######## design 1 ########
### config.mk
export PLATFORM = sky130hd
export DESIGN_NAME = ysyx_22040759_alu_issue
export DESIGN_NICKNAME = d
export VERILOG_FILES = /design/src/rtl/ysyx_22040759_alu_issue_pkg.sv /design/src/rtl/ysyx_22040759_alu_decode.sv /design/src/rtl/ysyx_22040759_alu_issue.sv
export SDC_FILE = /design/constraint.sdc
export NUM_CORES = 1
export LEC_CHECK = 0
export CORE_ASPECT_RATIO = 1.4
export CORE_MARGIN = 2
export CORE_UTILIZATION = 55
export CTS_CLUSTER_DIAMETER = 150
export DETAILED_ROUTE_END_ITERATION = 16
export DONT_BUFFER_PORTS = 1
export GPL_TIMING_DRIVEN = 0
export HOLD_SLACK_MARGIN = 0.12
export PLACE_DENSITY = 0.81
export SYNTH_ARGS = -nofsm -noshare
export SYNTH_HDL_FRONTEND = slang
export SYNTH_SLANG_ARGS = --single-unit
### constraint.sdc
create_clock -name clk -period 21.4 [get_ports clk]
set_clock_uncertainty 0.2 [all_clocks]
set_input_delay 5.35 -clock clk [delete_from_list [all_inputs] [get_ports clk]]
set_output_delay 5.35 -clock clk [all_outputs]
set_load 0.1 [all_outputs]
### src/rtl/ysyx_22040759_alu_issue_pkg.sv
// Shared ALU definitions: alu_sel function codes, RV64I opcode/funct
// constants, the W-mode select bit and the issue skid buffer state type.
// The EX-stage ALU imports the same package so both sides agree on codes.
package ysyx_22040759_alu_issue_pkg;

  localparam int ALU_XLEN     = 64;
  localparam int ALU_SEL_W    = 5;
  localparam int ALU_SEL_WBIT = 4;

  localparam logic [4:0] ALU_W_MASK = 5'b1 << ALU_SEL_WBIT;

  typedef enum logic [4:0] {
    ALU_ADD  = 5'b00000,
    ALU_SUB  = 5'b00001,
    ALU_SLL  = 5'b00010,
    ALU_SLT  = 5'b00011,
    ALU_SLTU = 5'b00100,
    ALU_XOR  = 5'b00101,
    ALU_SRL  = 5'b00110,
    ALU_SRA  = 5'b00111,
    ALU_OR   = 5'b01000,
    ALU_AND  = 5'b01001,
    ALU_ADDW = 5'b10000,
    ALU_SUBW = 5'b10001,
    ALU_SLLW = 5'b10010,
    ALU_SRLW = 5'b10110,
    ALU_SRAW = 5'b10111
  } aluSel_e;

  localparam logic [6:0] OPC_OP        = 7'b0110011;
  localparam logic [6:0] OPC_OP_IMM    = 7'b0010011;
  localparam logic [6:0] OPC_OP_32     = 7'b0111011;
  localparam logic [6:0] OPC_OP_IMM_32 = 7'b0011011;
  localparam logic [6:0] OPC_LUI       = 7'b0110111;
  localparam logic [6:0] OPC_AUIPC     = 7'b0010111;

  localparam logic [2:0] F3_ADDSUB = 3'b000;
  localparam logic [2:0] F3_SLL    = 3'b001;
  localparam logic [2:0] F3_SLT    = 3'b010;
  localparam logic [2:0] F3_SLTU   = 3'b011;
  localparam logic [2:0] F3_XOR    = 3'b100;
  localparam logic [2:0] F3_SR     = 3'b101;
  localparam logic [2:0] F3_OR     = 3'b110;
  localparam logic [2:0] F3_AND    = 3'b111;

  localparam logic [6:0] F7_BASE = 7'b0000000;
  localparam logic [6:0] F7_ALT  = 7'b0100000;
  localparam logic [5:0] F6_BASE = 6'b000000;
  localparam logic [5:0] F6_ALT  = 6'b010000;

  typedef enum logic [1:0] {
    ST_EMPTY = 2'd0,
    ST_ONE   = 2'd1,
    ST_TWO   = 2'd2
  } skidState_e;

  // Maps funct3 to the base ALU function; alt selects sub / sra.
  function automatic aluSel_e opSel(input logic [2:0] f3, input logic alt);
    aluSel_e sel;
    case (f3)
      F3_ADDSUB: sel = alt ? ALU_SUB : ALU_ADD;
      F3_SLL:    sel = ALU_SLL;
      F3_SLT:    sel = ALU_SLT;
      F3_SLTU:   sel = ALU_SLTU;
      F3_XOR:    sel = ALU_XOR;
      F3_SR:     sel = alt ? ALU_SRA : ALU_SRL;
      F3_OR:     sel = ALU_OR;
      default:   sel = ALU_AND;
    endcase
    return sel;
  endfunction

endpackage

### src/rtl/ysyx_22040759_alu_decode.sv
// Combinational RV64I integer-op decoder feeding the ALU issue buffer.
// Produces ALU operands, function select and writeback tags; anything it
// does not recognise is marked illegal with zero operands and an add select.
module ysyx_22040759_alu_decode
  import ysyx_22040759_alu_issue_pkg::*;
#(
  parameter int XLEN  = ALU_XLEN,
  parameter int SEL_W = ALU_SEL_W
) (
  input  logic [31:0]      i_inst,
  input  logic [XLEN-1:0]  i_pc,
  input  logic [XLEN-1:0]  i_rs1,
  input  logic [XLEN-1:0]  i_rs2,
  output logic [XLEN-1:0]  o_a,
  output logic [XLEN-1:0]  o_b,
  output logic [SEL_W-1:0] o_sel,
  output logic [4:0]       o_rd,
  output logic             o_wen,
  output logic             o_illegal
);

  logic [6:0]      w_opcode;
  logic [2:0]      w_f3;
  logic [6:0]      w_f7;
  logic [5:0]      w_f6;
  logic [XLEN-1:0] w_immI;
  logic [XLEN-1:0] w_immU;
  logic [XLEN-1:0] w_shamt;
  logic [XLEN-1:0] w_a;
  logic [XLEN-1:0] w_b;
  logic [4:0]      w_sel;
  logic            w_legal;
  logic            w_unusedRs1Idx;

  assign w_opcode = i_inst[6:0];
  assign w_f3     = i_inst[14:12];
  assign w_f7     = i_inst[31:25];
  assign w_f6     = i_inst[31:26];
  assign w_immI   = {{(XLEN-12){i_inst[31]}}, i_inst[31:20]};
  assign w_immU   = {{(XLEN-32){i_inst[31]}}, i_inst[31:12], 12'b0};
  assign w_shamt  = {{(XLEN-6){1'b0}}, i_inst[25:20]};

  // The register index field is consumed by register read upstream.
  assign w_unusedRs1Idx = ^i_inst[19:15];

  // Opcode/funct decode; illegal encodings fall through with defaults.
  always_comb begin
    w_legal = 1'b0;
    w_sel   = ALU_ADD;
    w_a     = '0;
    w_b     = '0;
    case (w_opcode)
      OPC_OP: begin
        if (w_f7 == F7_BASE ||
            (w_f7 == F7_ALT && (w_f3 == F3_ADDSUB || w_f3 == F3_SR))) begin
          w_legal = 1'b1;
          w_a     = i_rs1;
          w_b     = i_rs2;
          w_sel   = opSel(w_f3, w_f7 == F7_ALT);
        end
      end
      OPC_OP_IMM: begin
        if (w_f3 == F3_SLL) begin
          if (w_f6 == F6_BASE) begin
            w_legal = 1'b1;
            w_a     = i_rs1;
            w_b     = w_shamt;
            w_sel   = ALU_SLL;
          end
        end else if (w_f3 == F3_SR) begin
          if (w_f6 == F6_BASE || w_f6 == F6_ALT) begin
            w_legal = 1'b1;
            w_a     = i_rs1;
            w_b     = w_shamt;
            w_sel   = opSel(F3_SR, w_f6 == F6_ALT);
          end
        end else begin
          w_legal = 1'b1;
          w_a     = i_rs1;
          w_b     = w_immI;
          w_sel   = opSel(w_f3, 1'b0);
        end
      end
      OPC_OP_32: begin
        if (((w_f3 == F3_ADDSUB || w_f3 == F3_SR) &&
             (w_f7 == F7_BASE || w_f7 == F7_ALT)) ||
            (w_f3 == F3_SLL && w_f7 == F7_BASE)) begin
          w_legal = 1'b1;
          w_a     = i_rs1;
          w_b     = i_rs2;
          w_sel   = opSel(w_f3, w_f7 == F7_ALT) | ALU_W_MASK;
        end
      end
      OPC_OP_IMM_32: begin
        if (w_f3 == F3_ADDSUB) begin
          w_legal = 1'b1;
          w_a     = i_rs1;
          w_b     = w_immI;
          w_sel   = ALU_ADDW;
        end else if ((w_f3 == F3_SLL && w_f7 == F7_BASE) ||
                     (w_f3 == F3_SR && (w_f7 == F7_BASE || w_f7 == F7_ALT))) begin
          w_legal = 1'b1;
          w_a     = i_rs1;
          w_b     = w_shamt;
          w_sel   = opSel(w_f3, w_f7 == F7_ALT) | ALU_W_MASK;
        end
      end
      OPC_LUI: begin
        w_legal = 1'b1;
        w_b     = w_immU;
      end
      OPC_AUIPC: begin
        w_legal = 1'b1;
        w_a     = i_pc;
        w_b     = w_immU;
      end
      default: begin
        w_legal = 1'b0;
      end
    endcase
  end

  assign o_a       = w_a;
  assign o_b       = w_b;
  assign o_sel     = SEL_W'(w_sel);
  assign o_rd      = i_inst[11:7];
  assign o_wen     = w_legal & (i_inst[11:7] != 5'd0);
  assign o_illegal = ~w_legal;

endmodule

### src/rtl/ysyx_22040759_alu_issue.sv
// ALU issue stage: decodes integer ops from register read and hands them to
// EX through a 2-entry skid buffer, so in_ready comes straight from a flop
// and a full-rate stream still moves one op per cycle.
// Optional build macro ALU_ISSUE_STAT_EN adds handshake/illegal counters.
module ysyx_22040759_alu_issue
  import ysyx_22040759_alu_issue_pkg::*;
#(
  parameter int XLEN  = ALU_XLEN,
  parameter int SEL_W = ALU_SEL_W
) (
  input  logic             clk,
  input  logic             rst,
  input  logic             flush,
  input  logic             in_valid,
  output logic             in_ready,
  input  logic [31:0]      in_inst,
  input  logic [XLEN-1:0]  in_pc,
  input  logic [XLEN-1:0]  in_rs1,
  input  logic [XLEN-1:0]  in_rs2,
  output logic             out_valid,
  input  logic             out_ready,
  output logic [XLEN-1:0]  alu_a,
  output logic [XLEN-1:0]  alu_b,
  output logic [SEL_W-1:0] alu_sel,
  output logic [4:0]       out_rd,
  output logic             out_rd_wen,
  output logic             out_illegal,
`ifdef ALU_ISSUE_STAT_EN
  output logic [63:0]      stat_issued,
  output logic [31:0]      stat_illegal,
`endif
  output logic [XLEN-1:0]  out_pc
);

  typedef struct packed {
    logic [XLEN-1:0]  a;
    logic [XLEN-1:0]  b;
    logic [XLEN-1:0]  pc;
    logic [SEL_W-1:0] sel;
    logic [4:0]       rd;
    logic             wen;
    logic             illegal;
  } issueOp_t;

  issueOp_t   w_dec;
  issueOp_t   r_main;
  issueOp_t   r_skid;
  skidState_e r_state;
  logic       r_inReady;
  logic       r_outValid;
  logic       w_accept;

  ysyx_22040759_alu_decode #(
    .XLEN  (XLEN),
    .SEL_W (SEL_W)
  ) u_decode (
    .i_inst    (in_inst),
    .i_pc      (in_pc),
    .i_rs1     (in_rs1),
    .i_rs2     (in_rs2),
    .o_a       (w_dec.a),
    .o_b       (w_dec.b),
    .o_sel     (w_dec.sel),
    .o_rd      (w_dec.rd),
    .o_wen     (w_dec.wen),
    .o_illegal (w_dec.illegal)
  );

  assign w_dec.pc = in_pc;

  // A flush discards whatever upstream offers in the same cycle.
  assign w_accept = in_valid & r_inReady & ~flush;

  // Skid-buffer FSM: main register drives EX, skid catches the op that
  // arrives while EX stalls; ready/valid flags are registered with the state.
  always_ff @(posedge clk or posedge rst) begin
    if (rst) begin
      r_state    <= ST_EMPTY;
      r_inReady  <= 1'b1;
      r_outValid <= 1'b0;
      r_main     <= '0;
      r_skid     <= '0;
    end else if (flush) begin
      r_state    <= ST_EMPTY;
      r_inReady  <= 1'b1;
      r_outValid <= 1'b0;
    end else begin
      case (r_state)
        ST_EMPTY: begin
          if (w_accept) begin
            r_main     <= w_dec;
            r_state    <= ST_ONE;
            r_outValid <= 1'b1;
            r_inReady  <= 1'b1;
          end
        end
        ST_ONE: begin
          if (w_accept && !out_ready) begin
            r_skid     <= w_dec;
            r_state    <= ST_TWO;
            r_inReady  <= 1'b0;
            r_outValid <= 1'b1;
          end else if (w_accept && out_ready) begin
            r_main     <= w_dec;
            r_state    <= ST_ONE;
            r_inReady  <= 1'b1;
            r_outValid <= 1'b1;
          end else if (out_ready) begin
            r_state    <= ST_EMPTY;
            r_inReady  <= 1'b1;
            r_outValid <= 1'b0;
          end
        end
        ST_TWO: begin
          if (out_ready) begin
            r_main     <= r_skid;
            r_state    <= ST_ONE;
            r_inReady  <= 1'b1;
            r_outValid <= 1'b1;
          end
        end
        default: begin
          r_state    <= ST_EMPTY;
          r_inReady  <= 1'b1;
          r_outValid <= 1'b0;
        end
      endcase
    end
  end

  assign in_ready    = r_inReady;
  assign out_valid   = r_outValid;
  assign alu_a       = r_main.a;
  assign alu_b       = r_main.b;
  assign alu_sel     = r_main.sel;
  assign out_rd      = r_main.rd;
  assign out_rd_wen  = r_main.wen;
  assign out_illegal = r_main.illegal;
  assign out_pc      = r_main.pc;

`ifdef ALU_ISSUE_STAT_EN
  logic [63:0] r_statIssued;
  logic [31:0] r_statIllegal;

  // Counts ops handed to EX and how many of them were illegal; flush-proof.
  always_ff @(posedge clk or posedge rst) begin
    if (rst) begin
      r_statIssued  <= '0;
      r_statIllegal <= '0;
    end else if (r_outValid && out_ready) begin
      r_statIssued <= r_statIssued + 64'd1;
      if (r_main.illegal) begin
        r_statIllegal <= r_statIllegal + 32'd1;
      end
    end
  end

  assign stat_issued  = r_statIssued;
  assign stat_illegal = r_statIllegal;
`endif

endmodule

### Routed clock nets over the placement, design 1

Scale: 1 px per um.
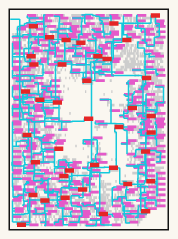
cyan -> clock wires  # length 4950 um
red -> clock drivers  # count 39
magenta -> flip-flops  # count 412
routed clock nets = 40
flops lie = widely spread
Worst-Skew Late Latency: 0.54 ns
clk pwr: 0.000705 W

### Clock nets, design 1

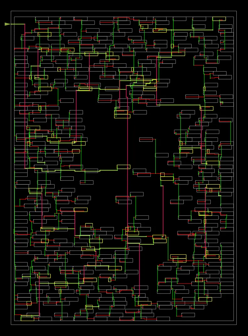
flop count: 412
CTS sink cnt: 412

==> flow_summary.yaml <==
# yosys + openroad results
global_route:
  antenna_found_initial: 1
  grt_usage_pct: 34.0
  use_met1_pct: 37.2
  grt_overflow: 0
finish:
  seq_share_pct: 51.3
  nFillCells: 2653
  final_core_util_pct: 61.8
  buffers_excl_clock: 161
  regArea_mm2: 0.0103
  nNetsFinal: 2237
  largest_reg_flops: 204
  comb_area_mm2: 0.00718
  nonClkBufAreaFrac_pct: 3.56
  fin_cells: 2473
floorplan:
  dieArea_mm2: 0.0345
  fp_util_pct: 55.9
route:
  firstDrtPassIters: 6
  detailroute.via_count: 15700
timing:
  fin_crit_ns: 7.80
  worst-slew-pin-transition_ns: 1.18
  final-setup-viol-count: 0
place:
  dp.cells: 2402
  portBuffers: 0
critical_path:
  crit_required_ns: 21.65
  critPathCapture: "alu_sel[4]$_DFFE_PP0P_"
  crit_path_max_incr_delay_ns: 0.88
  critPathKind: "input pin to flop"
logic_synthesis:
  ys_area_mm2: 0.0182
  muxShareOfSynthArea_pct: 3.98
  ys_sh_adder_pct: 0.400
  topCellsByArea: "dfrtp_1, nand2_1, o21ai_0"
power_and_ir_drop:
  p_total_w: 0.00347
  p_sw_share_pct: 53.7
  p_leak_nw: 8.60
  ir_worst_vdd_uv: 130
  p_int_w: 0.00160
  p_per_area_mw_per_mm2: 173
clock_network:
  cts_hold_buffers: 0
  path_clk_slew_ns: 0.06
  htreeDepth: 2
run_status:
  run_status: "complete, no violations"
### Metal layers overlaid, design 1

Scale: 2 px per um.
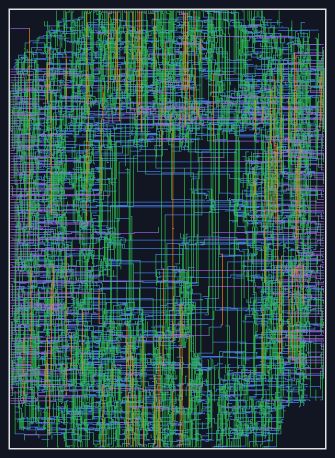
purple -> metal 3  # wire length 5940 um
blue -> metal 1  # wire length 20.3 mm
orange -> metal 4  # wire length 3210 um
green -> metal 2  # wire length 30.1 mm


######## design 2 ########
$ cat src/rtl/pipeline_interlock_ctrl_pkg.sv
`default_nettype none
// +----------------------------------------------------------------------+
// | Module  : pipe_ctrl_pkg                                              |
// | Brief   : State encodings and writer-compare helper for the interlock |
// | Revision: 1.0  initial release                                       |
// +----------------------------------------------------------------------+
package pipe_ctrl_pkg;

    localparam logic [1:0] ST_INIT = 2'b00;
    localparam logic [1:0] ST_RUN  = 2'b01;
    localparam logic [1:0] ST_HOLD = 2'b10;
    localparam logic [1:0] ST_ERR  = 2'b11;

    localparam logic [4:0] REG_ZERO = 5'd0;

    typedef struct packed {
        logic [4:0] reg_idx;
        logic       wr_en;
    } writer_t;

    function automatic logic writer_hits(input writer_t w, input logic [4:0] r);
        return w.wr_en && (w.reg_idx == r);
    endfunction

endpackage
`default_nettype wire

$ cat src/rtl/pipeline_interlock_ctrl_if.sv
`default_nettype none
// +----------------------------------------------------------------------+
// | Module  : pipeline_interlock_ctrl_if                                 |
// | Brief   : Pipeline-to-sequencer signal bundle (hazard inputs, enables)|
// | Revision: 1.0  initial release                                       |
// +----------------------------------------------------------------------+
interface pipeline_interlock_ctrl_if #(
    parameter int CNT_W = 16
);
    logic [4:0]       id_rs;
    logic [4:0]       id_rt;
    logic             id_uses_rs;
    logic             id_uses_rt;
    logic [4:0]       ex_wr_reg;
    logic             ex_wr_en;
    logic [4:0]       mem_wr_reg;
    logic             mem_wr_en;
    logic [4:0]       wb_wr_reg;
    logic             wb_wr_en;
    logic             jump_id;
    logic             mem_busy;
    logic             pc_enable;
    logic             if_id_enable;
    logic             if_id_flush;
    logic             id_ex_bubble;
    logic             ex_mem_enable;
    logic             mem_wb_enable;
    logic [1:0]       state;
    logic [CNT_W-1:0] stall_count;

    // master: the datapath side; slave: the sequencer
    modport master (
        output id_rs, id_rt, id_uses_rs, id_uses_rt,
        output ex_wr_reg, ex_wr_en, mem_wr_reg, mem_wr_en, wb_wr_reg, wb_wr_en,
        output jump_id, mem_busy,
        input  pc_enable, if_id_enable, if_id_flush, id_ex_bubble,
        input  ex_mem_enable, mem_wb_enable, state, stall_count
    );

    modport slave (
        input  id_rs, id_rt, id_uses_rs, id_uses_rt,
        input  ex_wr_reg, ex_wr_en, mem_wr_reg, mem_wr_en, wb_wr_reg, wb_wr_en,
        input  jump_id, mem_busy,
        output pc_enable, if_id_enable, if_id_flush, id_ex_bubble,
        output ex_mem_enable, mem_wb_enable, state, stall_count
    );
endinterface
`default_nettype wire

$ cat src/rtl/pipeline_interlock_ctrl_hazard_match.sv
`default_nettype none
// +----------------------------------------------------------------------+
// | Module  : hazard_match                                               |
// | Brief   : Compares one ID source register against the in-flight writers|
// | Revision: 1.0  initial release                                       |
// +----------------------------------------------------------------------+
module hazard_match
    import pipe_ctrl_pkg::*;
#(
    parameter bit WB_BYPASS = 1'b1
) (
    input  wire logic [4:0] i_src_reg,
    input  wire logic       i_src_used,
    input  wire writer_t    i_ex,
    input  wire writer_t    i_mem,
    input  wire writer_t    i_wb,
    output logic            o_hit
);

    logic w_match;

    // A write-first regfile already forwards the WB value, so WB only matters without bypass
    assign w_match = writer_hits(i_ex, i_src_reg)
                   | writer_hits(i_mem, i_src_reg)
                   | (!WB_BYPASS & writer_hits(i_wb, i_src_reg));

    assign o_hit = i_src_used & (i_src_reg != REG_ZERO) & w_match;

endmodule
`default_nettype wire

$ cat src/rtl/pipeline_interlock_ctrl.sv
`default_nettype none
// +----------------------------------------------------------------------+
// | Module  : pipeline_interlock_ctrl                                    |
// | Brief   : 5-stage pipe sequencer: enables, RAW stall, jump squash,    |
// |           memory-busy freeze with timeout                            |
// | Revision: 1.0  initial release                                       |
// +----------------------------------------------------------------------+
module pipeline_interlock_ctrl
    import pipe_ctrl_pkg::*;
#(
    parameter int INIT_CYC  = 4,
    parameter int HOLD_MAX  = 16,
    parameter bit WB_BYPASS = 1'b1,
    parameter int CNT_W     = 16
) (
    input  wire logic               clk,
    input  wire logic               rst_n,
    pipeline_interlock_ctrl_if.slave bus
);

    localparam int c_INIT_W = (INIT_CYC > 1) ? $clog2(INIT_CYC) : 1;
    localparam int c_HOLD_W = $clog2(HOLD_MAX + 1);
    localparam logic [c_INIT_W-1:0] c_INIT_LAST = c_INIT_W'(INIT_CYC - 1);
    localparam logic [c_HOLD_W-1:0] c_HOLD_MAX  = c_HOLD_W'(HOLD_MAX);
    localparam logic [c_HOLD_W-1:0] c_HOLD_ONE  = c_HOLD_W'(1);

    logic [1:0]          r_state;
    logic [c_INIT_W-1:0] r_init_cnt;
    logic [c_HOLD_W-1:0] r_hold_cnt;
    logic [CNT_W-1:0]    r_stall_count;

    logic [1:0]          w_next_state;
    logic [c_INIT_W-1:0] w_next_init;
    logic [c_HOLD_W-1:0] w_next_hold;
    logic                w_stall_inc;
    logic                w_pc_en;
    logic                w_if_id_en;
    logic                w_flush;
    logic                w_bubble;
    logic                w_ex_mem_en;
    logic                w_mem_wb_en;
    logic                w_raw;

    writer_t             w_ex;
    writer_t             w_mem;
    writer_t             w_wb;
    logic [4:0]          w_src [2];
    logic [1:0]          w_use;
    logic [1:0]          w_hit;

    assign w_ex  = {bus.ex_wr_reg,  bus.ex_wr_en};
    assign w_mem = {bus.mem_wr_reg, bus.mem_wr_en};
    assign w_wb  = {bus.wb_wr_reg,  bus.wb_wr_en};

    assign w_src[0] = bus.id_rs;
    assign w_src[1] = bus.id_rt;
    assign w_use    = {bus.id_uses_rt, bus.id_uses_rs};

    genvar gi;
    generate
        for (gi = 0; gi < 2; gi++) begin : g_src_match
            hazard_match #(
                .WB_BYPASS (WB_BYPASS)
            ) u_match (
                .i_src_reg  (w_src[gi]),
                .i_src_used (w_use[gi]),
                .i_ex       (w_ex),
                .i_mem      (w_mem),
                .i_wb       (w_wb),
                .o_hit      (w_hit[gi])
            );
        end
    endgenerate

    assign w_raw = |w_hit;

    always_comb begin
        w_next_state = r_state;
        w_next_init  = r_init_cnt;
        w_next_hold  = r_hold_cnt;
        w_stall_inc  = 1'b0;
        w_pc_en      = 1'b0;
        w_if_id_en   = 1'b0;
        w_flush      = 1'b0;
        w_bubble     = 1'b0;
        w_ex_mem_en  = 1'b0;
        w_mem_wb_en  = 1'b0;

        case (r_state)
            ST_INIT: begin
                if (r_init_cnt == c_INIT_LAST) begin
                    w_next_state = ST_RUN;
                    w_next_init  = '0;
                end else begin
                    w_next_init  = r_init_cnt + 1'b1;
                end
            end
            ST_RUN, ST_HOLD: begin
                if (bus.mem_busy && (r_state == ST_HOLD)) begin
                    if (r_hold_cnt == c_HOLD_MAX) begin
                        w_next_state = ST_ERR;
                    end else begin
                        w_next_hold  = r_hold_cnt + 1'b1;
                    end
                end else if (bus.mem_busy) begin
                    w_next_state = ST_HOLD;
                    w_next_hold  = c_HOLD_ONE;
                end else begin
                    // HOLD with memory ready is handled exactly like RUN in the same cycle
                    w_next_state = ST_RUN;
                    w_ex_mem_en  = 1'b1;
                    w_mem_wb_en  = 1'b1;
                    if (w_raw) begin
                        w_bubble    = 1'b1;
                        w_stall_inc = 1'b1;
                    end else begin
                        w_pc_en    = 1'b1;
                        w_if_id_en = 1'b1;
                        w_flush    = bus.jump_id;
                    end
                end
            end
            ST_ERR: begin
                w_next_state = ST_ERR;
            end
            default: begin
                w_next_state = ST_INIT;
            end
        endcase
    end

    always_ff @(posedge clk or negedge rst_n) begin
        if (!rst_n) begin
            r_state       <= ST_INIT;
            r_init_cnt    <= '0;
            r_hold_cnt    <= '0;
            r_stall_count <= '0;
        end else begin
            r_state    <= w_next_state;
            r_init_cnt <= w_next_init;
            r_hold_cnt <= w_next_hold;
            if (w_stall_inc && (r_stall_count != {CNT_W{1'b1}})) begin
                r_stall_count <= r_stall_count + 1'b1;
            end
        end
    end

    assign bus.pc_enable     = w_pc_en;
    assign bus.if_id_enable  = w_if_id_en;
    assign bus.if_id_flush   = w_flush;
    assign bus.id_ex_bubble  = w_bubble;
    assign bus.ex_mem_enable = w_ex_mem_en;
    assign bus.mem_wb_enable = w_mem_wb_en;
    assign bus.state         = r_state;
    assign bus.stall_count   = r_stall_count;

endmodule
`default_nettype wire
$ cat src/flat_wrapper.sv
// flat-port wrapper written by rule: the top's interface ports become plain ports
module pipeline_interlock_ctrl_flat import pipe_ctrl_pkg::*;
#(
    parameter int INIT_CYC  = 4,
    parameter int HOLD_MAX  = 16,
    parameter bit WB_BYPASS = 1'b1,
    parameter int CNT_W     = 16
)
  (clk, rst_n, bus_id_rs, bus_id_rt, bus_id_uses_rs, bus_id_uses_rt, bus_ex_wr_reg, bus_ex_wr_en, bus_mem_wr_reg, bus_mem_wr_en, bus_wb_wr_reg, bus_wb_wr_en, bus_jump_id, bus_mem_busy, bus_pc_enable, bus_if_id_enable, bus_if_id_flush, bus_id_ex_bubble, bus_ex_mem_enable, bus_mem_wb_enable, bus_state, bus_stall_count);
  pipeline_interlock_ctrl_if #(.CNT_W(CNT_W)) bus_i ();
  input  wire logic clk;
  input  wire logic rst_n;
  input wire logic [$bits(bus_i.id_rs)-1:0] bus_id_rs;
  input wire logic [$bits(bus_i.id_rt)-1:0] bus_id_rt;
  input wire logic [$bits(bus_i.id_uses_rs)-1:0] bus_id_uses_rs;
  input wire logic [$bits(bus_i.id_uses_rt)-1:0] bus_id_uses_rt;
  input wire logic [$bits(bus_i.ex_wr_reg)-1:0] bus_ex_wr_reg;
  input wire logic [$bits(bus_i.ex_wr_en)-1:0] bus_ex_wr_en;
  input wire logic [$bits(bus_i.mem_wr_reg)-1:0] bus_mem_wr_reg;
  input wire logic [$bits(bus_i.mem_wr_en)-1:0] bus_mem_wr_en;
  input wire logic [$bits(bus_i.wb_wr_reg)-1:0] bus_wb_wr_reg;
  input wire logic [$bits(bus_i.wb_wr_en)-1:0] bus_wb_wr_en;
  input wire logic [$bits(bus_i.jump_id)-1:0] bus_jump_id;
  input wire logic [$bits(bus_i.mem_busy)-1:0] bus_mem_busy;
  output wire logic [$bits(bus_i.pc_enable)-1:0] bus_pc_enable;
  output wire logic [$bits(bus_i.if_id_enable)-1:0] bus_if_id_enable;
  output wire logic [$bits(bus_i.if_id_flush)-1:0] bus_if_id_flush;
  output wire logic [$bits(bus_i.id_ex_bubble)-1:0] bus_id_ex_bubble;
  output wire logic [$bits(bus_i.ex_mem_enable)-1:0] bus_ex_mem_enable;
  output wire logic [$bits(bus_i.mem_wb_enable)-1:0] bus_mem_wb_enable;
  output wire logic [$bits(bus_i.state)-1:0] bus_state;
  output wire logic [$bits(bus_i.stall_count)-1:0] bus_stall_count;
  assign bus_i.id_rs = bus_id_rs;
  assign bus_i.id_rt = bus_id_rt;
  assign bus_i.id_uses_rs = bus_id_uses_rs;
  assign bus_i.id_uses_rt = bus_id_uses_rt;
  assign bus_i.ex_wr_reg = bus_ex_wr_reg;
  assign bus_i.ex_wr_en = bus_ex_wr_en;
  assign bus_i.mem_wr_reg = bus_mem_wr_reg;
  assign bus_i.mem_wr_en = bus_mem_wr_en;
  assign bus_i.wb_wr_reg = bus_wb_wr_reg;
  assign bus_i.wb_wr_en = bus_wb_wr_en;
  assign bus_i.jump_id = bus_jump_id;
  assign bus_i.mem_busy = bus_mem_busy;
  assign bus_pc_enable = bus_i.pc_enable;
  assign bus_if_id_enable = bus_i.if_id_enable;
  assign bus_if_id_flush = bus_i.if_id_flush;
  assign bus_id_ex_bubble = bus_i.id_ex_bubble;
  assign bus_ex_mem_enable = bus_i.ex_mem_enable;
  assign bus_mem_wb_enable = bus_i.mem_wb_enable;
  assign bus_state = bus_i.state;
  assign bus_stall_count = bus_i.stall_count;
  pipeline_interlock_ctrl #(.INIT_CYC(INIT_CYC), .HOLD_MAX(HOLD_MAX), .WB_BYPASS(WB_BYPASS), .CNT_W(CNT_W)) u_core (.clk(clk), .rst_n(rst_n), .bus(bus_i));
endmodule
$ cat config.mk
export PLATFORM = sky130hd
export DESIGN_NAME = pipeline_interlock_ctrl_flat
export DESIGN_NICKNAME = d
export VERILOG_FILES = /design/src/rtl/pipeline_interlock_ctrl_pkg.sv /design/src/rtl/pipeline_interlock_ctrl_if.sv /design/src/rtl/pipeline_interlock_ctrl_hazard_match.sv /design/src/rtl/pipeline_interlock_ctrl.sv /design/src/flat_wrapper.sv
export SDC_FILE = /design/constraint.sdc
export NUM_CORES = 1
export LEC_CHECK = 0
export CORE_MARGIN = 2
export CORE_UTILIZATION = 38
export CTS_CLUSTER_SIZE = 25
export DETAILED_ROUTE_END_ITERATION = 6
export GPL_TIMING_DRIVEN = 0
export PLACE_DENSITY = 0.76
export SYNTH_ARGS = -nofsm -noshare
export SYNTH_HDL_FRONTEND = slang
export SYNTH_SLANG_ARGS = --single-unit
export TNS_END_PERCENT = 50
$ cat constraint.sdc
create_clock -name clk -period 2.5 [get_ports clk]
set_input_delay 0.5 -clock clk [delete_from_list [all_inputs] [get_ports clk]]
set_output_delay 0.5 -clock clk [all_outputs]
set_load 0.01 [all_outputs]
==> flow_summary.yaml <==
# yosys + openroad results
timing:
  timing.hold.ws_ns: 0.490
  grt_setup_unrepaired: "yes"
  maxSlewHeadroom_pct: 24.7
critical_path:
  r2r_cells: 7
  crit_chain: "buf_4 -> or4_1 -> o21a_1 -> a32oi_4 -> buf_6 -> buf_8 -> nor2_4 -> buf_6"
  crit_path_end_kind: "primary output"
  timing.rr.end: "u_core.bus.stall_count[1]$_DFFE_PN0P_"
  rrSetupSlack_ns: 0.36
  crit_required_ns: 2.00
logic_synthesis:
  edf_count: 0
  synth.most_common_cell: "dfrtp_1"
  synthTopCellsByCount: "dfrtp_1, nand2_1, xnor2_1, xor2_1"
  postSynthSeqShare_pct: 37.7
  ff_type: "dfrtp_1"
  top_area_share_pct: 37.7
  ys_sh_simple_pct: 22.8
global_route:
  first_global_vias: 1426
  antenna_found_initial: 0
  use_met1_pct: 22.8
floorplan:
  dieArea_mm2: 0.00492
route:
  viasPerCell: 5.18
  drtAntennaViolNets: 0
run_status:
  run_status: "complete, no violations"
finish:
  nNetsFinal: 272
  drive_above_1_share_pct: 14.4
  nMultiInputCombCells: 136
  nFillCells: 403
  nNonClkInverters: 6
place:
  portBuffers: 51
clock_network:
  cts-root-buf: "clkbuf_8"
  numCtsBuffers: 3
  cts_buffer_depth: 2
power_and_ir_drop:
  p_total_w: 0.00149
### Gate families picked out, design 2

Scale: 4 px per um.
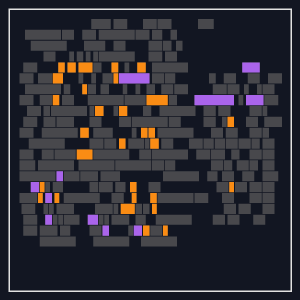
purple -> aoi and oai cells  # cells 11
orange -> nor cells  # cells 30
logic share of the area: 44.2%
Commonest Layout Cell: clkdlybuf4s50_1
Final Non-Filler Cells: 281

### Routed clock nets over the placement, design 2

Scale: 4 px per um.
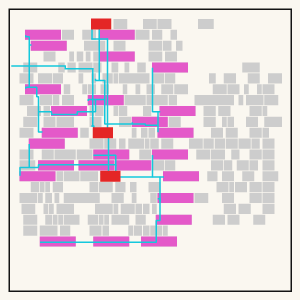
red -> clock drivers  # count 3
cyan -> clock wires  # length 302 um
magenta -> flip-flops  # count 25
routed clock nets = 4
Clock Skews: 0.00622 ns
Worst-Skew Late Latency: 0.27 ns

### Clock nets, design 2

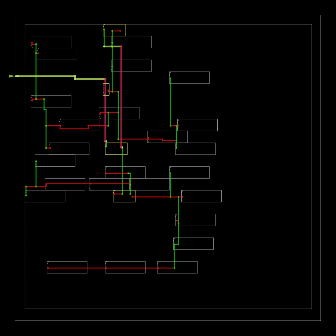
flop count: 25
CTS sink cnt: 25
clkbuf count: 4


######## design 3 ########
--- config.mk ---
export PLATFORM = sky130hd
export DESIGN_NAME = alu_sequencer
export DESIGN_NICKNAME = d
export VERILOG_FILES = /design/src/rtl/alu_sequencer_pkg.sv /design/src/rtl/alu_sequencer.sv
export SDC_FILE = /design/constraint.sdc
export NUM_CORES = 1
export LEC_CHECK = 0
export ABC_AREA = 1
export CORE_AREA = 5 5 42 44
export CTS_CLUSTER_SIZE = 10
export DETAILED_ROUTE_END_ITERATION = 6
export DIE_AREA = 0 0 47 49
export PLACE_DENSITY = 0.82
export SLEW_MARGIN = 20
export SYNTH_ARGS = -nofsm -noshare
export SYNTH_HDL_FRONTEND = slang
export SYNTH_SLANG_ARGS = --single-unit
--- constraint.sdc ---
create_clock -name clk -period 1.5 [get_ports clk]
set_clock_uncertainty 0.1 [all_clocks]
set_input_delay 0.3 -clock clk [delete_from_list [all_inputs] [get_ports clk]]
set_output_delay 0.3 -clock clk [all_outputs]
set_load 0.01 [all_outputs]
--- src/rtl/alu_sequencer_pkg.sv ---
// Shared datapath package for the ALU sequencer: state encoding and
// instruction-code width.
package alu_sequencer_pkg;

  localparam int PC_W  = 3;
  localparam int CNT_W = 4;

  typedef enum logic [2:0] {
    S_IDLE   = 3'd0,
    S_FETCH  = 3'd1,
    S_DECODE = 3'd2,
    S_READ   = 3'd3,
    S_EXEC   = 3'd4,
    S_WB     = 3'd5,
    S_PAUSE  = 3'd6
  } seq_state_t;

endpackage

--- src/rtl/alu_sequencer.sv ---
// ALU instruction sequencer: steps a run of PROG_LEN instruction codes,
// starting at START_PC, through FETCH/DECODE/READ/EXEC/WB and drives the
// per-stage enables. Optional feature macro SEQ_SINGLE_STEP_EN adds a step
// input and a PAUSE state between instructions.
module alu_sequencer
  import alu_sequencer_pkg::*;
#(
  parameter int PROG_LEN = 8,
  parameter int START_PC = 0
) (
  input  logic            clk,
  input  logic            rst,
  input  logic            start,
  input  logic            hold,
`ifdef SEQ_SINGLE_STEP_EN
  input  logic            step,
`endif
  output logic [PC_W-1:0] pc_out,
  output logic            dec_en,
  output logic            rd_en,
  output logic            alu_en,
  output logic            wb_en,
  output logic            busy,
  output logic            done,
  output logic [3:0]      instr_cnt
);

  localparam logic [PC_W-1:0]  START_CODE = PC_W'(START_PC);
  localparam logic [CNT_W-1:0] LAST_CNT   = CNT_W'(PROG_LEN);

  seq_state_t            state;
  logic [CNT_W-1:0]      cnt_next;

  assign cnt_next = instr_cnt + 4'd1;

  // Sequencer FSM, pc register and completed-instruction counter.
  always_ff @(posedge clk) begin
    if (rst) begin
      state     <= S_IDLE;
      pc_out    <= START_CODE;
      instr_cnt <= '0;
      done      <= 1'b0;
    end else begin
      done <= 1'b0;
      if (state == S_IDLE) begin
        if (start) begin
          state     <= S_FETCH;
          pc_out    <= START_CODE;
          instr_cnt <= '0;
        end
      end else if (!hold) begin
        case (state)
          S_FETCH:  state <= S_DECODE;
          S_DECODE: state <= S_READ;
          S_READ:   state <= S_EXEC;
          S_EXEC:   state <= S_WB;
          S_WB: begin
            instr_cnt <= cnt_next;
            if (cnt_next == LAST_CNT) begin
              state  <= S_IDLE;
              pc_out <= START_CODE;
              done   <= 1'b1;
            end else begin
              pc_out <= pc_out + 3'd1;
`ifdef SEQ_SINGLE_STEP_EN
              state  <= S_PAUSE;
`else
              state  <= S_FETCH;
`endif
            end
          end
`ifdef SEQ_SINGLE_STEP_EN
          S_PAUSE: if (step) state <= S_FETCH;
`endif
          default:  state <= S_IDLE;
        endcase
      end
    end
  end

  // Stage enables follow the registered state and drop while stalled.
  always_comb begin
    busy   = (state != S_IDLE);
    dec_en = (state == S_DECODE) && !hold;
    rd_en  = (state == S_READ)   && !hold;
    alu_en = (state == S_EXEC)   && !hold;
    wb_en  = (state == S_WB)     && !hold;
  end

endmodule

### Gate families picked out, design 3

Scale: 6 px per um.
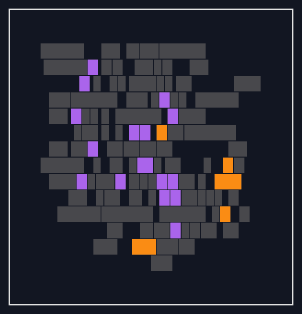
purple -> aoi and oai cells  # cells 16, where center
orange -> nor cells  # cells 5, where middle right

### Clock nets, design 3

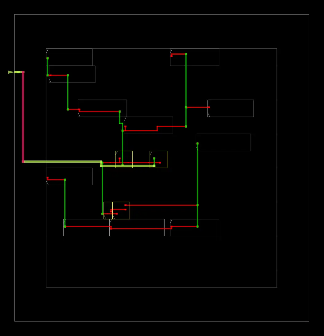
flop count: 11
Worst-Skew Late Latency: 0.26 ns
clk pwr: 0.000204 W
CTS buffer count: 3
clkbuf count: 4

==> flow_summary.yaml <==
# yosys + openroad results
run_status:
  run_status: "complete, no violations"
finish:
  final_common_cell: "nand2_1"
  largest_reg_flops: 4
  reg_top3: "instr_cnt: 4 flops, pc_out: 3 flops, state: 3 flops"
  final_core_util_pct: 61.3
logic_synthesis:
  postSynthSeqShare_pct: 39.6
  synthTopCellsByCount: "nand2_1, dfxtp_1, a21oi_1, inv_1"
critical_path:
  crit_chain: "buf_4 -> nor2_4 -> nand2_2 -> buf_6"
  critPathArrivalTime_ns: 1.07
  timing.rr.start: "state[0]$_SDFFE_PP0P_"
  timing.rr.end: "pc_out[2]$_SDFFE_PP0P_"
global_route:
  antenna_found_initial: 0
power_and_ir_drop:
  p_int_w: 0.000845
  pwr-share-seq_pct: 31.1
floorplan:
  die_h_um: 49
### Routed clock nets over the placement, design 3

Scale: 6 px per um.
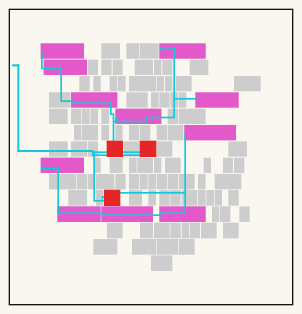
magenta -> flip-flops  # count 11
red -> clock drivers  # count 3
cyan -> clock wires  # length 177 um
routed clock nets = 4
Clock power frac: 14.8%


######## design 4 ########
==> config.mk <==
export PLATFORM = sky130hd
export DESIGN_NAME = opb_register_ppc2simulink
export DESIGN_NICKNAME = d
export VERILOG_FILES = /design/src/rtl/opb_register_ppc2simulink.sv
export SDC_FILE = /design/constraint.sdc
export NUM_CORES = 1
export LEC_CHECK = 0
export CORE_ASPECT_RATIO = 1.5
export CORE_MARGIN = 1
export CORE_UTILIZATION = 44
export DETAILED_ROUTE_END_ITERATION = 8
export PLACE_DENSITY = 0.78
export SYNTH_ARGS = -nofsm -noshare
export SYNTH_HDL_FRONTEND = slang
export SYNTH_SLANG_ARGS = --single-unit
==> constraint.sdc <==
create_clock -name OPB_Clk -period 3.6 [get_ports OPB_Clk]
set_clock_uncertainty 0.05 [all_clocks]
set_input_delay 1.08 -clock OPB_Clk [delete_from_list [all_inputs] [get_ports OPB_Clk]]
set_output_delay 1.08 -clock OPB_Clk [all_outputs]
set_load 0.02 [all_outputs]
==> src/rtl/opb_register_ppc2simulink.sv <==
// OPB slave control register: PPC writes a staging word, a commit (explicit or automatic)
// transfers it atomically to user_data_out with a one-cycle strobe.
module opb_register_ppc2simulink #(
  parameter logic [31:0] C_BASEADDR    = 32'h01028200,
  parameter logic [31:0] C_HIGHADDR    = 32'h010282FF,
  parameter int unsigned C_OPB_AWIDTH  = 32,
  parameter int unsigned C_OPB_DWIDTH  = 32,
  parameter string       C_FAMILY      = "virtex6",
  parameter logic [31:0] C_INIT_VALUE  = 32'h00000000,
  parameter bit          C_AUTO_COMMIT = 1'b0
) (
  input  logic        OPB_Clk,
  input  logic        OPB_Rst,
  input  logic [0:31] OPB_ABus,
  input  logic [0:3]  OPB_BE,
  input  logic [0:31] OPB_DBus,
  input  logic        OPB_RNW,
  input  logic        OPB_select,
  input  logic        OPB_seqAddr,
  output logic [0:31] Sl_DBus,
  output logic        Sl_errAck,
  output logic        Sl_retry,
  output logic        Sl_toutSup,
  output logic        Sl_xferAck,
  output logic [31:0] user_data_out,
  output logic        user_data_strobe
);

  typedef enum logic [1:0] {StIdle, StAck, StGap} state_e;

  state_e      state_q, state_d;
  logic [31:0] stage_q, stage_d;
  logic [31:0] user_q, user_d;
  logic [15:0] cnt_q, cnt_d;
  logic        strobe_q, strobe_d;
  logic        rnw_q, rnw_d;
  logic        is_stage_q, is_stage_d;
  logic        is_cmd_q, is_cmd_d;

  logic [31:0] addr, off, wdata, merged, rdata;
  logic [3:0]  be;
  logic        hit, commit, ack;
  logic        unused_cfg;

  // Big-endian OPB numbering maps MSB-first onto little-endian vectors.
  assign addr  = OPB_ABus;
  assign wdata = OPB_DBus;
  assign be    = OPB_BE;
  assign off   = addr - C_BASEADDR;
  assign hit   = OPB_select && (addr >= C_BASEADDR) && (addr <= C_HIGHADDR);

  assign unused_cfg = ^{OPB_seqAddr, off[1:0], (C_FAMILY == ""), (C_OPB_AWIDTH != 32),
                        (C_OPB_DWIDTH != 32)};

  always_comb begin
    state_d    = state_q;
    stage_d    = stage_q;
    user_d     = user_q;
    cnt_d      = cnt_q;
    strobe_d   = 1'b0;
    rnw_d      = rnw_q;
    is_stage_d = is_stage_q;
    is_cmd_d   = is_cmd_q;
    commit     = 1'b0;
    rdata      = 32'h0;
    for (int i = 0; i < 4; i++) begin
      merged[8*i +: 8] = be[i] ? wdata[8*i +: 8] : stage_q[8*i +: 8];
    end
    unique case (state_q)
      StIdle: begin
        if (hit) begin
          state_d    = StAck;
          rnw_d      = OPB_RNW;
          is_stage_d = (off[31:2] == 30'd0);
          is_cmd_d   = (off[31:2] == 30'd1);
        end
      end
      StAck: begin
        state_d = StGap;
        if (rnw_q) begin
          if (is_stage_q)    rdata = stage_q;
          else if (is_cmd_q) rdata = {16'h0, cnt_q};
        end else begin
          if (is_stage_q) begin
            stage_d = merged;
            commit  = C_AUTO_COMMIT;
          end
          // Commit bit is data bit 0, carried on byte lane BE[3].
          if (is_cmd_q && be[0] && wdata[0]) commit = 1'b1;
        end
      end
      StGap:   state_d = StIdle;
      default: state_d = StIdle;
    endcase
    if (commit) begin
      user_d   = stage_d;
      strobe_d = 1'b1;
      cnt_d    = cnt_q + 16'd1;
    end
  end

  always_ff @(posedge OPB_Clk) begin
    if (OPB_Rst) begin
      state_q    <= StIdle;
      stage_q    <= C_INIT_VALUE;
      user_q     <= C_INIT_VALUE;
      cnt_q      <= 16'h0;
      strobe_q   <= 1'b0;
      rnw_q      <= 1'b0;
      is_stage_q <= 1'b0;
      is_cmd_q   <= 1'b0;
    end else begin
      state_q    <= state_d;
      stage_q    <= stage_d;
      user_q     <= user_d;
      cnt_q      <= cnt_d;
      strobe_q   <= strobe_d;
      rnw_q      <= rnw_d;
      is_stage_q <= is_stage_d;
      is_cmd_q   <= is_cmd_d;
    end
  end

  // Reset masks the ack combinationally so an aborted beat is never acknowledged.
  assign ack              = (state_q == StAck) && !OPB_Rst;
  assign Sl_xferAck       = ack;
  assign Sl_DBus          = (ack && rnw_q) ? rdata : 32'h0;
  assign Sl_errAck        = 1'b0;
  assign Sl_retry         = 1'b0;
  assign Sl_toutSup       = 1'b0;
  assign user_data_out    = user_q;
  assign user_data_strobe = strobe_q;

endmodule

### Routed clock nets over the placement, design 4

Scale: 2 px per um.
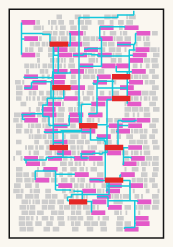
red -> clock drivers  # count 9
cyan -> clock wires  # length 976 um
magenta -> flip-flops  # count 86
flops lie = widely spread
routed clock nets = 10
Worst-Skew Late Latency: 0.33 ns
Clock power frac: 46.5%
clk pwr: 0.000920 W

### Metal layers overlaid, design 4

Scale: 4 px per um.
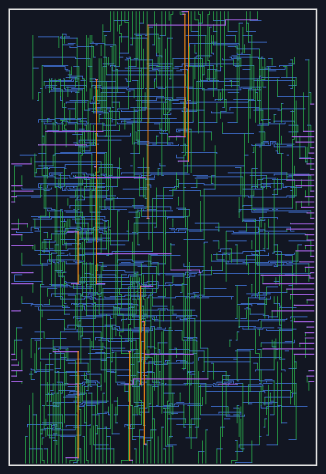
blue -> metal 1  # wire length 3800 um
green -> metal 2  # wire length 4870 um
orange -> metal 4  # wire length 289 um
purple -> metal 3  # wire length 392 um

==> flow_summary.yaml <==
# yosys + openroad results
timing:
  fmax_mhz: 287
  setup_slack_ns: 0.111
  hold_violations: 0
  slew_violations: 0
  maxSlewHeadroom_pct: 41.7
critical_path:
  crit_required_ns: 2.47
  critPathArrivalTime_ns: 2.36
  path_depth: 7
global_route:
  grt_overflow: 0
logic_synthesis:
  yosysCellCount: 405
  synthTopCellsByCount: "nor2_1, dfxtp_1, mux2i_1, a211oi_1, clkbuf_1"
  muxShareOfSynthArea_pct: 9.62
  synth-seq-cells: 86
  ys_area_mm2: 0.00365
  ys_warn_count: 0
  synth_area_leader_cell: "dfxtp_1"
  top_area_share_pct: 47.1
  topCellsByArea: "dfxtp_1, nor2_1, mux2i_1"
  postSynthSeqShare_pct: 47.1
  synthCells: 405
place:
  dp.cells: 629
  portBuffers: 135
  gp_routability_congestion: 0.835
power_and_ir_drop:
  pwr-share-seq_pct: 48.1
floorplan:
  fp_util_pct: 45.6
  taps: 105
  io_pins: 142
route:
  wl_met3_um: 391
  firstDrtPassIters: 4
  first_iter_violations: 156
clock_network:
  post-cts-setup-buffer-count: 0
  cts_hold_buffers: 0
finish:
  buffers_excl_clock: 147
  final_cell_area_mm2: 0.00536
  final_common_cell: "clkdlybuf4s50_1"
  largest_class: "logic gates"
  comb_area_mm2: 0.00179
  most-common-layout-cells: "clkdlybuf4s50_1, nor2_1, dfxtp_1"
worst_hold_path:
  hold_class: "flop to flop"
  holdCritStartpoint: "stage_q[0]$_SDFF_PP0_"
run_status:
  run_status: "complete, no violations"
### Supply network, design 4

Scale: 3 px per um. Pins as bars on the die edge.
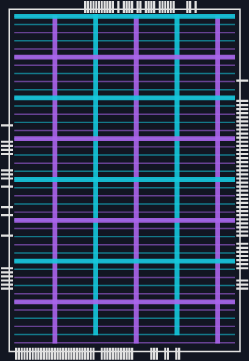
cyan -> VDD
purple -> VSS
met4 straps = 5
met1 rails = 41
met5 straps = 8
rows = 40
signal pins = 142
core area: 0.00801 mm^2
Worst IR Drop VDD: 282 uV
DIE WIDTH: 76.4 um


######## design 5 ########
### src/rtl/mp3_mem_pkg.sv
// Shared memory-subsystem definitions: ROM geometry, arbiter defaults and the
// return-pipeline payload type used by the ROM arbiter and its sub-modules.
package mp3_mem_pkg;

    localparam int ROM_DEPTH = 4096;
    localparam int ROM_WIDTH = 16;

    localparam int AW_DEF  = 12;
    localparam int DW_DEF  = 16;
    localparam int LAT_MIN = 1;
    localparam int LAT_MAX = 4;

    typedef enum logic {
        REQ_0 = 1'b0,
        REQ_1 = 1'b1
    } req_id_e;

    typedef struct packed {
        logic    valid;
        req_id_e id;
    } ret_t;

    // Out-of-range latencies are pinned to the nearest legal value.
    function automatic int clamp_lat(input int lat);
        if (lat < LAT_MIN) return LAT_MIN;
        if (lat > LAT_MAX) return LAT_MAX;
        return lat;
    endfunction

endpackage

### src/rtl/rom_ret_pipe.sv
// Return pipeline: delays each issued read's {valid, id} tag by LAT cycles so
// it lines up with the ROM output. Asynchronously cleared.
module rom_ret_pipe
    import mp3_mem_pkg::*;
#(
    parameter int LAT = 1
) (
    input  logic CLK,
    input  logic RST,
    input  ret_t din,
    output ret_t dout
);

    localparam int DEPTH = clamp_lat(LAT);

    ret_t stage [DEPTH];

    // NOTE: every stage is reset, not just the first, so reads in flight at
    // reset can never surface as a late rvalid once reset is released.
    always_ff @(posedge CLK or posedge RST) begin
        if (RST) begin
            for (int i = 0; i < DEPTH; i++) begin
                stage[i] <= '0;
            end
        end else begin
            stage[0] <= din;
            for (int i = 1; i < DEPTH; i++) begin
                stage[i] <= stage[i-1];
            end
        end
    end

    assign dout = stage[DEPTH-1];

endmodule

### src/rtl/rom_arbiter.sv
// Two-port round-robin arbiter in front of a single-port block ROM
// (blk_mem_gen_0); read data is shared and qualified by per-port rvalid.
module rom_arbiter
    import mp3_mem_pkg::*;
#(
    parameter int AW  = AW_DEF,
    parameter int DW  = DW_DEF,
    parameter int LAT = 1
) (
    input  logic          CLK,
    input  logic          RST,
    input  logic          req0,
    input  logic [AW-1:0] addr0,
    output logic          gnt0,
    output logic          rvalid0,
    input  logic          req1,
    input  logic [AW-1:0] addr1,
    output logic          gnt1,
    output logic          rvalid1,
    output logic [DW-1:0] rdata,
    output logic          rom_en,
    output logic [AW-1:0] rom_addr,
    input  logic [DW-1:0] rom_dout
);

    req_id_e       last_gnt;
    logic [AW-1:0] addr_hold;
    ret_t          ret_in;
    ret_t          ret_out;

    // NOTE: defaults first so no path leaves a grant unassigned (no latch).
    // Ties go to the port not granted last; reset holds both grants low.
    always_comb begin
        gnt0 = 1'b0;
        gnt1 = 1'b0;
        if (!RST) begin
            if (req0 && (!req1 || last_gnt == REQ_1)) begin
                gnt0 = 1'b1;
            end else if (req1) begin
                gnt1 = 1'b1;
            end
        end
    end

    assign rom_en   = gnt0 | gnt1;
    assign rom_addr = gnt0 ? addr0 : (gnt1 ? addr1 : addr_hold);

    // NOTE: non-blocking assignments for all clocked state.
    always_ff @(posedge CLK or posedge RST) begin
        if (RST) begin
            last_gnt  <= REQ_1;
            addr_hold <= '0;
        end else begin
            if (gnt0) begin
                last_gnt <= REQ_0;
            end else if (gnt1) begin
                last_gnt <= REQ_1;
            end
            addr_hold <= rom_addr;
        end
    end

    assign ret_in = '{valid: rom_en, id: req_id_e'(gnt1)};

    rom_ret_pipe #(
        .LAT (LAT)
    ) u_ret_pipe (
        .CLK  (CLK),
        .RST  (RST),
        .din  (ret_in),
        .dout (ret_out)
    );

    assign rvalid0 = ret_out.valid && (ret_out.id == REQ_0);
    assign rvalid1 = ret_out.valid && (ret_out.id == REQ_1);
    assign rdata   = rom_dout;

endmodule

### config.mk
export PLATFORM = sky130hd
export DESIGN_NAME = rom_arbiter
export DESIGN_NICKNAME = d
export VERILOG_FILES = /design/src/rtl/mp3_mem_pkg.sv /design/src/rtl/rom_ret_pipe.sv /design/src/rtl/rom_arbiter.sv
export SDC_FILE = /design/constraint.sdc
export NUM_CORES = 1
export LEC_CHECK = 0
export CELL_PAD_IN_SITES_DETAIL_PLACEMENT = 1
export CELL_PAD_IN_SITES_GLOBAL_PLACEMENT = 1
export CORE_MARGIN = 1.5
export CORE_UTILIZATION = 20
export DETAILED_ROUTE_END_ITERATION = 8
export GPL_TIMING_DRIVEN = 0
export HOLD_SLACK_MARGIN = 0.1
export PLACE_DENSITY = 0.83
export SKIP_CTS_REPAIR_TIMING = 1
export SLEW_MARGIN = 20
export SYNTH_ARGS = -nofsm -noshare
export SYNTH_HDL_FRONTEND = slang
export SYNTH_SLANG_ARGS = --single-unit
export TNS_END_PERCENT = 50
### constraint.sdc
create_clock -name CLK -period 1.3 [get_ports CLK]
set_input_delay 0.195 -clock CLK [delete_from_list [all_inputs] [get_ports CLK]]
set_output_delay 0.195 -clock CLK [all_outputs]
set_load 0.05 [all_outputs]
### Gate families picked out, design 5

Scale: 4 px per um.
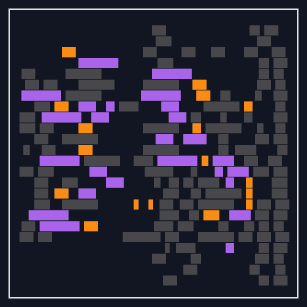
purple -> aoi and oai cells  # cells 25
orange -> nor cells  # cells 17

### Routed clock nets over the placement, design 5

Scale: 4 px per um.
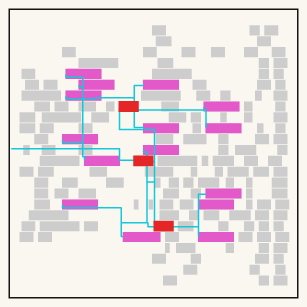
magenta -> flip-flops  # count 15
red -> clock drivers  # count 3
cyan -> clock wires  # length 238 um
routed clock nets = 4

==> flow_summary.yaml <==
# yosys + openroad results
critical_path:
  crit_buf_inv: 2
  slowest_stage: "dfstp_2"
  r2r_cells: 4
  worstSetupStartpointType: "flop"
  crit_path_end_kind: "primary output"
  timing.rr.end: "addr_hold[7]$_DFF_PP0_"
global_route:
  use_met2_pct: 21.1
  antenna_found_initial: 0
  grt_usage_pct: 12.4
  met3_usage_pct: 4.08
  busiest_layer: "met2"
timing:
  worst-slew-pin-transition_ns: 0.594
  final-setup-viol-count: 25
  timing.hold.ws_ns: 0.398
  setup_slack_ns: -0.595
  fin_crit_sh_pct: 146
  setup_tns_ns: -8.66
  fmax_mhz: 528
job:
  warning_count: 28
run_status:
  run_status: "finished with violations"
  violations: "design-rule violations, negative setup slack"
finish:
  seq_share_pct: 19.2
  final_core_util_pct: 44.1
  regArea_um2: 377
  clkCellAreaFrac_pct: 2.36
place:
  place_area_mm2: 0.00176
clock_network:
  cts_buffer_depth: 2
  path_clk_slew_ns: 0.07
  htreeDepth: 1
logic_synthesis:
  synth_area_per_cell_um2: 11.0
  top_area_share_pct: 37.1
  synth-seq-cells: 15
  logic_family: "AND-OR/OR-AND gates"
  syn_area_um2: 945
route:
  drcViolationCount: 11
  firstDrtPassIters: 8
  detailroute.via_count: 976
  drtAntennaViolNets: 0
  topRoutingLayerUsed: "met3"
power_and_ir_drop:
  ir_worst_vdd_uv: 479
floorplan:
  die_x_um: 71.7
  die_h_um: 71.7

######## design 6 ########
### Clock nets, design 6

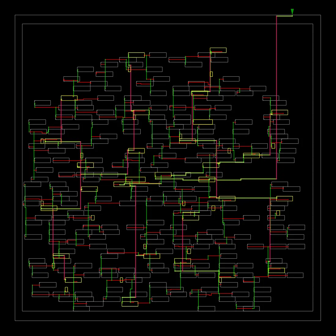
### Metal layers overlaid, design 6

Scale: 3 px per um.
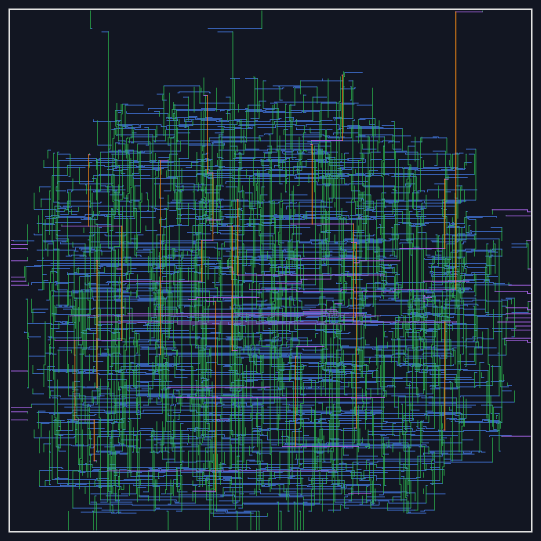
### Supply network, design 6

Scale: 2 px per um. Pins as bars on the die edge.
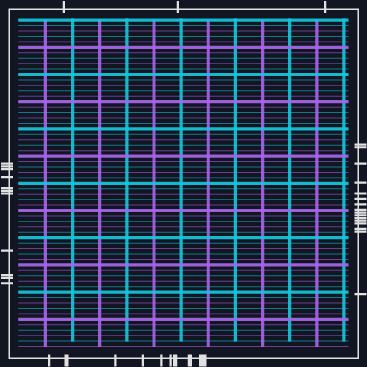
`src/rtl/adec_pkg.sv`:
```
// Shared constants for the programmable address decoder: reset window map,
// config field layout, ctrl-bit positions and FSM state encoding.
package adec_pkg;

  localparam int MAX_CS = 8;

  localparam logic [15:0] IO_HOLE_BASE = 16'hD000;
  localparam logic [15:0] IO_HOLE_MASK = 16'hF000;

  // Reset map: SID, VIA1, VIA2, UART, bifrost (off), spares (off)
  localparam logic [15:0] DEF_BASE [MAX_CS] = '{16'hD400, 16'hDC00, 16'hDC10, 16'hDC20,
                                                16'hDE00, 16'h0000, 16'h0000, 16'h0000};
  localparam logic [15:0] DEF_MASK [MAX_CS] = '{16'hFC00, 16'hFFF0, 16'hFFF0, 16'hFFF0,
                                                16'hFE00, 16'hFFFF, 16'hFFFF, 16'hFFFF};
  localparam logic [7:0]  DEF_CTRL [MAX_CS] = '{8'h80, 8'h80, 8'h80, 8'h80,
                                                8'h00, 8'h00, 8'h00, 8'h00};

  localparam logic [2:0] FLD_BASE_LO = 3'd0;
  localparam logic [2:0] FLD_BASE_HI = 3'd1;
  localparam logic [2:0] FLD_MASK_LO = 3'd2;
  localparam logic [2:0] FLD_MASK_HI = 3'd3;
  localparam logic [2:0] FLD_CTRL    = 3'd4;

  localparam int CTRL_EN_BIT = 7;
  localparam int CTRL_WP_BIT = 6;

  typedef logic [0:0] state_t;
  localparam state_t ST_IDLE = 1'b0;
  localparam state_t ST_WAIT = 1'b1;

endpackage

```
`src/rtl/adec_window.sv`:
```
// One decode channel: base/mask/ctrl registers written from the config port
// and a combinational window match against the current CPU address.
module adec_window
  import adec_pkg::*;
#(
  parameter int CH     = 0,
  parameter int WAIT_W = 3
) (
  input  logic              clock,
  input  logic              reset_b,
  input  logic              cfg_we,
  input  logic [2:0]        cfg_field,
  input  logic [7:0]        cfg_data,
  input  logic [15:0]       addr_lo,
  input  logic              bank_zero,
  input  logic              rw,
  output logic              match,
  output logic [WAIT_W-1:0] wait_cnt
);

  logic [15:0]       base;
  logic [15:0]       mask;
  logic              en;
  logic              wp;
  logic [WAIT_W-1:0] wt;

  always_ff @(posedge clock or negedge reset_b) begin
    if (!reset_b) begin
      base <= DEF_BASE[CH];
      mask <= DEF_MASK[CH];
      en   <= DEF_CTRL[CH][CTRL_EN_BIT];
      wp   <= DEF_CTRL[CH][CTRL_WP_BIT];
      wt   <= DEF_CTRL[CH][WAIT_W-1:0];
    end else if (cfg_we) begin
      case (cfg_field)
        FLD_BASE_LO: base[7:0]  <= cfg_data;
        FLD_BASE_HI: base[15:8] <= cfg_data;
        FLD_MASK_LO: mask[7:0]  <= cfg_data;
        FLD_MASK_HI: mask[15:8] <= cfg_data;
        FLD_CTRL: begin
          en <= cfg_data[CTRL_EN_BIT];
          wp <= cfg_data[CTRL_WP_BIT];
          wt <= cfg_data[WAIT_W-1:0];
        end
        default: ;
      endcase
    end
  end

  // A write-protected window simply does not claim writes.
  assign match = en && bank_zero && (((addr_lo ^ base) & mask) == 16'h0000) && !(wp && !rw);
  assign wait_cnt = wt;

endmodule

```
`src/rtl/adec_prog.sv`:
```
// Programmable registered address decoder: priority-encodes the channel
// windows, registers the selects and stretches slow accesses via rdy.
module adec_prog
  import adec_pkg::*;
#(
  parameter int NUM_CS = 6,
  parameter int ADDR_W = 19,
  parameter int WAIT_W = 3
) (
  input  logic              clock,
  input  logic              reset_b,
  input  logic [ADDR_W-1:0] addr,
  input  logic              rw,
  input  logic              cfg_we,
  input  logic [5:0]        cfg_addr,
  input  logic [7:0]        cfg_data,
  output logic [NUM_CS-1:0] cs_b,
  output logic              ram_cs_b,
  output logic              rdy
);

  logic              bank_zero;
  logic [NUM_CS-1:0] match;
  logic [WAIT_W-1:0] wait_all [NUM_CS];

  assign bank_zero = (addr[ADDR_W-1:16] == '0);

  for (genvar i = 0; i < NUM_CS; i++) begin : g_win
    adec_window #(.CH(i), .WAIT_W(WAIT_W)) u_win (
      .clock     (clock),
      .reset_b   (reset_b),
      .cfg_we    (cfg_we && (cfg_addr[5:3] == 3'(i))),
      .cfg_field (cfg_addr[2:0]),
      .cfg_data  (cfg_data),
      .addr_lo   (addr[15:0]),
      .bank_zero (bank_zero),
      .rw        (rw),
      .match     (match[i]),
      .wait_cnt  (wait_all[i])
    );
  end

  logic [NUM_CS-1:0] win_sel;
  logic [WAIT_W-1:0] win_wait;
  logic              any_hit;
  logic              in_hole;
  logic              ram_hit;

  always_comb begin
    win_sel  = '0;
    win_wait = '0;
    any_hit  = 1'b0;
    for (int i = NUM_CS - 1; i >= 0; i--) begin
      if (match[i]) begin
        win_sel    = '0;
        win_sel[i] = 1'b1;
        win_wait   = wait_all[i];
        any_hit    = 1'b1;
      end
    end
  end

  assign in_hole = bank_zero && ((addr[15:0] & IO_HOLE_MASK) == IO_HOLE_BASE);
  assign ram_hit = !any_hit && !in_hole;

  state_t            state;
  logic [WAIT_W-1:0] cnt;

  // In WAIT the select registers hold the latched channel; addr is ignored.
  always_ff @(posedge clock or negedge reset_b) begin
    if (!reset_b) begin
      state    <= ST_IDLE;
      cnt      <= '0;
      cs_b     <= '1;
      ram_cs_b <= 1'b1;
      rdy      <= 1'b1;
    end else begin
      case (state)
        ST_IDLE: begin
          cs_b     <= ~win_sel;
          ram_cs_b <= ~ram_hit;
          if (win_wait != '0) begin
            state <= ST_WAIT;
            cnt   <= win_wait;
            rdy   <= 1'b0;
          end
        end
        ST_WAIT: begin
          cnt <= cnt - WAIT_W'(1);
          if (cnt == WAIT_W'(1)) begin
            rdy   <= 1'b1;
            state <= ST_IDLE;
          end
        end
        default: state <= ST_IDLE;
      endcase
    end
  end

endmodule

```
`config.mk`:
```
export PLATFORM = sky130hd
export DESIGN_NAME = adec_prog
export DESIGN_NICKNAME = d
export VERILOG_FILES = /design/src/rtl/adec_pkg.sv /design/src/rtl/adec_window.sv /design/src/rtl/adec_prog.sv
export SDC_FILE = /design/constraint.sdc
export NUM_CORES = 1
export LEC_CHECK = 0
export CAP_MARGIN = 20
export CELL_PAD_IN_SITES_DETAIL_PLACEMENT = 1
export CELL_PAD_IN_SITES_GLOBAL_PLACEMENT = 2
export CORE_MARGIN = 4
export CORE_UTILIZATION = 40
export CTS_BUF_LIST = sky130_fd_sc_hd__clkbuf_16
export DETAILED_ROUTE_END_ITERATION = 8
export HOLD_SLACK_MARGIN = 0.03
export PLACE_DENSITY = 0.83
export SYNTH_ARGS = -nofsm -noshare
export SYNTH_HDL_FRONTEND = slang
export SYNTH_SLANG_ARGS = --single-unit
```
`constraint.sdc`:
```
create_clock -name clock -period 6.3 [get_ports clock]
set_input_delay 1.26 -clock clock [delete_from_list [all_inputs] [get_ports clock]]
set_output_delay 1.26 -clock clock [all_outputs]
set_load 0.01 [all_outputs]
```
==> flow_summary.yaml <==
# yosys + openroad results
critical_path:
  crit_path_end_kind: "flop"
  crit_buf_inv: 1
power_and_ir_drop:
  switching_power_w: 0.00106
  pwr.group.clock_w: 0.00145
finish:
  num_antenna_cells: 0
  final_core_util_pct: 46.3
  nNetsFinal: 896
  final_cell_area_mm2: 0.0125
  largest_class: "registers"
logic_synthesis:
  syn_area_mm2: 0.0110
  topCellsByArea: "dfrtp_1, dfstp_2, mux2_2"
  logic_family: "multiplexers"
  synthCells: 823
clock_network:
  ctsResizeCount: 0
global_route:
  grt_pass1_wl_um: 46600
  grt_overflow: 0
timing:
  fmax_mhz: 241
floorplan:
  fp_util_pct: 40.7
  fp.coreArea_mm2: 0.0270
run_status:
  run_status: "complete, no violations"
worst_hold_path:
  holdCritStartpoint: "ram_cs_b$_DFFE_PN1N_"
## Picture notes: 'Clock nets' of design 6
CTS sink cnt: 234
CTS buffer count: 26
Worst-Skew Late Latency: 0.53 ns

## Picture notes: 'Metal layers overlaid' of design 6
green -> metal 2  # wire length 14000 um
orange -> metal 4  # wire length 724 um
blue -> metal 1  # wire length 14000 um
purple -> metal 3  # wire length 1170 um
final wirelength: 29900 um
Vias: 6747
routed wire length per instance: 24.5 um
gr usage total: 20.0%

## Picture notes: 'Supply network' of design 6
purple -> VSS
cyan -> VDD
signal pins = 45
met5 straps = 12
met1 rails = 61
met4 straps = 12
rows = 60
Worst IR Drop VDD: 184 uV
Die H: 174 um


######## design 7 ########
### src/rtl/feature_extractor_win_pkg.sv
// Shared constants for the windowed feature extractor.
package feature_extractor_win_pkg;

   // Default sample/feature width.
   localparam int unsigned FEAT_DATA_WIDTH = 16;

   // log2 of the averaging window depth (8 samples); legal range 1..6.
   localparam int unsigned FEAT_WIN_LOG2     = 3;
   localparam int unsigned FEAT_WIN_LOG2_MIN = 1;
   localparam int unsigned FEAT_WIN_LOG2_MAX = 6;

   // Extra bit carried by the brake delta before saturation back to DATA_WIDTH.
   localparam int unsigned FEAT_DELTA_EXTRA = 1;

endpackage

### src/rtl/feature_extractor_win_avg.sv
// Circular-buffer moving average of accel magnitude with fill tracking.
// avg and full are combinational views of the state *including* the sample
// currently presented on valid/mag, so the parent can register them alongside
// the other features in the same cycle.
module feat_window_avg
   import feature_extractor_win_pkg::*;
#(
   parameter int unsigned DATA_WIDTH = FEAT_DATA_WIDTH,
   parameter int unsigned WIN_LOG2   = FEAT_WIN_LOG2
)(
   input  logic                  clk,
   input  logic                  rst_n,
   input  logic                  clear,
   input  logic                  valid,
   input  logic [DATA_WIDTH-1:0] mag,
   output logic [DATA_WIDTH-1:0] avg,
   output logic                  full
);

   localparam int unsigned DEPTH = 1 << WIN_LOG2;
   localparam int unsigned SUM_W = DATA_WIDTH + WIN_LOG2;
   localparam logic [WIN_LOG2:0] DEPTH_CNT = (WIN_LOG2 + 1)'(DEPTH);
   localparam logic [WIN_LOG2:0] CNT_ONE   = (WIN_LOG2 + 1)'(1);
   localparam logic [WIN_LOG2-1:0] PTR_ONE = WIN_LOG2'(1);

   logic [DATA_WIDTH-1:0] win_buf [DEPTH];
   logic [SUM_W-1:0]      sum;
   logic [SUM_W-1:0]      sum_next;
   logic [WIN_LOG2-1:0]   wptr;
   logic [WIN_LOG2:0]     count;
   logic [WIN_LOG2:0]     count_next;

   // Next running sum and saturating fill count for the presented sample.
   always_comb begin
      sum_next   = sum;
      count_next = count;
      if (valid) begin
         sum_next   = sum + SUM_W'(mag) - SUM_W'(win_buf[wptr]);
         count_next = (count == DEPTH_CNT) ? count : count + CNT_ONE;
      end
   end

   assign avg  = DATA_WIDTH'(sum_next >> WIN_LOG2);
   assign full = (count_next == DEPTH_CNT);

   // Window state: cleared by reset or clear, advanced on each valid sample.
   always_ff @(posedge clk or negedge rst_n) begin
      if (!rst_n) begin
         for (int unsigned i = 0; i < DEPTH; i++) win_buf[i] <= '0;
         sum   <= '0;
         wptr  <= '0;
         count <= '0;
      end else if (clear) begin
         for (int unsigned i = 0; i < DEPTH; i++) win_buf[i] <= '0;
         sum   <= '0;
         wptr  <= '0;
         count <= '0;
      end else if (valid) begin
         win_buf[wptr] <= mag;
         sum           <= sum_next;
         wptr          <= wptr + PTR_ONE;
         count         <= count_next;
      end
   end

endmodule

### src/rtl/feature_extractor_win.sv
// Windowed feature extractor: accel magnitude mean, accel peak and saturated
// brake rate. Two-cycle pipeline: stage 1 abs/delta, stage 2 window update,
// then registered outputs.
module feature_extractor_win
   import feature_extractor_win_pkg::*;
#(
   parameter int unsigned DATA_WIDTH = FEAT_DATA_WIDTH,
   parameter int unsigned WIN_LOG2   = FEAT_WIN_LOG2
)(
   input  logic                  clk,
   input  logic                  rst_n,
   input  logic                  clear,
   input  logic                  in_valid,
   input  logic [DATA_WIDTH-1:0] in_accel,
   input  logic [DATA_WIDTH-1:0] in_brake,
   output logic [DATA_WIDTH-1:0] feat_accel_mag,
   output logic [DATA_WIDTH-1:0] feat_accel_peak,
   output logic [DATA_WIDTH-1:0] feat_brake_rate,
   output logic                  data_valid,
   output logic                  window_full
);

   localparam int unsigned DELTA_W = DATA_WIDTH + FEAT_DELTA_EXTRA;
   localparam logic [DATA_WIDTH-1:0] POS_MAX = {1'b0, {(DATA_WIDTH-1){1'b1}}};
   localparam logic [DATA_WIDTH-1:0] NEG_MIN = {1'b1, {(DATA_WIDTH-1){1'b0}}};

   logic [DATA_WIDTH-1:0] mag_in;
   logic [DELTA_W-1:0]    diff;
   logic [DATA_WIDTH-1:0] delta_sat;

   logic                  hist_valid;
   logic [DATA_WIDTH-1:0] prev_brake;
   logic                  s1_valid;
   logic [DATA_WIDTH-1:0] s1_mag;
   logic [DATA_WIDTH-1:0] s1_delta;

   logic [DATA_WIDTH-1:0] win_avg;
   logic                  win_full;

   // abs(accel), with the most negative code clamped to the positive maximum.
   always_comb begin
      mag_in = in_accel;
      if (in_accel == NEG_MIN)
         mag_in = POS_MAX;
      else if (in_accel[DATA_WIDTH-1])
         mag_in = -in_accel;
   end

   // Brake delta at one extra bit, saturated back to signed DATA_WIDTH.
   always_comb begin
      diff      = {1'b0, in_brake} - {1'b0, prev_brake};
      delta_sat = diff[DATA_WIDTH-1:0];
      if (diff[DELTA_W-1] != diff[DATA_WIDTH-1])
         delta_sat = diff[DELTA_W-1] ? NEG_MIN : POS_MAX;
   end

   // Stage 1: capture magnitude and delta; clear drops the incoming sample.
   always_ff @(posedge clk or negedge rst_n) begin
      if (!rst_n) begin
         s1_valid   <= 1'b0;
         s1_mag     <= '0;
         s1_delta   <= '0;
         prev_brake <= '0;
         hist_valid <= 1'b0;
      end else if (clear) begin
         s1_valid   <= 1'b0;
         prev_brake <= '0;
         hist_valid <= 1'b0;
      end else begin
         s1_valid <= in_valid;
         if (in_valid) begin
            s1_mag     <= mag_in;
            s1_delta   <= hist_valid ? delta_sat : '0;
            prev_brake <= in_brake;
            hist_valid <= 1'b1;
         end
      end
   end

   feat_window_avg #(
      .DATA_WIDTH (DATA_WIDTH),
      .WIN_LOG2   (WIN_LOG2)
   ) u_window (
      .clk   (clk),
      .rst_n (rst_n),
      .clear (clear),
      .valid (s1_valid),
      .mag   (s1_mag),
      .avg   (win_avg),
      .full  (win_full)
   );

   // Output registers; mag and rate hold across clear, peak and full do not.
   always_ff @(posedge clk or negedge rst_n) begin
      if (!rst_n) begin
         feat_accel_mag  <= '0;
         feat_accel_peak <= '0;
         feat_brake_rate <= '0;
         data_valid      <= 1'b0;
         window_full     <= 1'b0;
      end else if (clear) begin
         feat_accel_peak <= '0;
         data_valid      <= 1'b0;
         window_full     <= 1'b0;
      end else begin
         window_full <= win_full;
         data_valid  <= s1_valid & win_full;
         if (s1_valid) begin
            feat_accel_mag  <= win_avg;
            feat_brake_rate <= s1_delta;
            if (s1_mag > feat_accel_peak)
               feat_accel_peak <= s1_mag;
         end
      end
   end

endmodule

### config.mk
export PLATFORM = sky130hd
export DESIGN_NAME = feature_extractor_win
export DESIGN_NICKNAME = d
export VERILOG_FILES = /design/src/rtl/feature_extractor_win_pkg.sv /design/src/rtl/feature_extractor_win_avg.sv /design/src/rtl/feature_extractor_win.sv
export SDC_FILE = /design/constraint.sdc
export NUM_CORES = 1
export LEC_CHECK = 0
export CAP_MARGIN = 25
export CORE_AREA = 10 10 147 204
export CTS_CLUSTER_DIAMETER = 50
export CTS_CLUSTER_SIZE = 10
export DETAILED_ROUTE_END_ITERATION = 10
export DIE_AREA = 0 0 157 214
export GPL_TIMING_DRIVEN = 0
export HOLD_SLACK_MARGIN = 0.02
export PLACE_DENSITY = 0.76
export SKIP_LAST_GASP = 1
export SYNTH_ARGS = -nofsm -noshare
export SYNTH_HDL_FRONTEND = slang
export SYNTH_SLANG_ARGS = --single-unit
### constraint.sdc
create_clock -name clk -period 4.2 [get_ports clk]
set_clock_uncertainty 0.05 [all_clocks]
set_input_delay 0.42 -clock clk [delete_from_list [all_inputs] [get_ports clk]]
set_output_delay 0.42 -clock clk [all_outputs]
set_load 0.1 [all_outputs]
==> flow_summary.yaml <==
# yosys + openroad results
finish:
  seq_cell_count: 254
  regMostFlops: "u_window.win_buf"
  largest_class: "logic gates"
critical_path:
  critical_path.most_common_cell: "buf_4"
  rrSetupSlack_ns: 0.06
floorplan:
  die_x_um: 157
  fp.coreArea_mm2: 0.0264
  io_pins: 86
  fp_util_pct: 52.8
route:
  wl_per_cell_um: 20.8
  detailroute.via_count: 12300
  wl_met3_um: 2790
place:
  dp.cells: 1985
  preCtsSetupSlack_ns: -1.25
clock_network:
  cts_hold_buffers: 1
  cts-root-buf: "clkbuf_16"
  htreeDepth: 1
  insertion_delay_ns: 0.55
logic_synthesis:
  yosysCellCount: 1569
  synth-seq-cells: 254
  logic_family: "simple AND/OR/NAND/NOR gates"
  ys_sh_adder_pct: 8.48
  synthArstFlopShare_pct: 100
run_status:
  run_status: "complete, no violations"
timing:
  grt_setup_unrepaired: "yes"
global_route:
  use_met2_pct: 43.4
  met3_usage_pct: 3.43
power_and_ir_drop:
  switching_power_w: 0.00372
  comb_power_share_pct: 42.4
### Metal layers overlaid, design 7

Scale: 2 px per um.
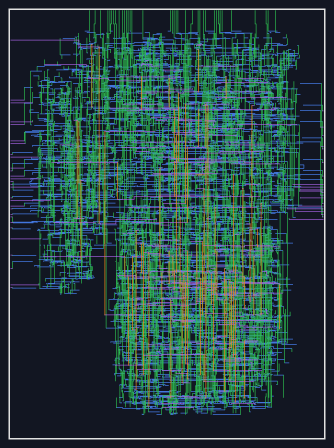
purple -> metal 3  # wire length 2790 um
orange -> metal 4  # wire length 2490 um
blue -> metal 1  # wire length 15700 um
green -> metal 2  # wire length 21.6 mm

### Supply network, design 7

Scale: 2 px per um. Pins as bars on the die edge.
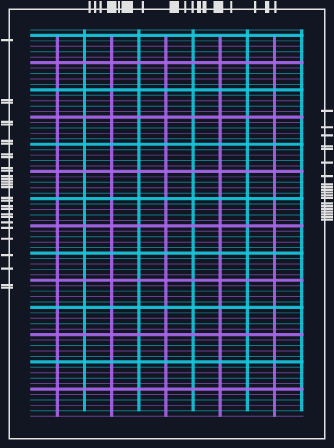
purple -> VSS
cyan -> VDD
rows = 71
met1 rails = 72


######## design 8 ########
### Gate families picked out, design 8

Scale: 4 px per um.
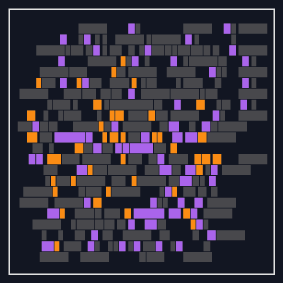
## src/rtl/ppu_pkg.sv

```systemverilog
// Shared types and constants for the PPU CPU-side data port.
package ppu_pkg;

    typedef enum logic [1:0] {
        IDLE      = 2'd0,
        VRD_WAIT  = 2'd1,
        PRD_WAIT  = 2'd2,
        PBUF_WAIT = 2'd3
    } ppu_state_e;

    localparam logic [2:0] REG_STATUS = 3'd2;
    localparam logic [2:0] REG_ADDR   = 3'd6;
    localparam logic [2:0] REG_DATA   = 3'd7;
    localparam logic [5:0] PAL_HI     = 6'h3F;

    function automatic logic in_pal_space(input logic [5:0] addr_hi);
        return addr_hi == PAL_HI;
    endfunction

endpackage

```

## src/rtl/ppu_data_port.sv

```systemverilog
// CPU access to PPU memory via $2006/$2007: owns v, t, w and the $2007 read buffer,
// and drives the VRAM and palette RAM CPU ports.
module ppu_data_port
    import ppu_pkg::*;
#(
    parameter int VRAM_AW = 14
) (
    input  logic               clk,
    input  logic               reset_n,
    input  logic               cpu_req,
    input  logic               cpu_we,
    input  logic [2:0]         cpu_reg,
    input  logic [7:0]         cpu_wdata,
    input  logic               inc32,
    output logic [7:0]         cpu_rdata,
    output logic               cpu_ack,
    output logic [VRAM_AW-1:0] vram_addr,
    output logic               vram_rden,
    output logic               vram_wren,
    output logic [7:0]         vram_wdata,
    input  logic [7:0]         vram_rdata,
    output logic [4:0]         pal_addr,
    output logic               pal_rden,
    output logic               pal_wren,
    output logic [7:0]         pal_wdata,
    input  logic [7:0]         pal_rdata
);

    localparam logic [VRAM_AW-1:0] ADDR_ONE  = {{(VRAM_AW-1){1'b0}}, 1'b1};
    // Palette reads refill the buffer from the nametable underneath ($3Fxx -> $2Fxx).
    localparam logic [VRAM_AW-1:0] PBUF_MASK = ~(ADDR_ONE << (VRAM_AW - 2));

    ppu_state_e state, state_nxt;

    logic [VRAM_AW-1:0] v;
    // The low byte of t is loaded straight into v, so only the high part is held.
    logic [VRAM_AW-9:0] t_hi;
    logic               w;
    logic [7:0]         rdbuf;

    logic               v_pal;
    logic               data_wr;
    logic               data_rd;
    logic               pal_rdata_unused;

    function automatic logic [VRAM_AW-1:0] step_v(input logic [VRAM_AW-1:0] a, input logic big);
        return a + (big ? VRAM_AW'(32) : VRAM_AW'(1));
    endfunction

    // Only the 6-bit colour index is returned to the CPU.
    assign pal_rdata_unused = ^pal_rdata[7:6];

    assign v_pal      = in_pal_space(v[VRAM_AW-1 -: 6]);
    assign data_wr    = cpu_req && (cpu_reg == REG_DATA) && cpu_we;
    assign data_rd    = cpu_req && (cpu_reg == REG_DATA) && !cpu_we;
    assign pal_addr   = v[4:0];
    assign vram_wdata = cpu_wdata;
    assign pal_wdata  = cpu_wdata;

    always_ff @(posedge clk) begin
        if (!reset_n) begin
            state <= IDLE;
        end else begin
            state <= state_nxt;
        end
    end

    always_comb begin
        state_nxt = state;
        vram_addr = v;
        vram_rden = 1'b0;
        vram_wren = 1'b0;
        pal_rden  = 1'b0;
        pal_wren  = 1'b0;
        case (state)
            IDLE: begin
                if (data_wr) begin
                    pal_wren  = v_pal;
                    vram_wren = !v_pal;
                end else if (data_rd) begin
                    pal_rden  = v_pal;
                    vram_rden = !v_pal;
                    state_nxt = v_pal ? PRD_WAIT : VRD_WAIT;
                end
            end
            VRD_WAIT: state_nxt = IDLE;
            PRD_WAIT: begin
                vram_addr = v & PBUF_MASK;
                vram_rden = 1'b1;
                state_nxt = PBUF_WAIT;
            end
            PBUF_WAIT: state_nxt = IDLE;
            default: state_nxt = IDLE;
        endcase
        if (!reset_n) begin
            vram_rden = 1'b0;
            vram_wren = 1'b0;
            pal_rden  = 1'b0;
            pal_wren  = 1'b0;
        end
    end

    always_ff @(posedge clk) begin
        if (!reset_n) begin
            v         <= '0;
            t_hi      <= '0;
            w         <= 1'b0;
            rdbuf     <= 8'h00;
            cpu_ack   <= 1'b0;
            cpu_rdata <= 8'h00;
        end else begin
            cpu_ack <= 1'b0;
            case (state)
                IDLE: begin
                    if (cpu_req && !data_rd) begin
                        cpu_ack   <= 1'b1;
                        cpu_rdata <= 8'h00;
                        if (data_wr) begin
                            v <= step_v(v, inc32);
                        end else if (cpu_reg == REG_STATUS && !cpu_we) begin
                            w <= 1'b0;
                        end else if (cpu_reg == REG_ADDR && cpu_we) begin
                            if (!w) begin
                                t_hi <= cpu_wdata[VRAM_AW-9:0];
                                w    <= 1'b1;
                            end else begin
                                v <= {t_hi, cpu_wdata};
                                w <= 1'b0;
                            end
                        end
                    end
                end
                VRD_WAIT: begin
                    cpu_rdata <= rdbuf;
                    rdbuf     <= vram_rdata;
                    cpu_ack   <= 1'b1;
                    v         <= step_v(v, inc32);
                end
                PRD_WAIT: begin
                    cpu_rdata <= {2'b00, pal_rdata[5:0]};
                end
                PBUF_WAIT: begin
                    rdbuf   <= vram_rdata;
                    cpu_ack <= 1'b1;
                    v       <= step_v(v, inc32);
                end
                default: ;
            endcase
        end
    end

endmodule

```

## config.mk

```make
export PLATFORM = sky130hd
export DESIGN_NAME = ppu_data_port
export DESIGN_NICKNAME = d
export VERILOG_FILES = /design/src/rtl/ppu_pkg.sv /design/src/rtl/ppu_data_port.sv
export SDC_FILE = /design/constraint.sdc
export NUM_CORES = 1
export LEC_CHECK = 0
export CAP_MARGIN = 25
export CORE_MARGIN = 1
export CORE_UTILIZATION = 60
export DETAILED_ROUTE_END_ITERATION = 7
export DONT_BUFFER_PORTS = 1
export PLACE_DENSITY = 0.76
export SLEW_MARGIN = 20
export SYNTH_ARGS = -nofsm -noshare
export SYNTH_HDL_FRONTEND = slang
export SYNTH_SLANG_ARGS = --single-unit
```

## constraint.sdc

```tcl
create_clock -name clk -period 2.7 [get_ports clk]
set_clock_uncertainty 0.05 [all_clocks]
set_input_delay 0.54 -clock clk [delete_from_list [all_inputs] [get_ports clk]]
set_output_delay 0.54 -clock clk [all_outputs]
set_load 0.005 [all_outputs]
```

==> flow_summary.yaml <==
# yosys + openroad results
logic_synthesis:
  ys_sh_adder_pct: 4.09
  synth-seq-cells: 40
  synthArstFlopShare_pct: 0
  top_area_share_pct: 32.7
  synth-xor-area-share_pct: 0.358
finish:
  final_core_util_pct: 61.3
  comb_area_mm2: 0.00130
  largest_reg_flops: 14
  final_cell_area_mm2: 0.00231
  buffers_excl_clock: 3
  regMostFlops: "v"
  nNetsFinal: 307
  nNonClkInverters: 5
critical_path:
  critPathCapture: "v[8]$_SDFFE_PN0P_"
  crit_path_end_kind: "flop"
  crit_start: "state[1]$_SDFFE_PN0P_"
clock_network:
  cts_buffer_depth: 2
  path_clk_slew_ns: 0.08
  cts-root-buf: "clkbuf_8"
power_and_ir_drop:
  powerSeq_w: 0.000771
  p_total_w: 0.00183
  powerComb_w: 0.000562
  switching_power_w: 0.000677
run_status:
  run_status: "complete, no violations"
route:
  detailroute.via_count: 2011
## Picture notes: 'Gate families picked out' of design 8
orange -> nor cells  # cells 40
purple -> aoi and oai cells  # cells 62
logic share of the area: 56.2%
Final Non-Filler Cells: 316


######## design 9 ########
File: config.mk
export PLATFORM = sky130hd
export DESIGN_NAME = axis_wc_4_to_1
export DESIGN_NICKNAME = d
export VERILOG_FILES = /design/src/rtl/axis_wc_4_to_1.sv
export SDC_FILE = /design/constraint.sdc
export NUM_CORES = 1
export LEC_CHECK = 0
export CAP_MARGIN = 10
export CORE_MARGIN = 8
export CORE_UTILIZATION = 48
export DETAILED_ROUTE_END_ITERATION = 16
export PLACE_DENSITY = 0.78
export SYNTH_ARGS = -nofsm -noshare
export SYNTH_HDL_FRONTEND = slang
export SYNTH_SLANG_ARGS = --single-unit
File: constraint.sdc
create_clock -name axis_aclk -period 2 [get_ports axis_aclk]
set_clock_uncertainty 0.05 [all_clocks]
set_input_delay 0.4 -clock axis_aclk [delete_from_list [all_inputs] [get_ports axis_aclk]]
set_output_delay 0.4 -clock axis_aclk [all_outputs]
set_load 0.01 [all_outputs]
File: src/rtl/axis_wc_4_to_1.sv
// AXI4-Stream 32-bit to 8-bit width down-converter. It emits lane 0 first and carries TUSER for each lane.
// Define AXIS_WC_4_TO_1_TLAST_EN to add the s_axis_tlast/m_axis_tlast ports and the tlast flag.
module axis_wc_4_to_1 #(
    parameter int TUSER_BYTE_WIDTH = 1
) (
    input  logic                          axis_aclk,
    input  logic                          axis_reset,
    input  logic [31:0]                   s_axis_tdata,
    input  logic [4*TUSER_BYTE_WIDTH-1:0] s_axis_tuser,
    input  logic                          s_axis_tvalid,
    output logic                          s_axis_tready,
`ifdef AXIS_WC_4_TO_1_TLAST_EN
    input  logic                          s_axis_tlast,
    output logic                          m_axis_tlast,
`endif
    output logic [7:0]                    m_axis_tdata,
    output logic [TUSER_BYTE_WIDTH-1:0]   m_axis_tuser,
    output logic                          m_axis_tvalid,
    input  logic                          m_axis_tready
);

    logic [31:0]                   hold_q, hold_d;
    logic [4*TUSER_BYTE_WIDTH-1:0] user_q, user_d;
    logic                          full_q, full_d;
    logic [1:0]                    idx_q, idx_d;
    logic                          in_xfer;
    logic                          out_xfer;

    // Handshake: a transfer occurs on a rising edge where valid && ready. Valid never waits on ready.
    // Ready may rise during lane 3 so that the next word loads on the edge where lane 3 leaves.
    assign s_axis_tready = !axis_reset && (!full_q || (m_axis_tready && idx_q == 2'd3));
    assign in_xfer       = s_axis_tvalid && s_axis_tready;
    assign out_xfer      = m_axis_tvalid && m_axis_tready;

    assign m_axis_tvalid = full_q && !axis_reset;
    assign m_axis_tdata  = axis_reset ? 8'd0 : hold_q[{idx_q, 3'b000} +: 8];
    assign m_axis_tuser  = axis_reset ? '0
                         : user_q[int'(idx_q) * TUSER_BYTE_WIDTH +: TUSER_BYTE_WIDTH];

`ifdef AXIS_WC_4_TO_1_TLAST_EN
    logic tlast_q, tlast_d;

    assign m_axis_tlast = !axis_reset && tlast_q && idx_q == 2'd3;

    always_comb begin
        tlast_d = tlast_q;
        if (in_xfer) begin
            tlast_d = s_axis_tlast;
        end
    end

    always_ff @(posedge axis_aclk) begin
        if (axis_reset) begin
            tlast_q <= 1'b0;
        end else begin
            tlast_q <= tlast_d;
        end
    end
`endif

    // If lane 3 leaves and a new word loads on the same edge, the load takes priority, so full stays set.
    always_comb begin
        hold_d = hold_q;
        user_d = user_q;
        full_d = full_q;
        idx_d  = idx_q;
        if (out_xfer) begin
            if (idx_q == 2'd3) begin
                full_d = 1'b0;
            end else begin
                idx_d = idx_q + 2'd1;
            end
        end
        if (in_xfer) begin
            hold_d = s_axis_tdata;
            user_d = s_axis_tuser;
            full_d = 1'b1;
            idx_d  = 2'd0;
        end
    end

    always_ff @(posedge axis_aclk) begin
        if (axis_reset) begin
            hold_q <= '0;
            user_q <= '0;
            full_q <= 1'b0;
            idx_q  <= 2'd0;
        end else begin
            hold_q <= hold_d;
            user_q <= user_d;
            full_q <= full_d;
            idx_q  <= idx_d;
        end
    end

endmodule

### Supply network, design 9

Scale: 4 px per um. Pins as bars on the die edge.
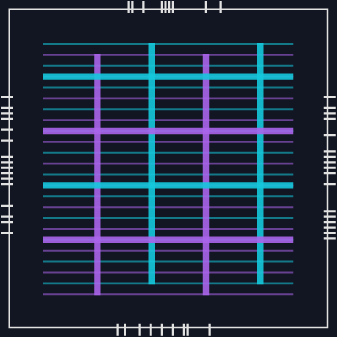
purple -> VSS
cyan -> VDD
met1 rails = 24
signal pins = 51
rows = 23
core area: 0.00391 mm^2
DIE WIDTH: 79.2 um
Die H: 79.2 um

==> flow_summary.yaml <==
# yosys + openroad results
place:
  dp.cells: 254
  place_area_mm2: 0.00251
worst_hold_path:
  hold_class: "flop to flop"
critical_path:
  cp_max_fo: 4
  crit_path_max_incr_delay_ns: 0.50
  crit_chain: "buf_6 -> mux4_2 -> nor2b_1 -> buf_2"
  crit_required_ns: 1.55
  path_depth: 4
  timing.rr.end: "hold_q[24]$_SDFFE_PP0P_"
finish:
  num_antenna_cells: 0
  clock_buffers: 8
  buffers_excl_clock: 70
  most-common-layout-cells: "nor2b_1, clkdlybuf4s50_1, dfxtp_1"
  regMostFlops: "hold_q"
  regArea_um2: 783
  nFillCells: 291
logic_synthesis:
  synth_area_leader_cell: "dfxtp_1"
  synth-xor-area-share_pct: 0.457
  synth.most_common_cell: "nor2b_1"
  top_area_share_pct: 40.7
  syn_area_mm2: 0.00192
timing:
  final-setup-viol-count: 0
  worst-slew-pin-transition_ns: 0.397
  fin_crit_sh_pct: 99.9
  setup_tns_ns: 0
clock_network:
  cts-root-buf: "clkbuf_8"
  insertion_delay_ns: 0.28
floorplan:
  io_pins: 51
  dieArea_mm2: 0.00628
global_route:
  use_met2_pct: 23.1
  met3_usage_pct: 5.30
  first_global_vias: 1516
power_and_ir_drop:
  p_per_area_mw_per_mm2: 654
  comb_power_share_pct: 19.4
  maxPowerGroup: "registers"
run_status:
  run_status: "complete, no violations"
route:
  detailroute.via_count: 1341
  drcViolationCount: 0

######## design 10 ########
===== src/rtl/wb_arbiter_pkg.sv =====
// wb_arbiter_pkg: shared constants, entry layout and helpers for the
// writeback arbiter.
//   WB_DATA_W / WB_ADDR_W : default value / register address widths
//   NUM_REQ               : number of producers (execA, execB, load/store)
//   REQ_*                 : producer indices within the packed request buses
//   wb_entry_t            : one queued writeback {addr, val, status}
//   rr_wrap()             : reduce a 0..5 sum back into the 0..2 producer range
package wb_arbiter_pkg;

    localparam int WB_DATA_W = 16;
    localparam int WB_ADDR_W = 5;
    localparam int NUM_REQ   = 3;

    localparam int REQ_EXECA = 0;
    localparam int REQ_EXECB = 1;
    localparam int REQ_LS    = 2;

    // Field order matches the flat FIFO word: {addr, val, status}.
    typedef struct packed {
        logic [WB_ADDR_W-1:0] addr;
        logic [WB_DATA_W-1:0] val;
        logic [1:0]           status;
    } wb_entry_t;

    function automatic logic [1:0] rr_wrap(input logic [2:0] v);
        logic [2:0] r;
        r = (v >= 3'd3) ? (v - 3'd3) : v;
        return r[1:0];
    endfunction

endpackage


===== src/rtl/wb_arb_fifo.sv =====
// wb_arb_fifo: single-producer FIFO feeding one arbiter input.
//   clock_i, reset_i : clock, synchronous active-high reset
//   flush_i          : empties the FIFO; a push in the same cycle is dropped
//   push_i / pop_i   : enqueue din_i / dequeue the head (ignored when full/empty)
//   full_o, empty_o  : occupancy flags, from the count register only
//   head_o           : current head entry (valid when !empty_o)
module wb_arb_fifo #(
    parameter int WIDTH = 23,
    parameter int DEPTH = 4
) (
    input  logic             clock_i,
    input  logic             reset_i,
    input  logic             flush_i,
    input  logic             push_i,
    input  logic             pop_i,
    input  logic [WIDTH-1:0] din_i,
    output logic             full_o,
    output logic             empty_o,
    output logic [WIDTH-1:0] head_o
);

    localparam int PW = $clog2(DEPTH);

    logic [WIDTH-1:0] mem_q [DEPTH];
    logic [PW-1:0]    wptr_q, rptr_q;
    logic [PW:0]      cnt_q, cnt_d;
    logic             push_ok, pop_ok;

    assign full_o  = (cnt_q == (PW+1)'(DEPTH));
    assign empty_o = (cnt_q == '0);
    assign head_o  = mem_q[rptr_q];

    // A full FIFO refuses a push even while popping.
    assign push_ok = push_i && !full_o;
    assign pop_ok  = pop_i && !empty_o;

    always_comb begin
        cnt_d = cnt_q;
        if (push_ok && !pop_ok)
            cnt_d = cnt_q + (PW+1)'(1);
        else if (!push_ok && pop_ok)
            cnt_d = cnt_q - (PW+1)'(1);
    end

    // Pointers wrap naturally because DEPTH is a power of two.
    always_ff @(posedge clock_i) begin
        if (reset_i || flush_i) begin
            wptr_q <= '0;
            rptr_q <= '0;
            cnt_q  <= '0;
        end else begin
            if (push_ok) wptr_q <= wptr_q + PW'(1);
            if (pop_ok)  rptr_q <= rptr_q + PW'(1);
            cnt_q <= cnt_d;
        end
    end

    // Storage needs no reset; the count alone defines which slots are live.
    always_ff @(posedge clock_i) begin
        if (!reset_i && !flush_i && push_ok)
            mem_q[wptr_q] <= din_i;
    end

endmodule


===== src/rtl/wb_arbiter.sv =====
// wb_arbiter: merges writebacks from execA, execB and load/store onto the
// register unit's two writeback ports, round-robin, never writing the same
// register twice in one cycle.
//   clock_i, reset_i        : clock, synchronous active-high reset
//   flushBack_i             : discard every queued writeback
//   reqValid_i/reqAddr_i/reqVal_i/reqStatus_i : per-producer request, packed by index
//   reqReady_o              : per-producer FIFO not full (0 while in reset)
//   wbA_o/wbB_o             : registered write strobes for port A / B
//   wbAddr*_o/wbVal*_o/operationStatus*_o : registered write payload (holds when idle)
// Optional (WB_ARBITER_PERF_EN): conflictCnt_o, fullCnt_o saturating 16-bit
// event counters.
module wb_arbiter
    import wb_arbiter_pkg::*;
#(
    parameter int DATA_W     = WB_DATA_W,
    parameter int ADDR_W     = WB_ADDR_W,
    parameter int FIFO_DEPTH = 4
) (
    input  logic                    clock_i,
    input  logic                    reset_i,
    input  logic                    flushBack_i,
    input  logic [NUM_REQ-1:0]      reqValid_i,
    input  logic [NUM_REQ*ADDR_W-1:0] reqAddr_i,
    input  logic [NUM_REQ*DATA_W-1:0] reqVal_i,
    input  logic [NUM_REQ*2-1:0]    reqStatus_i,
    output logic [NUM_REQ-1:0]      reqReady_o,
    output logic                    wbA_o,
    output logic                    wbB_o,
    output logic [ADDR_W-1:0]       wbAddrA_o,
    output logic [ADDR_W-1:0]       wbAddrB_o,
    output logic [DATA_W-1:0]       wbValA_o,
    output logic [DATA_W-1:0]       wbValB_o,
    output logic [1:0]              operationStatusA_o,
    output logic [1:0]              operationStatusB_o
`ifdef WB_ARBITER_PERF_EN
    ,
    output logic [15:0]             conflictCnt_o,
    output logic [15:0]             fullCnt_o
`endif
);

    localparam int ENTRY_W = ADDR_W + DATA_W + 2;

    logic [NUM_REQ-1:0] full, empty, push, pop, cand;
    logic [ENTRY_W-1:0] head      [NUM_REQ];
    logic [ADDR_W-1:0]  head_addr [NUM_REQ];
    logic [DATA_W-1:0]  head_val  [NUM_REQ];
    logic [1:0]         head_st   [NUM_REQ];

    logic [1:0] rr_q, rr_d;
    logic       gnt_a, gnt_b;
    logic [1:0] idx_a, idx_b;
    logic [1:0] ord [NUM_REQ];

    logic              wbA_q, wbB_q;
    logic [ADDR_W-1:0] addrA_q, addrB_q;
    logic [DATA_W-1:0] valA_q, valB_q;
    logic [1:0]        stA_q, stB_q;

    // Ready is gated by reset so producers see "not ready" during the reset
    // cycle regardless of what the FIFOs held.
    assign reqReady_o = ~full & {NUM_REQ{~reset_i}};

    // Nothing is a candidate during a flush: grants would pop entries that
    // the flush is about to discard anyway.
    assign cand = ~empty & {NUM_REQ{~flushBack_i}};

    for (genvar g = 0; g < NUM_REQ; g++) begin : g_req
        assign push[g] = reqValid_i[g] & reqReady_o[g];

        wb_arb_fifo #(
            .WIDTH (ENTRY_W),
            .DEPTH (FIFO_DEPTH)
        ) u_fifo (
            .clock_i (clock_i),
            .reset_i (reset_i),
            .flush_i (flushBack_i),
            .push_i  (push[g]),
            .pop_i   (pop[g]),
            .din_i   ({reqAddr_i[g*ADDR_W +: ADDR_W],
                       reqVal_i[g*DATA_W +: DATA_W],
                       reqStatus_i[g*2 +: 2]}),
            .full_o  (full[g]),
            .empty_o (empty[g]),
            .head_o  (head[g])
        );

        assign head_addr[g] = head[g][ENTRY_W-1 -: ADDR_W];
        assign head_val[g]  = head[g][DATA_W+1:2];
        assign head_st[g]   = head[g][1:0];
        assign ord[g]       = rr_wrap({1'b0, rr_q} + 3'(g));
    end

`ifdef WB_ARBITER_PERF_EN
    logic conflict;
`endif

    // Scan rr, rr+1, rr+2: first candidate takes A, the next candidate with a
    // different address takes B; same-address heads are skipped and stay queued.
    always_comb begin
        gnt_a = 1'b0;
        gnt_b = 1'b0;
        idx_a = '0;
        idx_b = '0;
`ifdef WB_ARBITER_PERF_EN
        conflict = 1'b0;
`endif
        for (int k = 0; k < NUM_REQ; k++) begin
            if (cand[ord[k]]) begin
                if (!gnt_a) begin
                    gnt_a = 1'b1;
                    idx_a = ord[k];
                end else if (!gnt_b) begin
                    if (head_addr[ord[k]] != head_addr[idx_a]) begin
                        gnt_b = 1'b1;
                        idx_b = ord[k];
                    end
`ifdef WB_ARBITER_PERF_EN
                    else begin
                        conflict = 1'b1;
                    end
`endif
                end
            end
        end
    end

    always_comb begin
        pop = '0;
        if (gnt_a) pop[idx_a] = 1'b1;
        if (gnt_b) pop[idx_b] = 1'b1;
    end

    // B is always later in the scan than A, so it is the last grant when present.
    always_comb begin
        rr_d = rr_q;
        if (gnt_b)
            rr_d = rr_wrap({1'b0, idx_b} + 3'd1);
        else if (gnt_a)
            rr_d = rr_wrap({1'b0, idx_a} + 3'd1);
    end

    always_ff @(posedge clock_i) begin
        if (reset_i) begin
            rr_q    <= '0;
            wbA_q   <= 1'b0;
            wbB_q   <= 1'b0;
            addrA_q <= '0;
            addrB_q <= '0;
            valA_q  <= '0;
            valB_q  <= '0;
            stA_q   <= '0;
            stB_q   <= '0;
        end else begin
            rr_q  <= rr_d;
            wbA_q <= gnt_a;
            wbB_q <= gnt_b;
            if (gnt_a) begin
                addrA_q <= head_addr[idx_a];
                valA_q  <= head_val[idx_a];
                stA_q   <= head_st[idx_a];
            end
            if (gnt_b) begin
                addrB_q <= head_addr[idx_b];
                valB_q  <= head_val[idx_b];
                stB_q   <= head_st[idx_b];
            end
        end
    end

    assign wbA_o              = wbA_q;
    assign wbB_o              = wbB_q;
    assign wbAddrA_o          = addrA_q;
    assign wbAddrB_o          = addrB_q;
    assign wbValA_o           = valA_q;
    assign wbValB_o           = valB_q;
    assign operationStatusA_o = stA_q;
    assign operationStatusB_o = stB_q;

`ifdef WB_ARBITER_PERF_EN
    logic [15:0] conflict_cnt_q, full_cnt_q;
    logic        full_evt;

    assign full_evt = |(reqValid_i & ~reqReady_o);

    // Counters survive flush; only reset clears them.
    always_ff @(posedge clock_i) begin
        if (reset_i) begin
            conflict_cnt_q <= '0;
            full_cnt_q     <= '0;
        end else begin
            if (conflict && conflict_cnt_q != 16'hFFFF)
                conflict_cnt_q <= conflict_cnt_q + 16'd1;
            if (full_evt && full_cnt_q != 16'hFFFF)
                full_cnt_q <= full_cnt_q + 16'd1;
        end
    end

    assign conflictCnt_o = conflict_cnt_q;
    assign fullCnt_o     = full_cnt_q;
`endif

endmodule


===== config.mk =====
export PLATFORM = sky130hd
export DESIGN_NAME = wb_arbiter
export DESIGN_NICKNAME = d
export VERILOG_FILES = /design/src/rtl/wb_arbiter_pkg.sv /design/src/rtl/wb_arb_fifo.sv /design/src/rtl/wb_arbiter.sv
export SDC_FILE = /design/constraint.sdc
export NUM_CORES = 1
export LEC_CHECK = 0
export CAP_MARGIN = 15
export CORE_MARGIN = 2
export CORE_UTILIZATION = 30
export CTS_CLUSTER_DIAMETER = 40
export DETAILED_ROUTE_END_ITERATION = 10
export GPL_TIMING_DRIVEN = 0
export SYNTH_ARGS = -nofsm -noshare
export SYNTH_HDL_FRONTEND = slang
export SYNTH_SLANG_ARGS = --single-unit

===== constraint.sdc =====
create_clock -name clock_i -period 9.1 [get_ports clock_i]
set_input_delay 0.91 -clock clock_i [delete_from_list [all_inputs] [get_ports clock_i]]
set_output_delay 0.91 -clock clock_i [all_outputs]
set_load 0.01 [all_outputs]

### Metal layers overlaid, design 10

Scale: 2 px per um.
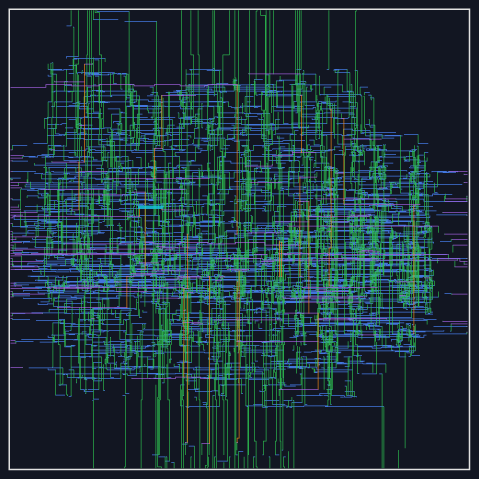
blue -> metal 1  # wire length 18000 um
green -> metal 2  # wire length 19800 um
cyan -> metal 5  # wire length 11.0 um
purple -> metal 3  # wire length 2450 um
orange -> metal 4  # wire length 1000 um
final wirelength: 41300 um
gr usage total: 15.5%
Vias: 9463
routed wire length per instance: 21.9 um

==> flow_summary.yaml <==
# yosys + openroad results
critical_path:
  crit_path_end_kind: "flop"
  r2r_cells: 19
clock_network:
  htreeDepth: 2
  cts_buffer_depth: 3
finish:
  final_core_util_pct: 38.1
  nonClkBufAreaFrac_pct: 9.49
  regMostFlops: "g_req.u_fifo.mem_q"
  drive_above_1_share_pct: 15.8
  regArea_mm2: 0.00983
  seq_cell_count: 353
global_route:
  met3_usage_pct: 3.51
  use_met1_pct: 20.8
power_and_ir_drop:
  comb_power_share_pct: 15.4
  switching_power_w: 0.00114
  p_leak_nw: 6.58
job:
  maxCapViolCount: 0
logic_synthesis:
  postSynthSeqShare_pct: 64.5
  synth_area_leader_cell: "edfxtp_1"
  synthAoiAreaFrac_pct: 9.01
  synth.most_common_cell: "edfxtp_1"
  ys_sh_simple_pct: 6.37
place:
  preCtsSetupSlack_ns: 2.76
  portBuffers: 124
  dp.cells: 1802
route:
  dr_wl_met2_um: 19800
  firstDrtPassIters: 5
worst_hold_path:
  hold_class: "flop to flop"
floorplan:
  die_h_um: 229
run_status:
  run_status: "complete, no violations"
timing:
  maxSlewHeadroom_pct: 23.1

######## design 11 ########
File: config.mk
export PLATFORM = sky130hd
export DESIGN_NAME = adxl_spi_reader
export DESIGN_NICKNAME = d
export VERILOG_FILES = /design/src/rtl/adxl_spi_reader.sv
export SDC_FILE = /design/constraint.sdc
export NUM_CORES = 1
export LEC_CHECK = 0
export CELL_PAD_IN_SITES_DETAIL_PLACEMENT = 2
export CELL_PAD_IN_SITES_GLOBAL_PLACEMENT = 2
export CORE_ASPECT_RATIO = 1.5
export CORE_MARGIN = 2
export CORE_UTILIZATION = 32
export DETAILED_ROUTE_END_ITERATION = 12
export PLACE_DENSITY_LB_ADDON = 0.1
export SYNTH_ARGS = -nofsm -noshare
export SYNTH_HDL_FRONTEND = slang
export SYNTH_SLANG_ARGS = --single-unit
File: constraint.sdc
create_clock -name clk_i -period 8.7 [get_ports clk_i]
set_input_delay 2.61 -clock clk_i [delete_from_list [all_inputs] [get_ports clk_i]]
set_output_delay 2.61 -clock clk_i [all_outputs]
set_load 0.01 [all_outputs]
File: src/rtl/adxl_spi_reader.sv
// adxl_spi_reader: configures an ADXL345 over SPI mode 3, then periodically
// reads the X-axis sample, scales it by an arithmetic right shift and
// saturates it to a signed 8-bit value for the LED bar driver.
// Optional feature macro: ADXL_AVG_EN (average four reads per update).
// Handshake: valid_o is a one-cycle pulse, with no ready; data_o is
// meaningful in the pulse cycle and holds until the next pulse.
module adxl_spi_reader #(
    parameter int CLK_DIV       = 25,
    parameter int SAMPLE_CYCLES = 500000,
    parameter int SHIFT         = 2
) (
    input  logic       clk_i,
    input  logic       rst_i,
    input  logic       en_i,
    output logic       spi_cs_n_o,
    output logic       spi_sclk_o,
    output logic       spi_mosi_o,
    input  logic       spi_miso_i,
    output logic [7:0] data_o,
    output logic       valid_o,
    output logic       busy_o,
    output logic       init_done_o,
    output logic [2:0] dbg_state_o
);
    localparam logic [2:0] S_INIT_WR1 = 3'd0;
    localparam logic [2:0] S_INIT_WR2 = 3'd1;
    localparam logic [2:0] S_IDLE     = 3'd2;
    localparam logic [2:0] S_READ     = 3'd3;
    localparam logic [2:0] S_UPDATE   = 3'd4;

    localparam logic [1:0] PH_SETUP = 2'd0;
    localparam logic [1:0] PH_LOW   = 2'd1;
    localparam logic [1:0] PH_HIGH  = 2'd2;

    localparam int DW = $clog2(CLK_DIV);
    localparam int GW = $clog2(2 * CLK_DIV + 1);
    localparam int TW = $clog2(SAMPLE_CYCLES + 1);
    localparam logic [DW-1:0] DIV_LAST  = DW'(CLK_DIV - 1);
    localparam logic [GW-1:0] GAP_INIT  = GW'(2 * CLK_DIV);
    localparam logic [TW-1:0] TIMER_END = TW'(SAMPLE_CYCLES - 1);

    logic [2:0]    state_q, state_d;
    logic [1:0]    ph_q, ph_d;
    logic [DW-1:0] div_q, div_d;
    logic [4:0]    bit_q, bit_d;
    logic [23:0]   tx_q, tx_d;
    logic [15:0]   rx_q, rx_d;
    logic          cs_q, cs_d, sclk_q, sclk_d, mosi_q, mosi_d;
    logic [7:0]    data_q, data_d;
    logic          valid_q, valid_d, init_done_q, init_done_d;
    logic [GW-1:0] gap_q, gap_d;
    logic [TW-1:0] timer_q, timer_d;
    logic          first_q, first_d;
    logic          xfer_done, start;
    logic [23:0]   start_word;
    logic [4:0]    bit_last;
    logic signed [17:0] raw18;

`ifdef ADXL_AVG_EN
    logic signed [17:0] sum_q, sum_d, sum_nxt;
    logic [1:0]         cnt_q, cnt_d;
`endif

    // Bytes arrive X0 first, so the low byte sits in the upper half of rx_q.
    assign raw18 = {{2{rx_q[7]}}, rx_q[7:0], rx_q[15:8]};
    assign bit_last = (state_q == S_READ) ? 5'd23 : 5'd15;

    function automatic logic [7:0] sat8(input logic signed [17:0] v);
        logic signed [17:0] s;
        s = v >>> SHIFT;
        if (s > 18'sd127)       sat8 = 8'h7F;
        else if (s < -18'sd128) sat8 = 8'h80;
        else                    sat8 = s[7:0];
    endfunction

    // SPI bit engine, transaction sequencing, sample timer and output update.
    always_comb begin
        state_d     = state_q;
        ph_d        = ph_q;
        div_d       = div_q;
        bit_d       = bit_q;
        tx_d        = tx_q;
        rx_d        = rx_q;
        cs_d        = cs_q;
        sclk_d      = sclk_q;
        mosi_d      = mosi_q;
        data_d      = data_q;
        valid_d     = 1'b0;
        init_done_d = init_done_q;
        first_d     = first_q;
        gap_d       = (gap_q != '0) ? gap_q - 1'b1 : gap_q;
        timer_d     = (timer_q == TIMER_END) ? timer_q : timer_q + 1'b1;
        xfer_done   = 1'b0;
        start       = 1'b0;
        start_word  = 24'h0;
`ifdef ADXL_AVG_EN
        sum_d   = sum_q;
        cnt_d   = cnt_q;
        sum_nxt = sum_q + raw18;
`endif
        // Bit engine: runs only while CS is low; every phase lasts CLK_DIV clocks.
        if (!cs_q) begin
            if (div_q == DIV_LAST) begin
                div_d = '0;
                if (ph_q == PH_LOW) begin
                    sclk_d = 1'b1;
                    rx_d   = {rx_q[14:0], spi_miso_i};
                    ph_d   = PH_HIGH;
                end else if (ph_q == PH_HIGH && bit_q == bit_last) begin
                    cs_d      = 1'b1;
                    mosi_d    = 1'b0;
                    gap_d     = GAP_INIT;
                    xfer_done = 1'b1;
                end else begin
                    sclk_d = 1'b0;
                    mosi_d = tx_q[23];
                    tx_d   = {tx_q[22:0], 1'b0};
                    ph_d   = PH_LOW;
                    if (ph_q == PH_HIGH) bit_d = bit_q + 1'b1;
                end
            end else begin
                div_d = div_q + 1'b1;
            end
        end

        case (state_q)
            S_INIT_WR1: begin
                if (cs_q) begin
                    start      = 1'b1;
                    start_word = {16'h3108, 8'h00};
                end
                if (xfer_done) state_d = S_INIT_WR2;
            end
            S_INIT_WR2: begin
                if (cs_q && gap_q == '0) begin
                    start      = 1'b1;
                    start_word = {16'h2D08, 8'h00};
                end
                if (xfer_done) begin
                    state_d     = S_IDLE;
                    init_done_d = 1'b1;
                end
            end
            S_IDLE: begin
                if (en_i && gap_q == '0 && (!first_q || timer_q == TIMER_END)) begin
                    start      = 1'b1;
                    start_word = 24'hF20000;
                    timer_d    = '0;
                    first_d    = 1'b1;
                    state_d    = S_READ;
                end
            end
            S_READ: begin
                if (xfer_done) state_d = S_UPDATE;
            end
            S_UPDATE: begin
`ifdef ADXL_AVG_EN
                if (cnt_q == 2'd3) begin
                    data_d  = sat8(sum_nxt >>> 2);
                    valid_d = 1'b1;
                    sum_d   = '0;
                    cnt_d   = 2'd0;
                end else begin
                    sum_d = sum_nxt;
                    cnt_d = cnt_q + 1'b1;
                end
`else
                data_d  = sat8(raw18);
                valid_d = 1'b1;
`endif
                state_d = S_IDLE;
            end
            default: state_d = S_INIT_WR1;
        endcase

        if (start) begin
            cs_d   = 1'b0;
            sclk_d = 1'b1;
            mosi_d = 1'b0;
            ph_d   = PH_SETUP;
            div_d  = '0;
            bit_d  = '0;
            tx_d   = start_word;
        end
    end

    // State registers; reset is asynchronous and abandons any transaction.
    always_ff @(posedge clk_i or posedge rst_i) begin
        if (rst_i) begin
            state_q     <= S_INIT_WR1;
            ph_q        <= PH_SETUP;
            div_q       <= '0;
            bit_q       <= '0;
            tx_q        <= '0;
            rx_q        <= '0;
            cs_q        <= 1'b1;
            sclk_q      <= 1'b1;
            mosi_q      <= 1'b0;
            data_q      <= '0;
            valid_q     <= 1'b0;
            init_done_q <= 1'b0;
            gap_q       <= '0;
            timer_q     <= '0;
            first_q     <= 1'b0;
        end else begin
            state_q     <= state_d;
            ph_q        <= ph_d;
            div_q       <= div_d;
            bit_q       <= bit_d;
            tx_q        <= tx_d;
            rx_q        <= rx_d;
            cs_q        <= cs_d;
            sclk_q      <= sclk_d;
            mosi_q      <= mosi_d;
            data_q      <= data_d;
            valid_q     <= valid_d;
            init_done_q <= init_done_d;
            gap_q       <= gap_d;
            timer_q     <= timer_d;
            first_q     <= first_d;
        end
    end

`ifdef ADXL_AVG_EN
    // Four-read accumulator and read counter.
    always_ff @(posedge clk_i or posedge rst_i) begin
        if (rst_i) begin
            sum_q <= '0;
            cnt_q <= '0;
        end else begin
            sum_q <= sum_d;
            cnt_q <= cnt_d;
        end
    end
`endif

    assign spi_cs_n_o  = cs_q;
    assign spi_sclk_o  = sclk_q;
    assign spi_mosi_o  = mosi_q;
    assign data_o      = data_q;
    assign valid_o     = valid_q;
    assign busy_o      = ~cs_q;
    assign init_done_o = init_done_q;
    assign dbg_state_o = state_q;
endmodule

### Metal layers overlaid, design 11

Scale: 3 px per um.
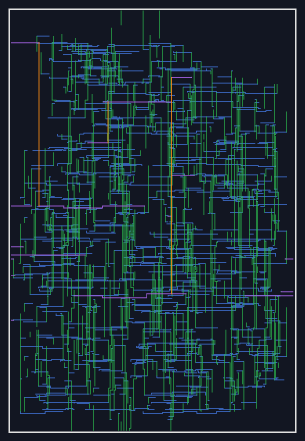
green -> metal 2  # wire length 5150 um
blue -> metal 1  # wire length 3920 um
purple -> metal 3  # wire length 190 um
orange -> metal 4  # wire length 140 um
Vias: 2822
gr usage total: 15.7%
final wirelength: 9400 um
routed wire length per instance: 17.2 um

### Clock nets, design 11

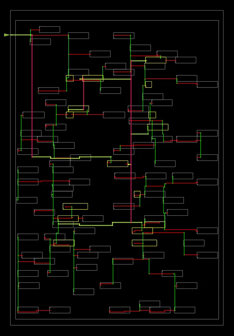
clk pwr: 0.000419 W
Clock Skews: 0.00993 ns
Worst-Skew Late Latency: 0.34 ns

### Routed clock nets over the placement, design 11

Scale: 2 px per um.
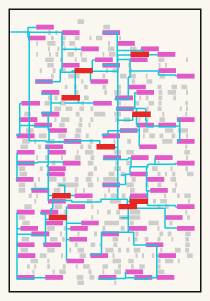
red -> clock drivers  # count 9
cyan -> clock wires  # length 1220 um
magenta -> flip-flops  # count 83
flops lie = widely spread
Clock power frac: 51.4%

==> flow_summary.yaml <==
# yosys + openroad results
run_status:
  run_status: "complete, no violations"
power_and_ir_drop:
  p_per_area_mw_per_mm2: 176
  powerSeq_w: 0.000386
logic_synthesis:
  ys_area_mm2: 0.00397
  syn_area_mm2: 0.00397
  postSynthSeqShare_pct: 52.3
  ys_types: 52
  topCellsByArea: "dfrtp_1, mux2_2, nor2_1"
timing:
  slew_violations: 0
  hold_violations: 0
  maxSlewHeadroom_pct: 28.0
  fmax_mhz: 230
clock_network:
  numCtsBuffers: 9
  post-cts-setup-buffer-count: 0
finish:
  nonClkBufAreaFrac_pct: 4.49
  seq_cell_count: 83
  buffers_excl_clock: 21
route:
  first_iter_violations: 90
worst_hold_path:
  hold_class: "flop to flop"
  whs_path_depth: 2
critical_path:
  crit_chain: "inv_1 -> clkdlybuf4s50_1"
  crit_buf_inv: 2
  path_depth: 2
global_route:
  use_met2_pct: 28.1
  antenna_found_initial: 0
place:
  gp_routability_congestion: 0.685
job:
  warning_count: 28

######## design 12 ########
### src/rtl/vec3_subtractor_pkg.sv
`default_nettype none
// ============================================================================
// Module   : vec3_subtractor_pkg
// Brief    : Shared h3dge word width, saturation limits and FSM encoding.
// Revision : 1.0
// ============================================================================
package vec3_subtractor_pkg;

   localparam int          H3DGE_WORD_W  = 32;
   localparam logic [31:0] H3DGE_SAT_POS = 32'h7FFF_FFFF;
   localparam logic [31:0] H3DGE_SAT_NEG = 32'h8000_0000;

   typedef enum logic [2:0] {
      ST_IDLE  = 3'd0,
      ST_SUB_X = 3'd1,
      ST_SUB_Y = 3'd2,
      ST_SUB_Z = 3'd3,
      ST_OUT   = 3'd4
   } state_t;

endpackage
`default_nettype wire

### src/rtl/vec3_subtractor_if.sv
`default_nettype none
// ============================================================================
// Module   : vec3_subtractor_if
// Brief    : Operand/result valid-ready bundle for the vector subtractor.
// Revision : 1.0
// ============================================================================
interface vec3_subtractor_if
   import vec3_subtractor_pkg::*;
#(
   parameter int WIDTH = H3DGE_WORD_W
);
   logic             in_valid;
   logic             in_ready;
   logic [WIDTH-1:0] a_x, a_y, a_z;
   logic [WIDTH-1:0] b_x, b_y, b_z;
   logic             out_valid;
   logic             out_ready;
   logic [WIDTH-1:0] c_x, c_y, c_z;
   logic [2:0]       ovf;
   logic             busy;

   modport master (
      output in_valid, a_x, a_y, a_z, b_x, b_y, b_z, out_ready,
      input  in_ready, out_valid, c_x, c_y, c_z, ovf, busy
   );

   modport slave (
      input  in_valid, a_x, a_y, a_z, b_x, b_y, b_z, out_ready,
      output in_ready, out_valid, c_x, c_y, c_z, ovf, busy
   );
endinterface
`default_nettype wire

### src/rtl/vec3_subtractor_sub_sat32.sv
`default_nettype none
// ============================================================================
// Module   : sub_sat32
// Brief    : Combinational two's-complement subtract with optional clamping.
// Revision : 1.0
// ============================================================================
module sub_sat32
   import vec3_subtractor_pkg::*;
#(
   parameter int WIDTH = H3DGE_WORD_W
) (
   input  wire logic [WIDTH-1:0] a,
   input  wire logic [WIDTH-1:0] b,
   input  wire logic             sat_en,
   output logic      [WIDTH-1:0] d,
   output logic                  ovf
);
   localparam logic [WIDTH-1:0] c_one     = {{(WIDTH-1){1'b0}}, 1'b1};
   localparam logic [WIDTH-1:0] c_sat_pos = {1'b0, {(WIDTH-1){1'b1}}};
   localparam logic [WIDTH-1:0] c_sat_neg = {1'b1, {(WIDTH-1){1'b0}}};

   logic [WIDTH-1:0] w_diff;

   assign w_diff = a + ~b + c_one;
   // Overflow only possible when operand signs differ and the sign flips.
   assign ovf    = (a[WIDTH-1] != b[WIDTH-1]) && (w_diff[WIDTH-1] != a[WIDTH-1]);

   always_comb begin
      d = w_diff;
      if (sat_en && ovf) begin
         d = a[WIDTH-1] ? c_sat_neg : c_sat_pos;
      end
   end
endmodule
`default_nettype wire

### src/rtl/vec3_subtractor.sv
`default_nettype none
// ============================================================================
// Module   : vec3_subtractor
// Brief    : C = A - B on 3-component vectors, one shared subtractor over 3 cycles.
// Revision : 1.0
// ============================================================================
module vec3_subtractor
   import vec3_subtractor_pkg::*;
#(
   parameter int WIDTH    = H3DGE_WORD_W,
   parameter int SATURATE = 1
) (
   input wire logic         clk,
   input wire logic         rst_n,
   vec3_subtractor_if.slave bus
);
   state_t           r_state;
   logic [WIDTH-1:0] r_a_x, r_a_y, r_a_z;
   logic [WIDTH-1:0] r_b_x, r_b_y, r_b_z;
   logic [WIDTH-1:0] r_c_x, r_c_y, r_c_z;
   logic [2:0]       r_ovf;
   logic             r_out_valid;
   logic             r_busy;

   logic             w_in_ready;
   logic             w_accept;
   logic [WIDTH-1:0] w_op_a, w_op_b, w_diff;
   logic             w_ovf;

   // OUT can hand off and accept in the same cycle for back-to-back vectors.
   assign w_in_ready = (r_state == ST_IDLE) || ((r_state == ST_OUT) && bus.out_ready);
   assign w_accept   = bus.in_valid && w_in_ready;

   always_comb begin
      w_op_a = '0;
      w_op_b = '0;
      case (r_state)
         ST_SUB_X: begin w_op_a = r_a_x; w_op_b = r_b_x; end
         ST_SUB_Y: begin w_op_a = r_a_y; w_op_b = r_b_y; end
         ST_SUB_Z: begin w_op_a = r_a_z; w_op_b = r_b_z; end
         default:  begin w_op_a = '0;    w_op_b = '0;    end
      endcase
   end

   sub_sat32 #(
      .WIDTH (WIDTH)
   ) u_sub (
      .a      (w_op_a),
      .b      (w_op_b),
      .sat_en (SATURATE != 0),
      .d      (w_diff),
      .ovf    (w_ovf)
   );

   always_ff @(posedge clk or negedge rst_n) begin
      if (!rst_n) begin
         r_state     <= ST_IDLE;
         r_a_x       <= '0; r_a_y <= '0; r_a_z <= '0;
         r_b_x       <= '0; r_b_y <= '0; r_b_z <= '0;
         r_c_x       <= '0; r_c_y <= '0; r_c_z <= '0;
         r_ovf       <= '0;
         r_out_valid <= 1'b0;
         r_busy      <= 1'b0;
      end else begin
         if (w_accept) begin
            r_a_x <= bus.a_x; r_a_y <= bus.a_y; r_a_z <= bus.a_z;
            r_b_x <= bus.b_x; r_b_y <= bus.b_y; r_b_z <= bus.b_z;
            r_ovf <= '0;
         end
         case (r_state)
            ST_IDLE: begin
               if (w_accept) begin
                  r_state <= ST_SUB_X;
                  r_busy  <= 1'b1;
               end
            end
            ST_SUB_X: begin
               r_c_x    <= w_diff;
               r_ovf[0] <= w_ovf;
               r_state  <= ST_SUB_Y;
            end
            ST_SUB_Y: begin
               r_c_y    <= w_diff;
               r_ovf[1] <= w_ovf;
               r_state  <= ST_SUB_Z;
            end
            ST_SUB_Z: begin
               r_c_z       <= w_diff;
               r_ovf[2]    <= w_ovf;
               r_state     <= ST_OUT;
               r_out_valid <= 1'b1;
            end
            ST_OUT: begin
               if (bus.out_ready) begin
                  r_out_valid <= 1'b0;
                  if (w_accept) begin
                     r_state <= ST_SUB_X;
                  end else begin
                     r_state <= ST_IDLE;
                     r_busy  <= 1'b0;
                  end
               end
            end
            default: begin
               r_state     <= ST_IDLE;
               r_out_valid <= 1'b0;
               r_busy      <= 1'b0;
            end
         endcase
      end
   end

   assign bus.in_ready  = w_in_ready;
   assign bus.out_valid = r_out_valid;
   assign bus.c_x       = r_c_x;
   assign bus.c_y       = r_c_y;
   assign bus.c_z       = r_c_z;
   assign bus.ovf       = r_ovf;
   assign bus.busy      = r_busy;
endmodule
`default_nettype wire

### src/flat_wrapper.sv
// flat-port wrapper written by rule: the top's interface ports become plain ports
module vec3_subtractor_flat import vec3_subtractor_pkg::*;
#(
   parameter int WIDTH    = H3DGE_WORD_W,
   parameter int SATURATE = 1
)
  (clk, rst_n, bus_in_valid, bus_a_x, bus_a_y, bus_a_z, bus_b_x, bus_b_y, bus_b_z, bus_out_ready, bus_in_ready, bus_out_valid, bus_c_x, bus_c_y, bus_c_z, bus_ovf, bus_busy);
  vec3_subtractor_if #(.WIDTH(WIDTH)) bus_i ();
  input wire logic clk;
  input wire logic rst_n;
  input wire logic [$bits(bus_i.in_valid)-1:0] bus_in_valid;
  input wire logic [$bits(bus_i.a_x)-1:0] bus_a_x;
  input wire logic [$bits(bus_i.a_y)-1:0] bus_a_y;
  input wire logic [$bits(bus_i.a_z)-1:0] bus_a_z;
  input wire logic [$bits(bus_i.b_x)-1:0] bus_b_x;
  input wire logic [$bits(bus_i.b_y)-1:0] bus_b_y;
  input wire logic [$bits(bus_i.b_z)-1:0] bus_b_z;
  input wire logic [$bits(bus_i.out_ready)-1:0] bus_out_ready;
  output wire logic [$bits(bus_i.in_ready)-1:0] bus_in_ready;
  output wire logic [$bits(bus_i.out_valid)-1:0] bus_out_valid;
  output wire logic [$bits(bus_i.c_x)-1:0] bus_c_x;
  output wire logic [$bits(bus_i.c_y)-1:0] bus_c_y;
  output wire logic [$bits(bus_i.c_z)-1:0] bus_c_z;
  output wire logic [$bits(bus_i.ovf)-1:0] bus_ovf;
  output wire logic [$bits(bus_i.busy)-1:0] bus_busy;
  assign bus_i.in_valid = bus_in_valid;
  assign bus_i.a_x = bus_a_x;
  assign bus_i.a_y = bus_a_y;
  assign bus_i.a_z = bus_a_z;
  assign bus_i.b_x = bus_b_x;
  assign bus_i.b_y = bus_b_y;
  assign bus_i.b_z = bus_b_z;
  assign bus_i.out_ready = bus_out_ready;
  assign bus_in_ready = bus_i.in_ready;
  assign bus_out_valid = bus_i.out_valid;
  assign bus_c_x = bus_i.c_x;
  assign bus_c_y = bus_i.c_y;
  assign bus_c_z = bus_i.c_z;
  assign bus_ovf = bus_i.ovf;
  assign bus_busy = bus_i.busy;
  vec3_subtractor #(.WIDTH(WIDTH), .SATURATE(SATURATE)) u_core (.clk(clk), .rst_n(rst_n), .bus(bus_i));
endmodule
### config.mk
export PLATFORM = sky130hd
export DESIGN_NAME = vec3_subtractor_flat
export DESIGN_NICKNAME = d
export VERILOG_FILES = /design/src/rtl/vec3_subtractor_pkg.sv /design/src/rtl/vec3_subtractor_if.sv /design/src/rtl/vec3_subtractor_sub_sat32.sv /design/src/rtl/vec3_subtractor.sv /design/src/flat_wrapper.sv
export SDC_FILE = /design/constraint.sdc
export NUM_CORES = 1
export LEC_CHECK = 0
export ABC_AREA = 0
export CAP_MARGIN = 30
export CELL_PAD_IN_SITES_DETAIL_PLACEMENT = 2
export CELL_PAD_IN_SITES_GLOBAL_PLACEMENT = 2
export CORE_MARGIN = 2
export CORE_UTILIZATION = 30
export CTS_CLUSTER_SIZE = 8
export DETAILED_ROUTE_END_ITERATION = 8
export GPL_TIMING_DRIVEN = 1
export PLACE_DENSITY_LB_ADDON = 0.15
export SETUP_SLACK_MARGIN = 0.4
export SLEW_MARGIN = 20
export SYNTH_ARGS = -nofsm -noshare
export SYNTH_HDL_FRONTEND = slang
export SYNTH_SLANG_ARGS = --single-unit
### constraint.sdc
create_clock -name clk -period 5.2 [get_ports clk]
set_input_delay 1.04 -clock clk [delete_from_list [all_inputs] [get_ports clk]]
set_output_delay 1.04 -clock clk [all_outputs]
set_load 0.03 [all_outputs]
### Supply network, design 12

Scale: 1.5 px per um. Pins as bars on the die edge.
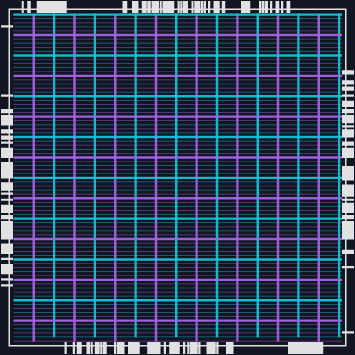
cyan -> VDD
purple -> VSS
signal pins = 298
met5 straps = 16
rows = 80
met1 rails = 81
met4 straps = 16

==> flow_summary.yaml <==
# yosys + openroad results
run_status:
  run_status: "complete, no violations"
global_route:
  grt_pass1_wl_um: 79700
  antenna_found_initial: 4
timing:
  setup_tns_ns: 0
  hold_violations: 0
floorplan:
  die_x_um: 223
  fp.coreArea_mm2: 0.0476
  num_rows: 80
clock_network:
  insertion_delay_ns: 0.57
  cts_tree: "done"
  htreeDepth: 2
  cts_buffer_depth: 3
finish:
  nonClkBufAreaFrac_pct: 19.3
  final_common_cell: "clkdlybuf4s50_1"
  nNonClkInverters: 8
critical_path:
  crit_chain: "buf_4 -> clkbuf_16 -> mux2_2 -> a22oi_2 -> or2_4 -> ha_4 -> a211o_2 -> o211ai_1 -> a21oi_1 -> a211oi_2 -> buf_4 -> o21ai_4 -> a31oi_1 -> and3_1 -> o21ai_2 -> a221oi_2 -> fa_2 -> nor3_4 -> buf_4 -> buf_6 -> buf_16 -> a31oi_4 -> o21ai_1"
  crit_required_ns: 5.67
  crit_path_end_kind: "flop"
  crit_family: "AND-OR/OR-AND gates"
  slowest_stage: "fa_2"
route:
  dr_wl_met2_um: 27600
logic_synthesis:
  ys_sh_adder_pct: 2.96
  syn_area_mm2: 0.0144

######## design 13 ########
### Clock nets, design 13

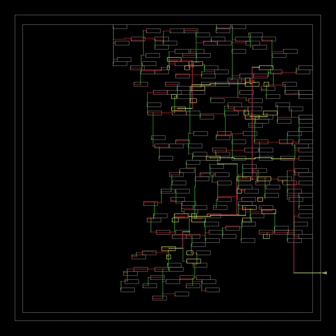
### Routed clock nets over the placement, design 13

Scale: 1.5 px per um.
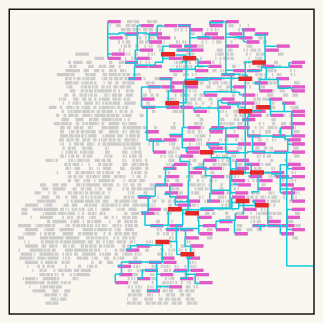
--- src/rtl/hud_pkg.sv ---
// -----------------------------------------------------------------------------
// hud_pkg
// Shared widths, constants and the conversion state type for the HUD
// binary-to-BCD stage.
//   HUD_BIN_W   : width of each binary value fed into the converter
//   HUD_DIGITS  : BCD digits presented on each output
//   HUD_ACC_W   : shift-add-3 accumulator width (one spare digit of headroom)
//   HUD_MAX_BCD : saturated display value
//   SPEED_MUL/SPEED_DIV : raw speed -> display units scale factor
//   DIST_LSB    : lowest distance bit kept when dropping sub-units
// -----------------------------------------------------------------------------
package hud_pkg;

  localparam int HUD_BIN_W    = 14;
  localparam int HUD_DIGITS   = 4;
  localparam int HUD_ACC_W    = 20;
  localparam int HUD_BCD_W    = 4 * HUD_DIGITS;
  localparam int HUD_NUM_VALS = 4;

  localparam logic [15:0] HUD_MAX_BCD = 16'h9999;

  localparam int SPEED_MUL   = 200;
  localparam int SPEED_DIV   = 513;
  localparam int DIST_LSB    = 6;
  localparam int DIST_KEEP_W = 12;

  typedef enum logic [1:0] {
    ST_IDLE    = 2'd0,
    ST_CONVERT = 2'd1,
    ST_COMMIT  = 2'd2
  } hud_conv_state_t;

endpackage

--- src/rtl/bcd_dabble_step.sv ---
// -----------------------------------------------------------------------------
// bcd_dabble_step
// One combinational shift-add-3 (double dabble) step.
// Ports:
//   i_acc : current BCD accumulator (5 digits)
//   i_bit : next binary bit, MSB first
//   o_acc : accumulator after digit correction and left shift
// -----------------------------------------------------------------------------
module bcd_dabble_step
  import hud_pkg::*;
(
  input  logic [HUD_ACC_W-1:0] i_acc,
  input  logic                 i_bit,
  output logic [HUD_ACC_W-1:0] o_acc
);

  // The top digit is never corrected: with at most 14 input bits it only
  // ever holds 0 or 1, so its MSB is always shifted out as zero.
  logic [HUD_ACC_W-2:0] w_adj;
  logic                 w_unused_msb;

  assign w_unused_msb = i_acc[HUD_ACC_W-1];

  always_comb begin
    w_adj = i_acc[HUD_ACC_W-2:0];
    for (int d = 0; d < HUD_DIGITS; d++) begin
      if (i_acc[4*d +: 4] >= 4'd5) begin
        w_adj[4*d +: 4] = i_acc[4*d +: 4] + 4'd3;
      end
    end
  end

  assign o_acc = {w_adj, i_bit};

endmodule

--- src/rtl/hud_bcd_converter.sv ---
// -----------------------------------------------------------------------------
// hud_bcd_converter
// Per-frame snapshot of the HUD values, scaling to display units and
// sequential binary-to-BCD conversion (four values in parallel, one bit per
// cycle). Outputs only change on COMMIT, so a scan never sees torn digits.
// Ports:
//   clk, resetN      : clock, asynchronous active-low reset
//   frame_start      : one-cycle snapshot request (honoured in IDLE only)
//   fuel_val         : fuel, binary
//   score_val        : score, binary
//   player_speed     : raw speed, scaled by 200/513
//   distance_drove   : signed distance in sub-units (negative shows as 0)
//   fuel_bcd .. distance_bcd : 4-digit BCD, thousands in [15:12]
//   bcd_valid        : one-cycle pulse when the outputs update
//   busy             : conversion in flight
// Build option: define HUD_SATURATE_EN to clamp results above 9999 to 9999;
// otherwise the ten-thousands digit is dropped.
//
// state      | meaning
// -----------+-------------------------------------------------------------
// ST_IDLE    | waiting for frame_start, outputs holding last commit
// ST_CONVERT | 14 shift-add-3 steps on the captured snapshot
// ST_COMMIT  | load outputs from accumulators, pulse bcd_valid
// -----------------------------------------------------------------------------
module hud_bcd_converter
  import hud_pkg::*;
(
  input  logic                  clk,
  input  logic                  resetN,
  input  logic                  frame_start,
  input  logic [HUD_BIN_W-1:0]  fuel_val,
  input  logic [HUD_BIN_W-1:0]  score_val,
  input  logic [9:0]            player_speed,
  input  logic [31:0]           distance_drove,
  output logic [HUD_BCD_W-1:0]  fuel_bcd,
  output logic [HUD_BCD_W-1:0]  score_bcd,
  output logic [HUD_BCD_W-1:0]  speed_bcd,
  output logic [HUD_BCD_W-1:0]  distance_bcd,
  output logic                  bcd_valid,
  output logic                  busy
);

  hud_conv_state_t      r_state;
  logic [3:0]           r_cnt;
  logic                 r_busy;
  logic                 r_bcd_valid;
  logic [HUD_BIN_W-1:0] r_bin [HUD_NUM_VALS];
  logic [HUD_ACC_W-1:0] r_acc [HUD_NUM_VALS];
  logic [HUD_BCD_W-1:0] r_out [HUD_NUM_VALS];

  logic [HUD_BIN_W-1:0] w_capture  [HUD_NUM_VALS];
  logic [HUD_ACC_W-1:0] w_acc_next [HUD_NUM_VALS];
  logic [HUD_BCD_W-1:0] w_commit   [HUD_NUM_VALS];

  // 10-bit speed times 200 fits 18 bits; quotient is at most 398.
  logic [17:0]          w_speed_prod;
  logic [17:0]          w_speed_quo;
  logic                 w_dist_neg;
  logic [HUD_BIN_W-1:0] w_dist_scaled;
  logic                 w_unused_in;

  assign w_speed_prod  = 18'(player_speed) * 18'(SPEED_MUL);
  assign w_speed_quo   = w_speed_prod / 18'(SPEED_DIV);
  assign w_dist_neg    = distance_drove[31];
  assign w_dist_scaled = w_dist_neg ? '0
                                    : HUD_BIN_W'(distance_drove[DIST_LSB +: DIST_KEEP_W]);
  assign w_unused_in   = ^{distance_drove[30:DIST_LSB+DIST_KEEP_W],
                           distance_drove[DIST_LSB-1:0],
                           w_speed_quo[17:HUD_BIN_W]};

  assign w_capture[0] = fuel_val;
  assign w_capture[1] = score_val;
  assign w_capture[2] = w_speed_quo[HUD_BIN_W-1:0];
  assign w_capture[3] = w_dist_scaled;

  for (genvar g = 0; g < HUD_NUM_VALS; g++) begin : g_val
    bcd_dabble_step u_step (
      .i_acc (r_acc[g]),
      .i_bit (r_bin[g][HUD_BIN_W-1]),
      .o_acc (w_acc_next[g])
    );

`ifdef HUD_SATURATE_EN
    assign w_commit[g] = (r_acc[g][HUD_ACC_W-1:HUD_BCD_W] != '0) ? HUD_MAX_BCD
                                                                  : r_acc[g][HUD_BCD_W-1:0];
`else
    logic w_unused_tt;
    assign w_unused_tt = ^r_acc[g][HUD_ACC_W-1:HUD_BCD_W];
    assign w_commit[g] = r_acc[g][HUD_BCD_W-1:0];
`endif
  end

  always_ff @(posedge clk or negedge resetN) begin
    if (!resetN) begin
      r_state     <= ST_IDLE;
      r_cnt       <= '0;
      r_busy      <= 1'b0;
      r_bcd_valid <= 1'b0;
      for (int i = 0; i < HUD_NUM_VALS; i++) begin
        r_bin[i] <= '0;
        r_acc[i] <= '0;
        r_out[i] <= '0;
      end
    end else begin
      r_bcd_valid <= 1'b0;
      case (r_state)
        ST_IDLE: begin
          if (frame_start) begin
            for (int i = 0; i < HUD_NUM_VALS; i++) begin
              r_bin[i] <= w_capture[i];
              r_acc[i] <= '0;
            end
            r_cnt   <= '0;
            r_busy  <= 1'b1;
            r_state <= ST_CONVERT;
          end
        end
        ST_CONVERT: begin
          // The snapshot shifts left so its MSB is always the next bit in.
          for (int i = 0; i < HUD_NUM_VALS; i++) begin
            r_acc[i] <= w_acc_next[i];
            r_bin[i] <= r_bin[i] << 1;
          end
          if (r_cnt == 4'(HUD_BIN_W - 1)) begin
            r_state <= ST_COMMIT;
          end else begin
            r_cnt <= r_cnt + 4'd1;
          end
        end
        ST_COMMIT: begin
          for (int i = 0; i < HUD_NUM_VALS; i++) begin
            r_out[i] <= w_commit[i];
          end
          r_bcd_valid <= 1'b1;
          r_busy      <= 1'b0;
          r_state     <= ST_IDLE;
        end
        default: begin
          r_state <= ST_IDLE;
        end
      endcase
    end
  end

  assign fuel_bcd     = r_out[0];
  assign score_bcd    = r_out[1];
  assign speed_bcd    = r_out[2];
  assign distance_bcd = r_out[3];
  assign bcd_valid    = r_bcd_valid;
  assign busy         = r_busy;

endmodule
--- config.mk ---
export PLATFORM = sky130hd
export DESIGN_NAME = hud_bcd_converter
export DESIGN_NICKNAME = d
export VERILOG_FILES = /design/src/rtl/hud_pkg.sv /design/src/rtl/bcd_dabble_step.sv /design/src/rtl/hud_bcd_converter.sv
export SDC_FILE = /design/constraint.sdc
export NUM_CORES = 1
export LEC_CHECK = 0
export CORE_MARGIN = 5
export CORE_UTILIZATION = 35
export CTS_CLUSTER_SIZE = 16
export DETAILED_ROUTE_END_ITERATION = 8
export DONT_BUFFER_PORTS = 1
export GPL_TIMING_DRIVEN = 0
export HOLD_SLACK_MARGIN = 0.12
export PLACE_DENSITY_LB_ADDON = 0.2
export SLEW_MARGIN = 15
export SYNTH_ARGS = -nofsm -noshare
export SYNTH_HDL_FRONTEND = slang
export SYNTH_SLANG_ARGS = --single-unit
--- constraint.sdc ---
create_clock -name clk -period 1.7 [get_ports clk]
set_input_delay 0.17 -clock clk [delete_from_list [all_inputs] [get_ports clk]]
set_output_delay 0.17 -clock clk [all_outputs]
set_load 0.1 [all_outputs]
==> flow_summary.yaml <==
# yosys + openroad results
critical_path:
  rrSetupSlack_ns: 0.07
  crit_path_max_incr_delay_ns: 0.64
timing:
  final-setup-viol-count: 9
  timing.hold.ws_ns: -0.566
  setup_slack_ns: -7.07
  setup_tns_ns: -41.32
  fin_crit_ns: 8.77
  hold_violations: 192
  fmax_mhz: 114
route:
  firstDrtPassIters: 5
  wl_per_cell_um: 18.8
run_status:
  run_status: "finished with violations"
  violations: "negative hold slack, negative setup slack"
logic_synthesis:
  ys_area_mm2: 0.0129
  synth-seq-cells: 192
  top_area_share_pct: 37.2
  yosysCellCount: 1411
finish:
  clock_buffers: 18
  clkCellAreaFrac_pct: 3.37
global_route:
  grt_usage_pct: 18.4
power_and_ir_drop:
  p_clk_share_pct: 11.3
clock_network:
  cts_buffer_depth: 2
## Picture notes: 'Clock nets' of design 13
CTS buffer count: 17
clk pwr: 0.00389 W

## Picture notes: 'Routed clock nets over the placement' of design 13
red -> clock drivers  # count 17
cyan -> clock wires  # length 2380 um
magenta -> flip-flops  # count 192
routed clock nets = 18


######## design 14 ########
### Routed clock nets over the placement, design 14

Scale: 4 px per um.
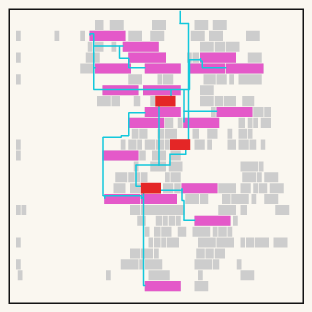
### Gate families picked out, design 14

Scale: 4 px per um.
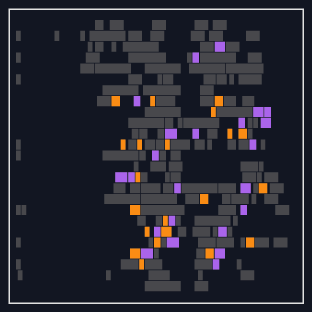
### Metal layers overlaid, design 14

Scale: 6 px per um.
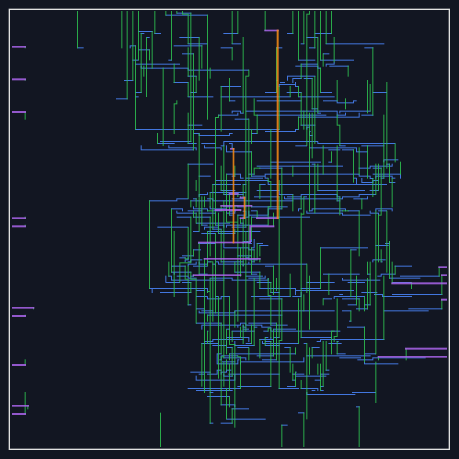
**config.mk**
```make
export PLATFORM = sky130hd
export DESIGN_NAME = gpi_pad_filter_flat
export DESIGN_NICKNAME = d
export VERILOG_FILES = /design/src/rtl/gpi_pad_filter_if.sv /design/src/rtl/gpi_pad_filter.sv /design/src/flat_wrapper.sv
export SDC_FILE = /design/constraint.sdc
export NUM_CORES = 1
export LEC_CHECK = 0
export CELL_PAD_IN_SITES_DETAIL_PLACEMENT = 0
export CELL_PAD_IN_SITES_GLOBAL_PLACEMENT = 2
export CORE_UTILIZATION = 27
export DETAILED_ROUTE_END_ITERATION = 7
export PLACE_DENSITY = 0.83
export SLEW_MARGIN = 0
export SYNTH_ARGS = -nofsm -noshare
export SYNTH_HDL_FRONTEND = slang
export SYNTH_SLANG_ARGS = --single-unit
export TNS_END_PERCENT = 20
```
**constraint.sdc**
```tcl
create_clock -name clk -period 2.6 [get_ports clk]
set_input_delay 0.39 -clock clk [delete_from_list [all_inputs] [get_ports clk]]
set_output_delay 0.39 -clock clk [all_outputs]
set_load 0.03 [all_outputs]
```
**src/rtl/gpi_pad_filter_if.sv**
```systemverilog
// Core/pad-facing signal bundle of the GPI pad filter.
// The slave modport is the filter itself; master is whoever drives it.
interface gpi_pad_filter_if #(
  parameter int CNT_W = 8
);
  logic             en;
  logic [1:0]       ste_cfg;
  logic [CNT_W-1:0] debounce;
  logic [1:0]       irq_mask;
  logic             irq_clr;
  logic             cnt_clr;
  logic [1:0]       di;
  logic             ie;
  logic [1:0]       ste;
  logic             level;
  logic             valid;
  logic             rise;
  logic             fall;
  logic             irq;
  logic [15:0]      edge_cnt;

  modport master (
    output en, ste_cfg, debounce, irq_mask, irq_clr, cnt_clr, di,
    input  ie, ste, level, valid, rise, fall, irq, edge_cnt
  );

  modport slave (
    input  en, ste_cfg, debounce, irq_mask, irq_clr, cnt_clr, di,
    output ie, ste, level, valid, rise, fall, irq, edge_cnt
  );
endinterface

```
**src/rtl/gpi_pad_filter.sv**
```systemverilog
// GPI pad front-end: synchroniser, debounce FSM, edge pulses and sticky irq.
// Define GPI_FILTER_EDGE_COUNT_EN to build the saturating qualified-edge counter.
//
// state   | meaning
// OFF     | channel disabled, pad input buffer off
// SETTLE  | pad just enabled, waiting for receiver and synchroniser to settle
// STABLE  | level is trusted and matches the synchronised pad
// QUALIFY | pad differs from level, counting consecutive samples
module gpi_pad_filter #(
  parameter int   SYNC_STAGES   = 2,
  parameter int   CNT_W         = 8,
  parameter int   SETTLE_CYCLES = 4,
  parameter logic RESET_LEVEL   = 1'b1
) (
  input logic             clk,
  input logic             rst_n,
  gpi_pad_filter_if.slave bus
);

  typedef enum logic [1:0] {OFF, SETTLE, STABLE, QUALIFY} state_t;

  localparam logic [CNT_W-1:0] SETTLE_LAST = CNT_W'(SETTLE_CYCLES + SYNC_STAGES - 1);
  localparam logic [CNT_W-1:0] CNT_ONE     = CNT_W'(1);

  state_t           state_q, state_d;
  logic [CNT_W-1:0] cnt_q, cnt_d;
  logic             level_q, level_d;
  logic             valid_q, valid_d;
  logic             rise_q, rise_d;
  logic             fall_q, fall_d;
  logic             ie_q;
  logic [1:0]       ste_q;
  logic             irq_q;
  logic             irq_set;
  logic [SYNC_STAGES-1:0] sync_q;
  logic             s;

  // Bit1 of the pad output is a redundant copy and is deliberately not used.
  logic unused_di;
  assign unused_di = bus.di[1];

  always_ff @(posedge clk or negedge rst_n) begin
    if (!rst_n) sync_q <= {SYNC_STAGES{RESET_LEVEL}};
    else        sync_q <= {sync_q[SYNC_STAGES-2:0], bus.di[0]};
  end

  assign s = sync_q[SYNC_STAGES-1];

  always_comb begin
    state_d = state_q;
    cnt_d   = cnt_q;
    level_d = level_q;
    valid_d = valid_q;
    rise_d  = 1'b0;
    fall_d  = 1'b0;
    if (!bus.en) begin
      state_d = OFF;
      cnt_d   = '0;
      level_d = RESET_LEVEL;
      valid_d = 1'b0;
    end else begin
      case (state_q)
        OFF: begin
          state_d = SETTLE;
          cnt_d   = '0;
        end
        SETTLE: begin
          if (cnt_q == SETTLE_LAST) begin
            level_d = s;
            valid_d = 1'b1;
            state_d = STABLE;
          end else begin
            cnt_d = cnt_q + CNT_ONE;
          end
        end
        STABLE: begin
          if (s != level_q) begin
            if (bus.debounce == '0) begin
              level_d = s;
              rise_d  = s;
              fall_d  = ~s;
            end else begin
              cnt_d   = CNT_ONE;
              state_d = QUALIFY;
            end
          end
        end
        QUALIFY: begin
          // The >= compare lets a lowered debounce length take effect at once.
          if (s == level_q) begin
            state_d = STABLE;
          end else if (cnt_q >= bus.debounce) begin
            level_d = s;
            rise_d  = s;
            fall_d  = ~s;
            state_d = STABLE;
          end else begin
            cnt_d = cnt_q + CNT_ONE;
          end
        end
        default: state_d = OFF;
      endcase
    end
  end

  assign irq_set = (rise_q & bus.irq_mask[0]) | (fall_q & bus.irq_mask[1]);

  always_ff @(posedge clk or negedge rst_n) begin
    if (!rst_n) begin
      state_q <= OFF;
      cnt_q   <= '0;
      level_q <= RESET_LEVEL;
      valid_q <= 1'b0;
      rise_q  <= 1'b0;
      fall_q  <= 1'b0;
      ie_q    <= 1'b0;
      ste_q   <= 2'b00;
      irq_q   <= 1'b0;
    end else begin
      state_q <= state_d;
      cnt_q   <= cnt_d;
      level_q <= level_d;
      valid_q <= valid_d;
      rise_q  <= rise_d;
      fall_q  <= fall_d;
      ie_q    <= (state_d != OFF);
      ste_q   <= bus.en ? bus.ste_cfg : 2'b00;
      irq_q   <= irq_set | (irq_q & ~bus.irq_clr);
    end
  end

  assign bus.ie    = ie_q;
  assign bus.ste   = ste_q;
  assign bus.level = level_q;
  assign bus.valid = valid_q;
  assign bus.rise  = rise_q;
  assign bus.fall  = fall_q;
  assign bus.irq   = irq_q;

`ifdef GPI_FILTER_EDGE_COUNT_EN
  logic [15:0] edge_cnt_q;
  logic        edge_seen;

  assign edge_seen = rise_q | fall_q;

  always_ff @(posedge clk or negedge rst_n) begin
    if (!rst_n)                                edge_cnt_q <= 16'd0;
    else if (bus.cnt_clr)                      edge_cnt_q <= {15'd0, edge_seen};
    else if (edge_seen && edge_cnt_q != 16'hFFFF) edge_cnt_q <= edge_cnt_q + 16'd1;
  end

  assign bus.edge_cnt = edge_cnt_q;
`else
  logic unused_cnt_clr;
  assign unused_cnt_clr = bus.cnt_clr;
  assign bus.edge_cnt   = 16'd0;
`endif

endmodule

```
**src/flat_wrapper.sv**
```systemverilog
// flat-port wrapper written by rule: the top's interface ports become plain ports
module gpi_pad_filter_flat 
#(
  parameter int   SYNC_STAGES   = 2,
  parameter int   CNT_W         = 8,
  parameter int   SETTLE_CYCLES = 4,
  parameter logic RESET_LEVEL   = 1'b1
)
  (clk, rst_n, bus_en, bus_ste_cfg, bus_debounce, bus_irq_mask, bus_irq_clr, bus_cnt_clr, bus_di, bus_ie, bus_ste, bus_level, bus_valid, bus_rise, bus_fall, bus_irq, bus_edge_cnt);
  gpi_pad_filter_if #(.CNT_W(CNT_W)) bus_i ();
  input logic clk;
  input logic rst_n;
  input wire logic [$bits(bus_i.en)-1:0] bus_en;
  input wire logic [$bits(bus_i.ste_cfg)-1:0] bus_ste_cfg;
  input wire logic [$bits(bus_i.debounce)-1:0] bus_debounce;
  input wire logic [$bits(bus_i.irq_mask)-1:0] bus_irq_mask;
  input wire logic [$bits(bus_i.irq_clr)-1:0] bus_irq_clr;
  input wire logic [$bits(bus_i.cnt_clr)-1:0] bus_cnt_clr;
  input wire logic [$bits(bus_i.di)-1:0] bus_di;
  output wire logic [$bits(bus_i.ie)-1:0] bus_ie;
  output wire logic [$bits(bus_i.ste)-1:0] bus_ste;
  output wire logic [$bits(bus_i.level)-1:0] bus_level;
  output wire logic [$bits(bus_i.valid)-1:0] bus_valid;
  output wire logic [$bits(bus_i.rise)-1:0] bus_rise;
  output wire logic [$bits(bus_i.fall)-1:0] bus_fall;
  output wire logic [$bits(bus_i.irq)-1:0] bus_irq;
  output wire logic [$bits(bus_i.edge_cnt)-1:0] bus_edge_cnt;
  assign bus_i.en = bus_en;
  assign bus_i.ste_cfg = bus_ste_cfg;
  assign bus_i.debounce = bus_debounce;
  assign bus_i.irq_mask = bus_irq_mask;
  assign bus_i.irq_clr = bus_irq_clr;
  assign bus_i.cnt_clr = bus_cnt_clr;
  assign bus_i.di = bus_di;
  assign bus_ie = bus_i.ie;
  assign bus_ste = bus_i.ste;
  assign bus_level = bus_i.level;
  assign bus_valid = bus_i.valid;
  assign bus_rise = bus_i.rise;
  assign bus_fall = bus_i.fall;
  assign bus_irq = bus_i.irq;
  assign bus_edge_cnt = bus_i.edge_cnt;
  gpi_pad_filter #(.SYNC_STAGES(SYNC_STAGES), .CNT_W(CNT_W), .SETTLE_CYCLES(SETTLE_CYCLES), .RESET_LEVEL(RESET_LEVEL)) u_core (.clk(clk), .rst_n(rst_n), .bus(bus_i));
endmodule
```
==> flow_summary.yaml <==
# yosys + openroad results
power_and_ir_drop:
  p_total_w: 0.000747
  p_clk_share_pct: 41.5
clock_network:
  cts_buffer_depth: 2
  clock-sinks: 20
  cts_hold_buffers: 0
  ctsResizeCount: 0
  cts-root-buf: "clkbuf_8"
global_route:
  use_met2_pct: 20.6
  first_global_vias: 1103
timing:
  skew_ns: 0.000851
  timing.hold.ws_ns: 0.362
logic_synthesis:
  postSynthSeqShare_pct: 36.9
  synth.most_common_cell: "dfrtp_1"
  muxShareOfSynthArea_pct: 2.57
  topCellsByArea: "dfrtp_1, ha_1, buf_4"
  ys_warn_count: 0
  edf_count: 0
floorplan:
  die_x_um: 73.1
  taps: 67
critical_path:
  critPathArrivalTime_ns: 2.53
  crit_chain: "clkdlybuf4s50_1 -> inv_1 -> ha_1 -> and3_1 -> o21ai_0 -> a31oi_1 -> o21a_1 -> or4_1 -> mux2i_1"
  timing.rr.end: "u_core.cnt_q[7]$_DFFE_PN0P_"
  crit_path_max_incr_delay_ns: 0.48
worst_hold_path:
  whs_path_depth: 0
run_status:
  run_status: "complete, no violations"
route:
  firstDrtPassIters: 5
## Picture notes: 'Routed clock nets over the placement' of design 14
cyan -> clock wires  # length 269 um
magenta -> flip-flops  # count 20
red -> clock drivers  # count 3
routed clock nets = 4

## Picture notes: 'Gate families picked out' of design 14
orange -> nor cells  # cells 21
purple -> aoi and oai cells  # cells 23
logic share of the area: 41.2%
Final Non-Filler Cells: 248
Commonest Layout Cell: clkdlybuf4s50_1

## Picture notes: 'Metal layers overlaid' of design 14
orange -> metal 4  # wire length 50.3 um
blue -> metal 1  # wire length 1300 um
green -> metal 2  # wire length 1500 um
purple -> metal 3  # wire length 102 um


######## design 15 ########
### Routed clock nets over the placement, design 15

Scale: 2 px per um.
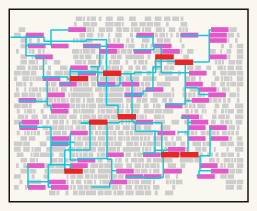
### Gate families picked out, design 15

Scale: 2 px per um.
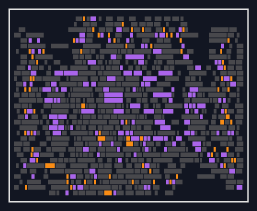
### Metal layers overlaid, design 15

Scale: 4 px per um.
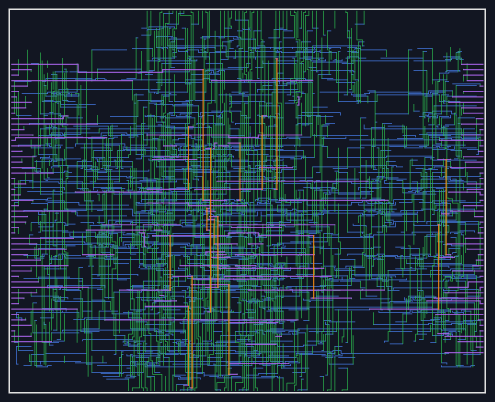
--- src/rtl/cpu_pkg.sv ---
// Shared CPU definitions: ALU operand select encodings and their widths.
package cpu_pkg;

  localparam int ALUX_W = 2;
  localparam int ALUY_W = 3;

  localparam logic [ALUX_W-1:0] ALUX_RS   = 2'd0;
  localparam logic [ALUX_W-1:0] ALUX_RT   = 2'd1;
  localparam logic [ALUX_W-1:0] ALUX_PC   = 2'd2;
  localparam logic [ALUX_W-1:0] ALUX_ZERO = 2'd3;

  localparam logic [ALUY_W-1:0] ALUY_RT    = 3'd0;
  localparam logic [ALUY_W-1:0] ALUY_SIMM  = 3'd1;
  localparam logic [ALUY_W-1:0] ALUY_ZIMM  = 3'd2;
  localparam logic [ALUY_W-1:0] ALUY_SHAMT = 3'd3;
  localparam logic [ALUY_W-1:0] ALUY_PC4   = 3'd4;
  localparam logic [ALUY_W-1:0] ALUY_LUI   = 3'd5;
  localparam logic [ALUY_W-1:0] ALUY_BOFF  = 3'd6;
  localparam logic [ALUY_W-1:0] ALUY_ZERO  = 3'd7;

endpackage

--- src/rtl/imm_extend.sv ---
// Immediate-field extraction from the instruction word; pure wiring, no arithmetic.
module imm_extend #(
  parameter int DATA_W = 32
) (
  input  logic [31:0]       instruction,
  output logic [DATA_W-1:0] simm,
  output logic [DATA_W-1:0] zimm,
  output logic [DATA_W-1:0] shamt,
  output logic [DATA_W-1:0] lui,
  output logic [DATA_W-1:0] boff
);

  assign simm  = {{(DATA_W-16){instruction[15]}}, instruction[15:0]};
  assign zimm  = {{(DATA_W-16){1'b0}}, instruction[15:0]};
  assign shamt = {{(DATA_W-5){1'b0}}, instruction[10:6]};
  assign lui   = {instruction[15:0], {(DATA_W-16){1'b0}}};
  // Branch offset: word-aligned shift of the sign-extended immediate, top bits dropped.
  assign boff  = {simm[DATA_W-3:0], 2'b00};

endmodule

--- src/rtl/alu_operand_select.sv ---
// Registered ALU operand-select stage: picks X and Y operands and captures them with a valid flag.
module alu_operand_select
  import cpu_pkg::*;
#(
  parameter int DATA_W = 32,
  parameter int PC_INC = 4
) (
  input  logic              clk,
  input  logic              rst_n,
  input  logic              en,
  input  logic              in_valid,
  input  logic [DATA_W-1:0] pc,
  input  logic [DATA_W-1:0] regTValue,
  input  logic [DATA_W-1:0] regSValue,
  input  logic [31:0]       instruction,
  input  logic [ALUX_W-1:0] aluX,
  input  logic [ALUY_W-1:0] aluY,
  output logic [DATA_W-1:0] resultX,
  output logic [DATA_W-1:0] resultY,
  output logic              out_valid
);

  localparam logic [DATA_W-1:0] PC_INC_VAL = DATA_W'(PC_INC);

  logic [DATA_W-1:0] simm;
  logic [DATA_W-1:0] zimm;
  logic [DATA_W-1:0] shamt;
  logic [DATA_W-1:0] lui;
  logic [DATA_W-1:0] boff;
  logic [DATA_W-1:0] nextX;
  logic [DATA_W-1:0] nextY;

  imm_extend #(.DATA_W(DATA_W)) uImmExtend (
    .instruction(instruction),
    .simm       (simm),
    .zimm       (zimm),
    .shamt      (shamt),
    .lui        (lui),
    .boff       (boff)
  );

  // X operand mux
  always_comb begin
    nextX = {DATA_W{1'b0}};
    case (aluX)
      ALUX_RS:   nextX = regSValue;
      ALUX_RT:   nextX = regTValue;
      ALUX_PC:   nextX = pc;
      ALUX_ZERO: nextX = {DATA_W{1'b0}};
      default:   nextX = {DATA_W{1'b0}};
    endcase
  end

  // Y operand mux
  always_comb begin
    nextY = {DATA_W{1'b0}};
    case (aluY)
      ALUY_RT:    nextY = regTValue;
      ALUY_SIMM:  nextY = simm;
      ALUY_ZIMM:  nextY = zimm;
      ALUY_SHAMT: nextY = shamt;
      ALUY_PC4:   nextY = PC_INC_VAL;
      ALUY_LUI:   nextY = lui;
      ALUY_BOFF:  nextY = boff;
      ALUY_ZERO:  nextY = {DATA_W{1'b0}};
      default:    nextY = {DATA_W{1'b0}};
    endcase
  end

  // Output register: operands load on every enabled edge, in_valid rides along
  always_ff @(posedge clk or negedge rst_n) begin
    if (!rst_n) begin
      resultX   <= {DATA_W{1'b0}};
      resultY   <= {DATA_W{1'b0}};
      out_valid <= 1'b0;
    end else if (en) begin
      resultX   <= nextX;
      resultY   <= nextY;
      out_valid <= in_valid;
    end else begin
      resultX   <= resultX;
      resultY   <= resultY;
      out_valid <= out_valid;
    end
  end

endmodule

--- config.mk ---
export PLATFORM = sky130hd
export DESIGN_NAME = alu_operand_select
export DESIGN_NICKNAME = d
export VERILOG_FILES = /design/src/rtl/cpu_pkg.sv /design/src/rtl/imm_extend.sv /design/src/rtl/alu_operand_select.sv
export SDC_FILE = /design/constraint.sdc
export NUM_CORES = 1
export LEC_CHECK = 0
export CAP_MARGIN = 20
export CORE_ASPECT_RATIO = 0.8
export CORE_MARGIN = 1.5
export CORE_UTILIZATION = 36
export DETAILED_ROUTE_END_ITERATION = 8
export PLACE_DENSITY = 0.77
export REMOVE_ABC_BUFFERS = 1
export SYNTH_ARGS = -nofsm -noshare
export SYNTH_HDL_FRONTEND = slang
export SYNTH_SLANG_ARGS = --single-unit
--- constraint.sdc ---
create_clock -name clk -period 0.8 [get_ports clk]
set_input_delay 0.12 -clock clk [delete_from_list [all_inputs] [get_ports clk]]
set_output_delay 0.12 -clock clk [all_outputs]
set_load 0.005 [all_outputs]
==> flow_summary.yaml <==
# yosys + openroad results
floorplan:
  die_h_um: 95.5
  io_pins: 202
  taps: 140
critical_path:
  timing.rr.end: "resultY[20]$_DFFE_PN0P_"
  path_depth: 1
  critPathCapture: "resultY[20]"
  timing.rr.start: "resultY[20]$_DFFE_PN0P_"
route:
  firstDrtPassIters: 5
  drcViolationCount: 0
global_route:
  use_met2_pct: 47.3
  busiest_layer: "met2"
logic_synthesis:
  synth_area_per_cell_um2: 8.52
  postSynthSeqShare_pct: 42.2
  ys_area_mm2: 0.00385
  ys_warn_count: 0
  synthAoiAreaFrac_pct: 25.1
  synth-xor-area-share_pct: 0.227
worst_hold_path:
  hold_class: "input pin to flop"
  holdCritStartpoint: "regTValue[2]"
  hold_path_end: "resultY[2]$_DFFE_PN0P_"
finish:
  final_cell_area_mm2: 0.00741
  num_antenna_cells: 2
run_status:
  run_status: "finished with violations"
  violations: "negative setup slack"
timing:
  fin_crit_ns: 1.00
  setup_slack_ns: -0.201
  final-setup-viol-count: 94
power_and_ir_drop:
  p_total_w: 0.0115
  pwr-share-seq_pct: 33.6
  comb_power_share_pct: 31.6
  ir_worst_vdd_uv: 886
place:
  gp_routability_congestion: 0.837
## Picture notes: 'Routed clock nets over the placement' of design 15
cyan -> clock wires  # length 1020 um
magenta -> flip-flops  # count 65
red -> clock drivers  # count 9
routed clock nets = 10
Worst-Skew Late Latency: 0.33 ns
Clock Skews: 0 ns
clk pwr: 0.00400 W

## Picture notes: 'Gate families picked out' of design 15
orange -> nor cells  # cells 73, where widely spread
purple -> aoi and oai cells  # cells 147, where widely spread
logic share of the area: 32.2%
Final Non-Filler Cells: 878
Commonest Layout Cell: buf_4

## Picture notes: 'Metal layers overlaid' of design 15
purple -> metal 3  # wire length 1380 um
blue -> metal 1  # wire length 6600 um
green -> metal 2  # wire length 8000 um
orange -> metal 4  # wire length 328 um
routed wire length per instance: 18.6 um
Vias: 4687
gr usage total: 27.4%
final wirelength: 16300 um


######## design 16 ########
### Routed clock nets over the placement, design 16

Scale: 4 px per um.
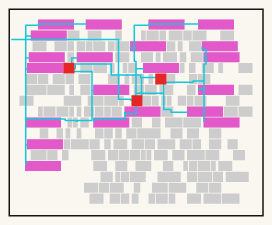
### Supply network, design 16

Scale: 6 px per um. Pins as bars on the die edge.
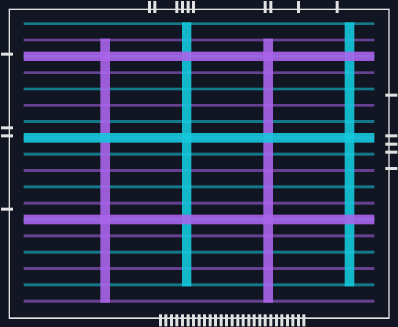
File: src/rtl/cpu_pkg.sv
// Shared definitions for the MIPS core pipeline control blocks:
// MDU tracker state encoding, the IF/ID nop encoding and the default MDU latency.
package cpu_pkg;

  typedef enum logic {
    ST_RUN  = 1'b0,
    ST_BUSY = 1'b1
  } mdu_state_e;

  localparam int          MDU_LAT_DEF = 4;
  localparam logic [31:0] NOP_INS     = {6'b111111, 26'b0};

  // True when a used source register names the given destination.
  function automatic logic src_match(input logic use_r, input logic [4:0] src,
                                     input logic [4:0] dst);
    return use_r && (src == dst);
  endfunction

endpackage

File: src/rtl/hazard_ctrl_if.sv
// Signal bundle between the ID/EX pipeline stages and the hazard controller.
// master = pipeline side, slave = hazard_ctrl.
interface hazard_ctrl_if #(
  parameter int PERF_W = 16
);
  logic [4:0]        id_rs;
  logic [4:0]        id_rt;
  logic              id_use_rs;
  logic              id_use_rt;
  logic              id_jump;
  logic              id_mdu_start;
  logic              id_mdu_read;
  logic              ex_load;
  logic [4:0]        ex_wreg;
  logic              ex_br_taken;
  logic              pc_hold;
  logic              loadad;
  logic              jumpSuccess;
  logic              idex_bubble;
  logic              mdu_go;
  logic              mdu_busy;
  logic [PERF_W-1:0] stall_cnt;

  modport master (
    output id_rs, id_rt, id_use_rs, id_use_rt, id_jump, id_mdu_start, id_mdu_read,
           ex_load, ex_wreg, ex_br_taken,
    input  pc_hold, loadad, jumpSuccess, idex_bubble, mdu_go, mdu_busy, stall_cnt
  );

  modport slave (
    input  id_rs, id_rt, id_use_rs, id_use_rt, id_jump, id_mdu_start, id_mdu_read,
           ex_load, ex_wreg, ex_br_taken,
    output pc_hold, loadad, jumpSuccess, idex_bubble, mdu_go, mdu_busy, stall_cnt
  );
endinterface

File: src/rtl/hazard_ctrl_mdu_tracker.sv
// Tracks the busy window of the multi-cycle multiply/divide unit: busy for
// MDU_LAT-1 cycles after the cycle in which go_i is asserted.
module mdu_tracker
  import cpu_pkg::*;
#(
  parameter int MDU_LAT = MDU_LAT_DEF
) (
  input  logic clk,
  input  logic rst,
  input  logic go_i,
  output logic busy_o
);

  mdu_state_e state_q;
  logic [3:0] cnt_q;

  // NOTE: sequential state uses non-blocking assignments so every register
  // samples the pre-edge values, independent of statement order.
  always_ff @(posedge clk or posedge rst) begin
    if (rst) begin
      state_q <= ST_RUN;
      cnt_q   <= '0;
    end else begin
      case (state_q)
        ST_RUN: begin
          if (go_i) begin
            state_q <= ST_BUSY;
            cnt_q   <= 4'(MDU_LAT - 1);
          end
        end
        ST_BUSY: begin
          // A started op always completes; flushes do not abort the count.
          cnt_q <= cnt_q - 4'd1;
          if (cnt_q == 4'd1) state_q <= ST_RUN;
        end
      endcase
    end
  end

  assign busy_o = (state_q == ST_BUSY);

endmodule

File: src/rtl/hazard_ctrl.sv
// Pipeline hazard controller: load-use, MDU-busy and branch/jump handling for
// the IF/ID and ID/EX registers, plus a saturating stall-cycle counter.
module hazard_ctrl
  import cpu_pkg::*;
#(
  parameter int MDU_LAT = MDU_LAT_DEF,
  parameter int PERF_W  = 16
) (
  input  logic           clk,
  input  logic           rst,
  hazard_ctrl_if.slave   hz
);

  logic              lu;
  logic              ms;
  logic              busy;
  logic              go;
  logic              pc_hold;
  logic              loadad;
  logic              jump_success;
  logic              idex_bubble;
  logic [PERF_W-1:0] stall_cnt_q;

  assign lu = hz.ex_load && (hz.ex_wreg != 5'd0) &&
              (src_match(hz.id_use_rs, hz.id_rs, hz.ex_wreg) ||
               src_match(hz.id_use_rt, hz.id_rt, hz.ex_wreg));

  assign ms = (hz.id_mdu_read || hz.id_mdu_start) && busy;

  // An MDU op is started only if it actually leaves ID this cycle.
  assign go = hz.id_mdu_start && !hz.ex_br_taken && !lu && !busy && !rst;

  // NOTE: every output gets a default at the top of the block so no path
  // leaves it unassigned, which would otherwise infer a latch.
  always_comb begin
    pc_hold      = 1'b0;
    loadad       = 1'b0;
    jump_success = 1'b0;
    idex_bubble  = 1'b0;
    if (rst) begin
      pc_hold      = 1'b1;
      jump_success = 1'b1;
      idex_bubble  = 1'b1;
    end else if (hz.ex_br_taken) begin
      jump_success = 1'b1;
      idex_bubble  = 1'b1;
    end else if (lu || ms) begin
      pc_hold     = 1'b1;
      loadad      = 1'b1;
      idex_bubble = 1'b1;
    end else if (hz.id_jump) begin
      jump_success = 1'b1;
    end
  end

  always_ff @(posedge clk or posedge rst) begin
    if (rst) begin
      stall_cnt_q <= '0;
    end else if (pc_hold && (stall_cnt_q != '1)) begin
      stall_cnt_q <= stall_cnt_q + 1'b1;
    end
  end

  mdu_tracker #(
    .MDU_LAT (MDU_LAT)
  ) u_mdu_tracker (
    .clk    (clk),
    .rst    (rst),
    .go_i   (go),
    .busy_o (busy)
  );

  assign hz.pc_hold     = pc_hold;
  assign hz.loadad      = loadad;
  assign hz.jumpSuccess = jump_success;
  assign hz.idex_bubble = idex_bubble;
  assign hz.mdu_go      = go;
  assign hz.mdu_busy    = busy;
  assign hz.stall_cnt   = stall_cnt_q;

endmodule

File: src/flat_wrapper.sv
// flat-port wrapper written by rule: the top's interface ports become plain ports
module hazard_ctrl_flat import cpu_pkg::*;
#(
  parameter int MDU_LAT = MDU_LAT_DEF,
  parameter int PERF_W  = 16
)
  (clk, rst, hz_id_rs, hz_id_rt, hz_id_use_rs, hz_id_use_rt, hz_id_jump, hz_id_mdu_start, hz_id_mdu_read, hz_ex_load, hz_ex_wreg, hz_ex_br_taken, hz_pc_hold, hz_loadad, hz_jumpSuccess, hz_idex_bubble, hz_mdu_go, hz_mdu_busy, hz_stall_cnt);
  hazard_ctrl_if #(.PERF_W(PERF_W)) hz_i ();
  input  logic clk;
  input  logic rst;
  input wire logic [$bits(hz_i.id_rs)-1:0] hz_id_rs;
  input wire logic [$bits(hz_i.id_rt)-1:0] hz_id_rt;
  input wire logic [$bits(hz_i.id_use_rs)-1:0] hz_id_use_rs;
  input wire logic [$bits(hz_i.id_use_rt)-1:0] hz_id_use_rt;
  input wire logic [$bits(hz_i.id_jump)-1:0] hz_id_jump;
  input wire logic [$bits(hz_i.id_mdu_start)-1:0] hz_id_mdu_start;
  input wire logic [$bits(hz_i.id_mdu_read)-1:0] hz_id_mdu_read;
  input wire logic [$bits(hz_i.ex_load)-1:0] hz_ex_load;
  input wire logic [$bits(hz_i.ex_wreg)-1:0] hz_ex_wreg;
  input wire logic [$bits(hz_i.ex_br_taken)-1:0] hz_ex_br_taken;
  output wire logic [$bits(hz_i.pc_hold)-1:0] hz_pc_hold;
  output wire logic [$bits(hz_i.loadad)-1:0] hz_loadad;
  output wire logic [$bits(hz_i.jumpSuccess)-1:0] hz_jumpSuccess;
  output wire logic [$bits(hz_i.idex_bubble)-1:0] hz_idex_bubble;
  output wire logic [$bits(hz_i.mdu_go)-1:0] hz_mdu_go;
  output wire logic [$bits(hz_i.mdu_busy)-1:0] hz_mdu_busy;
  output wire logic [$bits(hz_i.stall_cnt)-1:0] hz_stall_cnt;
  assign hz_i.id_rs = hz_id_rs;
  assign hz_i.id_rt = hz_id_rt;
  assign hz_i.id_use_rs = hz_id_use_rs;
  assign hz_i.id_use_rt = hz_id_use_rt;
  assign hz_i.id_jump = hz_id_jump;
  assign hz_i.id_mdu_start = hz_id_mdu_start;
  assign hz_i.id_mdu_read = hz_id_mdu_read;
  assign hz_i.ex_load = hz_ex_load;
  assign hz_i.ex_wreg = hz_ex_wreg;
  assign hz_i.ex_br_taken = hz_ex_br_taken;
  assign hz_pc_hold = hz_i.pc_hold;
  assign hz_loadad = hz_i.loadad;
  assign hz_jumpSuccess = hz_i.jumpSuccess;
  assign hz_idex_bubble = hz_i.idex_bubble;
  assign hz_mdu_go = hz_i.mdu_go;
  assign hz_mdu_busy = hz_i.mdu_busy;
  assign hz_stall_cnt = hz_i.stall_cnt;
  hazard_ctrl #(.MDU_LAT(MDU_LAT), .PERF_W(PERF_W)) u_core (.clk(clk), .rst(rst), .hz(hz_i));
endmodule
File: config.mk
export PLATFORM = sky130hd
export DESIGN_NAME = hazard_ctrl_flat
export DESIGN_NICKNAME = d
export VERILOG_FILES = /design/src/rtl/cpu_pkg.sv /design/src/rtl/hazard_ctrl_if.sv /design/src/rtl/hazard_ctrl_mdu_tracker.sv /design/src/rtl/hazard_ctrl.sv /design/src/flat_wrapper.sv
export SDC_FILE = /design/constraint.sdc
export NUM_CORES = 1
export LEC_CHECK = 0
export CORE_ASPECT_RATIO = 0.8
export CORE_MARGIN = 2
export CORE_UTILIZATION = 44
export DETAILED_ROUTE_END_ITERATION = 16
export PLACE_DENSITY = 0.8
export SLEW_MARGIN = 20
export SYNTH_ARGS = -nofsm -noshare
export SYNTH_HDL_FRONTEND = slang
export SYNTH_SLANG_ARGS = --single-unit
File: constraint.sdc
create_clock -name clk -period 2.39 [get_ports clk]
set_input_delay 0.478 -clock clk [delete_from_list [all_inputs] [get_ports clk]]
set_output_delay 0.478 -clock clk [all_outputs]
set_load 0.02 [all_outputs]
==> flow_summary.yaml <==
# yosys + openroad results
power_and_ir_drop:
  pwr-share-seq_pct: 38.1
  p_int_w: 0.000999
  p_per_area_mw_per_mm2: 894
logic_synthesis:
  topCellsByArea: "dfrtp_1, xor2_1, xnor2_1"
  top_area_share_pct: 42.8
  synth.most_common_cell: "dfrtp_1"
  ys_sh_adder_pct: 3.06
place:
  portBuffers: 45
clock_network:
  cts_buffer_depth: 2
finish:
  nonClkBufAreaFrac_pct: 29.2
  sh_comb_area_pct: 37.5
  nFillCells: 229
timing:
  worst-slew-pin-transition_ns: 0.389
  hold_violations: 0
worst_hold_path:
  hold_path_end: "u_core.hz.stall_cnt[10]$_DFFE_PP0P_"
run_status:
  run_status: "complete, no violations"
Notes on 'Routed clock nets over the placement' of design 16 above:
magenta -> flip-flops  # count 21
red -> clock drivers  # count 3
cyan -> clock wires  # length 281 um
routed clock nets = 4

Notes on 'Supply network' of design 16 above:
cyan -> VDD
purple -> VSS
met1 rails = 18
met4 straps = 4
DIE WIDTH: 63.1 um
core area: 0.00270 mm^2
Worst IR Drop VDD: 818 uV


######## design 17 ########
$ cat src/rtl/keypad_pkg.sv
// keypad_pkg: shared definitions for the keypad digit-entry front end.
//   key_t        4-bit active-low key bus type
//   KEY_NONE     no key pressed
//   KEY0..KEY3   the four legal one-hot (active-low) key codes
//   state_t      front-end FSM states
//   onehot_low() 1 when exactly one bit of a key word is low
package keypad_pkg;

  typedef logic [3:0] key_t;

  localparam key_t KEY_NONE = 4'b1111;
  localparam key_t KEY0     = 4'b1110;
  localparam key_t KEY1     = 4'b1101;
  localparam key_t KEY2     = 4'b1011;
  localparam key_t KEY3     = 4'b0111;

  typedef enum logic [1:0] {
    ST_IDLE,
    ST_PRESSED,
    ST_RELEASED,
    ST_LOCKOUT
  } state_t;

  function automatic logic onehot_low(input key_t k);
    return (k == KEY0) || (k == KEY1) || (k == KEY2) || (k == KEY3);
  endfunction

endpackage

$ cat src/rtl/keypad_frontend_if.sv
// keypad_frontend_if: digit-entry bus from the keypad front end to the lock.
//   key           debounced active-low one-hot key, KEY_NONE when idle
//   key_event     one-cycle pulse when key leaves KEY_NONE
//   digit_count   digits accepted in the current sequence
//   timeout_error inter-digit timeout, held for a fixed number of cycles
//   multi_key     high while a multi-key press is being rejected
// master = keypad front end (driver), slave = lock controller (receiver).
interface keypad_frontend_if #(
  parameter int NUM_DIGITS = 4
);
  import keypad_pkg::*;

  localparam int DC_W = $clog2(NUM_DIGITS + 1);

  key_t            key;
  logic            key_event;
  logic [DC_W-1:0] digit_count;
  logic            timeout_error;
  logic            multi_key;

  modport master (
    output key,
    output key_event,
    output digit_count,
    output timeout_error,
    output multi_key
  );

  modport slave (
    input key,
    input key_event,
    input digit_count,
    input timeout_error,
    input multi_key
  );

endinterface

$ cat src/rtl/key_debounce.sv
// key_debounce: two-flop synchroniser plus stability counter for a group of
// raw buttons.
//   clock      system clock
//   reset      asynchronous, active-high
//   raw_in     raw button levels, asynchronous to clock
//   sync_keys  synchronised levels
//   stable     high once sync_keys has held its value DEBOUNCE_CYCLES cycles
module key_debounce #(
  parameter int               WIDTH           = 4,
  parameter int               DEBOUNCE_CYCLES = 50000,
  parameter logic [WIDTH-1:0] IDLE_LEVEL      = '1
) (
  input  logic             clock,
  input  logic             reset,
  input  logic [WIDTH-1:0] raw_in,
  output logic [WIDTH-1:0] sync_keys,
  output logic             stable
);

  localparam int             CNT_W   = $clog2(DEBOUNCE_CYCLES + 1);
  localparam logic [CNT_W-1:0] CNT_MAX = CNT_W'(DEBOUNCE_CYCLES);

  logic [WIDTH-1:0] sync1_q, sync1_d;
  logic [WIDTH-1:0] sync2_q, sync2_d;
  logic [CNT_W-1:0] cnt_q, cnt_d;

  // cnt_q is the number of cycles sync_keys has held its present value: it
  // restarts at 0 on the same edge sync_keys takes a new value, so the
  // raw-to-stable path is 2 synchroniser cycles plus DEBOUNCE_CYCLES.
  always_comb begin
    sync1_d = raw_in;
    sync2_d = sync1_q;
    cnt_d   = cnt_q;
    if (sync1_q != sync2_q) begin
      cnt_d = '0;
    end else if (cnt_q != CNT_MAX) begin
      cnt_d = cnt_q + CNT_W'(1);
    end
  end

  always_ff @(posedge clock or posedge reset) begin
    if (reset) begin
      sync1_q <= IDLE_LEVEL;
      sync2_q <= IDLE_LEVEL;
      cnt_q   <= '0;
    end else begin
      sync1_q <= sync1_d;
      sync2_q <= sync2_d;
      cnt_q   <= cnt_d;
    end
  end

  assign sync_keys = sync2_q;
  assign stable    = (cnt_q == CNT_MAX);

endmodule

$ cat src/rtl/keypad_frontend.sv
// keypad_frontend: driving end of the digit-entry interface into the lock.
// Debounces four raw active-low buttons, accepts single-key presses, rejects
// multi-key presses, counts digits and flags a stalled sequence.
//   clock     system clock
//   reset     asynchronous, active-high
//   raw_keys  raw active-low buttons, asynchronous to clock
//   bus       keypad_frontend_if master: key, key_event, digit_count,
//             timeout_error, multi_key
module keypad_frontend
  import keypad_pkg::*;
#(
  parameter int NUM_DIGITS      = 4,
  parameter int DEBOUNCE_CYCLES = 50000,
  parameter int TIMEOUT_CYCLES  = 250000000,
  parameter int ERR_HOLD_CYCLES = 8
) (
  input  logic clock,
  input  logic reset,
  input  key_t raw_keys,
  keypad_frontend_if.master bus
);

  localparam int DC_W   = $clog2(NUM_DIGITS + 1);
  localparam int TMO_W  = $clog2(TIMEOUT_CYCLES + 1);
  localparam int HOLD_W = $clog2(ERR_HOLD_CYCLES + 1);

  localparam logic [DC_W-1:0]   DIGIT_LAST = DC_W'(NUM_DIGITS);
  localparam logic [TMO_W-1:0]  TMO_MAX    = TMO_W'(TIMEOUT_CYCLES);
  localparam logic [TMO_W-1:0]  TMO_LAST   = TMO_W'(TIMEOUT_CYCLES - 1);
  localparam logic [HOLD_W-1:0] HOLD_MAX   = HOLD_W'(ERR_HOLD_CYCLES);

  key_t sync_keys;
  logic deb_stable;

  key_debounce #(
    .WIDTH          (4),
    .DEBOUNCE_CYCLES(DEBOUNCE_CYCLES),
    .IDLE_LEVEL     (KEY_NONE)
  ) u_debounce (
    .clock    (clock),
    .reset    (reset),
    .raw_in   (raw_keys),
    .sync_keys(sync_keys),
    .stable   (deb_stable)
  );

  state_t            state_q, state_d;
  key_t              key_q, key_d;
  logic              key_event_q, key_event_d;
  logic [DC_W-1:0]   digit_q, digit_d;
  logic              armed_q, armed_d;
  logic [TMO_W-1:0]  tmo_q, tmo_d;
  logic [HOLD_W-1:0] hold_q, hold_d;

  logic [DC_W-1:0]   digit_inc;
  logic              press_accept;
  logic              fire;

  always_comb begin
    state_d      = state_q;
    key_d        = key_q;
    key_event_d  = 1'b0;
    digit_d      = digit_q;
    armed_d      = armed_q;
    tmo_d        = tmo_q;
    hold_d       = hold_q;
    digit_inc    = digit_q + DC_W'(1);
    press_accept = 1'b0;
    fire         = 1'b0;

    case (state_q)
      ST_IDLE: begin
        if (deb_stable && onehot_low(sync_keys)) begin
          state_d      = ST_PRESSED;
          key_d        = sync_keys;
          key_event_d  = 1'b1;
          press_accept = 1'b1;
        end else if (deb_stable && (sync_keys != KEY_NONE)) begin
          state_d = ST_LOCKOUT;
        end
      end

      ST_PRESSED: begin
        if (deb_stable && (sync_keys == KEY_NONE)) begin
          state_d = ST_RELEASED;
          key_d   = KEY_NONE;
        end else if (deb_stable && (sync_keys != key_q)) begin
          // A second key joined or the key was swapped without a release.
          state_d = ST_LOCKOUT;
          key_d   = KEY_NONE;
        end
      end

      ST_RELEASED: begin
        state_d = ST_IDLE;
        if (digit_inc == DIGIT_LAST) begin
          digit_d = '0;
          armed_d = 1'b0;
        end else begin
          digit_d = digit_inc;
          armed_d = 1'b1;
          // The release cycle itself is the first idle cycle of the gap.
          tmo_d   = TMO_W'(1);
        end
      end

      ST_LOCKOUT: begin
        if (deb_stable && (sync_keys == KEY_NONE)) begin
          state_d = ST_IDLE;
        end
      end

      default: state_d = ST_IDLE;
    endcase

    // A press accepted on the same cycle the timeout would fire wins.
    if (press_accept) begin
      tmo_d = '0;
    end else if (armed_q && (state_q == ST_IDLE)) begin
      if (tmo_q == TMO_LAST) begin
        tmo_d   = TMO_MAX;
        armed_d = 1'b0;
        digit_d = '0;
        fire    = 1'b1;
      end else if (tmo_q != TMO_MAX) begin
        tmo_d = tmo_q + TMO_W'(1);
      end
    end

    if (fire) begin
      hold_d = HOLD_MAX;
    end else if (hold_q != '0) begin
      hold_d = hold_q - HOLD_W'(1);
    end
  end

  always_ff @(posedge clock or posedge reset) begin
    if (reset) begin
      state_q     <= ST_IDLE;
      key_q       <= KEY_NONE;
      key_event_q <= 1'b0;
      digit_q     <= '0;
      armed_q     <= 1'b0;
      tmo_q       <= '0;
      hold_q      <= '0;
    end else begin
      state_q     <= state_d;
      key_q       <= key_d;
      key_event_q <= key_event_d;
      digit_q     <= digit_d;
      armed_q     <= armed_d;
      tmo_q       <= tmo_d;
      hold_q      <= hold_d;
    end
  end

  assign bus.key           = key_q;
  assign bus.key_event     = key_event_q;
  assign bus.digit_count   = digit_q;
  assign bus.timeout_error = (hold_q != '0);
  assign bus.multi_key     = (state_q == ST_LOCKOUT);

endmodule
$ cat src/flat_wrapper.sv
// flat-port wrapper written by rule: the top's interface ports become plain ports
module keypad_frontend_flat import keypad_pkg::*;
#(
  parameter int NUM_DIGITS      = 4,
  parameter int DEBOUNCE_CYCLES = 50000,
  parameter int TIMEOUT_CYCLES  = 250000000,
  parameter int ERR_HOLD_CYCLES = 8
)
  (clock, reset, raw_keys, bus_key, bus_key_event, bus_digit_count, bus_timeout_error, bus_multi_key);
  keypad_frontend_if #(.NUM_DIGITS(NUM_DIGITS)) bus_i ();
  input  logic clock;
  input  logic reset;
  input  key_t raw_keys;
  output wire logic [$bits(bus_i.key)-1:0] bus_key;
  output wire logic [$bits(bus_i.key_event)-1:0] bus_key_event;
  output wire logic [$bits(bus_i.digit_count)-1:0] bus_digit_count;
  output wire logic [$bits(bus_i.timeout_error)-1:0] bus_timeout_error;
  output wire logic [$bits(bus_i.multi_key)-1:0] bus_multi_key;
  assign bus_key = bus_i.key;
  assign bus_key_event = bus_i.key_event;
  assign bus_digit_count = bus_i.digit_count;
  assign bus_timeout_error = bus_i.timeout_error;
  assign bus_multi_key = bus_i.multi_key;
  keypad_frontend #(.NUM_DIGITS(NUM_DIGITS), .DEBOUNCE_CYCLES(DEBOUNCE_CYCLES), .TIMEOUT_CYCLES(TIMEOUT_CYCLES), .ERR_HOLD_CYCLES(ERR_HOLD_CYCLES)) u_core (.clock(clock), .reset(reset), .raw_keys(raw_keys), .bus(bus_i));
endmodule
$ cat config.mk
export PLATFORM = sky130hd
export DESIGN_NAME = keypad_frontend_flat
export DESIGN_NICKNAME = d
export VERILOG_FILES = /design/src/rtl/keypad_pkg.sv /design/src/rtl/keypad_frontend_if.sv /design/src/rtl/key_debounce.sv /design/src/rtl/keypad_frontend.sv /design/src/flat_wrapper.sv
export SDC_FILE = /design/constraint.sdc
export NUM_CORES = 1
export LEC_CHECK = 0
export CORE_ASPECT_RATIO = 1.2
export CORE_UTILIZATION = 42
export CTS_CLUSTER_DIAMETER = 50
export DETAILED_ROUTE_END_ITERATION = 10
export DONT_BUFFER_PORTS = 1
export GPL_ROUTABILITY_DRIVEN = 0
export HOLD_SLACK_MARGIN = 0.02
export PLACE_DENSITY = 0.63
export SKIP_LAST_GASP = 1
export SYNTH_ARGS = -nofsm -noshare
export SYNTH_HDL_FRONTEND = slang
export SYNTH_SLANG_ARGS = --single-unit
$ cat constraint.sdc
create_clock -name clock -period 2.9 [get_ports clock]
set_input_delay 0.58 -clock clock [delete_from_list [all_inputs] [get_ports clock]]
set_output_delay 0.58 -clock clock [all_outputs]
set_load 0.1 [all_outputs]
### Supply network, design 17

Scale: 4 px per um. Pins as bars on the die edge.
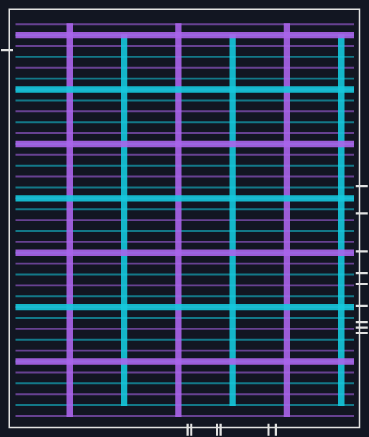
cyan -> VDD
purple -> VSS
signal pins = 16
met4 straps = 6

==> flow_summary.yaml <==
# yosys + openroad results
logic_synthesis:
  synthCells: 397
  synthArstFlopShare_pct: 100
  synth_area_per_cell_um2: 9.21
  topCellsByArea: "dfrtp_1, dfstp_2, nor2_1"
  syn_area_mm2: 0.00366
finish:
  final_common_cell: "dfrtp_1"
  regArea_mm2: 0.00169
  nNonClkInverters: 15
  largest_class: "logic gates"
  clock_buffers: 12
worst_hold_path:
  hold_path_end: "u_core.u_debounce.sync1_q[0]$_DFF_PP1_"
floorplan:
  die_h_um: 104
timing:
  fmax_mhz: 401
  setup_tns_ns: 0
critical_path:
  crit_buf_inv: 0
job:
  maxCapViolCount: 0
run_status:
  run_status: "complete, no violations"
power_and_ir_drop:
  pwr.group.clock_w: 0.000816
  p_int_w: 0.00142
clock_network:
  cts_tree: "done"
global_route:
  grt_max_degree: 40
  first_global_vias: 2909

######## design 18 ########
## src/rtl/display_pkg.sv

```systemverilog
// Shared types and constants for the CPU output display: converter states,
// active-low seven-segment patterns and the digit count.
package display_pkg;
  localparam int DIGITS = 3;

  typedef enum logic [1:0] {IDLE, CONV, COMMIT} conv_state_e;

  // Patterns are {g,f,e,d,c,b,a}, a lit segment is 0.
  localparam logic [6:0] SEG_0     = 7'b1000000;
  localparam logic [6:0] SEG_1     = 7'b1111001;
  localparam logic [6:0] SEG_2     = 7'b0100100;
  localparam logic [6:0] SEG_3     = 7'b0110000;
  localparam logic [6:0] SEG_4     = 7'b0011001;
  localparam logic [6:0] SEG_5     = 7'b0010010;
  localparam logic [6:0] SEG_6     = 7'b0000010;
  localparam logic [6:0] SEG_7     = 7'b1111000;
  localparam logic [6:0] SEG_8     = 7'b0000000;
  localparam logic [6:0] SEG_9     = 7'b0010000;
  localparam logic [6:0] SEG_BLANK = 7'b1111111;

  function automatic logic [6:0] seg_encode(input logic [3:0] d);
    case (d)
      4'd0:    return SEG_0;
      4'd1:    return SEG_1;
      4'd2:    return SEG_2;
      4'd3:    return SEG_3;
      4'd4:    return SEG_4;
      4'd5:    return SEG_5;
      4'd6:    return SEG_6;
      4'd7:    return SEG_7;
      4'd8:    return SEG_8;
      4'd9:    return SEG_9;
      default: return SEG_BLANK;
    endcase
  endfunction
endpackage

```

## src/rtl/cpu_out_display_if.sv

```systemverilog
// Bundle between the CPU output register (master) and the display block (slave).
interface cpu_out_display_if;
  logic [7:0]  valueIn;
  logic [6:0]  seg;
  logic [2:0]  an;
  logic [11:0] bcd;
  logic        busy;

  modport master (output valueIn, input seg, an, bcd, busy);
  modport slave  (input valueIn, output seg, an, bcd, busy);
endinterface

```

## src/rtl/cpu_out_display_bin_to_bcd_seq.sv

```systemverilog
// Sequential double-dabble: one bit per cycle, digits committed only when the
// whole conversion is done so downstream never sees partial results.
module bin_to_bcd_seq
  import display_pkg::*;
#(
  parameter int DATA_WIDTH = 8
) (
  input  logic                       clk,
  input  logic                       reset,
  input  logic [DATA_WIDTH-1:0]      valueIn,
  input  logic                       start,
  output logic [DIGITS-1:0][3:0]     bcd,
  output logic                       busy
);
  localparam int CW = $clog2(DATA_WIDTH) + 1;

  conv_state_e                   state;
  logic [DATA_WIDTH-1:0]         shift_q;
  logic [DIGITS-1:0][3:0]        scratch, adj;
  logic [CW-1:0]                 bit_cnt;
  logic [DIGITS*4+DATA_WIDTH-1:0] sh_nxt;

  always_comb begin
    adj = scratch;
    for (int i = 0; i < DIGITS; i++)
      if (scratch[i] >= 4'd5) adj[i] = scratch[i] + 4'd3;
  end

  assign sh_nxt = {adj, shift_q} << 1;

  always_ff @(posedge clk or negedge reset) begin
    if (!reset) begin
      state   <= IDLE;
      shift_q <= '0;
      scratch <= '0;
      bit_cnt <= '0;
      bcd     <= '0;
      busy    <= 1'b0;
    end else begin
      case (state)
        IDLE: if (start) begin
          shift_q <= valueIn;
          scratch <= '0;
          bit_cnt <= '0;
          busy    <= 1'b1;
          state   <= CONV;
        end
        CONV: begin
          {scratch, shift_q} <= sh_nxt;
          bit_cnt            <= bit_cnt + 1'b1;
          if (bit_cnt == CW'(DATA_WIDTH - 1)) state <= COMMIT;
        end
        COMMIT: begin
          bcd   <= scratch;
          busy  <= 1'b0;
          state <= IDLE;
        end
        default: state <= IDLE;
      endcase
    end
  end
endmodule

```

## src/rtl/cpu_out_display.sv

```systemverilog
// CPU output to 3-digit multiplexed seven-segment display: change detect, BCD
// convert, scan. Optional `LEADING_ZERO_BLANK_EN blanks leading zero digits.
module cpu_out_display
  import display_pkg::*;
#(
  parameter int DATA_WIDTH = 8,
  parameter int SCAN_DIV   = 50000
) (
  input  logic             clk,
  input  logic             reset,
  cpu_out_display_if.slave bus
);
  localparam int PW = (SCAN_DIV > 2) ? $clog2(SCAN_DIV) : 1;

  logic [DATA_WIDTH-1:0]  last_value;
  logic                   start, busy;
  logic [DIGITS-1:0][3:0] bcd;
  logic [PW-1:0]          presc;
  logic [1:0]             scan_idx, scan_nxt;
  logic [6:0]             seg_nxt;
  logic [2:0]             an_nxt;
  logic [3:0]             digit;

  // Only compare while idle; changes during a conversion wait for the next idle cycle.
  assign start = !busy && (bus.valueIn != last_value);

  bin_to_bcd_seq #(.DATA_WIDTH(DATA_WIDTH)) u_conv (
    .clk     (clk),
    .reset   (reset),
    .valueIn (bus.valueIn),
    .start   (start),
    .bcd     (bcd),
    .busy    (busy)
  );

  assign bus.bcd  = bcd;
  assign bus.busy = busy;

  always_comb begin
    scan_nxt = scan_idx;
    if (presc == PW'(SCAN_DIV - 1)) scan_nxt = (scan_idx == 2'd2) ? 2'd0 : scan_idx + 2'd1;
    case (scan_nxt)
      2'd1:    digit = bcd[1];
      2'd2:    digit = bcd[2];
      default: digit = bcd[0];
    endcase
    seg_nxt = seg_encode(digit);
`ifdef LEADING_ZERO_BLANK_EN
    if (scan_nxt == 2'd2 && bcd[2] == 4'd0) seg_nxt = SEG_BLANK;
    if (scan_nxt == 2'd1 && bcd[2] == 4'd0 && bcd[1] == 4'd0) seg_nxt = SEG_BLANK;
`endif
    an_nxt = ~(3'b001 << scan_nxt);
  end

  always_ff @(posedge clk or negedge reset) begin
    if (!reset) begin
      last_value <= '0;
      presc      <= '0;
      scan_idx   <= '0;
      bus.an     <= 3'b110;
      bus.seg    <= SEG_0;
    end else begin
      // lastValue is only consulted while idle, so latching at start is equivalent to at commit.
      if (start) last_value <= bus.valueIn;
      presc    <= (presc == PW'(SCAN_DIV - 1)) ? '0 : presc + 1'b1;
      scan_idx <= scan_nxt;
      bus.an   <= an_nxt;
      bus.seg  <= seg_nxt;
    end
  end
endmodule

```

## src/flat_wrapper.sv

```systemverilog
// flat-port wrapper written by rule: the top's interface ports become plain ports
module cpu_out_display_flat import display_pkg::*;
#(
  parameter int DATA_WIDTH = 8,
  parameter int SCAN_DIV   = 50000
)
  (clk, reset, bus_valueIn, bus_seg, bus_an, bus_bcd, bus_busy);
  cpu_out_display_if bus_i ();
  input  logic clk;
  input  logic reset;
  input wire logic [$bits(bus_i.valueIn)-1:0] bus_valueIn;
  output wire logic [$bits(bus_i.seg)-1:0] bus_seg;
  output wire logic [$bits(bus_i.an)-1:0] bus_an;
  output wire logic [$bits(bus_i.bcd)-1:0] bus_bcd;
  output wire logic [$bits(bus_i.busy)-1:0] bus_busy;
  assign bus_i.valueIn = bus_valueIn;
  assign bus_seg = bus_i.seg;
  assign bus_an = bus_i.an;
  assign bus_bcd = bus_i.bcd;
  assign bus_busy = bus_i.busy;
  cpu_out_display #(.DATA_WIDTH(DATA_WIDTH), .SCAN_DIV(SCAN_DIV)) u_core (.clk(clk), .reset(reset), .bus(bus_i));
endmodule
```

## config.mk

```make
export PLATFORM = sky130hd
export DESIGN_NAME = cpu_out_display_flat
export DESIGN_NICKNAME = d
export VERILOG_FILES = /design/src/rtl/display_pkg.sv /design/src/rtl/cpu_out_display_if.sv /design/src/rtl/cpu_out_display_bin_to_bcd_seq.sv /design/src/rtl/cpu_out_display.sv /design/src/flat_wrapper.sv
export SDC_FILE = /design/constraint.sdc
export NUM_CORES = 1
export LEC_CHECK = 0
export CORE_MARGIN = 3
export CORE_UTILIZATION = 57
export CTS_CLUSTER_DIAMETER = 200
export DETAILED_ROUTE_END_ITERATION = 12
export GPL_ROUTABILITY_DRIVEN = 0
export GPL_TIMING_DRIVEN = 0
export PLACE_DENSITY = 0.83
export SETUP_SLACK_MARGIN = 0.1
export SLEW_MARGIN = 10
export SYNTH_ARGS = -nofsm -noshare
export SYNTH_HDL_FRONTEND = slang
export SYNTH_HIERARCHICAL = 1
export SYNTH_SLANG_ARGS = --single-unit
```

## constraint.sdc

```tcl
create_clock -name clk -period 2.9 [get_ports clk]
set_input_delay 0.58 -clock clk [delete_from_list [all_inputs] [get_ports clk]]
set_output_delay 0.58 -clock clk [all_outputs]
set_load 0.02 [all_outputs]
```

### Routed clock nets over the placement, design 18

Scale: 3 px per um.
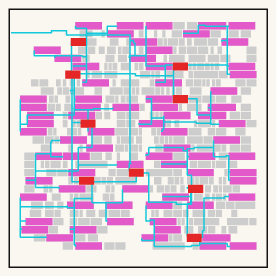
cyan -> clock wires  # length 904 um
red -> clock drivers  # count 9
magenta -> flip-flops  # count 75
flops lie = widely spread
clk pwr: 0.000907 W
Worst-Skew Late Latency: 0.34 ns
Clock Skews: 0.00679 ns

==> flow_summary.yaml <==
# yosys + openroad results
critical_path:
  crit_buf_inv: 2
  slowest_stage: "or4_4"
  critPathArrivalTime_ns: 3.04
  cp_max_fo: 8
finish:
  most-common-layout-cells: "dfrtp_1, nand2_1, clkdlybuf4s50_1"
  nFillCells: 407
  drive_above_1_share_pct: 18.8
  seq_share_pct: 42.1
  fin_cells: 468
logic_synthesis:
  synth_nets: 357
  topCellsByArea: "dfrtp_1, ha_1, nand2_1"
  logic_family: "AND-OR/OR-AND gates"
  ff_type: "dfrtp_1"
floorplan:
  num_rows: 28
power_and_ir_drop:
  p_int_w: 0.00264
  comb_power_share_pct: 39.1
timing:
  timing.hold.ws_ns: 0.190
  fmax_mhz: 362
clock_network:
  clock-sinks: 75
run_status:
  run_status: "complete, no violations"
global_route:
  grt_pass1_wl_um: 11900
### Supply network, design 18

Scale: 4 px per um. Pins as bars on the die edge.
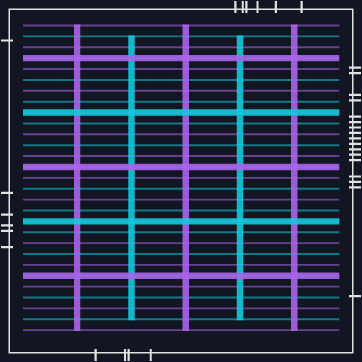
purple -> VSS
cyan -> VDD
met5 straps = 5
signal pins = 33
met1 rails = 29
met4 straps = 5
Worst IR Drop VDD: 571 uV
DIE WIDTH: 85.5 um
Die H: 85.5 um


######## design 19 ########
===== src/rtl/ibus_dbus_arbiter_pkg.sv =====
// Shared types for the iBus/dBus arbiter: requester identity and the
// byte-mask value driven for instruction fetches.
package arb_pkg;

    typedef enum logic {
        REQ_IBUS = 1'b0,
        REQ_DBUS = 1'b1
    } req_id_e;

    localparam logic [3:0] MASK_NONE = 4'h0;

endpackage : arb_pkg


===== src/rtl/ibus_dbus_arbiter_tag_fifo.sv =====
// One-bit-wide tag FIFO recording which requester owns each outstanding
// read, so in-order memory responses can be routed back to the right bus.
module tag_fifo #(
    parameter int DEPTH = 4
) (
    input  logic clk,
    input  logic rstf,
    input  logic push,
    input  logic push_tag,
    input  logic pop,
    output logic full,
    output logic empty,
    output logic head
);

    localparam int PTR_W = $clog2(DEPTH);
    localparam int CNT_W = PTR_W + 1;

    logic [PTR_W-1:0] wr_ptr_q, wr_ptr_d;
    logic [PTR_W-1:0] rd_ptr_q, rd_ptr_d;
    logic [CNT_W-1:0] count_q, count_d;
    logic [DEPTH-1:0] mem_q, mem_d;
    logic             do_push_s;
    logic             do_pop_s;

    // Status flags come from the registered count only.
    always_comb begin
        full      = (count_q == CNT_W'(DEPTH));
        empty     = (count_q == {CNT_W{1'b0}});
        head      = mem_q[rd_ptr_q];
        do_push_s = push && !full;
        do_pop_s  = pop && !empty;
    end

    // Next-state for storage, pointers and occupancy count.
    always_comb begin
        mem_d    = mem_q;
        wr_ptr_d = wr_ptr_q;
        rd_ptr_d = rd_ptr_q;
        count_d  = count_q;
        if (do_push_s) begin
            mem_d[wr_ptr_q] = push_tag;
            wr_ptr_d        = wr_ptr_q + PTR_W'(1);
        end else begin
            wr_ptr_d = wr_ptr_q;
        end
        if (do_pop_s) begin
            rd_ptr_d = rd_ptr_q + PTR_W'(1);
        end else begin
            rd_ptr_d = rd_ptr_q;
        end
        case ({do_push_s, do_pop_s})
            2'b10:   count_d = count_q + CNT_W'(1);
            2'b01:   count_d = count_q - CNT_W'(1);
            default: count_d = count_q;
        endcase
    end

    // State registers; reset drops every outstanding tag.
    always_ff @(posedge clk) begin
        if (!rstf) begin
            mem_q    <= {DEPTH{1'b0}};
            wr_ptr_q <= {PTR_W{1'b0}};
            rd_ptr_q <= {PTR_W{1'b0}};
            count_q  <= {CNT_W{1'b0}};
        end else begin
            mem_q    <= mem_d;
            wr_ptr_q <= wr_ptr_d;
            rd_ptr_q <= rd_ptr_d;
            count_q  <= count_d;
        end
    end

endmodule : tag_fifo


===== src/rtl/ibus_dbus_arbiter.sv =====
// Round-robin arbiter sharing one memory command/response port between the
// instruction fetch bus and the data bus. Command and response paths are
// combinational; a stalled command locks the grant until its handshake.
module ibus_dbus_arbiter
    import arb_pkg::*;
#(
    parameter int ADDR_W  = 32,
    parameter int DATA_W  = 32,
    parameter int MAX_OUT = 4
) (
    input  logic              clk,
    input  logic              rstf,
    input  logic              iBus_cmd_valid,
    output logic              iBus_cmd_ready,
    input  logic [ADDR_W-1:0] iBus_cmd_payload_pc,
    output logic              iBus_rsp_ready,
    output logic [DATA_W-1:0] iBus_rsp_instr,
    input  logic              dBus_cmd_valid,
    output logic              dBus_cmd_ready,
    input  logic [ADDR_W-1:0] dBus_cmd_payload_addr,
    input  logic [DATA_W-1:0] dBus_cmd_payload_data,
    input  logic [3:0]        dBus_cmd_payload_size,
    input  logic              dBus_cmd_payload_wr,
    output logic              dBus_rsp_valid,
    output logic [DATA_W-1:0] dBus_rsp_data,
    output logic              m_cmd_valid,
    input  logic              m_cmd_ready,
    output logic              m_cmd_we,
    output logic [ADDR_W-1:0] m_cmd_addr,
    output logic [DATA_W-1:0] m_cmd_data,
    output logic [3:0]        m_cmd_mask,
    input  logic              m_rsp_valid,
    input  logic [DATA_W-1:0] m_rsp_data,
    output logic              protocol_err
);

    req_id_e last_grant_q, last_grant_d;
    req_id_e owner_q, owner_d;
    logic    lock_q, lock_d;
    logic    protocol_err_q, protocol_err_d;

    req_id_e grant_s;
    logic    i_elig_s;
    logic    d_elig_s;
    logic    grant_elig_s;
    logic    handshake_s;
    logic    fifo_full_s;
    logic    fifo_empty_s;
    logic    fifo_head_s;
    logic    fifo_push_s;
    logic    fifo_pop_s;

    tag_fifo #(
        .DEPTH (MAX_OUT)
    ) u_tag_fifo (
        .clk      (clk),
        .rstf     (rstf),
        .push     (fifo_push_s),
        .push_tag (grant_s == REQ_DBUS),
        .pop      (fifo_pop_s),
        .full     (fifo_full_s),
        .empty    (fifo_empty_s),
        .head     (fifo_head_s)
    );

    // Eligibility and grant selection: lock wins, then single requester,
    // then the requester that did not win the last handshake.
    always_comb begin
        i_elig_s = iBus_cmd_valid && !fifo_full_s;
        d_elig_s = dBus_cmd_valid && (dBus_cmd_payload_wr || !fifo_full_s);
        grant_s  = REQ_IBUS;
        if (lock_q) begin
            grant_s = owner_q;
        end else if (i_elig_s && d_elig_s) begin
            grant_s = (last_grant_q == REQ_DBUS) ? REQ_IBUS : REQ_DBUS;
        end else if (d_elig_s) begin
            grant_s = REQ_DBUS;
        end else begin
            grant_s = REQ_IBUS;
        end
        grant_elig_s = (grant_s == REQ_DBUS) ? d_elig_s : i_elig_s;
    end

    // Command mux toward memory and per-requester ready.
    always_comb begin
        m_cmd_valid    = rstf && grant_elig_s;
        handshake_s    = m_cmd_valid && m_cmd_ready;
        iBus_cmd_ready = 1'b0;
        dBus_cmd_ready = 1'b0;
        case (grant_s)
            REQ_DBUS: begin
                m_cmd_we       = dBus_cmd_payload_wr;
                m_cmd_addr     = dBus_cmd_payload_addr;
                m_cmd_data     = dBus_cmd_payload_data;
                m_cmd_mask     = dBus_cmd_payload_size;
                dBus_cmd_ready = handshake_s;
            end
            default: begin
                m_cmd_we       = 1'b0;
                m_cmd_addr     = iBus_cmd_payload_pc;
                m_cmd_data     = {DATA_W{1'b0}};
                m_cmd_mask     = MASK_NONE;
                iBus_cmd_ready = handshake_s;
            end
        endcase
        fifo_push_s = handshake_s && !m_cmd_we;
    end

    // Response routing by the FIFO head tag; empty-FIFO responses are dropped.
    always_comb begin
        fifo_pop_s     = rstf && m_rsp_valid && !fifo_empty_s;
        iBus_rsp_ready = fifo_pop_s && (fifo_head_s == 1'b0);
        dBus_rsp_valid = fifo_pop_s && (fifo_head_s == 1'b1);
        iBus_rsp_instr = m_rsp_data;
        dBus_rsp_data  = m_rsp_data;
        protocol_err   = protocol_err_q;
    end

    // Next state for lock, owner, round-robin pointer and sticky error.
    always_comb begin
        lock_d         = m_cmd_valid && !m_cmd_ready;
        owner_d        = owner_q;
        last_grant_d   = last_grant_q;
        protocol_err_d = protocol_err_q;
        if (lock_d) begin
            owner_d = grant_s;
        end else begin
            owner_d = owner_q;
        end
        if (handshake_s) begin
            last_grant_d = grant_s;
        end else begin
            last_grant_d = last_grant_q;
        end
        if (m_rsp_valid && fifo_empty_s) begin
            protocol_err_d = 1'b1;
        end else begin
            protocol_err_d = protocol_err_q;
        end
    end

    // Arbiter state registers; after reset iBus wins the first tie.
    always_ff @(posedge clk) begin
        if (!rstf) begin
            lock_q         <= 1'b0;
            owner_q        <= REQ_IBUS;
            last_grant_q   <= REQ_DBUS;
            protocol_err_q <= 1'b0;
        end else begin
            lock_q         <= lock_d;
            owner_q        <= owner_d;
            last_grant_q   <= last_grant_d;
            protocol_err_q <= protocol_err_d;
        end
    end

endmodule : ibus_dbus_arbiter


===== config.mk =====
export PLATFORM = sky130hd
export DESIGN_NAME = ibus_dbus_arbiter
export DESIGN_NICKNAME = d
export VERILOG_FILES = /design/src/rtl/ibus_dbus_arbiter_pkg.sv /design/src/rtl/ibus_dbus_arbiter_tag_fifo.sv /design/src/rtl/ibus_dbus_arbiter.sv
export SDC_FILE = /design/constraint.sdc
export NUM_CORES = 1
export LEC_CHECK = 0
export ABC_CLOCK_PERIOD_IN_PS = 7700
export CAP_MARGIN = 10
export CORE_AREA = 2 2 107 109
export DETAILED_ROUTE_END_ITERATION = 8
export DIE_AREA = 0 0 109 111
export GPL_ROUTABILITY_DRIVEN = 0
export PLACE_DENSITY = 0.67
export SKIP_CTS_REPAIR_TIMING = 1
export SLEW_MARGIN = 0
export SYNTH_ARGS = -nofsm -noshare
export SYNTH_HDL_FRONTEND = slang
export SYNTH_SLANG_ARGS = --single-unit

===== constraint.sdc =====
create_clock -name clk -period 7.7 [get_ports clk]
set_input_delay 1.54 -clock clk [delete_from_list [all_inputs] [get_ports clk]]
set_output_delay 1.54 -clock clk [all_outputs]
set_load 0.05 [all_outputs]

==> flow_summary.yaml <==
# yosys + openroad results
timing:
  setup_tns_ns: 0
  fin_crit_ns: 6.12
  worst-slew-pin-transition_ns: 0.784
  hold_violations: 0
run_status:
  run_status: "complete, no violations"
global_route:
  met3_usage_pct: 4.12
  first_global_vias: 2195
  use_met2_pct: 21.4
  grt_overflow: 0
  use_met1_pct: 14.3
logic_synthesis:
  ys_sh_adder_pct: 4.07
  synth-seq-cells: 15
  topCellsByArea: "buf_4, nand2_1, dfxtp_1"
  synthArstFlopShare_pct: 0
  synthAoiAreaFrac_pct: 5.61
  synthTopCellsByCount: "nand2_1, buf_4, and2_1, dfxtp_1, inv_1"
  synth-xor-area-share_pct: 1.73
route:
  viasPerCell: 3.93
  firstDrtPassIters: 4
  met1_length_um: 3310
  wl_met3_um: 903
  drtAntennaViolNets: 0
clock_network:
  cts_buffer_depth: 2
  cts_tree: "done"
  htreeDepth: 1
power_and_ir_drop:
  ir_worst_vdd_uv: 86.5
  powerComb_w: 0.000299
  pwr-share-seq_pct: 18.1
critical_path:
  critPathArrivalTime_ns: 4.58
  crit_path_max_incr_delay_ns: 0.79
  timing.rr.start: "u_tag_fifo.count_q[0]$_SDFFE_PN0P_"
  crit_chain: "clkdlybuf4s50_1 -> or4b_1 -> nand2_1 -> o21a_1 -> buf_4 -> nand2_1 -> nand2_1 -> clkdlybuf4s50_1"
finish:
  clock_buffers: 4
  most-common-layout-cells: "clkdlybuf4s50_1, nand2_1, and2_1"
  largest_class: "buffers"
  final_core_util_pct: 31.9
  area_delta_synth_final_pct: 73.8
  seq_share_pct: 8.51
  nonClkBufAreaFrac_pct: 51.8
  nFillCells: 1177
place:
  preCtsSetupSlack_ns: 1.57
floorplan:
  die_x_um: 109
  num_rows: 39
### Gate families picked out, design 19

Scale: 2 px per um.
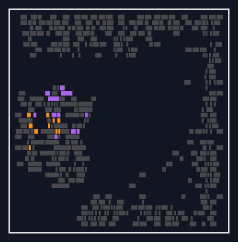
purple -> aoi and oai cells  # cells 11, where middle left
orange -> nor cells  # cells 10, where middle left

### Metal layers overlaid, design 19

Scale: 4 px per um.
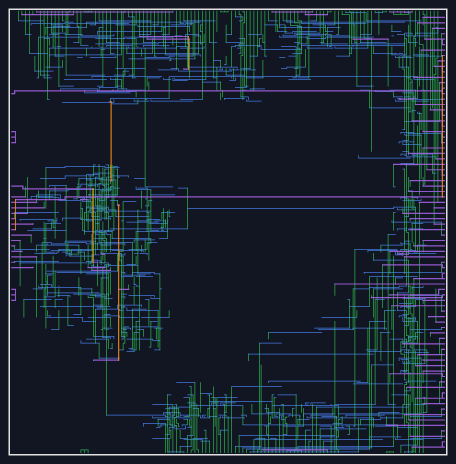
green -> metal 2  # wire length 3910 um
orange -> metal 4  # wire length 128 um
blue -> metal 1  # wire length 3310 um
purple -> metal 3  # wire length 903 um
Vias: 2192
gr usage total: 12.4%
routed wire length per instance: 14.8 um


######## design 20 ########
<file path="src/rtl/qspim_rx_fifo.sv">
`default_nettype none
// ============================================================================
// Module   : qspim_rx_fifo
// Purpose  : Receive-data buffer sitting directly behind the QSPI RX shift
//            stage. Assembled 32-bit words enter through a valid/ready
//            handshake and are held in a small first-word-fall-through FIFO
//            for the bus-side read logic. The final word of each read
//            transfer is tagged with rd_last and byte enables derived from
//            the programmed byte count.
//
// Ports    :
//   clk        in   system clock
//   rst        in   asynchronous active-high reset
//   flush      in   synchronous clear of FIFO contents and transfer tracking
//   xfer_start in   one-cycle pulse, loads xfer_bytes for a new transfer
//   xfer_bytes in   [15:0] total bytes expected in the transfer
//   wr_valid   in   word available from the RX stage
//   wr_data    in   [DW-1:0] word from the RX stage, already byte-ordered
//   wr_ready   out  space available (one slot of headroom kept)
//   rd_valid   out  head word available
//   rd_data    out  [DW-1:0] head word
//   rd_be      out  [3:0] byte enables of the head word (lane 0 = [7:0])
//   rd_last    out  head word is the last word of the transfer
//   rd_ready   in   consumer pops the head when rd_valid && rd_ready
//   xfer_done  out  registered one-cycle pulse after the last word is popped
//   level      out  [AW:0] current word count, 0..DEPTH
//   overflow   out  sticky, a write arrived while full and was dropped
//
// Revision : 1.0  initial release
// ============================================================================
module qspim_rx_fifo #(
    parameter int DW    = 32,   // must stay 32: four byte lanes
    parameter int DEPTH = 4,    // power of two, >= 2
    parameter int AW    = 2     // log2(DEPTH)
) (
    input  logic          clk,
    input  logic          rst,
    input  logic          flush,
    input  logic          xfer_start,
    input  logic [15:0]   xfer_bytes,
    input  logic          wr_valid,
    input  logic [DW-1:0] wr_data,
    output logic          wr_ready,
    output logic          rd_valid,
    output logic [DW-1:0] rd_data,
    output logic [3:0]    rd_be,
    output logic          rd_last,
    input  logic          rd_ready,
    output logic          xfer_done,
    output logic [AW:0]   level,
    output logic          overflow
);

    // Level value meaning "full" and the level at which wr_ready drops.
    localparam logic [AW:0] c_FULL       = {1'b1, {AW{1'b0}}};
    localparam logic [AW:0] c_HIGH_WATER = c_FULL - 1'b1;

    // ------------------------------------------------------------------------
    // State
    // ------------------------------------------------------------------------
    logic [DW-1:0] r_mem [DEPTH];
    logic [AW-1:0] r_wr_ptr;
    logic [AW-1:0] r_rd_ptr;
    logic [AW:0]   r_level;
    logic [14:0]   r_words_left;
    logic [1:0]    r_tail;
    logic          r_overflow;
    logic          r_xfer_done;

    // ------------------------------------------------------------------------
    // Handshake decode
    // ------------------------------------------------------------------------
    logic        w_full;
    logic        w_pop;
    logic        w_push;
    logic        w_drop;
    logic        w_last;
    logic [14:0] w_words_load;

    assign w_full = (r_level == c_FULL);
    assign w_pop  = rd_valid && rd_ready && !flush;

    // A pop in the same cycle frees the head slot, so a write at full is
    // still accepted when the consumer is draining; the new word lands in
    // the slot being vacated (wr_ptr == rd_ptr when full).
    assign w_push = wr_valid && (!w_full || w_pop) && !flush;
    assign w_drop = wr_valid && w_full && !w_pop && !flush;

    assign w_last = rd_valid && (r_words_left == 15'd1);

    // ceil(xfer_bytes / 4)
    assign w_words_load = {1'b0, xfer_bytes[15:2]} + {14'd0, (xfer_bytes[1:0] != 2'd0)};

    // ------------------------------------------------------------------------
    // Storage: plain register array, no reset needed because rd_valid is
    // derived from level and never from the array contents.
    // ------------------------------------------------------------------------
    always_ff @(posedge clk) begin
        if (w_push) begin
            r_mem[r_wr_ptr] <= wr_data;
        end
    end

    // ------------------------------------------------------------------------
    // Pointers, level, transfer tracking and status
    // ------------------------------------------------------------------------
    always_ff @(posedge clk or posedge rst) begin
        if (rst) begin
            r_wr_ptr     <= '0;
            r_rd_ptr     <= '0;
            r_level      <= '0;
            r_words_left <= '0;
            r_tail       <= '0;
            r_overflow   <= 1'b0;
            r_xfer_done  <= 1'b0;
        end else if (flush) begin
            r_wr_ptr     <= '0;
            r_rd_ptr     <= '0;
            r_level      <= '0;
            r_words_left <= '0;
            r_tail       <= '0;
            r_overflow   <= 1'b0;
            r_xfer_done  <= 1'b0;
        end else begin
            if (w_push) begin
                r_wr_ptr <= r_wr_ptr + 1'b1;
            end
            if (w_pop) begin
                r_rd_ptr <= r_rd_ptr + 1'b1;
            end

            case ({w_push, w_pop})
                2'b10:   r_level <= r_level + 1'b1;
                2'b01:   r_level <= r_level - 1'b1;
                default: r_level <= r_level;
            endcase

            if (w_drop) begin
                r_overflow <= 1'b1;
            end

            // A new transfer load overrides the decrement of a coincident pop.
            if (xfer_start) begin
                r_words_left <= w_words_load;
                r_tail       <= xfer_bytes[1:0];
            end else if (w_pop && (r_words_left != 15'd0)) begin
                r_words_left <= r_words_left - 15'd1;
            end

            r_xfer_done <= w_pop && w_last;
        end
    end

    // ------------------------------------------------------------------------
    // Outputs
    // ------------------------------------------------------------------------
    assign level     = r_level;
    assign overflow  = r_overflow;
    assign xfer_done = r_xfer_done;
    assign rd_valid  = (r_level != '0);
    assign rd_data   = r_mem[r_rd_ptr];
    assign rd_last   = w_last;

    // Headroom of one slot: the RX stage raises data_valid a cycle after it
    // samples data_ready, so one more word may still arrive after the drop.
    assign wr_ready  = (r_level < c_HIGH_WATER);

    // Partial byte enables only on the final word of a transfer whose byte
    // count is not a multiple of four.
    always_comb begin
        rd_be = 4'hF;
        if (w_last) begin
            case (r_tail)
                2'd1:    rd_be = 4'b0001;
                2'd2:    rd_be = 4'b0011;
                2'd3:    rd_be = 4'b0111;
                default: rd_be = 4'hF;
            endcase
        end
    end

endmodule
`default_nettype wire

</file>
<file path="config.mk">
export PLATFORM = sky130hd
export DESIGN_NAME = qspim_rx_fifo
export DESIGN_NICKNAME = d
export VERILOG_FILES = /design/src/rtl/qspim_rx_fifo.sv
export SDC_FILE = /design/constraint.sdc
export NUM_CORES = 1
export LEC_CHECK = 0
export CORE_ASPECT_RATIO = 1.5
export CORE_MARGIN = 1.5
export CORE_UTILIZATION = 49
export CTS_CLUSTER_DIAMETER = 40
export DETAILED_ROUTE_END_ITERATION = 16
export PLACE_DENSITY_LB_ADDON = 0.25
export REMOVE_ABC_BUFFERS = 1
export SYNTH_ARGS = -nofsm -noshare
export SYNTH_HDL_FRONTEND = slang
export SYNTH_SLANG_ARGS = --single-unit
</file>
<file path="constraint.sdc">
create_clock -name clk -period 2.5 [get_ports clk]
set_clock_uncertainty 0.1 [all_clocks]
set_input_delay 0.25 -clock clk [delete_from_list [all_inputs] [get_ports clk]]
set_output_delay 0.25 -clock clk [all_outputs]
set_load 0.03 [all_outputs]
</file>
### Routed clock nets over the placement, design 20

Scale: 2 px per um.
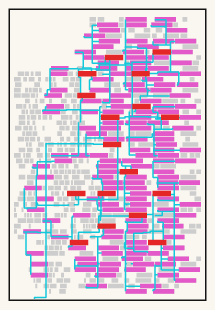
magenta -> flip-flops  # count 154
cyan -> clock wires  # length 1590 um
red -> clock drivers  # count 17
routed clock nets = 18

==> flow_summary.yaml <==
# yosys + openroad results
power_and_ir_drop:
  switching_power_w: 0.00204
place:
  dp.cells: 669
critical_path:
  cp_max_fo: 3
  crit_start: "r_words_left[12]$_DFFE_PP0P_"
  rrSetupSlack_ns: 0.10
timing:
  timing.hold.ws_ns: 0.0960
  fmax_mhz: 407
logic_synthesis:
  ys_types: 54
  ys_warn_count: 0
  ff_type: "edfxtp_1"
  syn_area_mm2: 0.00657
  ys_sh_adder_pct: 2.40
finish:
  nFillCells: 959
  nNonClkInverters: 15
  buffers_excl_clock: 133
  clkCellAreaFrac_pct: 7.05
  final_core_util_pct: 65.5
route:
  wl_met3_um: 540
clock_network:
  cts_tree: "done"
run_status:
  run_status: "complete, no violations"

######## design 21 ########
`config.mk`:
```
export PLATFORM = sky130hd
export DESIGN_NAME = add_round_key_stage
export DESIGN_NICKNAME = d
export VERILOG_FILES = /design/src/rtl/add_round_key_stage.sv
export SDC_FILE = /design/constraint.sdc
export NUM_CORES = 1
export LEC_CHECK = 0
export CORE_AREA = 2 2 207 209
export DETAILED_ROUTE_END_ITERATION = 12
export DIE_AREA = 0 0 209 211
export PLACE_DENSITY_LB_ADDON = 0.25
export SYNTH_ARGS = -nofsm -noshare
export SYNTH_HDL_FRONTEND = slang
export SYNTH_SLANG_ARGS = --single-unit
```
`constraint.sdc`:
```
create_clock -name clk -period 2.14 [get_ports clk]
set_input_delay 0.214 -clock clk [delete_from_list [all_inputs] [get_ports clk]]
set_output_delay 0.214 -clock clk [all_outputs]
set_load 0.02 [all_outputs]
```
`src/rtl/add_round_key_stage.sv`:
```
// add_round_key_stage
//   Round-output stage that sits directly after mix_cols in the AES encrypt
//   datapath. Each accepted beat is registered as state ^ round_key into a
//   2-entry buffer with a valid/ready handshake. The stage tracks the round
//   number within each block. On round NR it takes the pre-MixColumns state
//   and marks the beat as the final ciphertext.
//
// Parameters
//   NR         rounds per block (10/12/14 for AES-128/192/256), range 1..15
//
// Ports
//   clk        rising-edge clock
//   rst_n      asynchronous active-low reset
//   in_valid   upstream beat valid
//   in_ready   stage can accept a beat (buffer not full)
//   in_start   beat is round 1 of a new block
//   in_mix     [127:0] state after mix_cols
//   in_nomix   [127:0] state before mix_cols (after shift_rows)
//   in_key     [127:0] round key for this beat
//   out_valid  output beat valid (buffer not empty)
//   out_ready  downstream accepts
//   out_data   [127:0] state ^ key of the head beat
//   out_round  [3:0] round number of out_data (1..NR)
//   out_last   out_data is the final ciphertext (round NR)
//   err_seq    sticky sequencing error flag, cleared only by reset
module add_round_key_stage #(
  parameter int unsigned NR = 10
) (
  input  logic         clk,
  input  logic         rst_n,
  input  logic         in_valid,
  output logic         in_ready,
  input  logic         in_start,
  input  logic [127:0] in_mix,
  input  logic [127:0] in_nomix,
  input  logic [127:0] in_key,
  output logic         out_valid,
  input  logic         out_ready,
  output logic [127:0] out_data,
  output logic [3:0]   out_round,
  output logic         out_last,
  output logic         err_seq
);

  localparam logic [3:0] NR_L = 4'(NR);

  // Buffer occupancy and pointers
  logic [1:0]   count_q, count_d;
  logic         wr_ptr_q, wr_ptr_d;
  logic         rd_ptr_q, rd_ptr_d;

  // Buffer storage
  logic [127:0] data_q  [2];
  logic [3:0]   round_q [2];
  logic         last_q  [2];

  // Round tracking: 0 = idle, otherwise the round expected on the next beat
  logic [3:0]   exp_round_q, exp_round_d;
  logic         err_seq_q, err_seq_d;

  // Incoming beat, fully formed before it is written into the buffer
  logic         push, pop;
  logic [3:0]   beat_round;
  logic         beat_last;
  logic [127:0] beat_data;

  // Handshake flags come straight from the occupancy register
  assign in_ready  = (count_q != 2'd2);
  assign out_valid = (count_q != 2'd0);

  assign push = in_valid  & in_ready;
  assign pop  = out_valid & out_ready;

  // Head entry drives the outputs; it cannot change until it is popped
  // because writes only ever target the other slot while it is occupied.
  assign out_data  = data_q[rd_ptr_q];
  assign out_round = round_q[rd_ptr_q];
  assign out_last  = last_q[rd_ptr_q];
  assign err_seq   = err_seq_q;

  // Round classification of the incoming beat. A start beat, or an
  // unexpected non-start beat while idle, both begin a fresh block at
  // round 1; the next expected round then follows from that beat.
  always_comb begin
    beat_round  = 4'd1;
    exp_round_d = exp_round_q;
    err_seq_d   = err_seq_q;
    if (push) begin
      if (in_start) begin
        if (exp_round_q != 4'd0) begin
          err_seq_d = 1'b1;
        end
      end else if (exp_round_q == 4'd0) begin
        err_seq_d = 1'b1;
      end else begin
        beat_round = exp_round_q;
      end
      exp_round_d = (beat_round == NR_L) ? 4'd0 : beat_round + 4'd1;
    end
  end

  // Final round skips MixColumns: use the shift_rows output instead
  always_comb begin
    beat_last = (beat_round == NR_L);
    beat_data = (beat_last ? in_nomix : in_mix) ^ in_key;
  end

  // Occupancy and pointer updates; 1-bit pointers wrap naturally
  always_comb begin
    count_d  = count_q;
    wr_ptr_d = wr_ptr_q;
    rd_ptr_d = rd_ptr_q;
    if (push) begin
      wr_ptr_d = ~wr_ptr_q;
    end
    if (pop) begin
      rd_ptr_d = ~rd_ptr_q;
    end
    case ({push, pop})
      2'b10:   count_d = count_q + 2'd1;
      2'b01:   count_d = count_q - 2'd1;
      default: count_d = count_q;
    endcase
  end

  always_ff @(posedge clk or negedge rst_n) begin
    if (!rst_n) begin
      count_q     <= '0;
      wr_ptr_q    <= 1'b0;
      rd_ptr_q    <= 1'b0;
      exp_round_q <= '0;
      err_seq_q   <= 1'b0;
      for (int unsigned i = 0; i < 2; i++) begin
        data_q[i]  <= '0;
        round_q[i] <= '0;
        last_q[i]  <= 1'b0;
      end
    end else begin
      count_q     <= count_d;
      wr_ptr_q    <= wr_ptr_d;
      rd_ptr_q    <= rd_ptr_d;
      exp_round_q <= exp_round_d;
      err_seq_q   <= err_seq_d;
      if (push) begin
        data_q[wr_ptr_q]  <= beat_data;
        round_q[wr_ptr_q] <= beat_round;
        last_q[wr_ptr_q]  <= beat_last;
      end
    end
  end

endmodule

```
### Routed clock nets over the placement, design 21

Scale: 1 px per um.
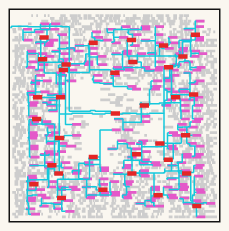
cyan -> clock wires  # length 3910 um
red -> clock drivers  # count 34
magenta -> flip-flops  # count 275
flops lie = widely spread
routed clock nets = 35

==> flow_summary.yaml <==
# yosys + openroad results
timing:
  maxSlewHeadroom_pct: 49.4
  hold_violations: 0
  timing.hold.ws_ns: 0.202
  setup_slack_ns: -0.0579
  final-setup-viol-count: 10
route:
  viasPerCell: 5.82
critical_path:
  crit_family: "buffers and inverters"
  crit_start: "rd_ptr_q$_DFFE_PN0P_"
  slowest_stage: "dfrtp_4"
  crit_buf_inv: 3
  timing.rr.start: "count_q[0]$_DFFE_PN0P_"
run_status:
  violations: "negative setup slack"
  run_status: "finished with violations"
finish:
  nNetsFinal: 2526
  largest_reg_flops: 256
  clock_buffers: 48
logic_synthesis:
  topCellsByArea: "dfrtp_1, o31ai_1, mux2_2"
  ys_sh_adder_pct: 0.0769
  synth-seq-cells: 275
  top_area_share_pct: 42.3
power_and_ir_drop:
  powerComb_w: 0.0168
  p_leak_nw: 9.76
  switching_power_w: 0.0133
global_route:
  use_met2_pct: 44.0
  busiest_layer: "met2"
  grt_max_degree: 81
clock_network:
  cts_hold_buffers: 1
  insertion_delay_ns: 0.53
  cts_tree: "done"
  ctsResizeCount: 360
place:
  portBuffers: 524
floorplan:
  die_h_um: 211
  dieArea_mm2: 0.0441

######## design 22 ########
### Routed clock nets over the placement, design 22

Scale: 2 px per um.
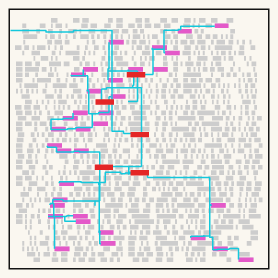
### Metal layers overlaid, design 22

Scale: 4 px per um.
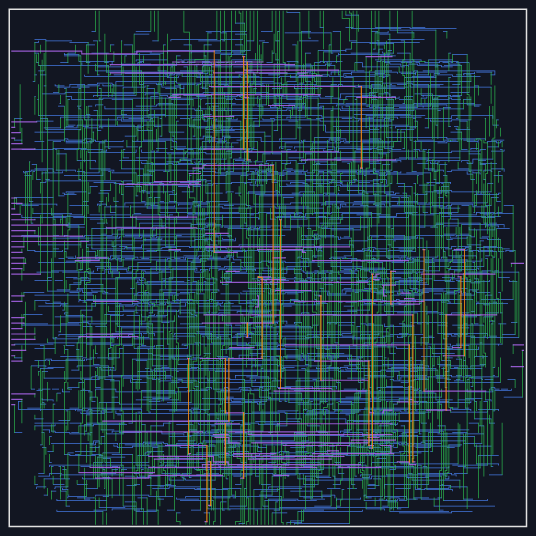
### Gate families picked out, design 22

Scale: 2 px per um.
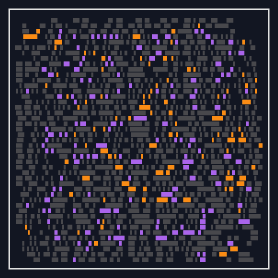
[config.mk]
export PLATFORM = sky130hd
export DESIGN_NAME = prog_counter_flat
export DESIGN_NICKNAME = d
export VERILOG_FILES = /design/src/rtl/prog_counter_pkg.sv /design/src/rtl/prog_counter_if.sv /design/src/rtl/prog_counter_prescaler.sv /design/src/rtl/prog_counter.sv /design/src/flat_wrapper.sv
export SDC_FILE = /design/constraint.sdc
export NUM_CORES = 1
export LEC_CHECK = 0
export ABC_AREA = 1
export CAP_MARGIN = 20
export CELL_PAD_IN_SITES_DETAIL_PLACEMENT = 1
export CELL_PAD_IN_SITES_GLOBAL_PLACEMENT = 1
export CORE_MARGIN = 2
export CORE_UTILIZATION = 33
export DETAILED_ROUTE_END_ITERATION = 8
export PLACE_DENSITY_LB_ADDON = 0.1
export SLEW_MARGIN = 20
export SYNTH_ARGS = -nofsm -noshare
export SYNTH_HDL_FRONTEND = slang
export SYNTH_SLANG_ARGS = --single-unit
[constraint.sdc]
create_clock -name clk -period 2.9 [get_ports clk]
set_input_delay 0.58 -clock clk [delete_from_list [all_inputs] [get_ports clk]]
set_output_delay 0.58 -clock clk [all_outputs]
set_load 0.05 [all_outputs]
[src/rtl/prog_counter_pkg.sv]
// Shared definitions for the programmable up/down counter: step-decision encoding
// and default widths.
package prog_counter_pkg;

  localparam int unsigned DEF_WIDTH   = 32;
  localparam int unsigned DEF_PRESC_W = 8;

  // What the next count value is built from on a cycle with no clear/load.
  typedef enum logic [2:0] {
    STEP_HOLD    = 3'd0,
    STEP_INC     = 3'd1,
    STEP_DEC     = 3'd2,
    STEP_WRAP_LO = 3'd3,
    STEP_WRAP_HI = 3'd4
  } step_e;

endpackage

[src/rtl/prog_counter_if.sv]
// Control/status bundle of prog_counter. presc_div exists only when
// PROG_COUNTER_PRESCALE_EN is defined.
interface prog_counter_if #(
  parameter int unsigned WIDTH = 32
`ifdef PROG_COUNTER_PRESCALE_EN
  , parameter int unsigned PRESC_W = 8
`endif
);

  logic             en;
  logic             up;
  logic             sat_mode;
  logic [WIDTH-1:0] limit;
  logic             clear;
  logic             load;
  logic [WIDTH-1:0] load_val;
  logic             ovf_clr;
`ifdef PROG_COUNTER_PRESCALE_EN
  logic [PRESC_W-1:0] presc_div;
`endif
  logic [WIDTH-1:0] count;
  logic             tc;
  logic             ovf_sticky;

  modport master (
`ifdef PROG_COUNTER_PRESCALE_EN
    output presc_div,
`endif
    output en, up, sat_mode, limit, clear, load, load_val, ovf_clr,
    input  count, tc, ovf_sticky
  );

  modport slave (
`ifdef PROG_COUNTER_PRESCALE_EN
    input  presc_div,
`endif
    input  en, up, sat_mode, limit, clear, load, load_val, ovf_clr,
    output count, tc, ovf_sticky
  );

endinterface

[src/rtl/prog_counter_prescaler.sv]
// Step prescaler: tick on the enabled cycle where the internal count equals div,
// then restart from 0. Only instantiated under PROG_COUNTER_PRESCALE_EN.
module prog_counter_prescaler #(
  parameter int unsigned PRESC_W = 8
) (
  input  logic               clk,
  input  logic               reset_l,
  input  logic               en,
  input  logic               clr,
  input  logic [PRESC_W-1:0] div,
  output logic               tick
);

  logic [PRESC_W-1:0] presc_p1;
  logic               hit_p0;

  assign hit_p0 = (presc_p1 == div);
  assign tick   = en & hit_p0;

  always_ff @(posedge clk) begin
    if (!reset_l) begin
      presc_p1 <= '0;
    end else if (clr) begin
      presc_p1 <= '0;
    end else if (en) begin
      presc_p1 <= hit_p0 ? '0 : presc_p1 + {{(PRESC_W-1){1'b0}}, 1'b1};
    end
  end

endmodule

[src/rtl/prog_counter.sv]
// Programmable up/down counter with limit, wrap/saturate, load, clear, terminal-count
// pulse and sticky overflow. Optional step prescaler under PROG_COUNTER_PRESCALE_EN.
module prog_counter
  import prog_counter_pkg::*;
#(
  parameter int unsigned      WIDTH   = DEF_WIDTH,
  parameter logic [WIDTH-1:0] RST_VAL = '0
`ifdef PROG_COUNTER_PRESCALE_EN
  , parameter int unsigned    PRESC_W = DEF_PRESC_W
`endif
) (
  input  logic           clk,
  input  logic           reset_l,
  prog_counter_if.slave  bus
);

  localparam logic [WIDTH-1:0] ONE = {{(WIDTH-1){1'b0}}, 1'b1};

  logic [WIDTH-1:0] count_p1;
  logic             tc_p1;
  logic             ovf_p1;

  logic             tick_p0;
  logic             step_p0;
  logic             at_bound_p0;
  logic             bound_evt_p0;
  step_e            dec_p0;
  logic [WIDTH-1:0] count_nxt_p0;

  // Saturating at the top lands on limit and at the bottom on 0, which are the same
  // targets as the opposite-direction wraps, so both modes share WRAP_LO/WRAP_HI.
  function automatic step_e decide(input logic up, input logic sat, input logic at_bound);
    if (!at_bound) return up ? STEP_INC : STEP_DEC;
    if (up)        return sat ? STEP_WRAP_HI : STEP_WRAP_LO;
    return sat ? STEP_WRAP_LO : STEP_WRAP_HI;
  endfunction

  function automatic logic [WIDTH-1:0] step_value(input step_e d,
                                                  input logic [WIDTH-1:0] cur,
                                                  input logic [WIDTH-1:0] lim);
    case (d)
      STEP_INC:     return cur + ONE;
      STEP_DEC:     return cur - ONE;
      STEP_WRAP_LO: return '0;
      STEP_WRAP_HI: return lim;
      default:      return cur;
    endcase
  endfunction

`ifdef PROG_COUNTER_PRESCALE_EN
  prog_counter_prescaler #(
    .PRESC_W (PRESC_W)
  ) u_presc (
    .clk     (clk),
    .reset_l (reset_l),
    .en      (bus.en),
    .clr     (bus.clear | bus.load),
    .div     (bus.presc_div),
    .tick    (tick_p0)
  );
`else
  assign tick_p0 = 1'b1;
`endif

  // Stage p0: step decision and next-state mux
  assign step_p0      = bus.en & tick_p0 & ~bus.clear & ~bus.load;
  assign at_bound_p0  = bus.up ? (count_p1 >= bus.limit) : (count_p1 == '0);
  assign bound_evt_p0 = step_p0 & at_bound_p0;

  always_comb begin
    dec_p0       = STEP_HOLD;
    count_nxt_p0 = count_p1;
    if (step_p0) dec_p0 = decide(bus.up, bus.sat_mode, at_bound_p0);
    if (bus.clear)     count_nxt_p0 = RST_VAL;
    else if (bus.load) count_nxt_p0 = bus.load_val;
    else               count_nxt_p0 = step_value(dec_p0, count_p1, bus.limit);
  end

  // Stage p1: output registers
  always_ff @(posedge clk) begin
    if (!reset_l) begin
      count_p1 <= RST_VAL;
      tc_p1    <= 1'b0;
      ovf_p1   <= 1'b0;
    end else begin
      count_p1 <= count_nxt_p0;
      tc_p1    <= bound_evt_p0;
      ovf_p1   <= bound_evt_p0 | (ovf_p1 & ~bus.ovf_clr);
    end
  end

  assign bus.count      = count_p1;
  assign bus.tc         = tc_p1;
  assign bus.ovf_sticky = ovf_p1;

endmodule

[src/flat_wrapper.sv]
// flat-port wrapper written by rule: the top's interface ports become plain ports
module prog_counter_flat import prog_counter_pkg::*;
#(
  parameter int unsigned      WIDTH   = DEF_WIDTH,
  parameter logic [WIDTH-1:0] RST_VAL = '0

)
  (clk, reset_l, bus_en, bus_up, bus_sat_mode, bus_limit, bus_clear, bus_load, bus_load_val, bus_ovf_clr, bus_count, bus_tc, bus_ovf_sticky);
  prog_counter_if #(.WIDTH(WIDTH)) bus_i ();
  input  logic clk;
  input  logic reset_l;
  input wire logic [$bits(bus_i.en)-1:0] bus_en;
  input wire logic [$bits(bus_i.up)-1:0] bus_up;
  input wire logic [$bits(bus_i.sat_mode)-1:0] bus_sat_mode;
  input wire logic [$bits(bus_i.limit)-1:0] bus_limit;
  input wire logic [$bits(bus_i.clear)-1:0] bus_clear;
  input wire logic [$bits(bus_i.load)-1:0] bus_load;
  input wire logic [$bits(bus_i.load_val)-1:0] bus_load_val;
  input wire logic [$bits(bus_i.ovf_clr)-1:0] bus_ovf_clr;
  output wire logic [$bits(bus_i.count)-1:0] bus_count;
  output wire logic [$bits(bus_i.tc)-1:0] bus_tc;
  output wire logic [$bits(bus_i.ovf_sticky)-1:0] bus_ovf_sticky;
  assign bus_i.en = bus_en;
  assign bus_i.up = bus_up;
  assign bus_i.sat_mode = bus_sat_mode;
  assign bus_i.limit = bus_limit;
  assign bus_i.clear = bus_clear;
  assign bus_i.load = bus_load;
  assign bus_i.load_val = bus_load_val;
  assign bus_i.ovf_clr = bus_ovf_clr;
  assign bus_count = bus_i.count;
  assign bus_tc = bus_i.tc;
  assign bus_ovf_sticky = bus_i.ovf_sticky;
  prog_counter #(.WIDTH(WIDTH), .RST_VAL(RST_VAL)) u_core (.clk(clk), .reset_l(reset_l), .bus(bus_i));
endmodule
==> flow_summary.yaml <==
# yosys + openroad results
timing:
  setup_slack_ns: -0.350
  final-setup-viol-count: 28
  setup_tns_ns: -6.18
worst_hold_path:
  holdCritStartpoint: "u_core.bus.ovf_sticky$_SDFF_PN0_"
  hold_class: "flop to flop"
finish:
  largest_class: "logic gates"
  seq_cell_count: 34
  comb_area_mm2: 0.00494
  final_core_util_pct: 58.4
  seq_share_pct: 8.12
  area_delta_synth_final_pct: 72.3
logic_synthesis:
  ys_warn_count: 0
  postSynthSeqShare_pct: 13.2
  synth.most_common_cell: "nand2_1"
  synthAoiAreaFrac_pct: 16.3
  synth_area_per_cell_um2: 5.90
  ff_type: "dfxtp_1"
clock_network:
  cts-root-buf: "clkbuf_16"
  ctsResizeCount: 64
run_status:
  violations: "negative setup slack"
  run_status: "finished with violations"
route:
  dr_wl_met2_um: 12900
  viasPerCell: 5.44
  drtAntennaViolNets: 0
  drcViolationCount: 0
critical_path:
  crit_buf_inv: 3
  crit_family: "simple AND/OR/NAND/NOR gates"
  critPathKind: "flop to flop"
  crit_required_ns: 3.07
power_and_ir_drop:
  p_int_w: 0.00127
floorplan:
  die_h_um: 129
  taps: 188
  dieArea_mm2: 0.0166
global_route:
  grt_pass1_wl_um: 36200
  grt_max_degree: 45
Notes on 'Routed clock nets over the placement' of design 22 above:
red -> clock drivers  # count 5
cyan -> clock wires  # length 758 um
magenta -> flip-flops  # count 34
routed clock nets = 6
Worst-Skew Late Latency: 0.30 ns
Clock Skews: 0.0145 ns

Notes on 'Metal layers overlaid' of design 22 above:
purple -> metal 3  # wire length 1650 um
green -> metal 2  # wire length 12900 um
blue -> metal 1  # wire length 12000 um
orange -> metal 4  # wire length 597 um

Notes on 'Gate families picked out' of design 22 above:
purple -> aoi and oai cells  # cells 148, where widely spread
orange -> nor cells  # cells 98
logic share of the area: 55.7%
Commonest Layout Cell: nand2_1
Final Non-Filler Cells: 1310


######## design 23 ########
### Clock nets, design 23

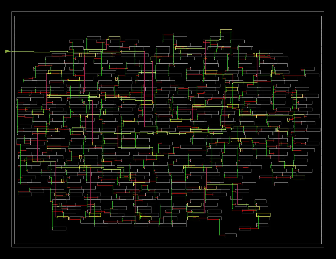
### src/rtl/rb_if.sv
// Valid/ready streaming bundle used on both sides of ring_buffer.
// The sink modport is the consumer view; the source modport is the producer view.
interface rb_if #(
  parameter type data_t = logic [31:0]
);
  logic  valid;
  logic  ready;
  data_t data;

  modport sink   (input valid, input data, output ready);
  modport source (output valid, output data, input ready);
endinterface

### src/rtl/ring_buffer.sv
// Single-clock first-word-fall-through FIFO ring buffer with valid/ready on both sides.
// Define RING_BUFFER_OVERWRITE_EN to accept writes when full, dropping the oldest entry.
module ring_buffer #(
  parameter type data_t = logic [31:0],
  parameter int  DEPTH  = 16,
  parameter int  AW     = 4
) (
  input  logic clk,
  input  logic rst_n,
  output logic full,
  output logic empty,
  rb_if.sink   i_bus,
  rb_if.source o_bus
);

  generate
    if (AW < 1 || DEPTH != (1 << AW)) begin : g_bad_cfg
      $error("ring_buffer: DEPTH must equal 2**AW with AW >= 1");
    end
  endgenerate

  localparam logic [AW:0] FULL_CNT = (AW+1)'(DEPTH);

  data_t         mem [DEPTH];
  logic [AW-1:0] wr_ptr_q, wr_ptr_d;
  logic [AW-1:0] rd_ptr_q, rd_ptr_d;
  logic [AW:0]   count_q, count_d;

  logic ready_int;
  logic valid_int;
  logic push;
  logic pop;
  logic drop;

  assign empty     = (count_q == '0);
  assign full      = (count_q == FULL_CNT);
  assign valid_int = !empty;

`ifdef RING_BUFFER_OVERWRITE_EN
  assign ready_int = rst_n;
  assign push      = i_bus.valid & ready_int;
  assign pop       = valid_int & o_bus.ready;
  // A write into a full buffer with no read evicts the oldest word.
  assign drop      = push & full & !pop;
`else
  assign ready_int = rst_n & !full;
  assign push      = i_bus.valid & ready_int;
  assign pop       = valid_int & o_bus.ready;
  assign drop      = 1'b0;
`endif

  assign i_bus.ready = ready_int;
  assign o_bus.valid = valid_int;
  assign o_bus.data  = mem[rd_ptr_q];

  always_comb begin
    wr_ptr_d = wr_ptr_q;
    rd_ptr_d = rd_ptr_q;
    count_d  = count_q;
    if (push) begin
      wr_ptr_d = wr_ptr_q + AW'(1);
    end
    if (pop || drop) begin
      rd_ptr_d = rd_ptr_q + AW'(1);
    end
    if (push && !pop && !drop) begin
      count_d = count_q + (AW+1)'(1);
    end else if (pop && !push) begin
      count_d = count_q - (AW+1)'(1);
    end
  end

  always_ff @(posedge clk or negedge rst_n) begin
    if (!rst_n) begin
      wr_ptr_q <= '0;
      rd_ptr_q <= '0;
      count_q  <= '0;
    end else begin
      wr_ptr_q <= wr_ptr_d;
      rd_ptr_q <= rd_ptr_d;
      count_q  <= count_d;
    end
  end

  // Storage is deliberately left out of reset.
  always_ff @(posedge clk) begin
    if (push) begin
      mem[wr_ptr_q] <= i_bus.data;
    end
  end

endmodule

### src/flat_wrapper.sv
// flat-port wrapper written by rule: the top's interface ports become plain ports
module ring_buffer_flat 
#(
  parameter type data_t = logic [31:0],
  parameter int  DEPTH  = 16,
  parameter int  AW     = 4
)
  (clk, rst_n, full, empty, i_bus_valid, i_bus_data, i_bus_ready, o_bus_valid, o_bus_data, o_bus_ready);
  rb_if #(.data_t(data_t)) i_bus_i ();
  rb_if #(.data_t(data_t)) o_bus_i ();
  input  logic clk;
  input  logic rst_n;
  output logic full;
  output logic empty;
  input wire logic [$bits(i_bus_i.valid)-1:0] i_bus_valid;
  input wire logic [$bits(i_bus_i.data)-1:0] i_bus_data;
  output wire logic [$bits(i_bus_i.ready)-1:0] i_bus_ready;
  output wire logic [$bits(o_bus_i.valid)-1:0] o_bus_valid;
  output wire logic [$bits(o_bus_i.data)-1:0] o_bus_data;
  input wire logic [$bits(o_bus_i.ready)-1:0] o_bus_ready;
  assign i_bus_i.valid = i_bus_valid;
  assign i_bus_i.data = i_bus_data;
  assign i_bus_ready = i_bus_i.ready;
  assign o_bus_valid = o_bus_i.valid;
  assign o_bus_data = o_bus_i.data;
  assign o_bus_i.ready = o_bus_ready;
  ring_buffer #(.data_t(data_t), .DEPTH(DEPTH), .AW(AW)) u_core (.clk(clk), .rst_n(rst_n), .full(full), .empty(empty), .i_bus(i_bus_i), .o_bus(o_bus_i));
endmodule
### config.mk
export PLATFORM = sky130hd
export DESIGN_NAME = ring_buffer_flat
export DESIGN_NICKNAME = d
export VERILOG_FILES = /design/src/rtl/rb_if.sv /design/src/rtl/ring_buffer.sv /design/src/flat_wrapper.sv
export SDC_FILE = /design/constraint.sdc
export NUM_CORES = 1
export LEC_CHECK = 0
export CORE_ASPECT_RATIO = 0.75
export CORE_MARGIN = 2
export CORE_UTILIZATION = 45
export DETAILED_ROUTE_END_ITERATION = 12
export GPL_TIMING_DRIVEN = 0
export PLACE_DENSITY = 0.7
export SLEW_MARGIN = 20
export SYNTH_ARGS = -nofsm -noshare
export SYNTH_HDL_FRONTEND = slang
export SYNTH_SLANG_ARGS = --single-unit
### constraint.sdc
create_clock -name clk -period 6.5 [get_ports clk]
set_clock_uncertainty 0.2 [all_clocks]
set_input_delay 1.3 -clock clk [delete_from_list [all_inputs] [get_ports clk]]
set_output_delay 1.3 -clock clk [all_outputs]
set_load 0.02 [all_outputs]
==> flow_summary.yaml <==
# yosys + openroad results
logic_synthesis:
  yosysCellCount: 1006
  topCellsByArea: "edfxtp_1, mux4_2, mux2i_1"
  syn_area_mm2: 0.0204
  edf_count: 512
  ys_warn_count: 0
floorplan:
  die_h_um: 188
  fp.coreArea_mm2: 0.0448
  dieArea_mm2: 0.0471
  fp_util_pct: 45.6
finish:
  clkCellAreaFrac_pct: 6.40
  drive_above_1_share_pct: 17.5
  sh_comb_area_pct: 18.3
  nNonClkInverters: 8
  final_core_util_pct: 53.1
  area_delta_synth_final_pct: 16.5
  nonClkBufAreaFrac_pct: 6.03
  largest_reg_flops: 512
  largest_class: "registers"
  regArea_mm2: 0.0157
job:
  warning_count: 29
global_route:
  antenna_found_initial: 0
  use_met1_pct: 28.4
  grt_max_degree: 19
critical_path:
  critPathKind: "flop to primary output"
  critPathArrivalTime_ns: 3.40
  slowest_stage: "clkbuf_1"
  crit_required_ns: 5.00
  path_depth: 6
  crit_buf_inv: 3
  crit_family: "buffers and inverters"
place:
  portBuffers: 71
  gp_routability_congestion: 0.747
run_status:
  run_status: "complete, no violations"
worst_hold_path:
  hold_class: "flop to flop"
  whs_path_depth: 1
route:
  drcViolationCount: 0
  firstDrtPassIters: 5
  viasPerCell: 5.76
power_and_ir_drop:
  p_sw_share_pct: 32.0
  powerComb_w: 0.00354
  comb_power_share_pct: 34.3
clock_network:
  post-cts-setup-buffer-count: 0
timing:
  timing.hold.ws_ns: 0.323
## Picture notes: 'Clock nets' of design 23
clkbuf count: 63
CTS sink cnt: 525
clk pwr: 0.00275 W
flop count: 525


######## design 24 ########
`src/rtl/fnd_monitor.sv`:
```
// Purpose: passive receiver for a scanned 4-digit 7-segment bus; rebuilds the shown integer.
// Latency: a value is available 5 clocks after the sample that completes a 4-digit frame.
// Backpressure: none; the monitor only observes the bus and never stalls the driver.
module fnd_monitor #(
  parameter int unsigned SETTLE_CYCLES = 4
) (
  input  logic        clk,
  input  logic        rst,
  input  logic [3:0]  fnd_com,
  input  logic [7:0]  fnd_data,
  output logic [13:0] value,
  output logic        value_valid,
  output logic [3:0]  blank_mask,
  output logic [3:0]  dp_mask,
  output logic        digit_err,
  output logic        com_err
);

  typedef enum logic [1:0] {IDLE, CONV, DONE} state_t;

  localparam logic [7:0] SETTLE_SAT = 8'(SETTLE_CYCLES);
  localparam logic [7:0] SETTLE_M1  = 8'(SETTLE_CYCLES - 1);

  // registered bus and settle filter
  logic [3:0]       com_q, com_d;
  logic [7:0]       dat_q, dat_d;
  logic [7:0]       cnt_q, cnt_d;
  // per-slot capture
  logic [3:0]       mask_q, mask_d;
  logic [3:0][3:0]  dig_q, dig_d;
  logic [3:0]       blank_q, blank_d;
  logic [3:0]       dp_q, dp_d;
  // frame snapshot and conversion
  logic [3:0][3:0]  snap_dig_q, snap_dig_d;
  logic [3:0]       snap_blank_q, snap_blank_d;
  logic [3:0]       snap_dp_q, snap_dp_d;
  logic [13:0]      acc_q, acc_d;
  logic [1:0]       idx_q, idx_d;
  state_t           state_q, state_d;
  // registered outputs
  logic [13:0]      value_q, value_d;
  logic             value_valid_q, value_valid_d;
  logic [3:0]       blank_mask_q, blank_mask_d;
  logic [3:0]       dp_mask_q, dp_mask_d;
  logic             digit_err_q, digit_err_d;
  logic             com_err_q, com_err_d;

  // decode helpers
  logic             pair_chg;
  logic             sample;
  logic             slot_vld;
  logic [1:0]       slot;
  logic             com_bad;
  logic             seg_ok;
  logic [3:0]       seg_dig;
  logic             seg_blank;
  logic             seg_bad;
  logic             err_now;
  logic             wr;
  logic             start;
  logic [13:0]      acc_next;

  // Settle filter, bus decode, slot capture and conversion FSM next-state logic
  always_comb begin
    com_d = fnd_com;
    dat_d = fnd_data;

    // counter restarts on any change of the registered pair and saturates once settled,
    // so a held pair produces exactly one sample
    pair_chg = ({fnd_com, fnd_data} != {com_q, dat_q});
    if (pair_chg) begin
      cnt_d = 8'd0;
    end else if (cnt_q == SETTLE_SAT) begin
      cnt_d = cnt_q;
    end else begin
      cnt_d = cnt_q + 8'd1;
    end
    sample = (cnt_q == SETTLE_M1);

    slot_vld = 1'b0;
    slot     = 2'd0;
    com_bad  = 1'b0;
    case (com_q)
      4'b1110: begin slot_vld = 1'b1; slot = 2'd0; end
      4'b1101: begin slot_vld = 1'b1; slot = 2'd1; end
      4'b1011: begin slot_vld = 1'b1; slot = 2'd2; end
      4'b0111: begin slot_vld = 1'b1; slot = 2'd3; end
      4'b1111: ;  // blanking interval between digits
      default: com_bad = sample;
    endcase

    seg_ok    = 1'b1;
    seg_dig   = 4'd0;
    seg_blank = 1'b0;
    case (dat_q[6:0])
      7'h40: seg_dig = 4'd0;
      7'h79: seg_dig = 4'd1;
      7'h24: seg_dig = 4'd2;
      7'h30: seg_dig = 4'd3;
      7'h19: seg_dig = 4'd4;
      7'h12: seg_dig = 4'd5;
      7'h02: seg_dig = 4'd6;
      7'h78: seg_dig = 4'd7;
      7'h00: seg_dig = 4'd8;
      7'h10: seg_dig = 4'd9;
      7'h7F: seg_blank = 1'b1;  // dark digit counts as zero
      default: seg_ok = 1'b0;
    endcase

    seg_bad = sample & slot_vld & ~seg_ok;
    err_now = com_bad | seg_bad;
    wr      = sample & slot_vld & seg_ok;
    // an error on the same clock as a full mask wins: the frame is discarded
    start   = (state_q == IDLE) && (mask_q == 4'hF) && !err_now;

    mask_d  = start ? 4'h0 : mask_q;
    dig_d   = dig_q;
    blank_d = blank_q;
    dp_d    = dp_q;
    if (err_now) begin
      mask_d = 4'h0;
    end else if (wr) begin
      mask_d[slot]  = 1'b1;
      dig_d[slot]   = seg_dig;
      blank_d[slot] = seg_blank;
      dp_d[slot]    = ~dat_q[7];
    end

    digit_err_d = seg_bad;
    com_err_d   = com_bad;

    state_d       = state_q;
    acc_d         = acc_q;
    idx_d         = idx_q;
    snap_dig_d    = snap_dig_q;
    snap_blank_d  = snap_blank_q;
    snap_dp_d     = snap_dp_q;
    value_d       = value_q;
    value_valid_d = 1'b0;
    blank_mask_d  = blank_mask_q;
    dp_mask_d     = dp_mask_q;
    // acc*10 + digit as (acc<<3) + (acc<<1) + digit; acc <= 999 here so nothing overflows
    acc_next = {acc_q[10:0], 3'b000} + {acc_q[12:0], 1'b0} + {10'd0, snap_dig_q[idx_q]};

    case (state_q)
      IDLE: begin
        if (start) begin
          snap_dig_d   = dig_q;
          snap_blank_d = blank_q;
          snap_dp_d    = dp_q;
          acc_d        = 14'd0;
          idx_d        = 2'd3;
          state_d      = CONV;
        end
      end
      CONV: begin
        // thousands first, ones last; the last step publishes straight into the outputs
        acc_d = acc_next;
        idx_d = idx_q - 2'd1;
        if (idx_q == 2'd0) begin
          state_d       = DONE;
          value_d       = acc_next;
          blank_mask_d  = snap_blank_q;
          dp_mask_d     = snap_dp_q;
          value_valid_d = 1'b1;
        end
      end
      DONE: state_d = IDLE;
      default: state_d = IDLE;
    endcase
  end

  // State registers with synchronous reset
  always_ff @(posedge clk) begin
    if (rst) begin
      com_q         <= 4'd0;
      dat_q         <= 8'd0;
      cnt_q         <= 8'd0;
      mask_q        <= 4'd0;
      dig_q         <= '0;
      blank_q       <= 4'd0;
      dp_q          <= 4'd0;
      snap_dig_q    <= '0;
      snap_blank_q  <= 4'd0;
      snap_dp_q     <= 4'd0;
      acc_q         <= 14'd0;
      idx_q         <= 2'd0;
      state_q       <= IDLE;
      value_q       <= 14'd0;
      value_valid_q <= 1'b0;
      blank_mask_q  <= 4'd0;
      dp_mask_q     <= 4'd0;
      digit_err_q   <= 1'b0;
      com_err_q     <= 1'b0;
    end else begin
      com_q         <= com_d;
      dat_q         <= dat_d;
      cnt_q         <= cnt_d;
      mask_q        <= mask_d;
      dig_q         <= dig_d;
      blank_q       <= blank_d;
      dp_q          <= dp_d;
      snap_dig_q    <= snap_dig_d;
      snap_blank_q  <= snap_blank_d;
      snap_dp_q     <= snap_dp_d;
      acc_q         <= acc_d;
      idx_q         <= idx_d;
      state_q       <= state_d;
      value_q       <= value_d;
      value_valid_q <= value_valid_d;
      blank_mask_q  <= blank_mask_d;
      dp_mask_q     <= dp_mask_d;
      digit_err_q   <= digit_err_d;
      com_err_q     <= com_err_d;
    end
  end

  assign value       = value_q;
  assign value_valid = value_valid_q;
  assign blank_mask  = blank_mask_q;
  assign dp_mask     = dp_mask_q;
  assign digit_err   = digit_err_q;
  assign com_err     = com_err_q;

endmodule

```
`config.mk`:
```
export PLATFORM = sky130hd
export DESIGN_NAME = fnd_monitor
export DESIGN_NICKNAME = d
export VERILOG_FILES = /design/src/rtl/fnd_monitor.sv
export SDC_FILE = /design/constraint.sdc
export NUM_CORES = 1
export LEC_CHECK = 0
export ABC_AREA = 1
export CORE_ASPECT_RATIO = 0.75
export CORE_MARGIN = 4
export CORE_UTILIZATION = 53
export DETAILED_ROUTE_END_ITERATION = 10
export GPL_ROUTABILITY_DRIVEN = 0
export HOLD_SLACK_MARGIN = 0.1
export MAX_ROUTING_LAYER = met4
export PLACE_DENSITY = 0.83
export SLEW_MARGIN = 30
export SYNTH_ARGS = -nofsm -noshare
export SYNTH_HDL_FRONTEND = slang
export SYNTH_SLANG_ARGS = --single-unit
export TNS_END_PERCENT = 1
```
`constraint.sdc`:
```
create_clock -name clk -period 2.5 [get_ports clk]
set_input_delay 0.75 -clock clk [delete_from_list [all_inputs] [get_ports clk]]
set_output_delay 0.75 -clock clk [all_outputs]
set_load 0.005 [all_outputs]
```
### Routed clock nets over the placement, design 24

Scale: 2 px per um.
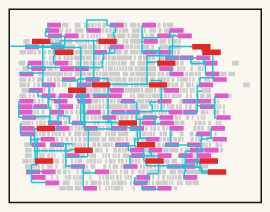
magenta -> flip-flops  # count 114
red -> clock drivers  # count 17
cyan -> clock wires  # length 1510 um
flops lie = widely spread

==> flow_summary.yaml <==
# yosys + openroad results
run_status:
  run_status: "finished with violations"
  violations: "negative setup slack"
power_and_ir_drop:
  comb_power_share_pct: 3.0
  p_int_w: 0.00360
  p_leak_nw: 2.89
  pwr.group.clock_w: 0.00257
  p_per_area_mw_per_mm2: 663
finish:
  regArea_mm2: 0.00229
  nFillCells: 756
  fin_cells: 920
  nonClkBufAreaFrac_pct: 8.37
  num_antenna_cells: 0
logic_synthesis:
  synth-xor-area-share_pct: 2.72
  synth.most_common_cell: "nand2_1"
  muxShareOfSynthArea_pct: 0
  logic_family: "simple AND/OR/NAND/NOR gates"
  edf_count: 0
  ys_area_mm2: 0.00546
  ff_type: "dfxtp_1"
timing:
  setup_slack_ns: -0.128
  final-setup-viol-count: 13
floorplan:
  taps: 132
critical_path:
  crit_path_end_kind: "flop"
  timing.rr.start: "idx_q[0]$_SDFFE_PP0P_"
  critPathArrivalTime_ns: 2.93
  crit_chain: "buf_6 -> a21oi_4 -> a21oi_2 -> fa_2 -> inv_1 -> ha_2 -> a21oi_2 -> o21ai_0 -> nand2_1 -> nand4_1 -> nand2_1 -> o21bai_1 -> inv_1"
worst_hold_path:
  whs_path_depth: 2
  hold_class: "flop to flop"
job:
  maxCapViolCount: 0
place:
  dp_hpwl_um: 9490
global_route:
  grt_pass1_wl_um: 24400

######## design 25 ########
### Metal layers overlaid, design 25

Scale: 4 px per um.
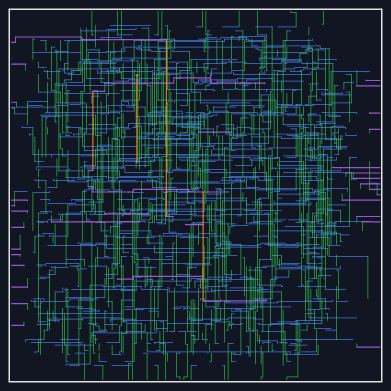
### Clock nets, design 25

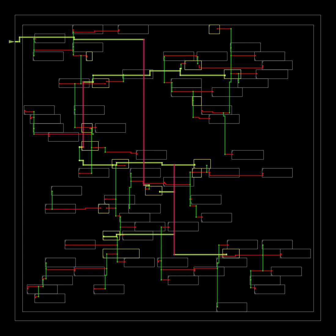
### src/rtl/rc4_pkg.sv
// Shared RC4 types and constants for the init/ksa/prga pipeline.
package rc4_pkg;

   localparam int unsigned S_DEPTH         = 256;
   localparam int unsigned DEFAULT_KEY_LEN = 3;

   typedef enum logic [2:0] {
      IDLE    = 3'd0,
      READ_I  = 3'd1,
      CAPT_I  = 3'd2,
      READ_J  = 3'd3,
      CAPT_J  = 3'd4,
      WRITE_I = 3'd5,
      WRITE_J = 3'd6
   } ksa_state_t;

endpackage

### src/rtl/ksa.sv
// RC4 key-scheduling stage: permutes S in s_mem in place, six cycles per index i.
module ksa
   import rc4_pkg::*;
#(
   parameter int unsigned KEY_LEN = DEFAULT_KEY_LEN
) (
   input  logic                   clk,
   input  logic                   rst_n,
   input  logic                   en,
   output logic                   rdy,
   input  logic [8*KEY_LEN-1:0]   key,
   output logic [7:0]             addr,
   input  logic [7:0]             rddata,
   output logic [7:0]             wrdata,
   output logic                   wren
);

   localparam int unsigned KIDX_W = (KEY_LEN > 1) ? $clog2(KEY_LEN) : 1;

   ksa_state_t             state_q, state_d;
   logic [7:0]             i_q, i_d;
   logic [7:0]             j_q, j_d;
   logic [7:0]             si_q, si_d;
   logic [7:0]             sj_q, sj_d;
   logic [8*KEY_LEN-1:0]   key_q, key_d;
   logic [KIDX_W-1:0]      kidx_q, kidx_d;
   logic [7:0]             key_byte;

   // Byte 0 is the most significant key byte.
   always_comb begin
      key_byte = 8'h00;
      for (int k = 0; k < KEY_LEN; k++) begin
         if (kidx_q == KIDX_W'(k)) begin
            key_byte = key_q[8*(KEY_LEN-k)-1 -: 8];
         end
      end
   end

   always_comb begin
      state_d = state_q;
      i_d     = i_q;
      j_d     = j_q;
      si_d    = si_q;
      sj_d    = sj_q;
      key_d   = key_q;
      kidx_d  = kidx_q;
      unique case (state_q)
         IDLE: begin
            if (en) begin
               key_d   = key;
               i_d     = 8'h00;
               j_d     = 8'h00;
               kidx_d  = '0;
               state_d = READ_I;
            end
         end
         READ_I:  state_d = CAPT_I;
         CAPT_I: begin
            si_d    = rddata;
            j_d     = j_q + rddata + key_byte;
            state_d = READ_J;
         end
         READ_J:  state_d = CAPT_J;
         CAPT_J: begin
            sj_d    = rddata;
            state_d = WRITE_I;
         end
         WRITE_I: state_d = WRITE_J;
         WRITE_J: begin
            if (i_q == 8'hFF) begin
               state_d = IDLE;
            end else begin
               i_d     = i_q + 8'h01;
               kidx_d  = (kidx_q == KIDX_W'(KEY_LEN - 1)) ? '0 : kidx_q + KIDX_W'(1);
               state_d = READ_I;
            end
         end
         default: state_d = IDLE;
      endcase
   end

   always_ff @(posedge clk or negedge rst_n) begin
      if (!rst_n) begin
         state_q <= IDLE;
         i_q     <= 8'h00;
         j_q     <= 8'h00;
         si_q    <= 8'h00;
         sj_q    <= 8'h00;
         key_q   <= '0;
         kidx_q  <= '0;
      end else begin
         state_q <= state_d;
         i_q     <= i_d;
         j_q     <= j_d;
         si_q    <= si_d;
         sj_q    <= sj_d;
         key_q   <= key_d;
         kidx_q  <= kidx_d;
      end
   end

   always_comb begin
      rdy    = 1'b0;
      addr   = 8'h00;
      wrdata = 8'h00;
      wren   = 1'b0;
      unique case (state_q)
         IDLE:    rdy = 1'b1;
         READ_I:  addr = i_q;
         CAPT_I:  addr = i_q;
         READ_J:  addr = j_q;
         CAPT_J:  addr = j_q;
         WRITE_I: begin
            addr   = i_q;
            wrdata = sj_q;
            wren   = 1'b1;
         end
         WRITE_J: begin
            addr   = j_q;
            wrdata = si_q;
            wren   = 1'b1;
         end
         default: rdy = 1'b0;
      endcase
   end

endmodule

### config.mk
export PLATFORM = sky130hd
export DESIGN_NAME = ksa
export DESIGN_NICKNAME = d
export VERILOG_FILES = /design/src/rtl/rc4_pkg.sv /design/src/rtl/ksa.sv
export SDC_FILE = /design/constraint.sdc
export NUM_CORES = 1
export LEC_CHECK = 0
export CAP_MARGIN = 5
export CELL_PAD_IN_SITES_DETAIL_PLACEMENT = 1
export CELL_PAD_IN_SITES_GLOBAL_PLACEMENT = 1
export CORE_MARGIN = 2
export CORE_UTILIZATION = 41
export DETAILED_ROUTE_END_ITERATION = 12
export PLACE_DENSITY_LB_ADDON = 0.1
export RECOVER_POWER = 50
export SETUP_SLACK_MARGIN = 0.05
export SLEW_MARGIN = 20
export SYNTH_ARGS = -nofsm -noshare
export SYNTH_HDL_FRONTEND = slang
export SYNTH_SLANG_ARGS = --single-unit
### constraint.sdc
create_clock -name clk -period 2.88 [get_ports clk]
set_input_delay 0.576 -clock clk [delete_from_list [all_inputs] [get_ports clk]]
set_output_delay 0.576 -clock clk [all_outputs]
set_load 0.005 [all_outputs]
==> flow_summary.yaml <==
# yosys + openroad results
route:
  firstDrtPassIters: 4
  drtAntennaViolNets: 0
job:
  maxCapViolCount: 1
worst_hold_path:
  whs_path_depth: 2
  hold_path_end: "key_q[6]$_DFFE_PN0P_"
finish:
  fin_cells: 522
  seq_share_pct: 36.2
place:
  dp.cells: 499
global_route:
  grt_max_degree: 33
timing:
  slew_violations: 31
  timing.hold.ws_ns: 0.480
  fmax_mhz: 361
  worst-slew-pin-transition_ns: 1.63
  hold_violations: 0
power_and_ir_drop:
  p_per_area_mw_per_mm2: 1220
floorplan:
  num_rows: 32
  taps: 102
logic_synthesis:
  synthAoiAreaFrac_pct: 9.72
run_status:
  violations: "max-capacitance violations, max-slew violations"
  run_status: "finished with violations"
critical_path:
  crit_required_ns: 3.09
  timing.rr.end: "j_q[7]$_DFFE_PN0P_"
About 'Metal layers overlaid' of design 25:
green -> metal 2  # wire length 4320 um
orange -> metal 4  # wire length 113 um
blue -> metal 1  # wire length 3880 um
purple -> metal 3  # wire length 321 um
final wirelength: 8630 um
routed wire length per instance: 16.5 um
Vias: 2694
gr usage total: 22.1%

About 'Clock nets' of design 25:
CTS buffer count: 9
Clock Skews: 0.00883 ns



## Gallery

Supply network.
Plate I
Scale: 3 px per um. Pins as bars on the die edge.
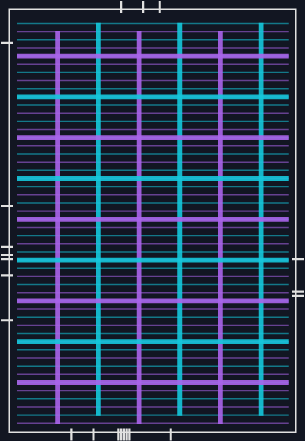
Plate II
Scale: 6 px per um. Pins as bars on the die edge.
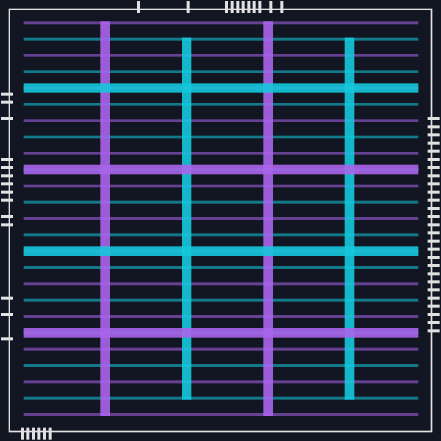
Plate III
Scale: 4 px per um. Pins as bars on the die edge.
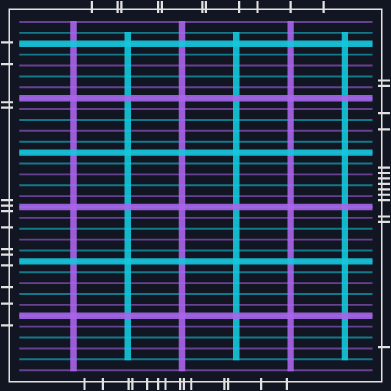
Plate IV
Scale: 2 px per um. Pins as bars on the die edge.
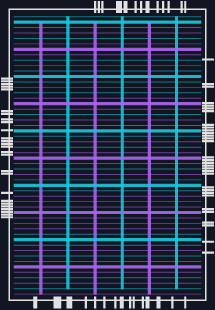
Plate V
Scale: 6 px per um. Pins as bars on the die edge.
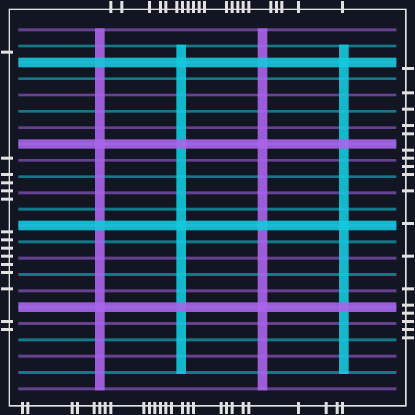
Plate VI
Scale: 3 px per um. Pins as bars on the die edge.
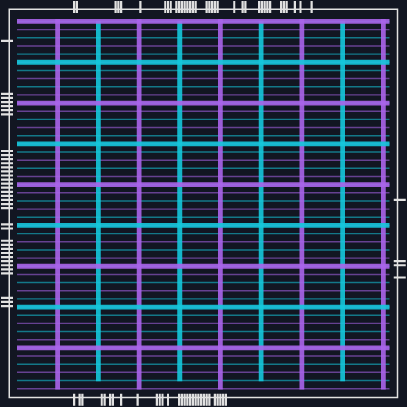
Plate VI -> design 22
Plate IV -> design 20
Plate I -> design 11
Plate III -> design 25
Plate V -> design 8
Plate II -> design 2

Key to Plate I:
purple -> VSS
cyan -> VDD
signal pins = 21
met1 rails = 50
met4 straps = 6
rows = 49
met5 straps = 9


==> screenshots <==
Routed clock nets over the placement.
image #1
Scale: 3 px per um.
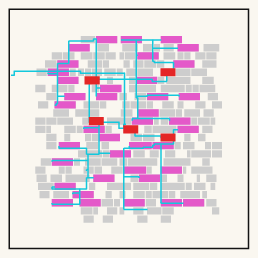
image #2
Scale: 4 px per um.
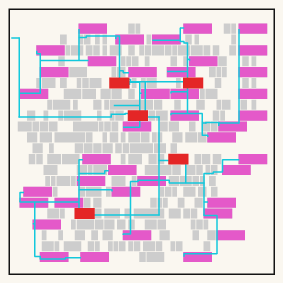
image #3
Scale: 1 px per um.
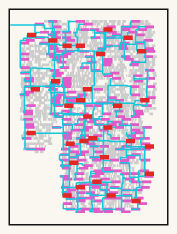
image #4
Scale: 3 px per um.
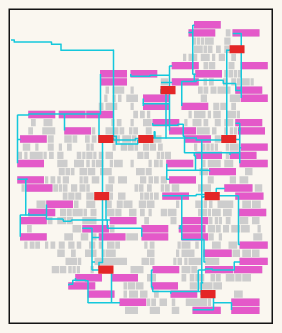
image #5
Scale: 1.5 px per um.
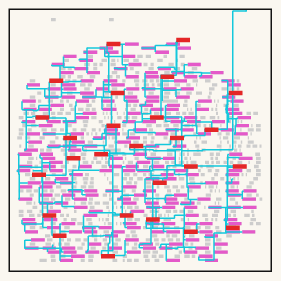
image #6
Scale: 2 px per um.
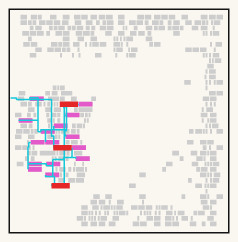
Design 7 is image #3.
Design 17 is image #4.
Design 8 is image #2.
Design 19 is image #6.
Design 9 is image #1.
Design 6 is image #5.
Of these, smallest die: image #2
Of these, fewest sequential cells: image #6

Key to image #1:
magenta -> flip-flops  # count 39
red -> clock drivers  # count 5
cyan -> clock wires  # length 470 um
routed clock nets = 6

Power and IR drop assume default switching activity.
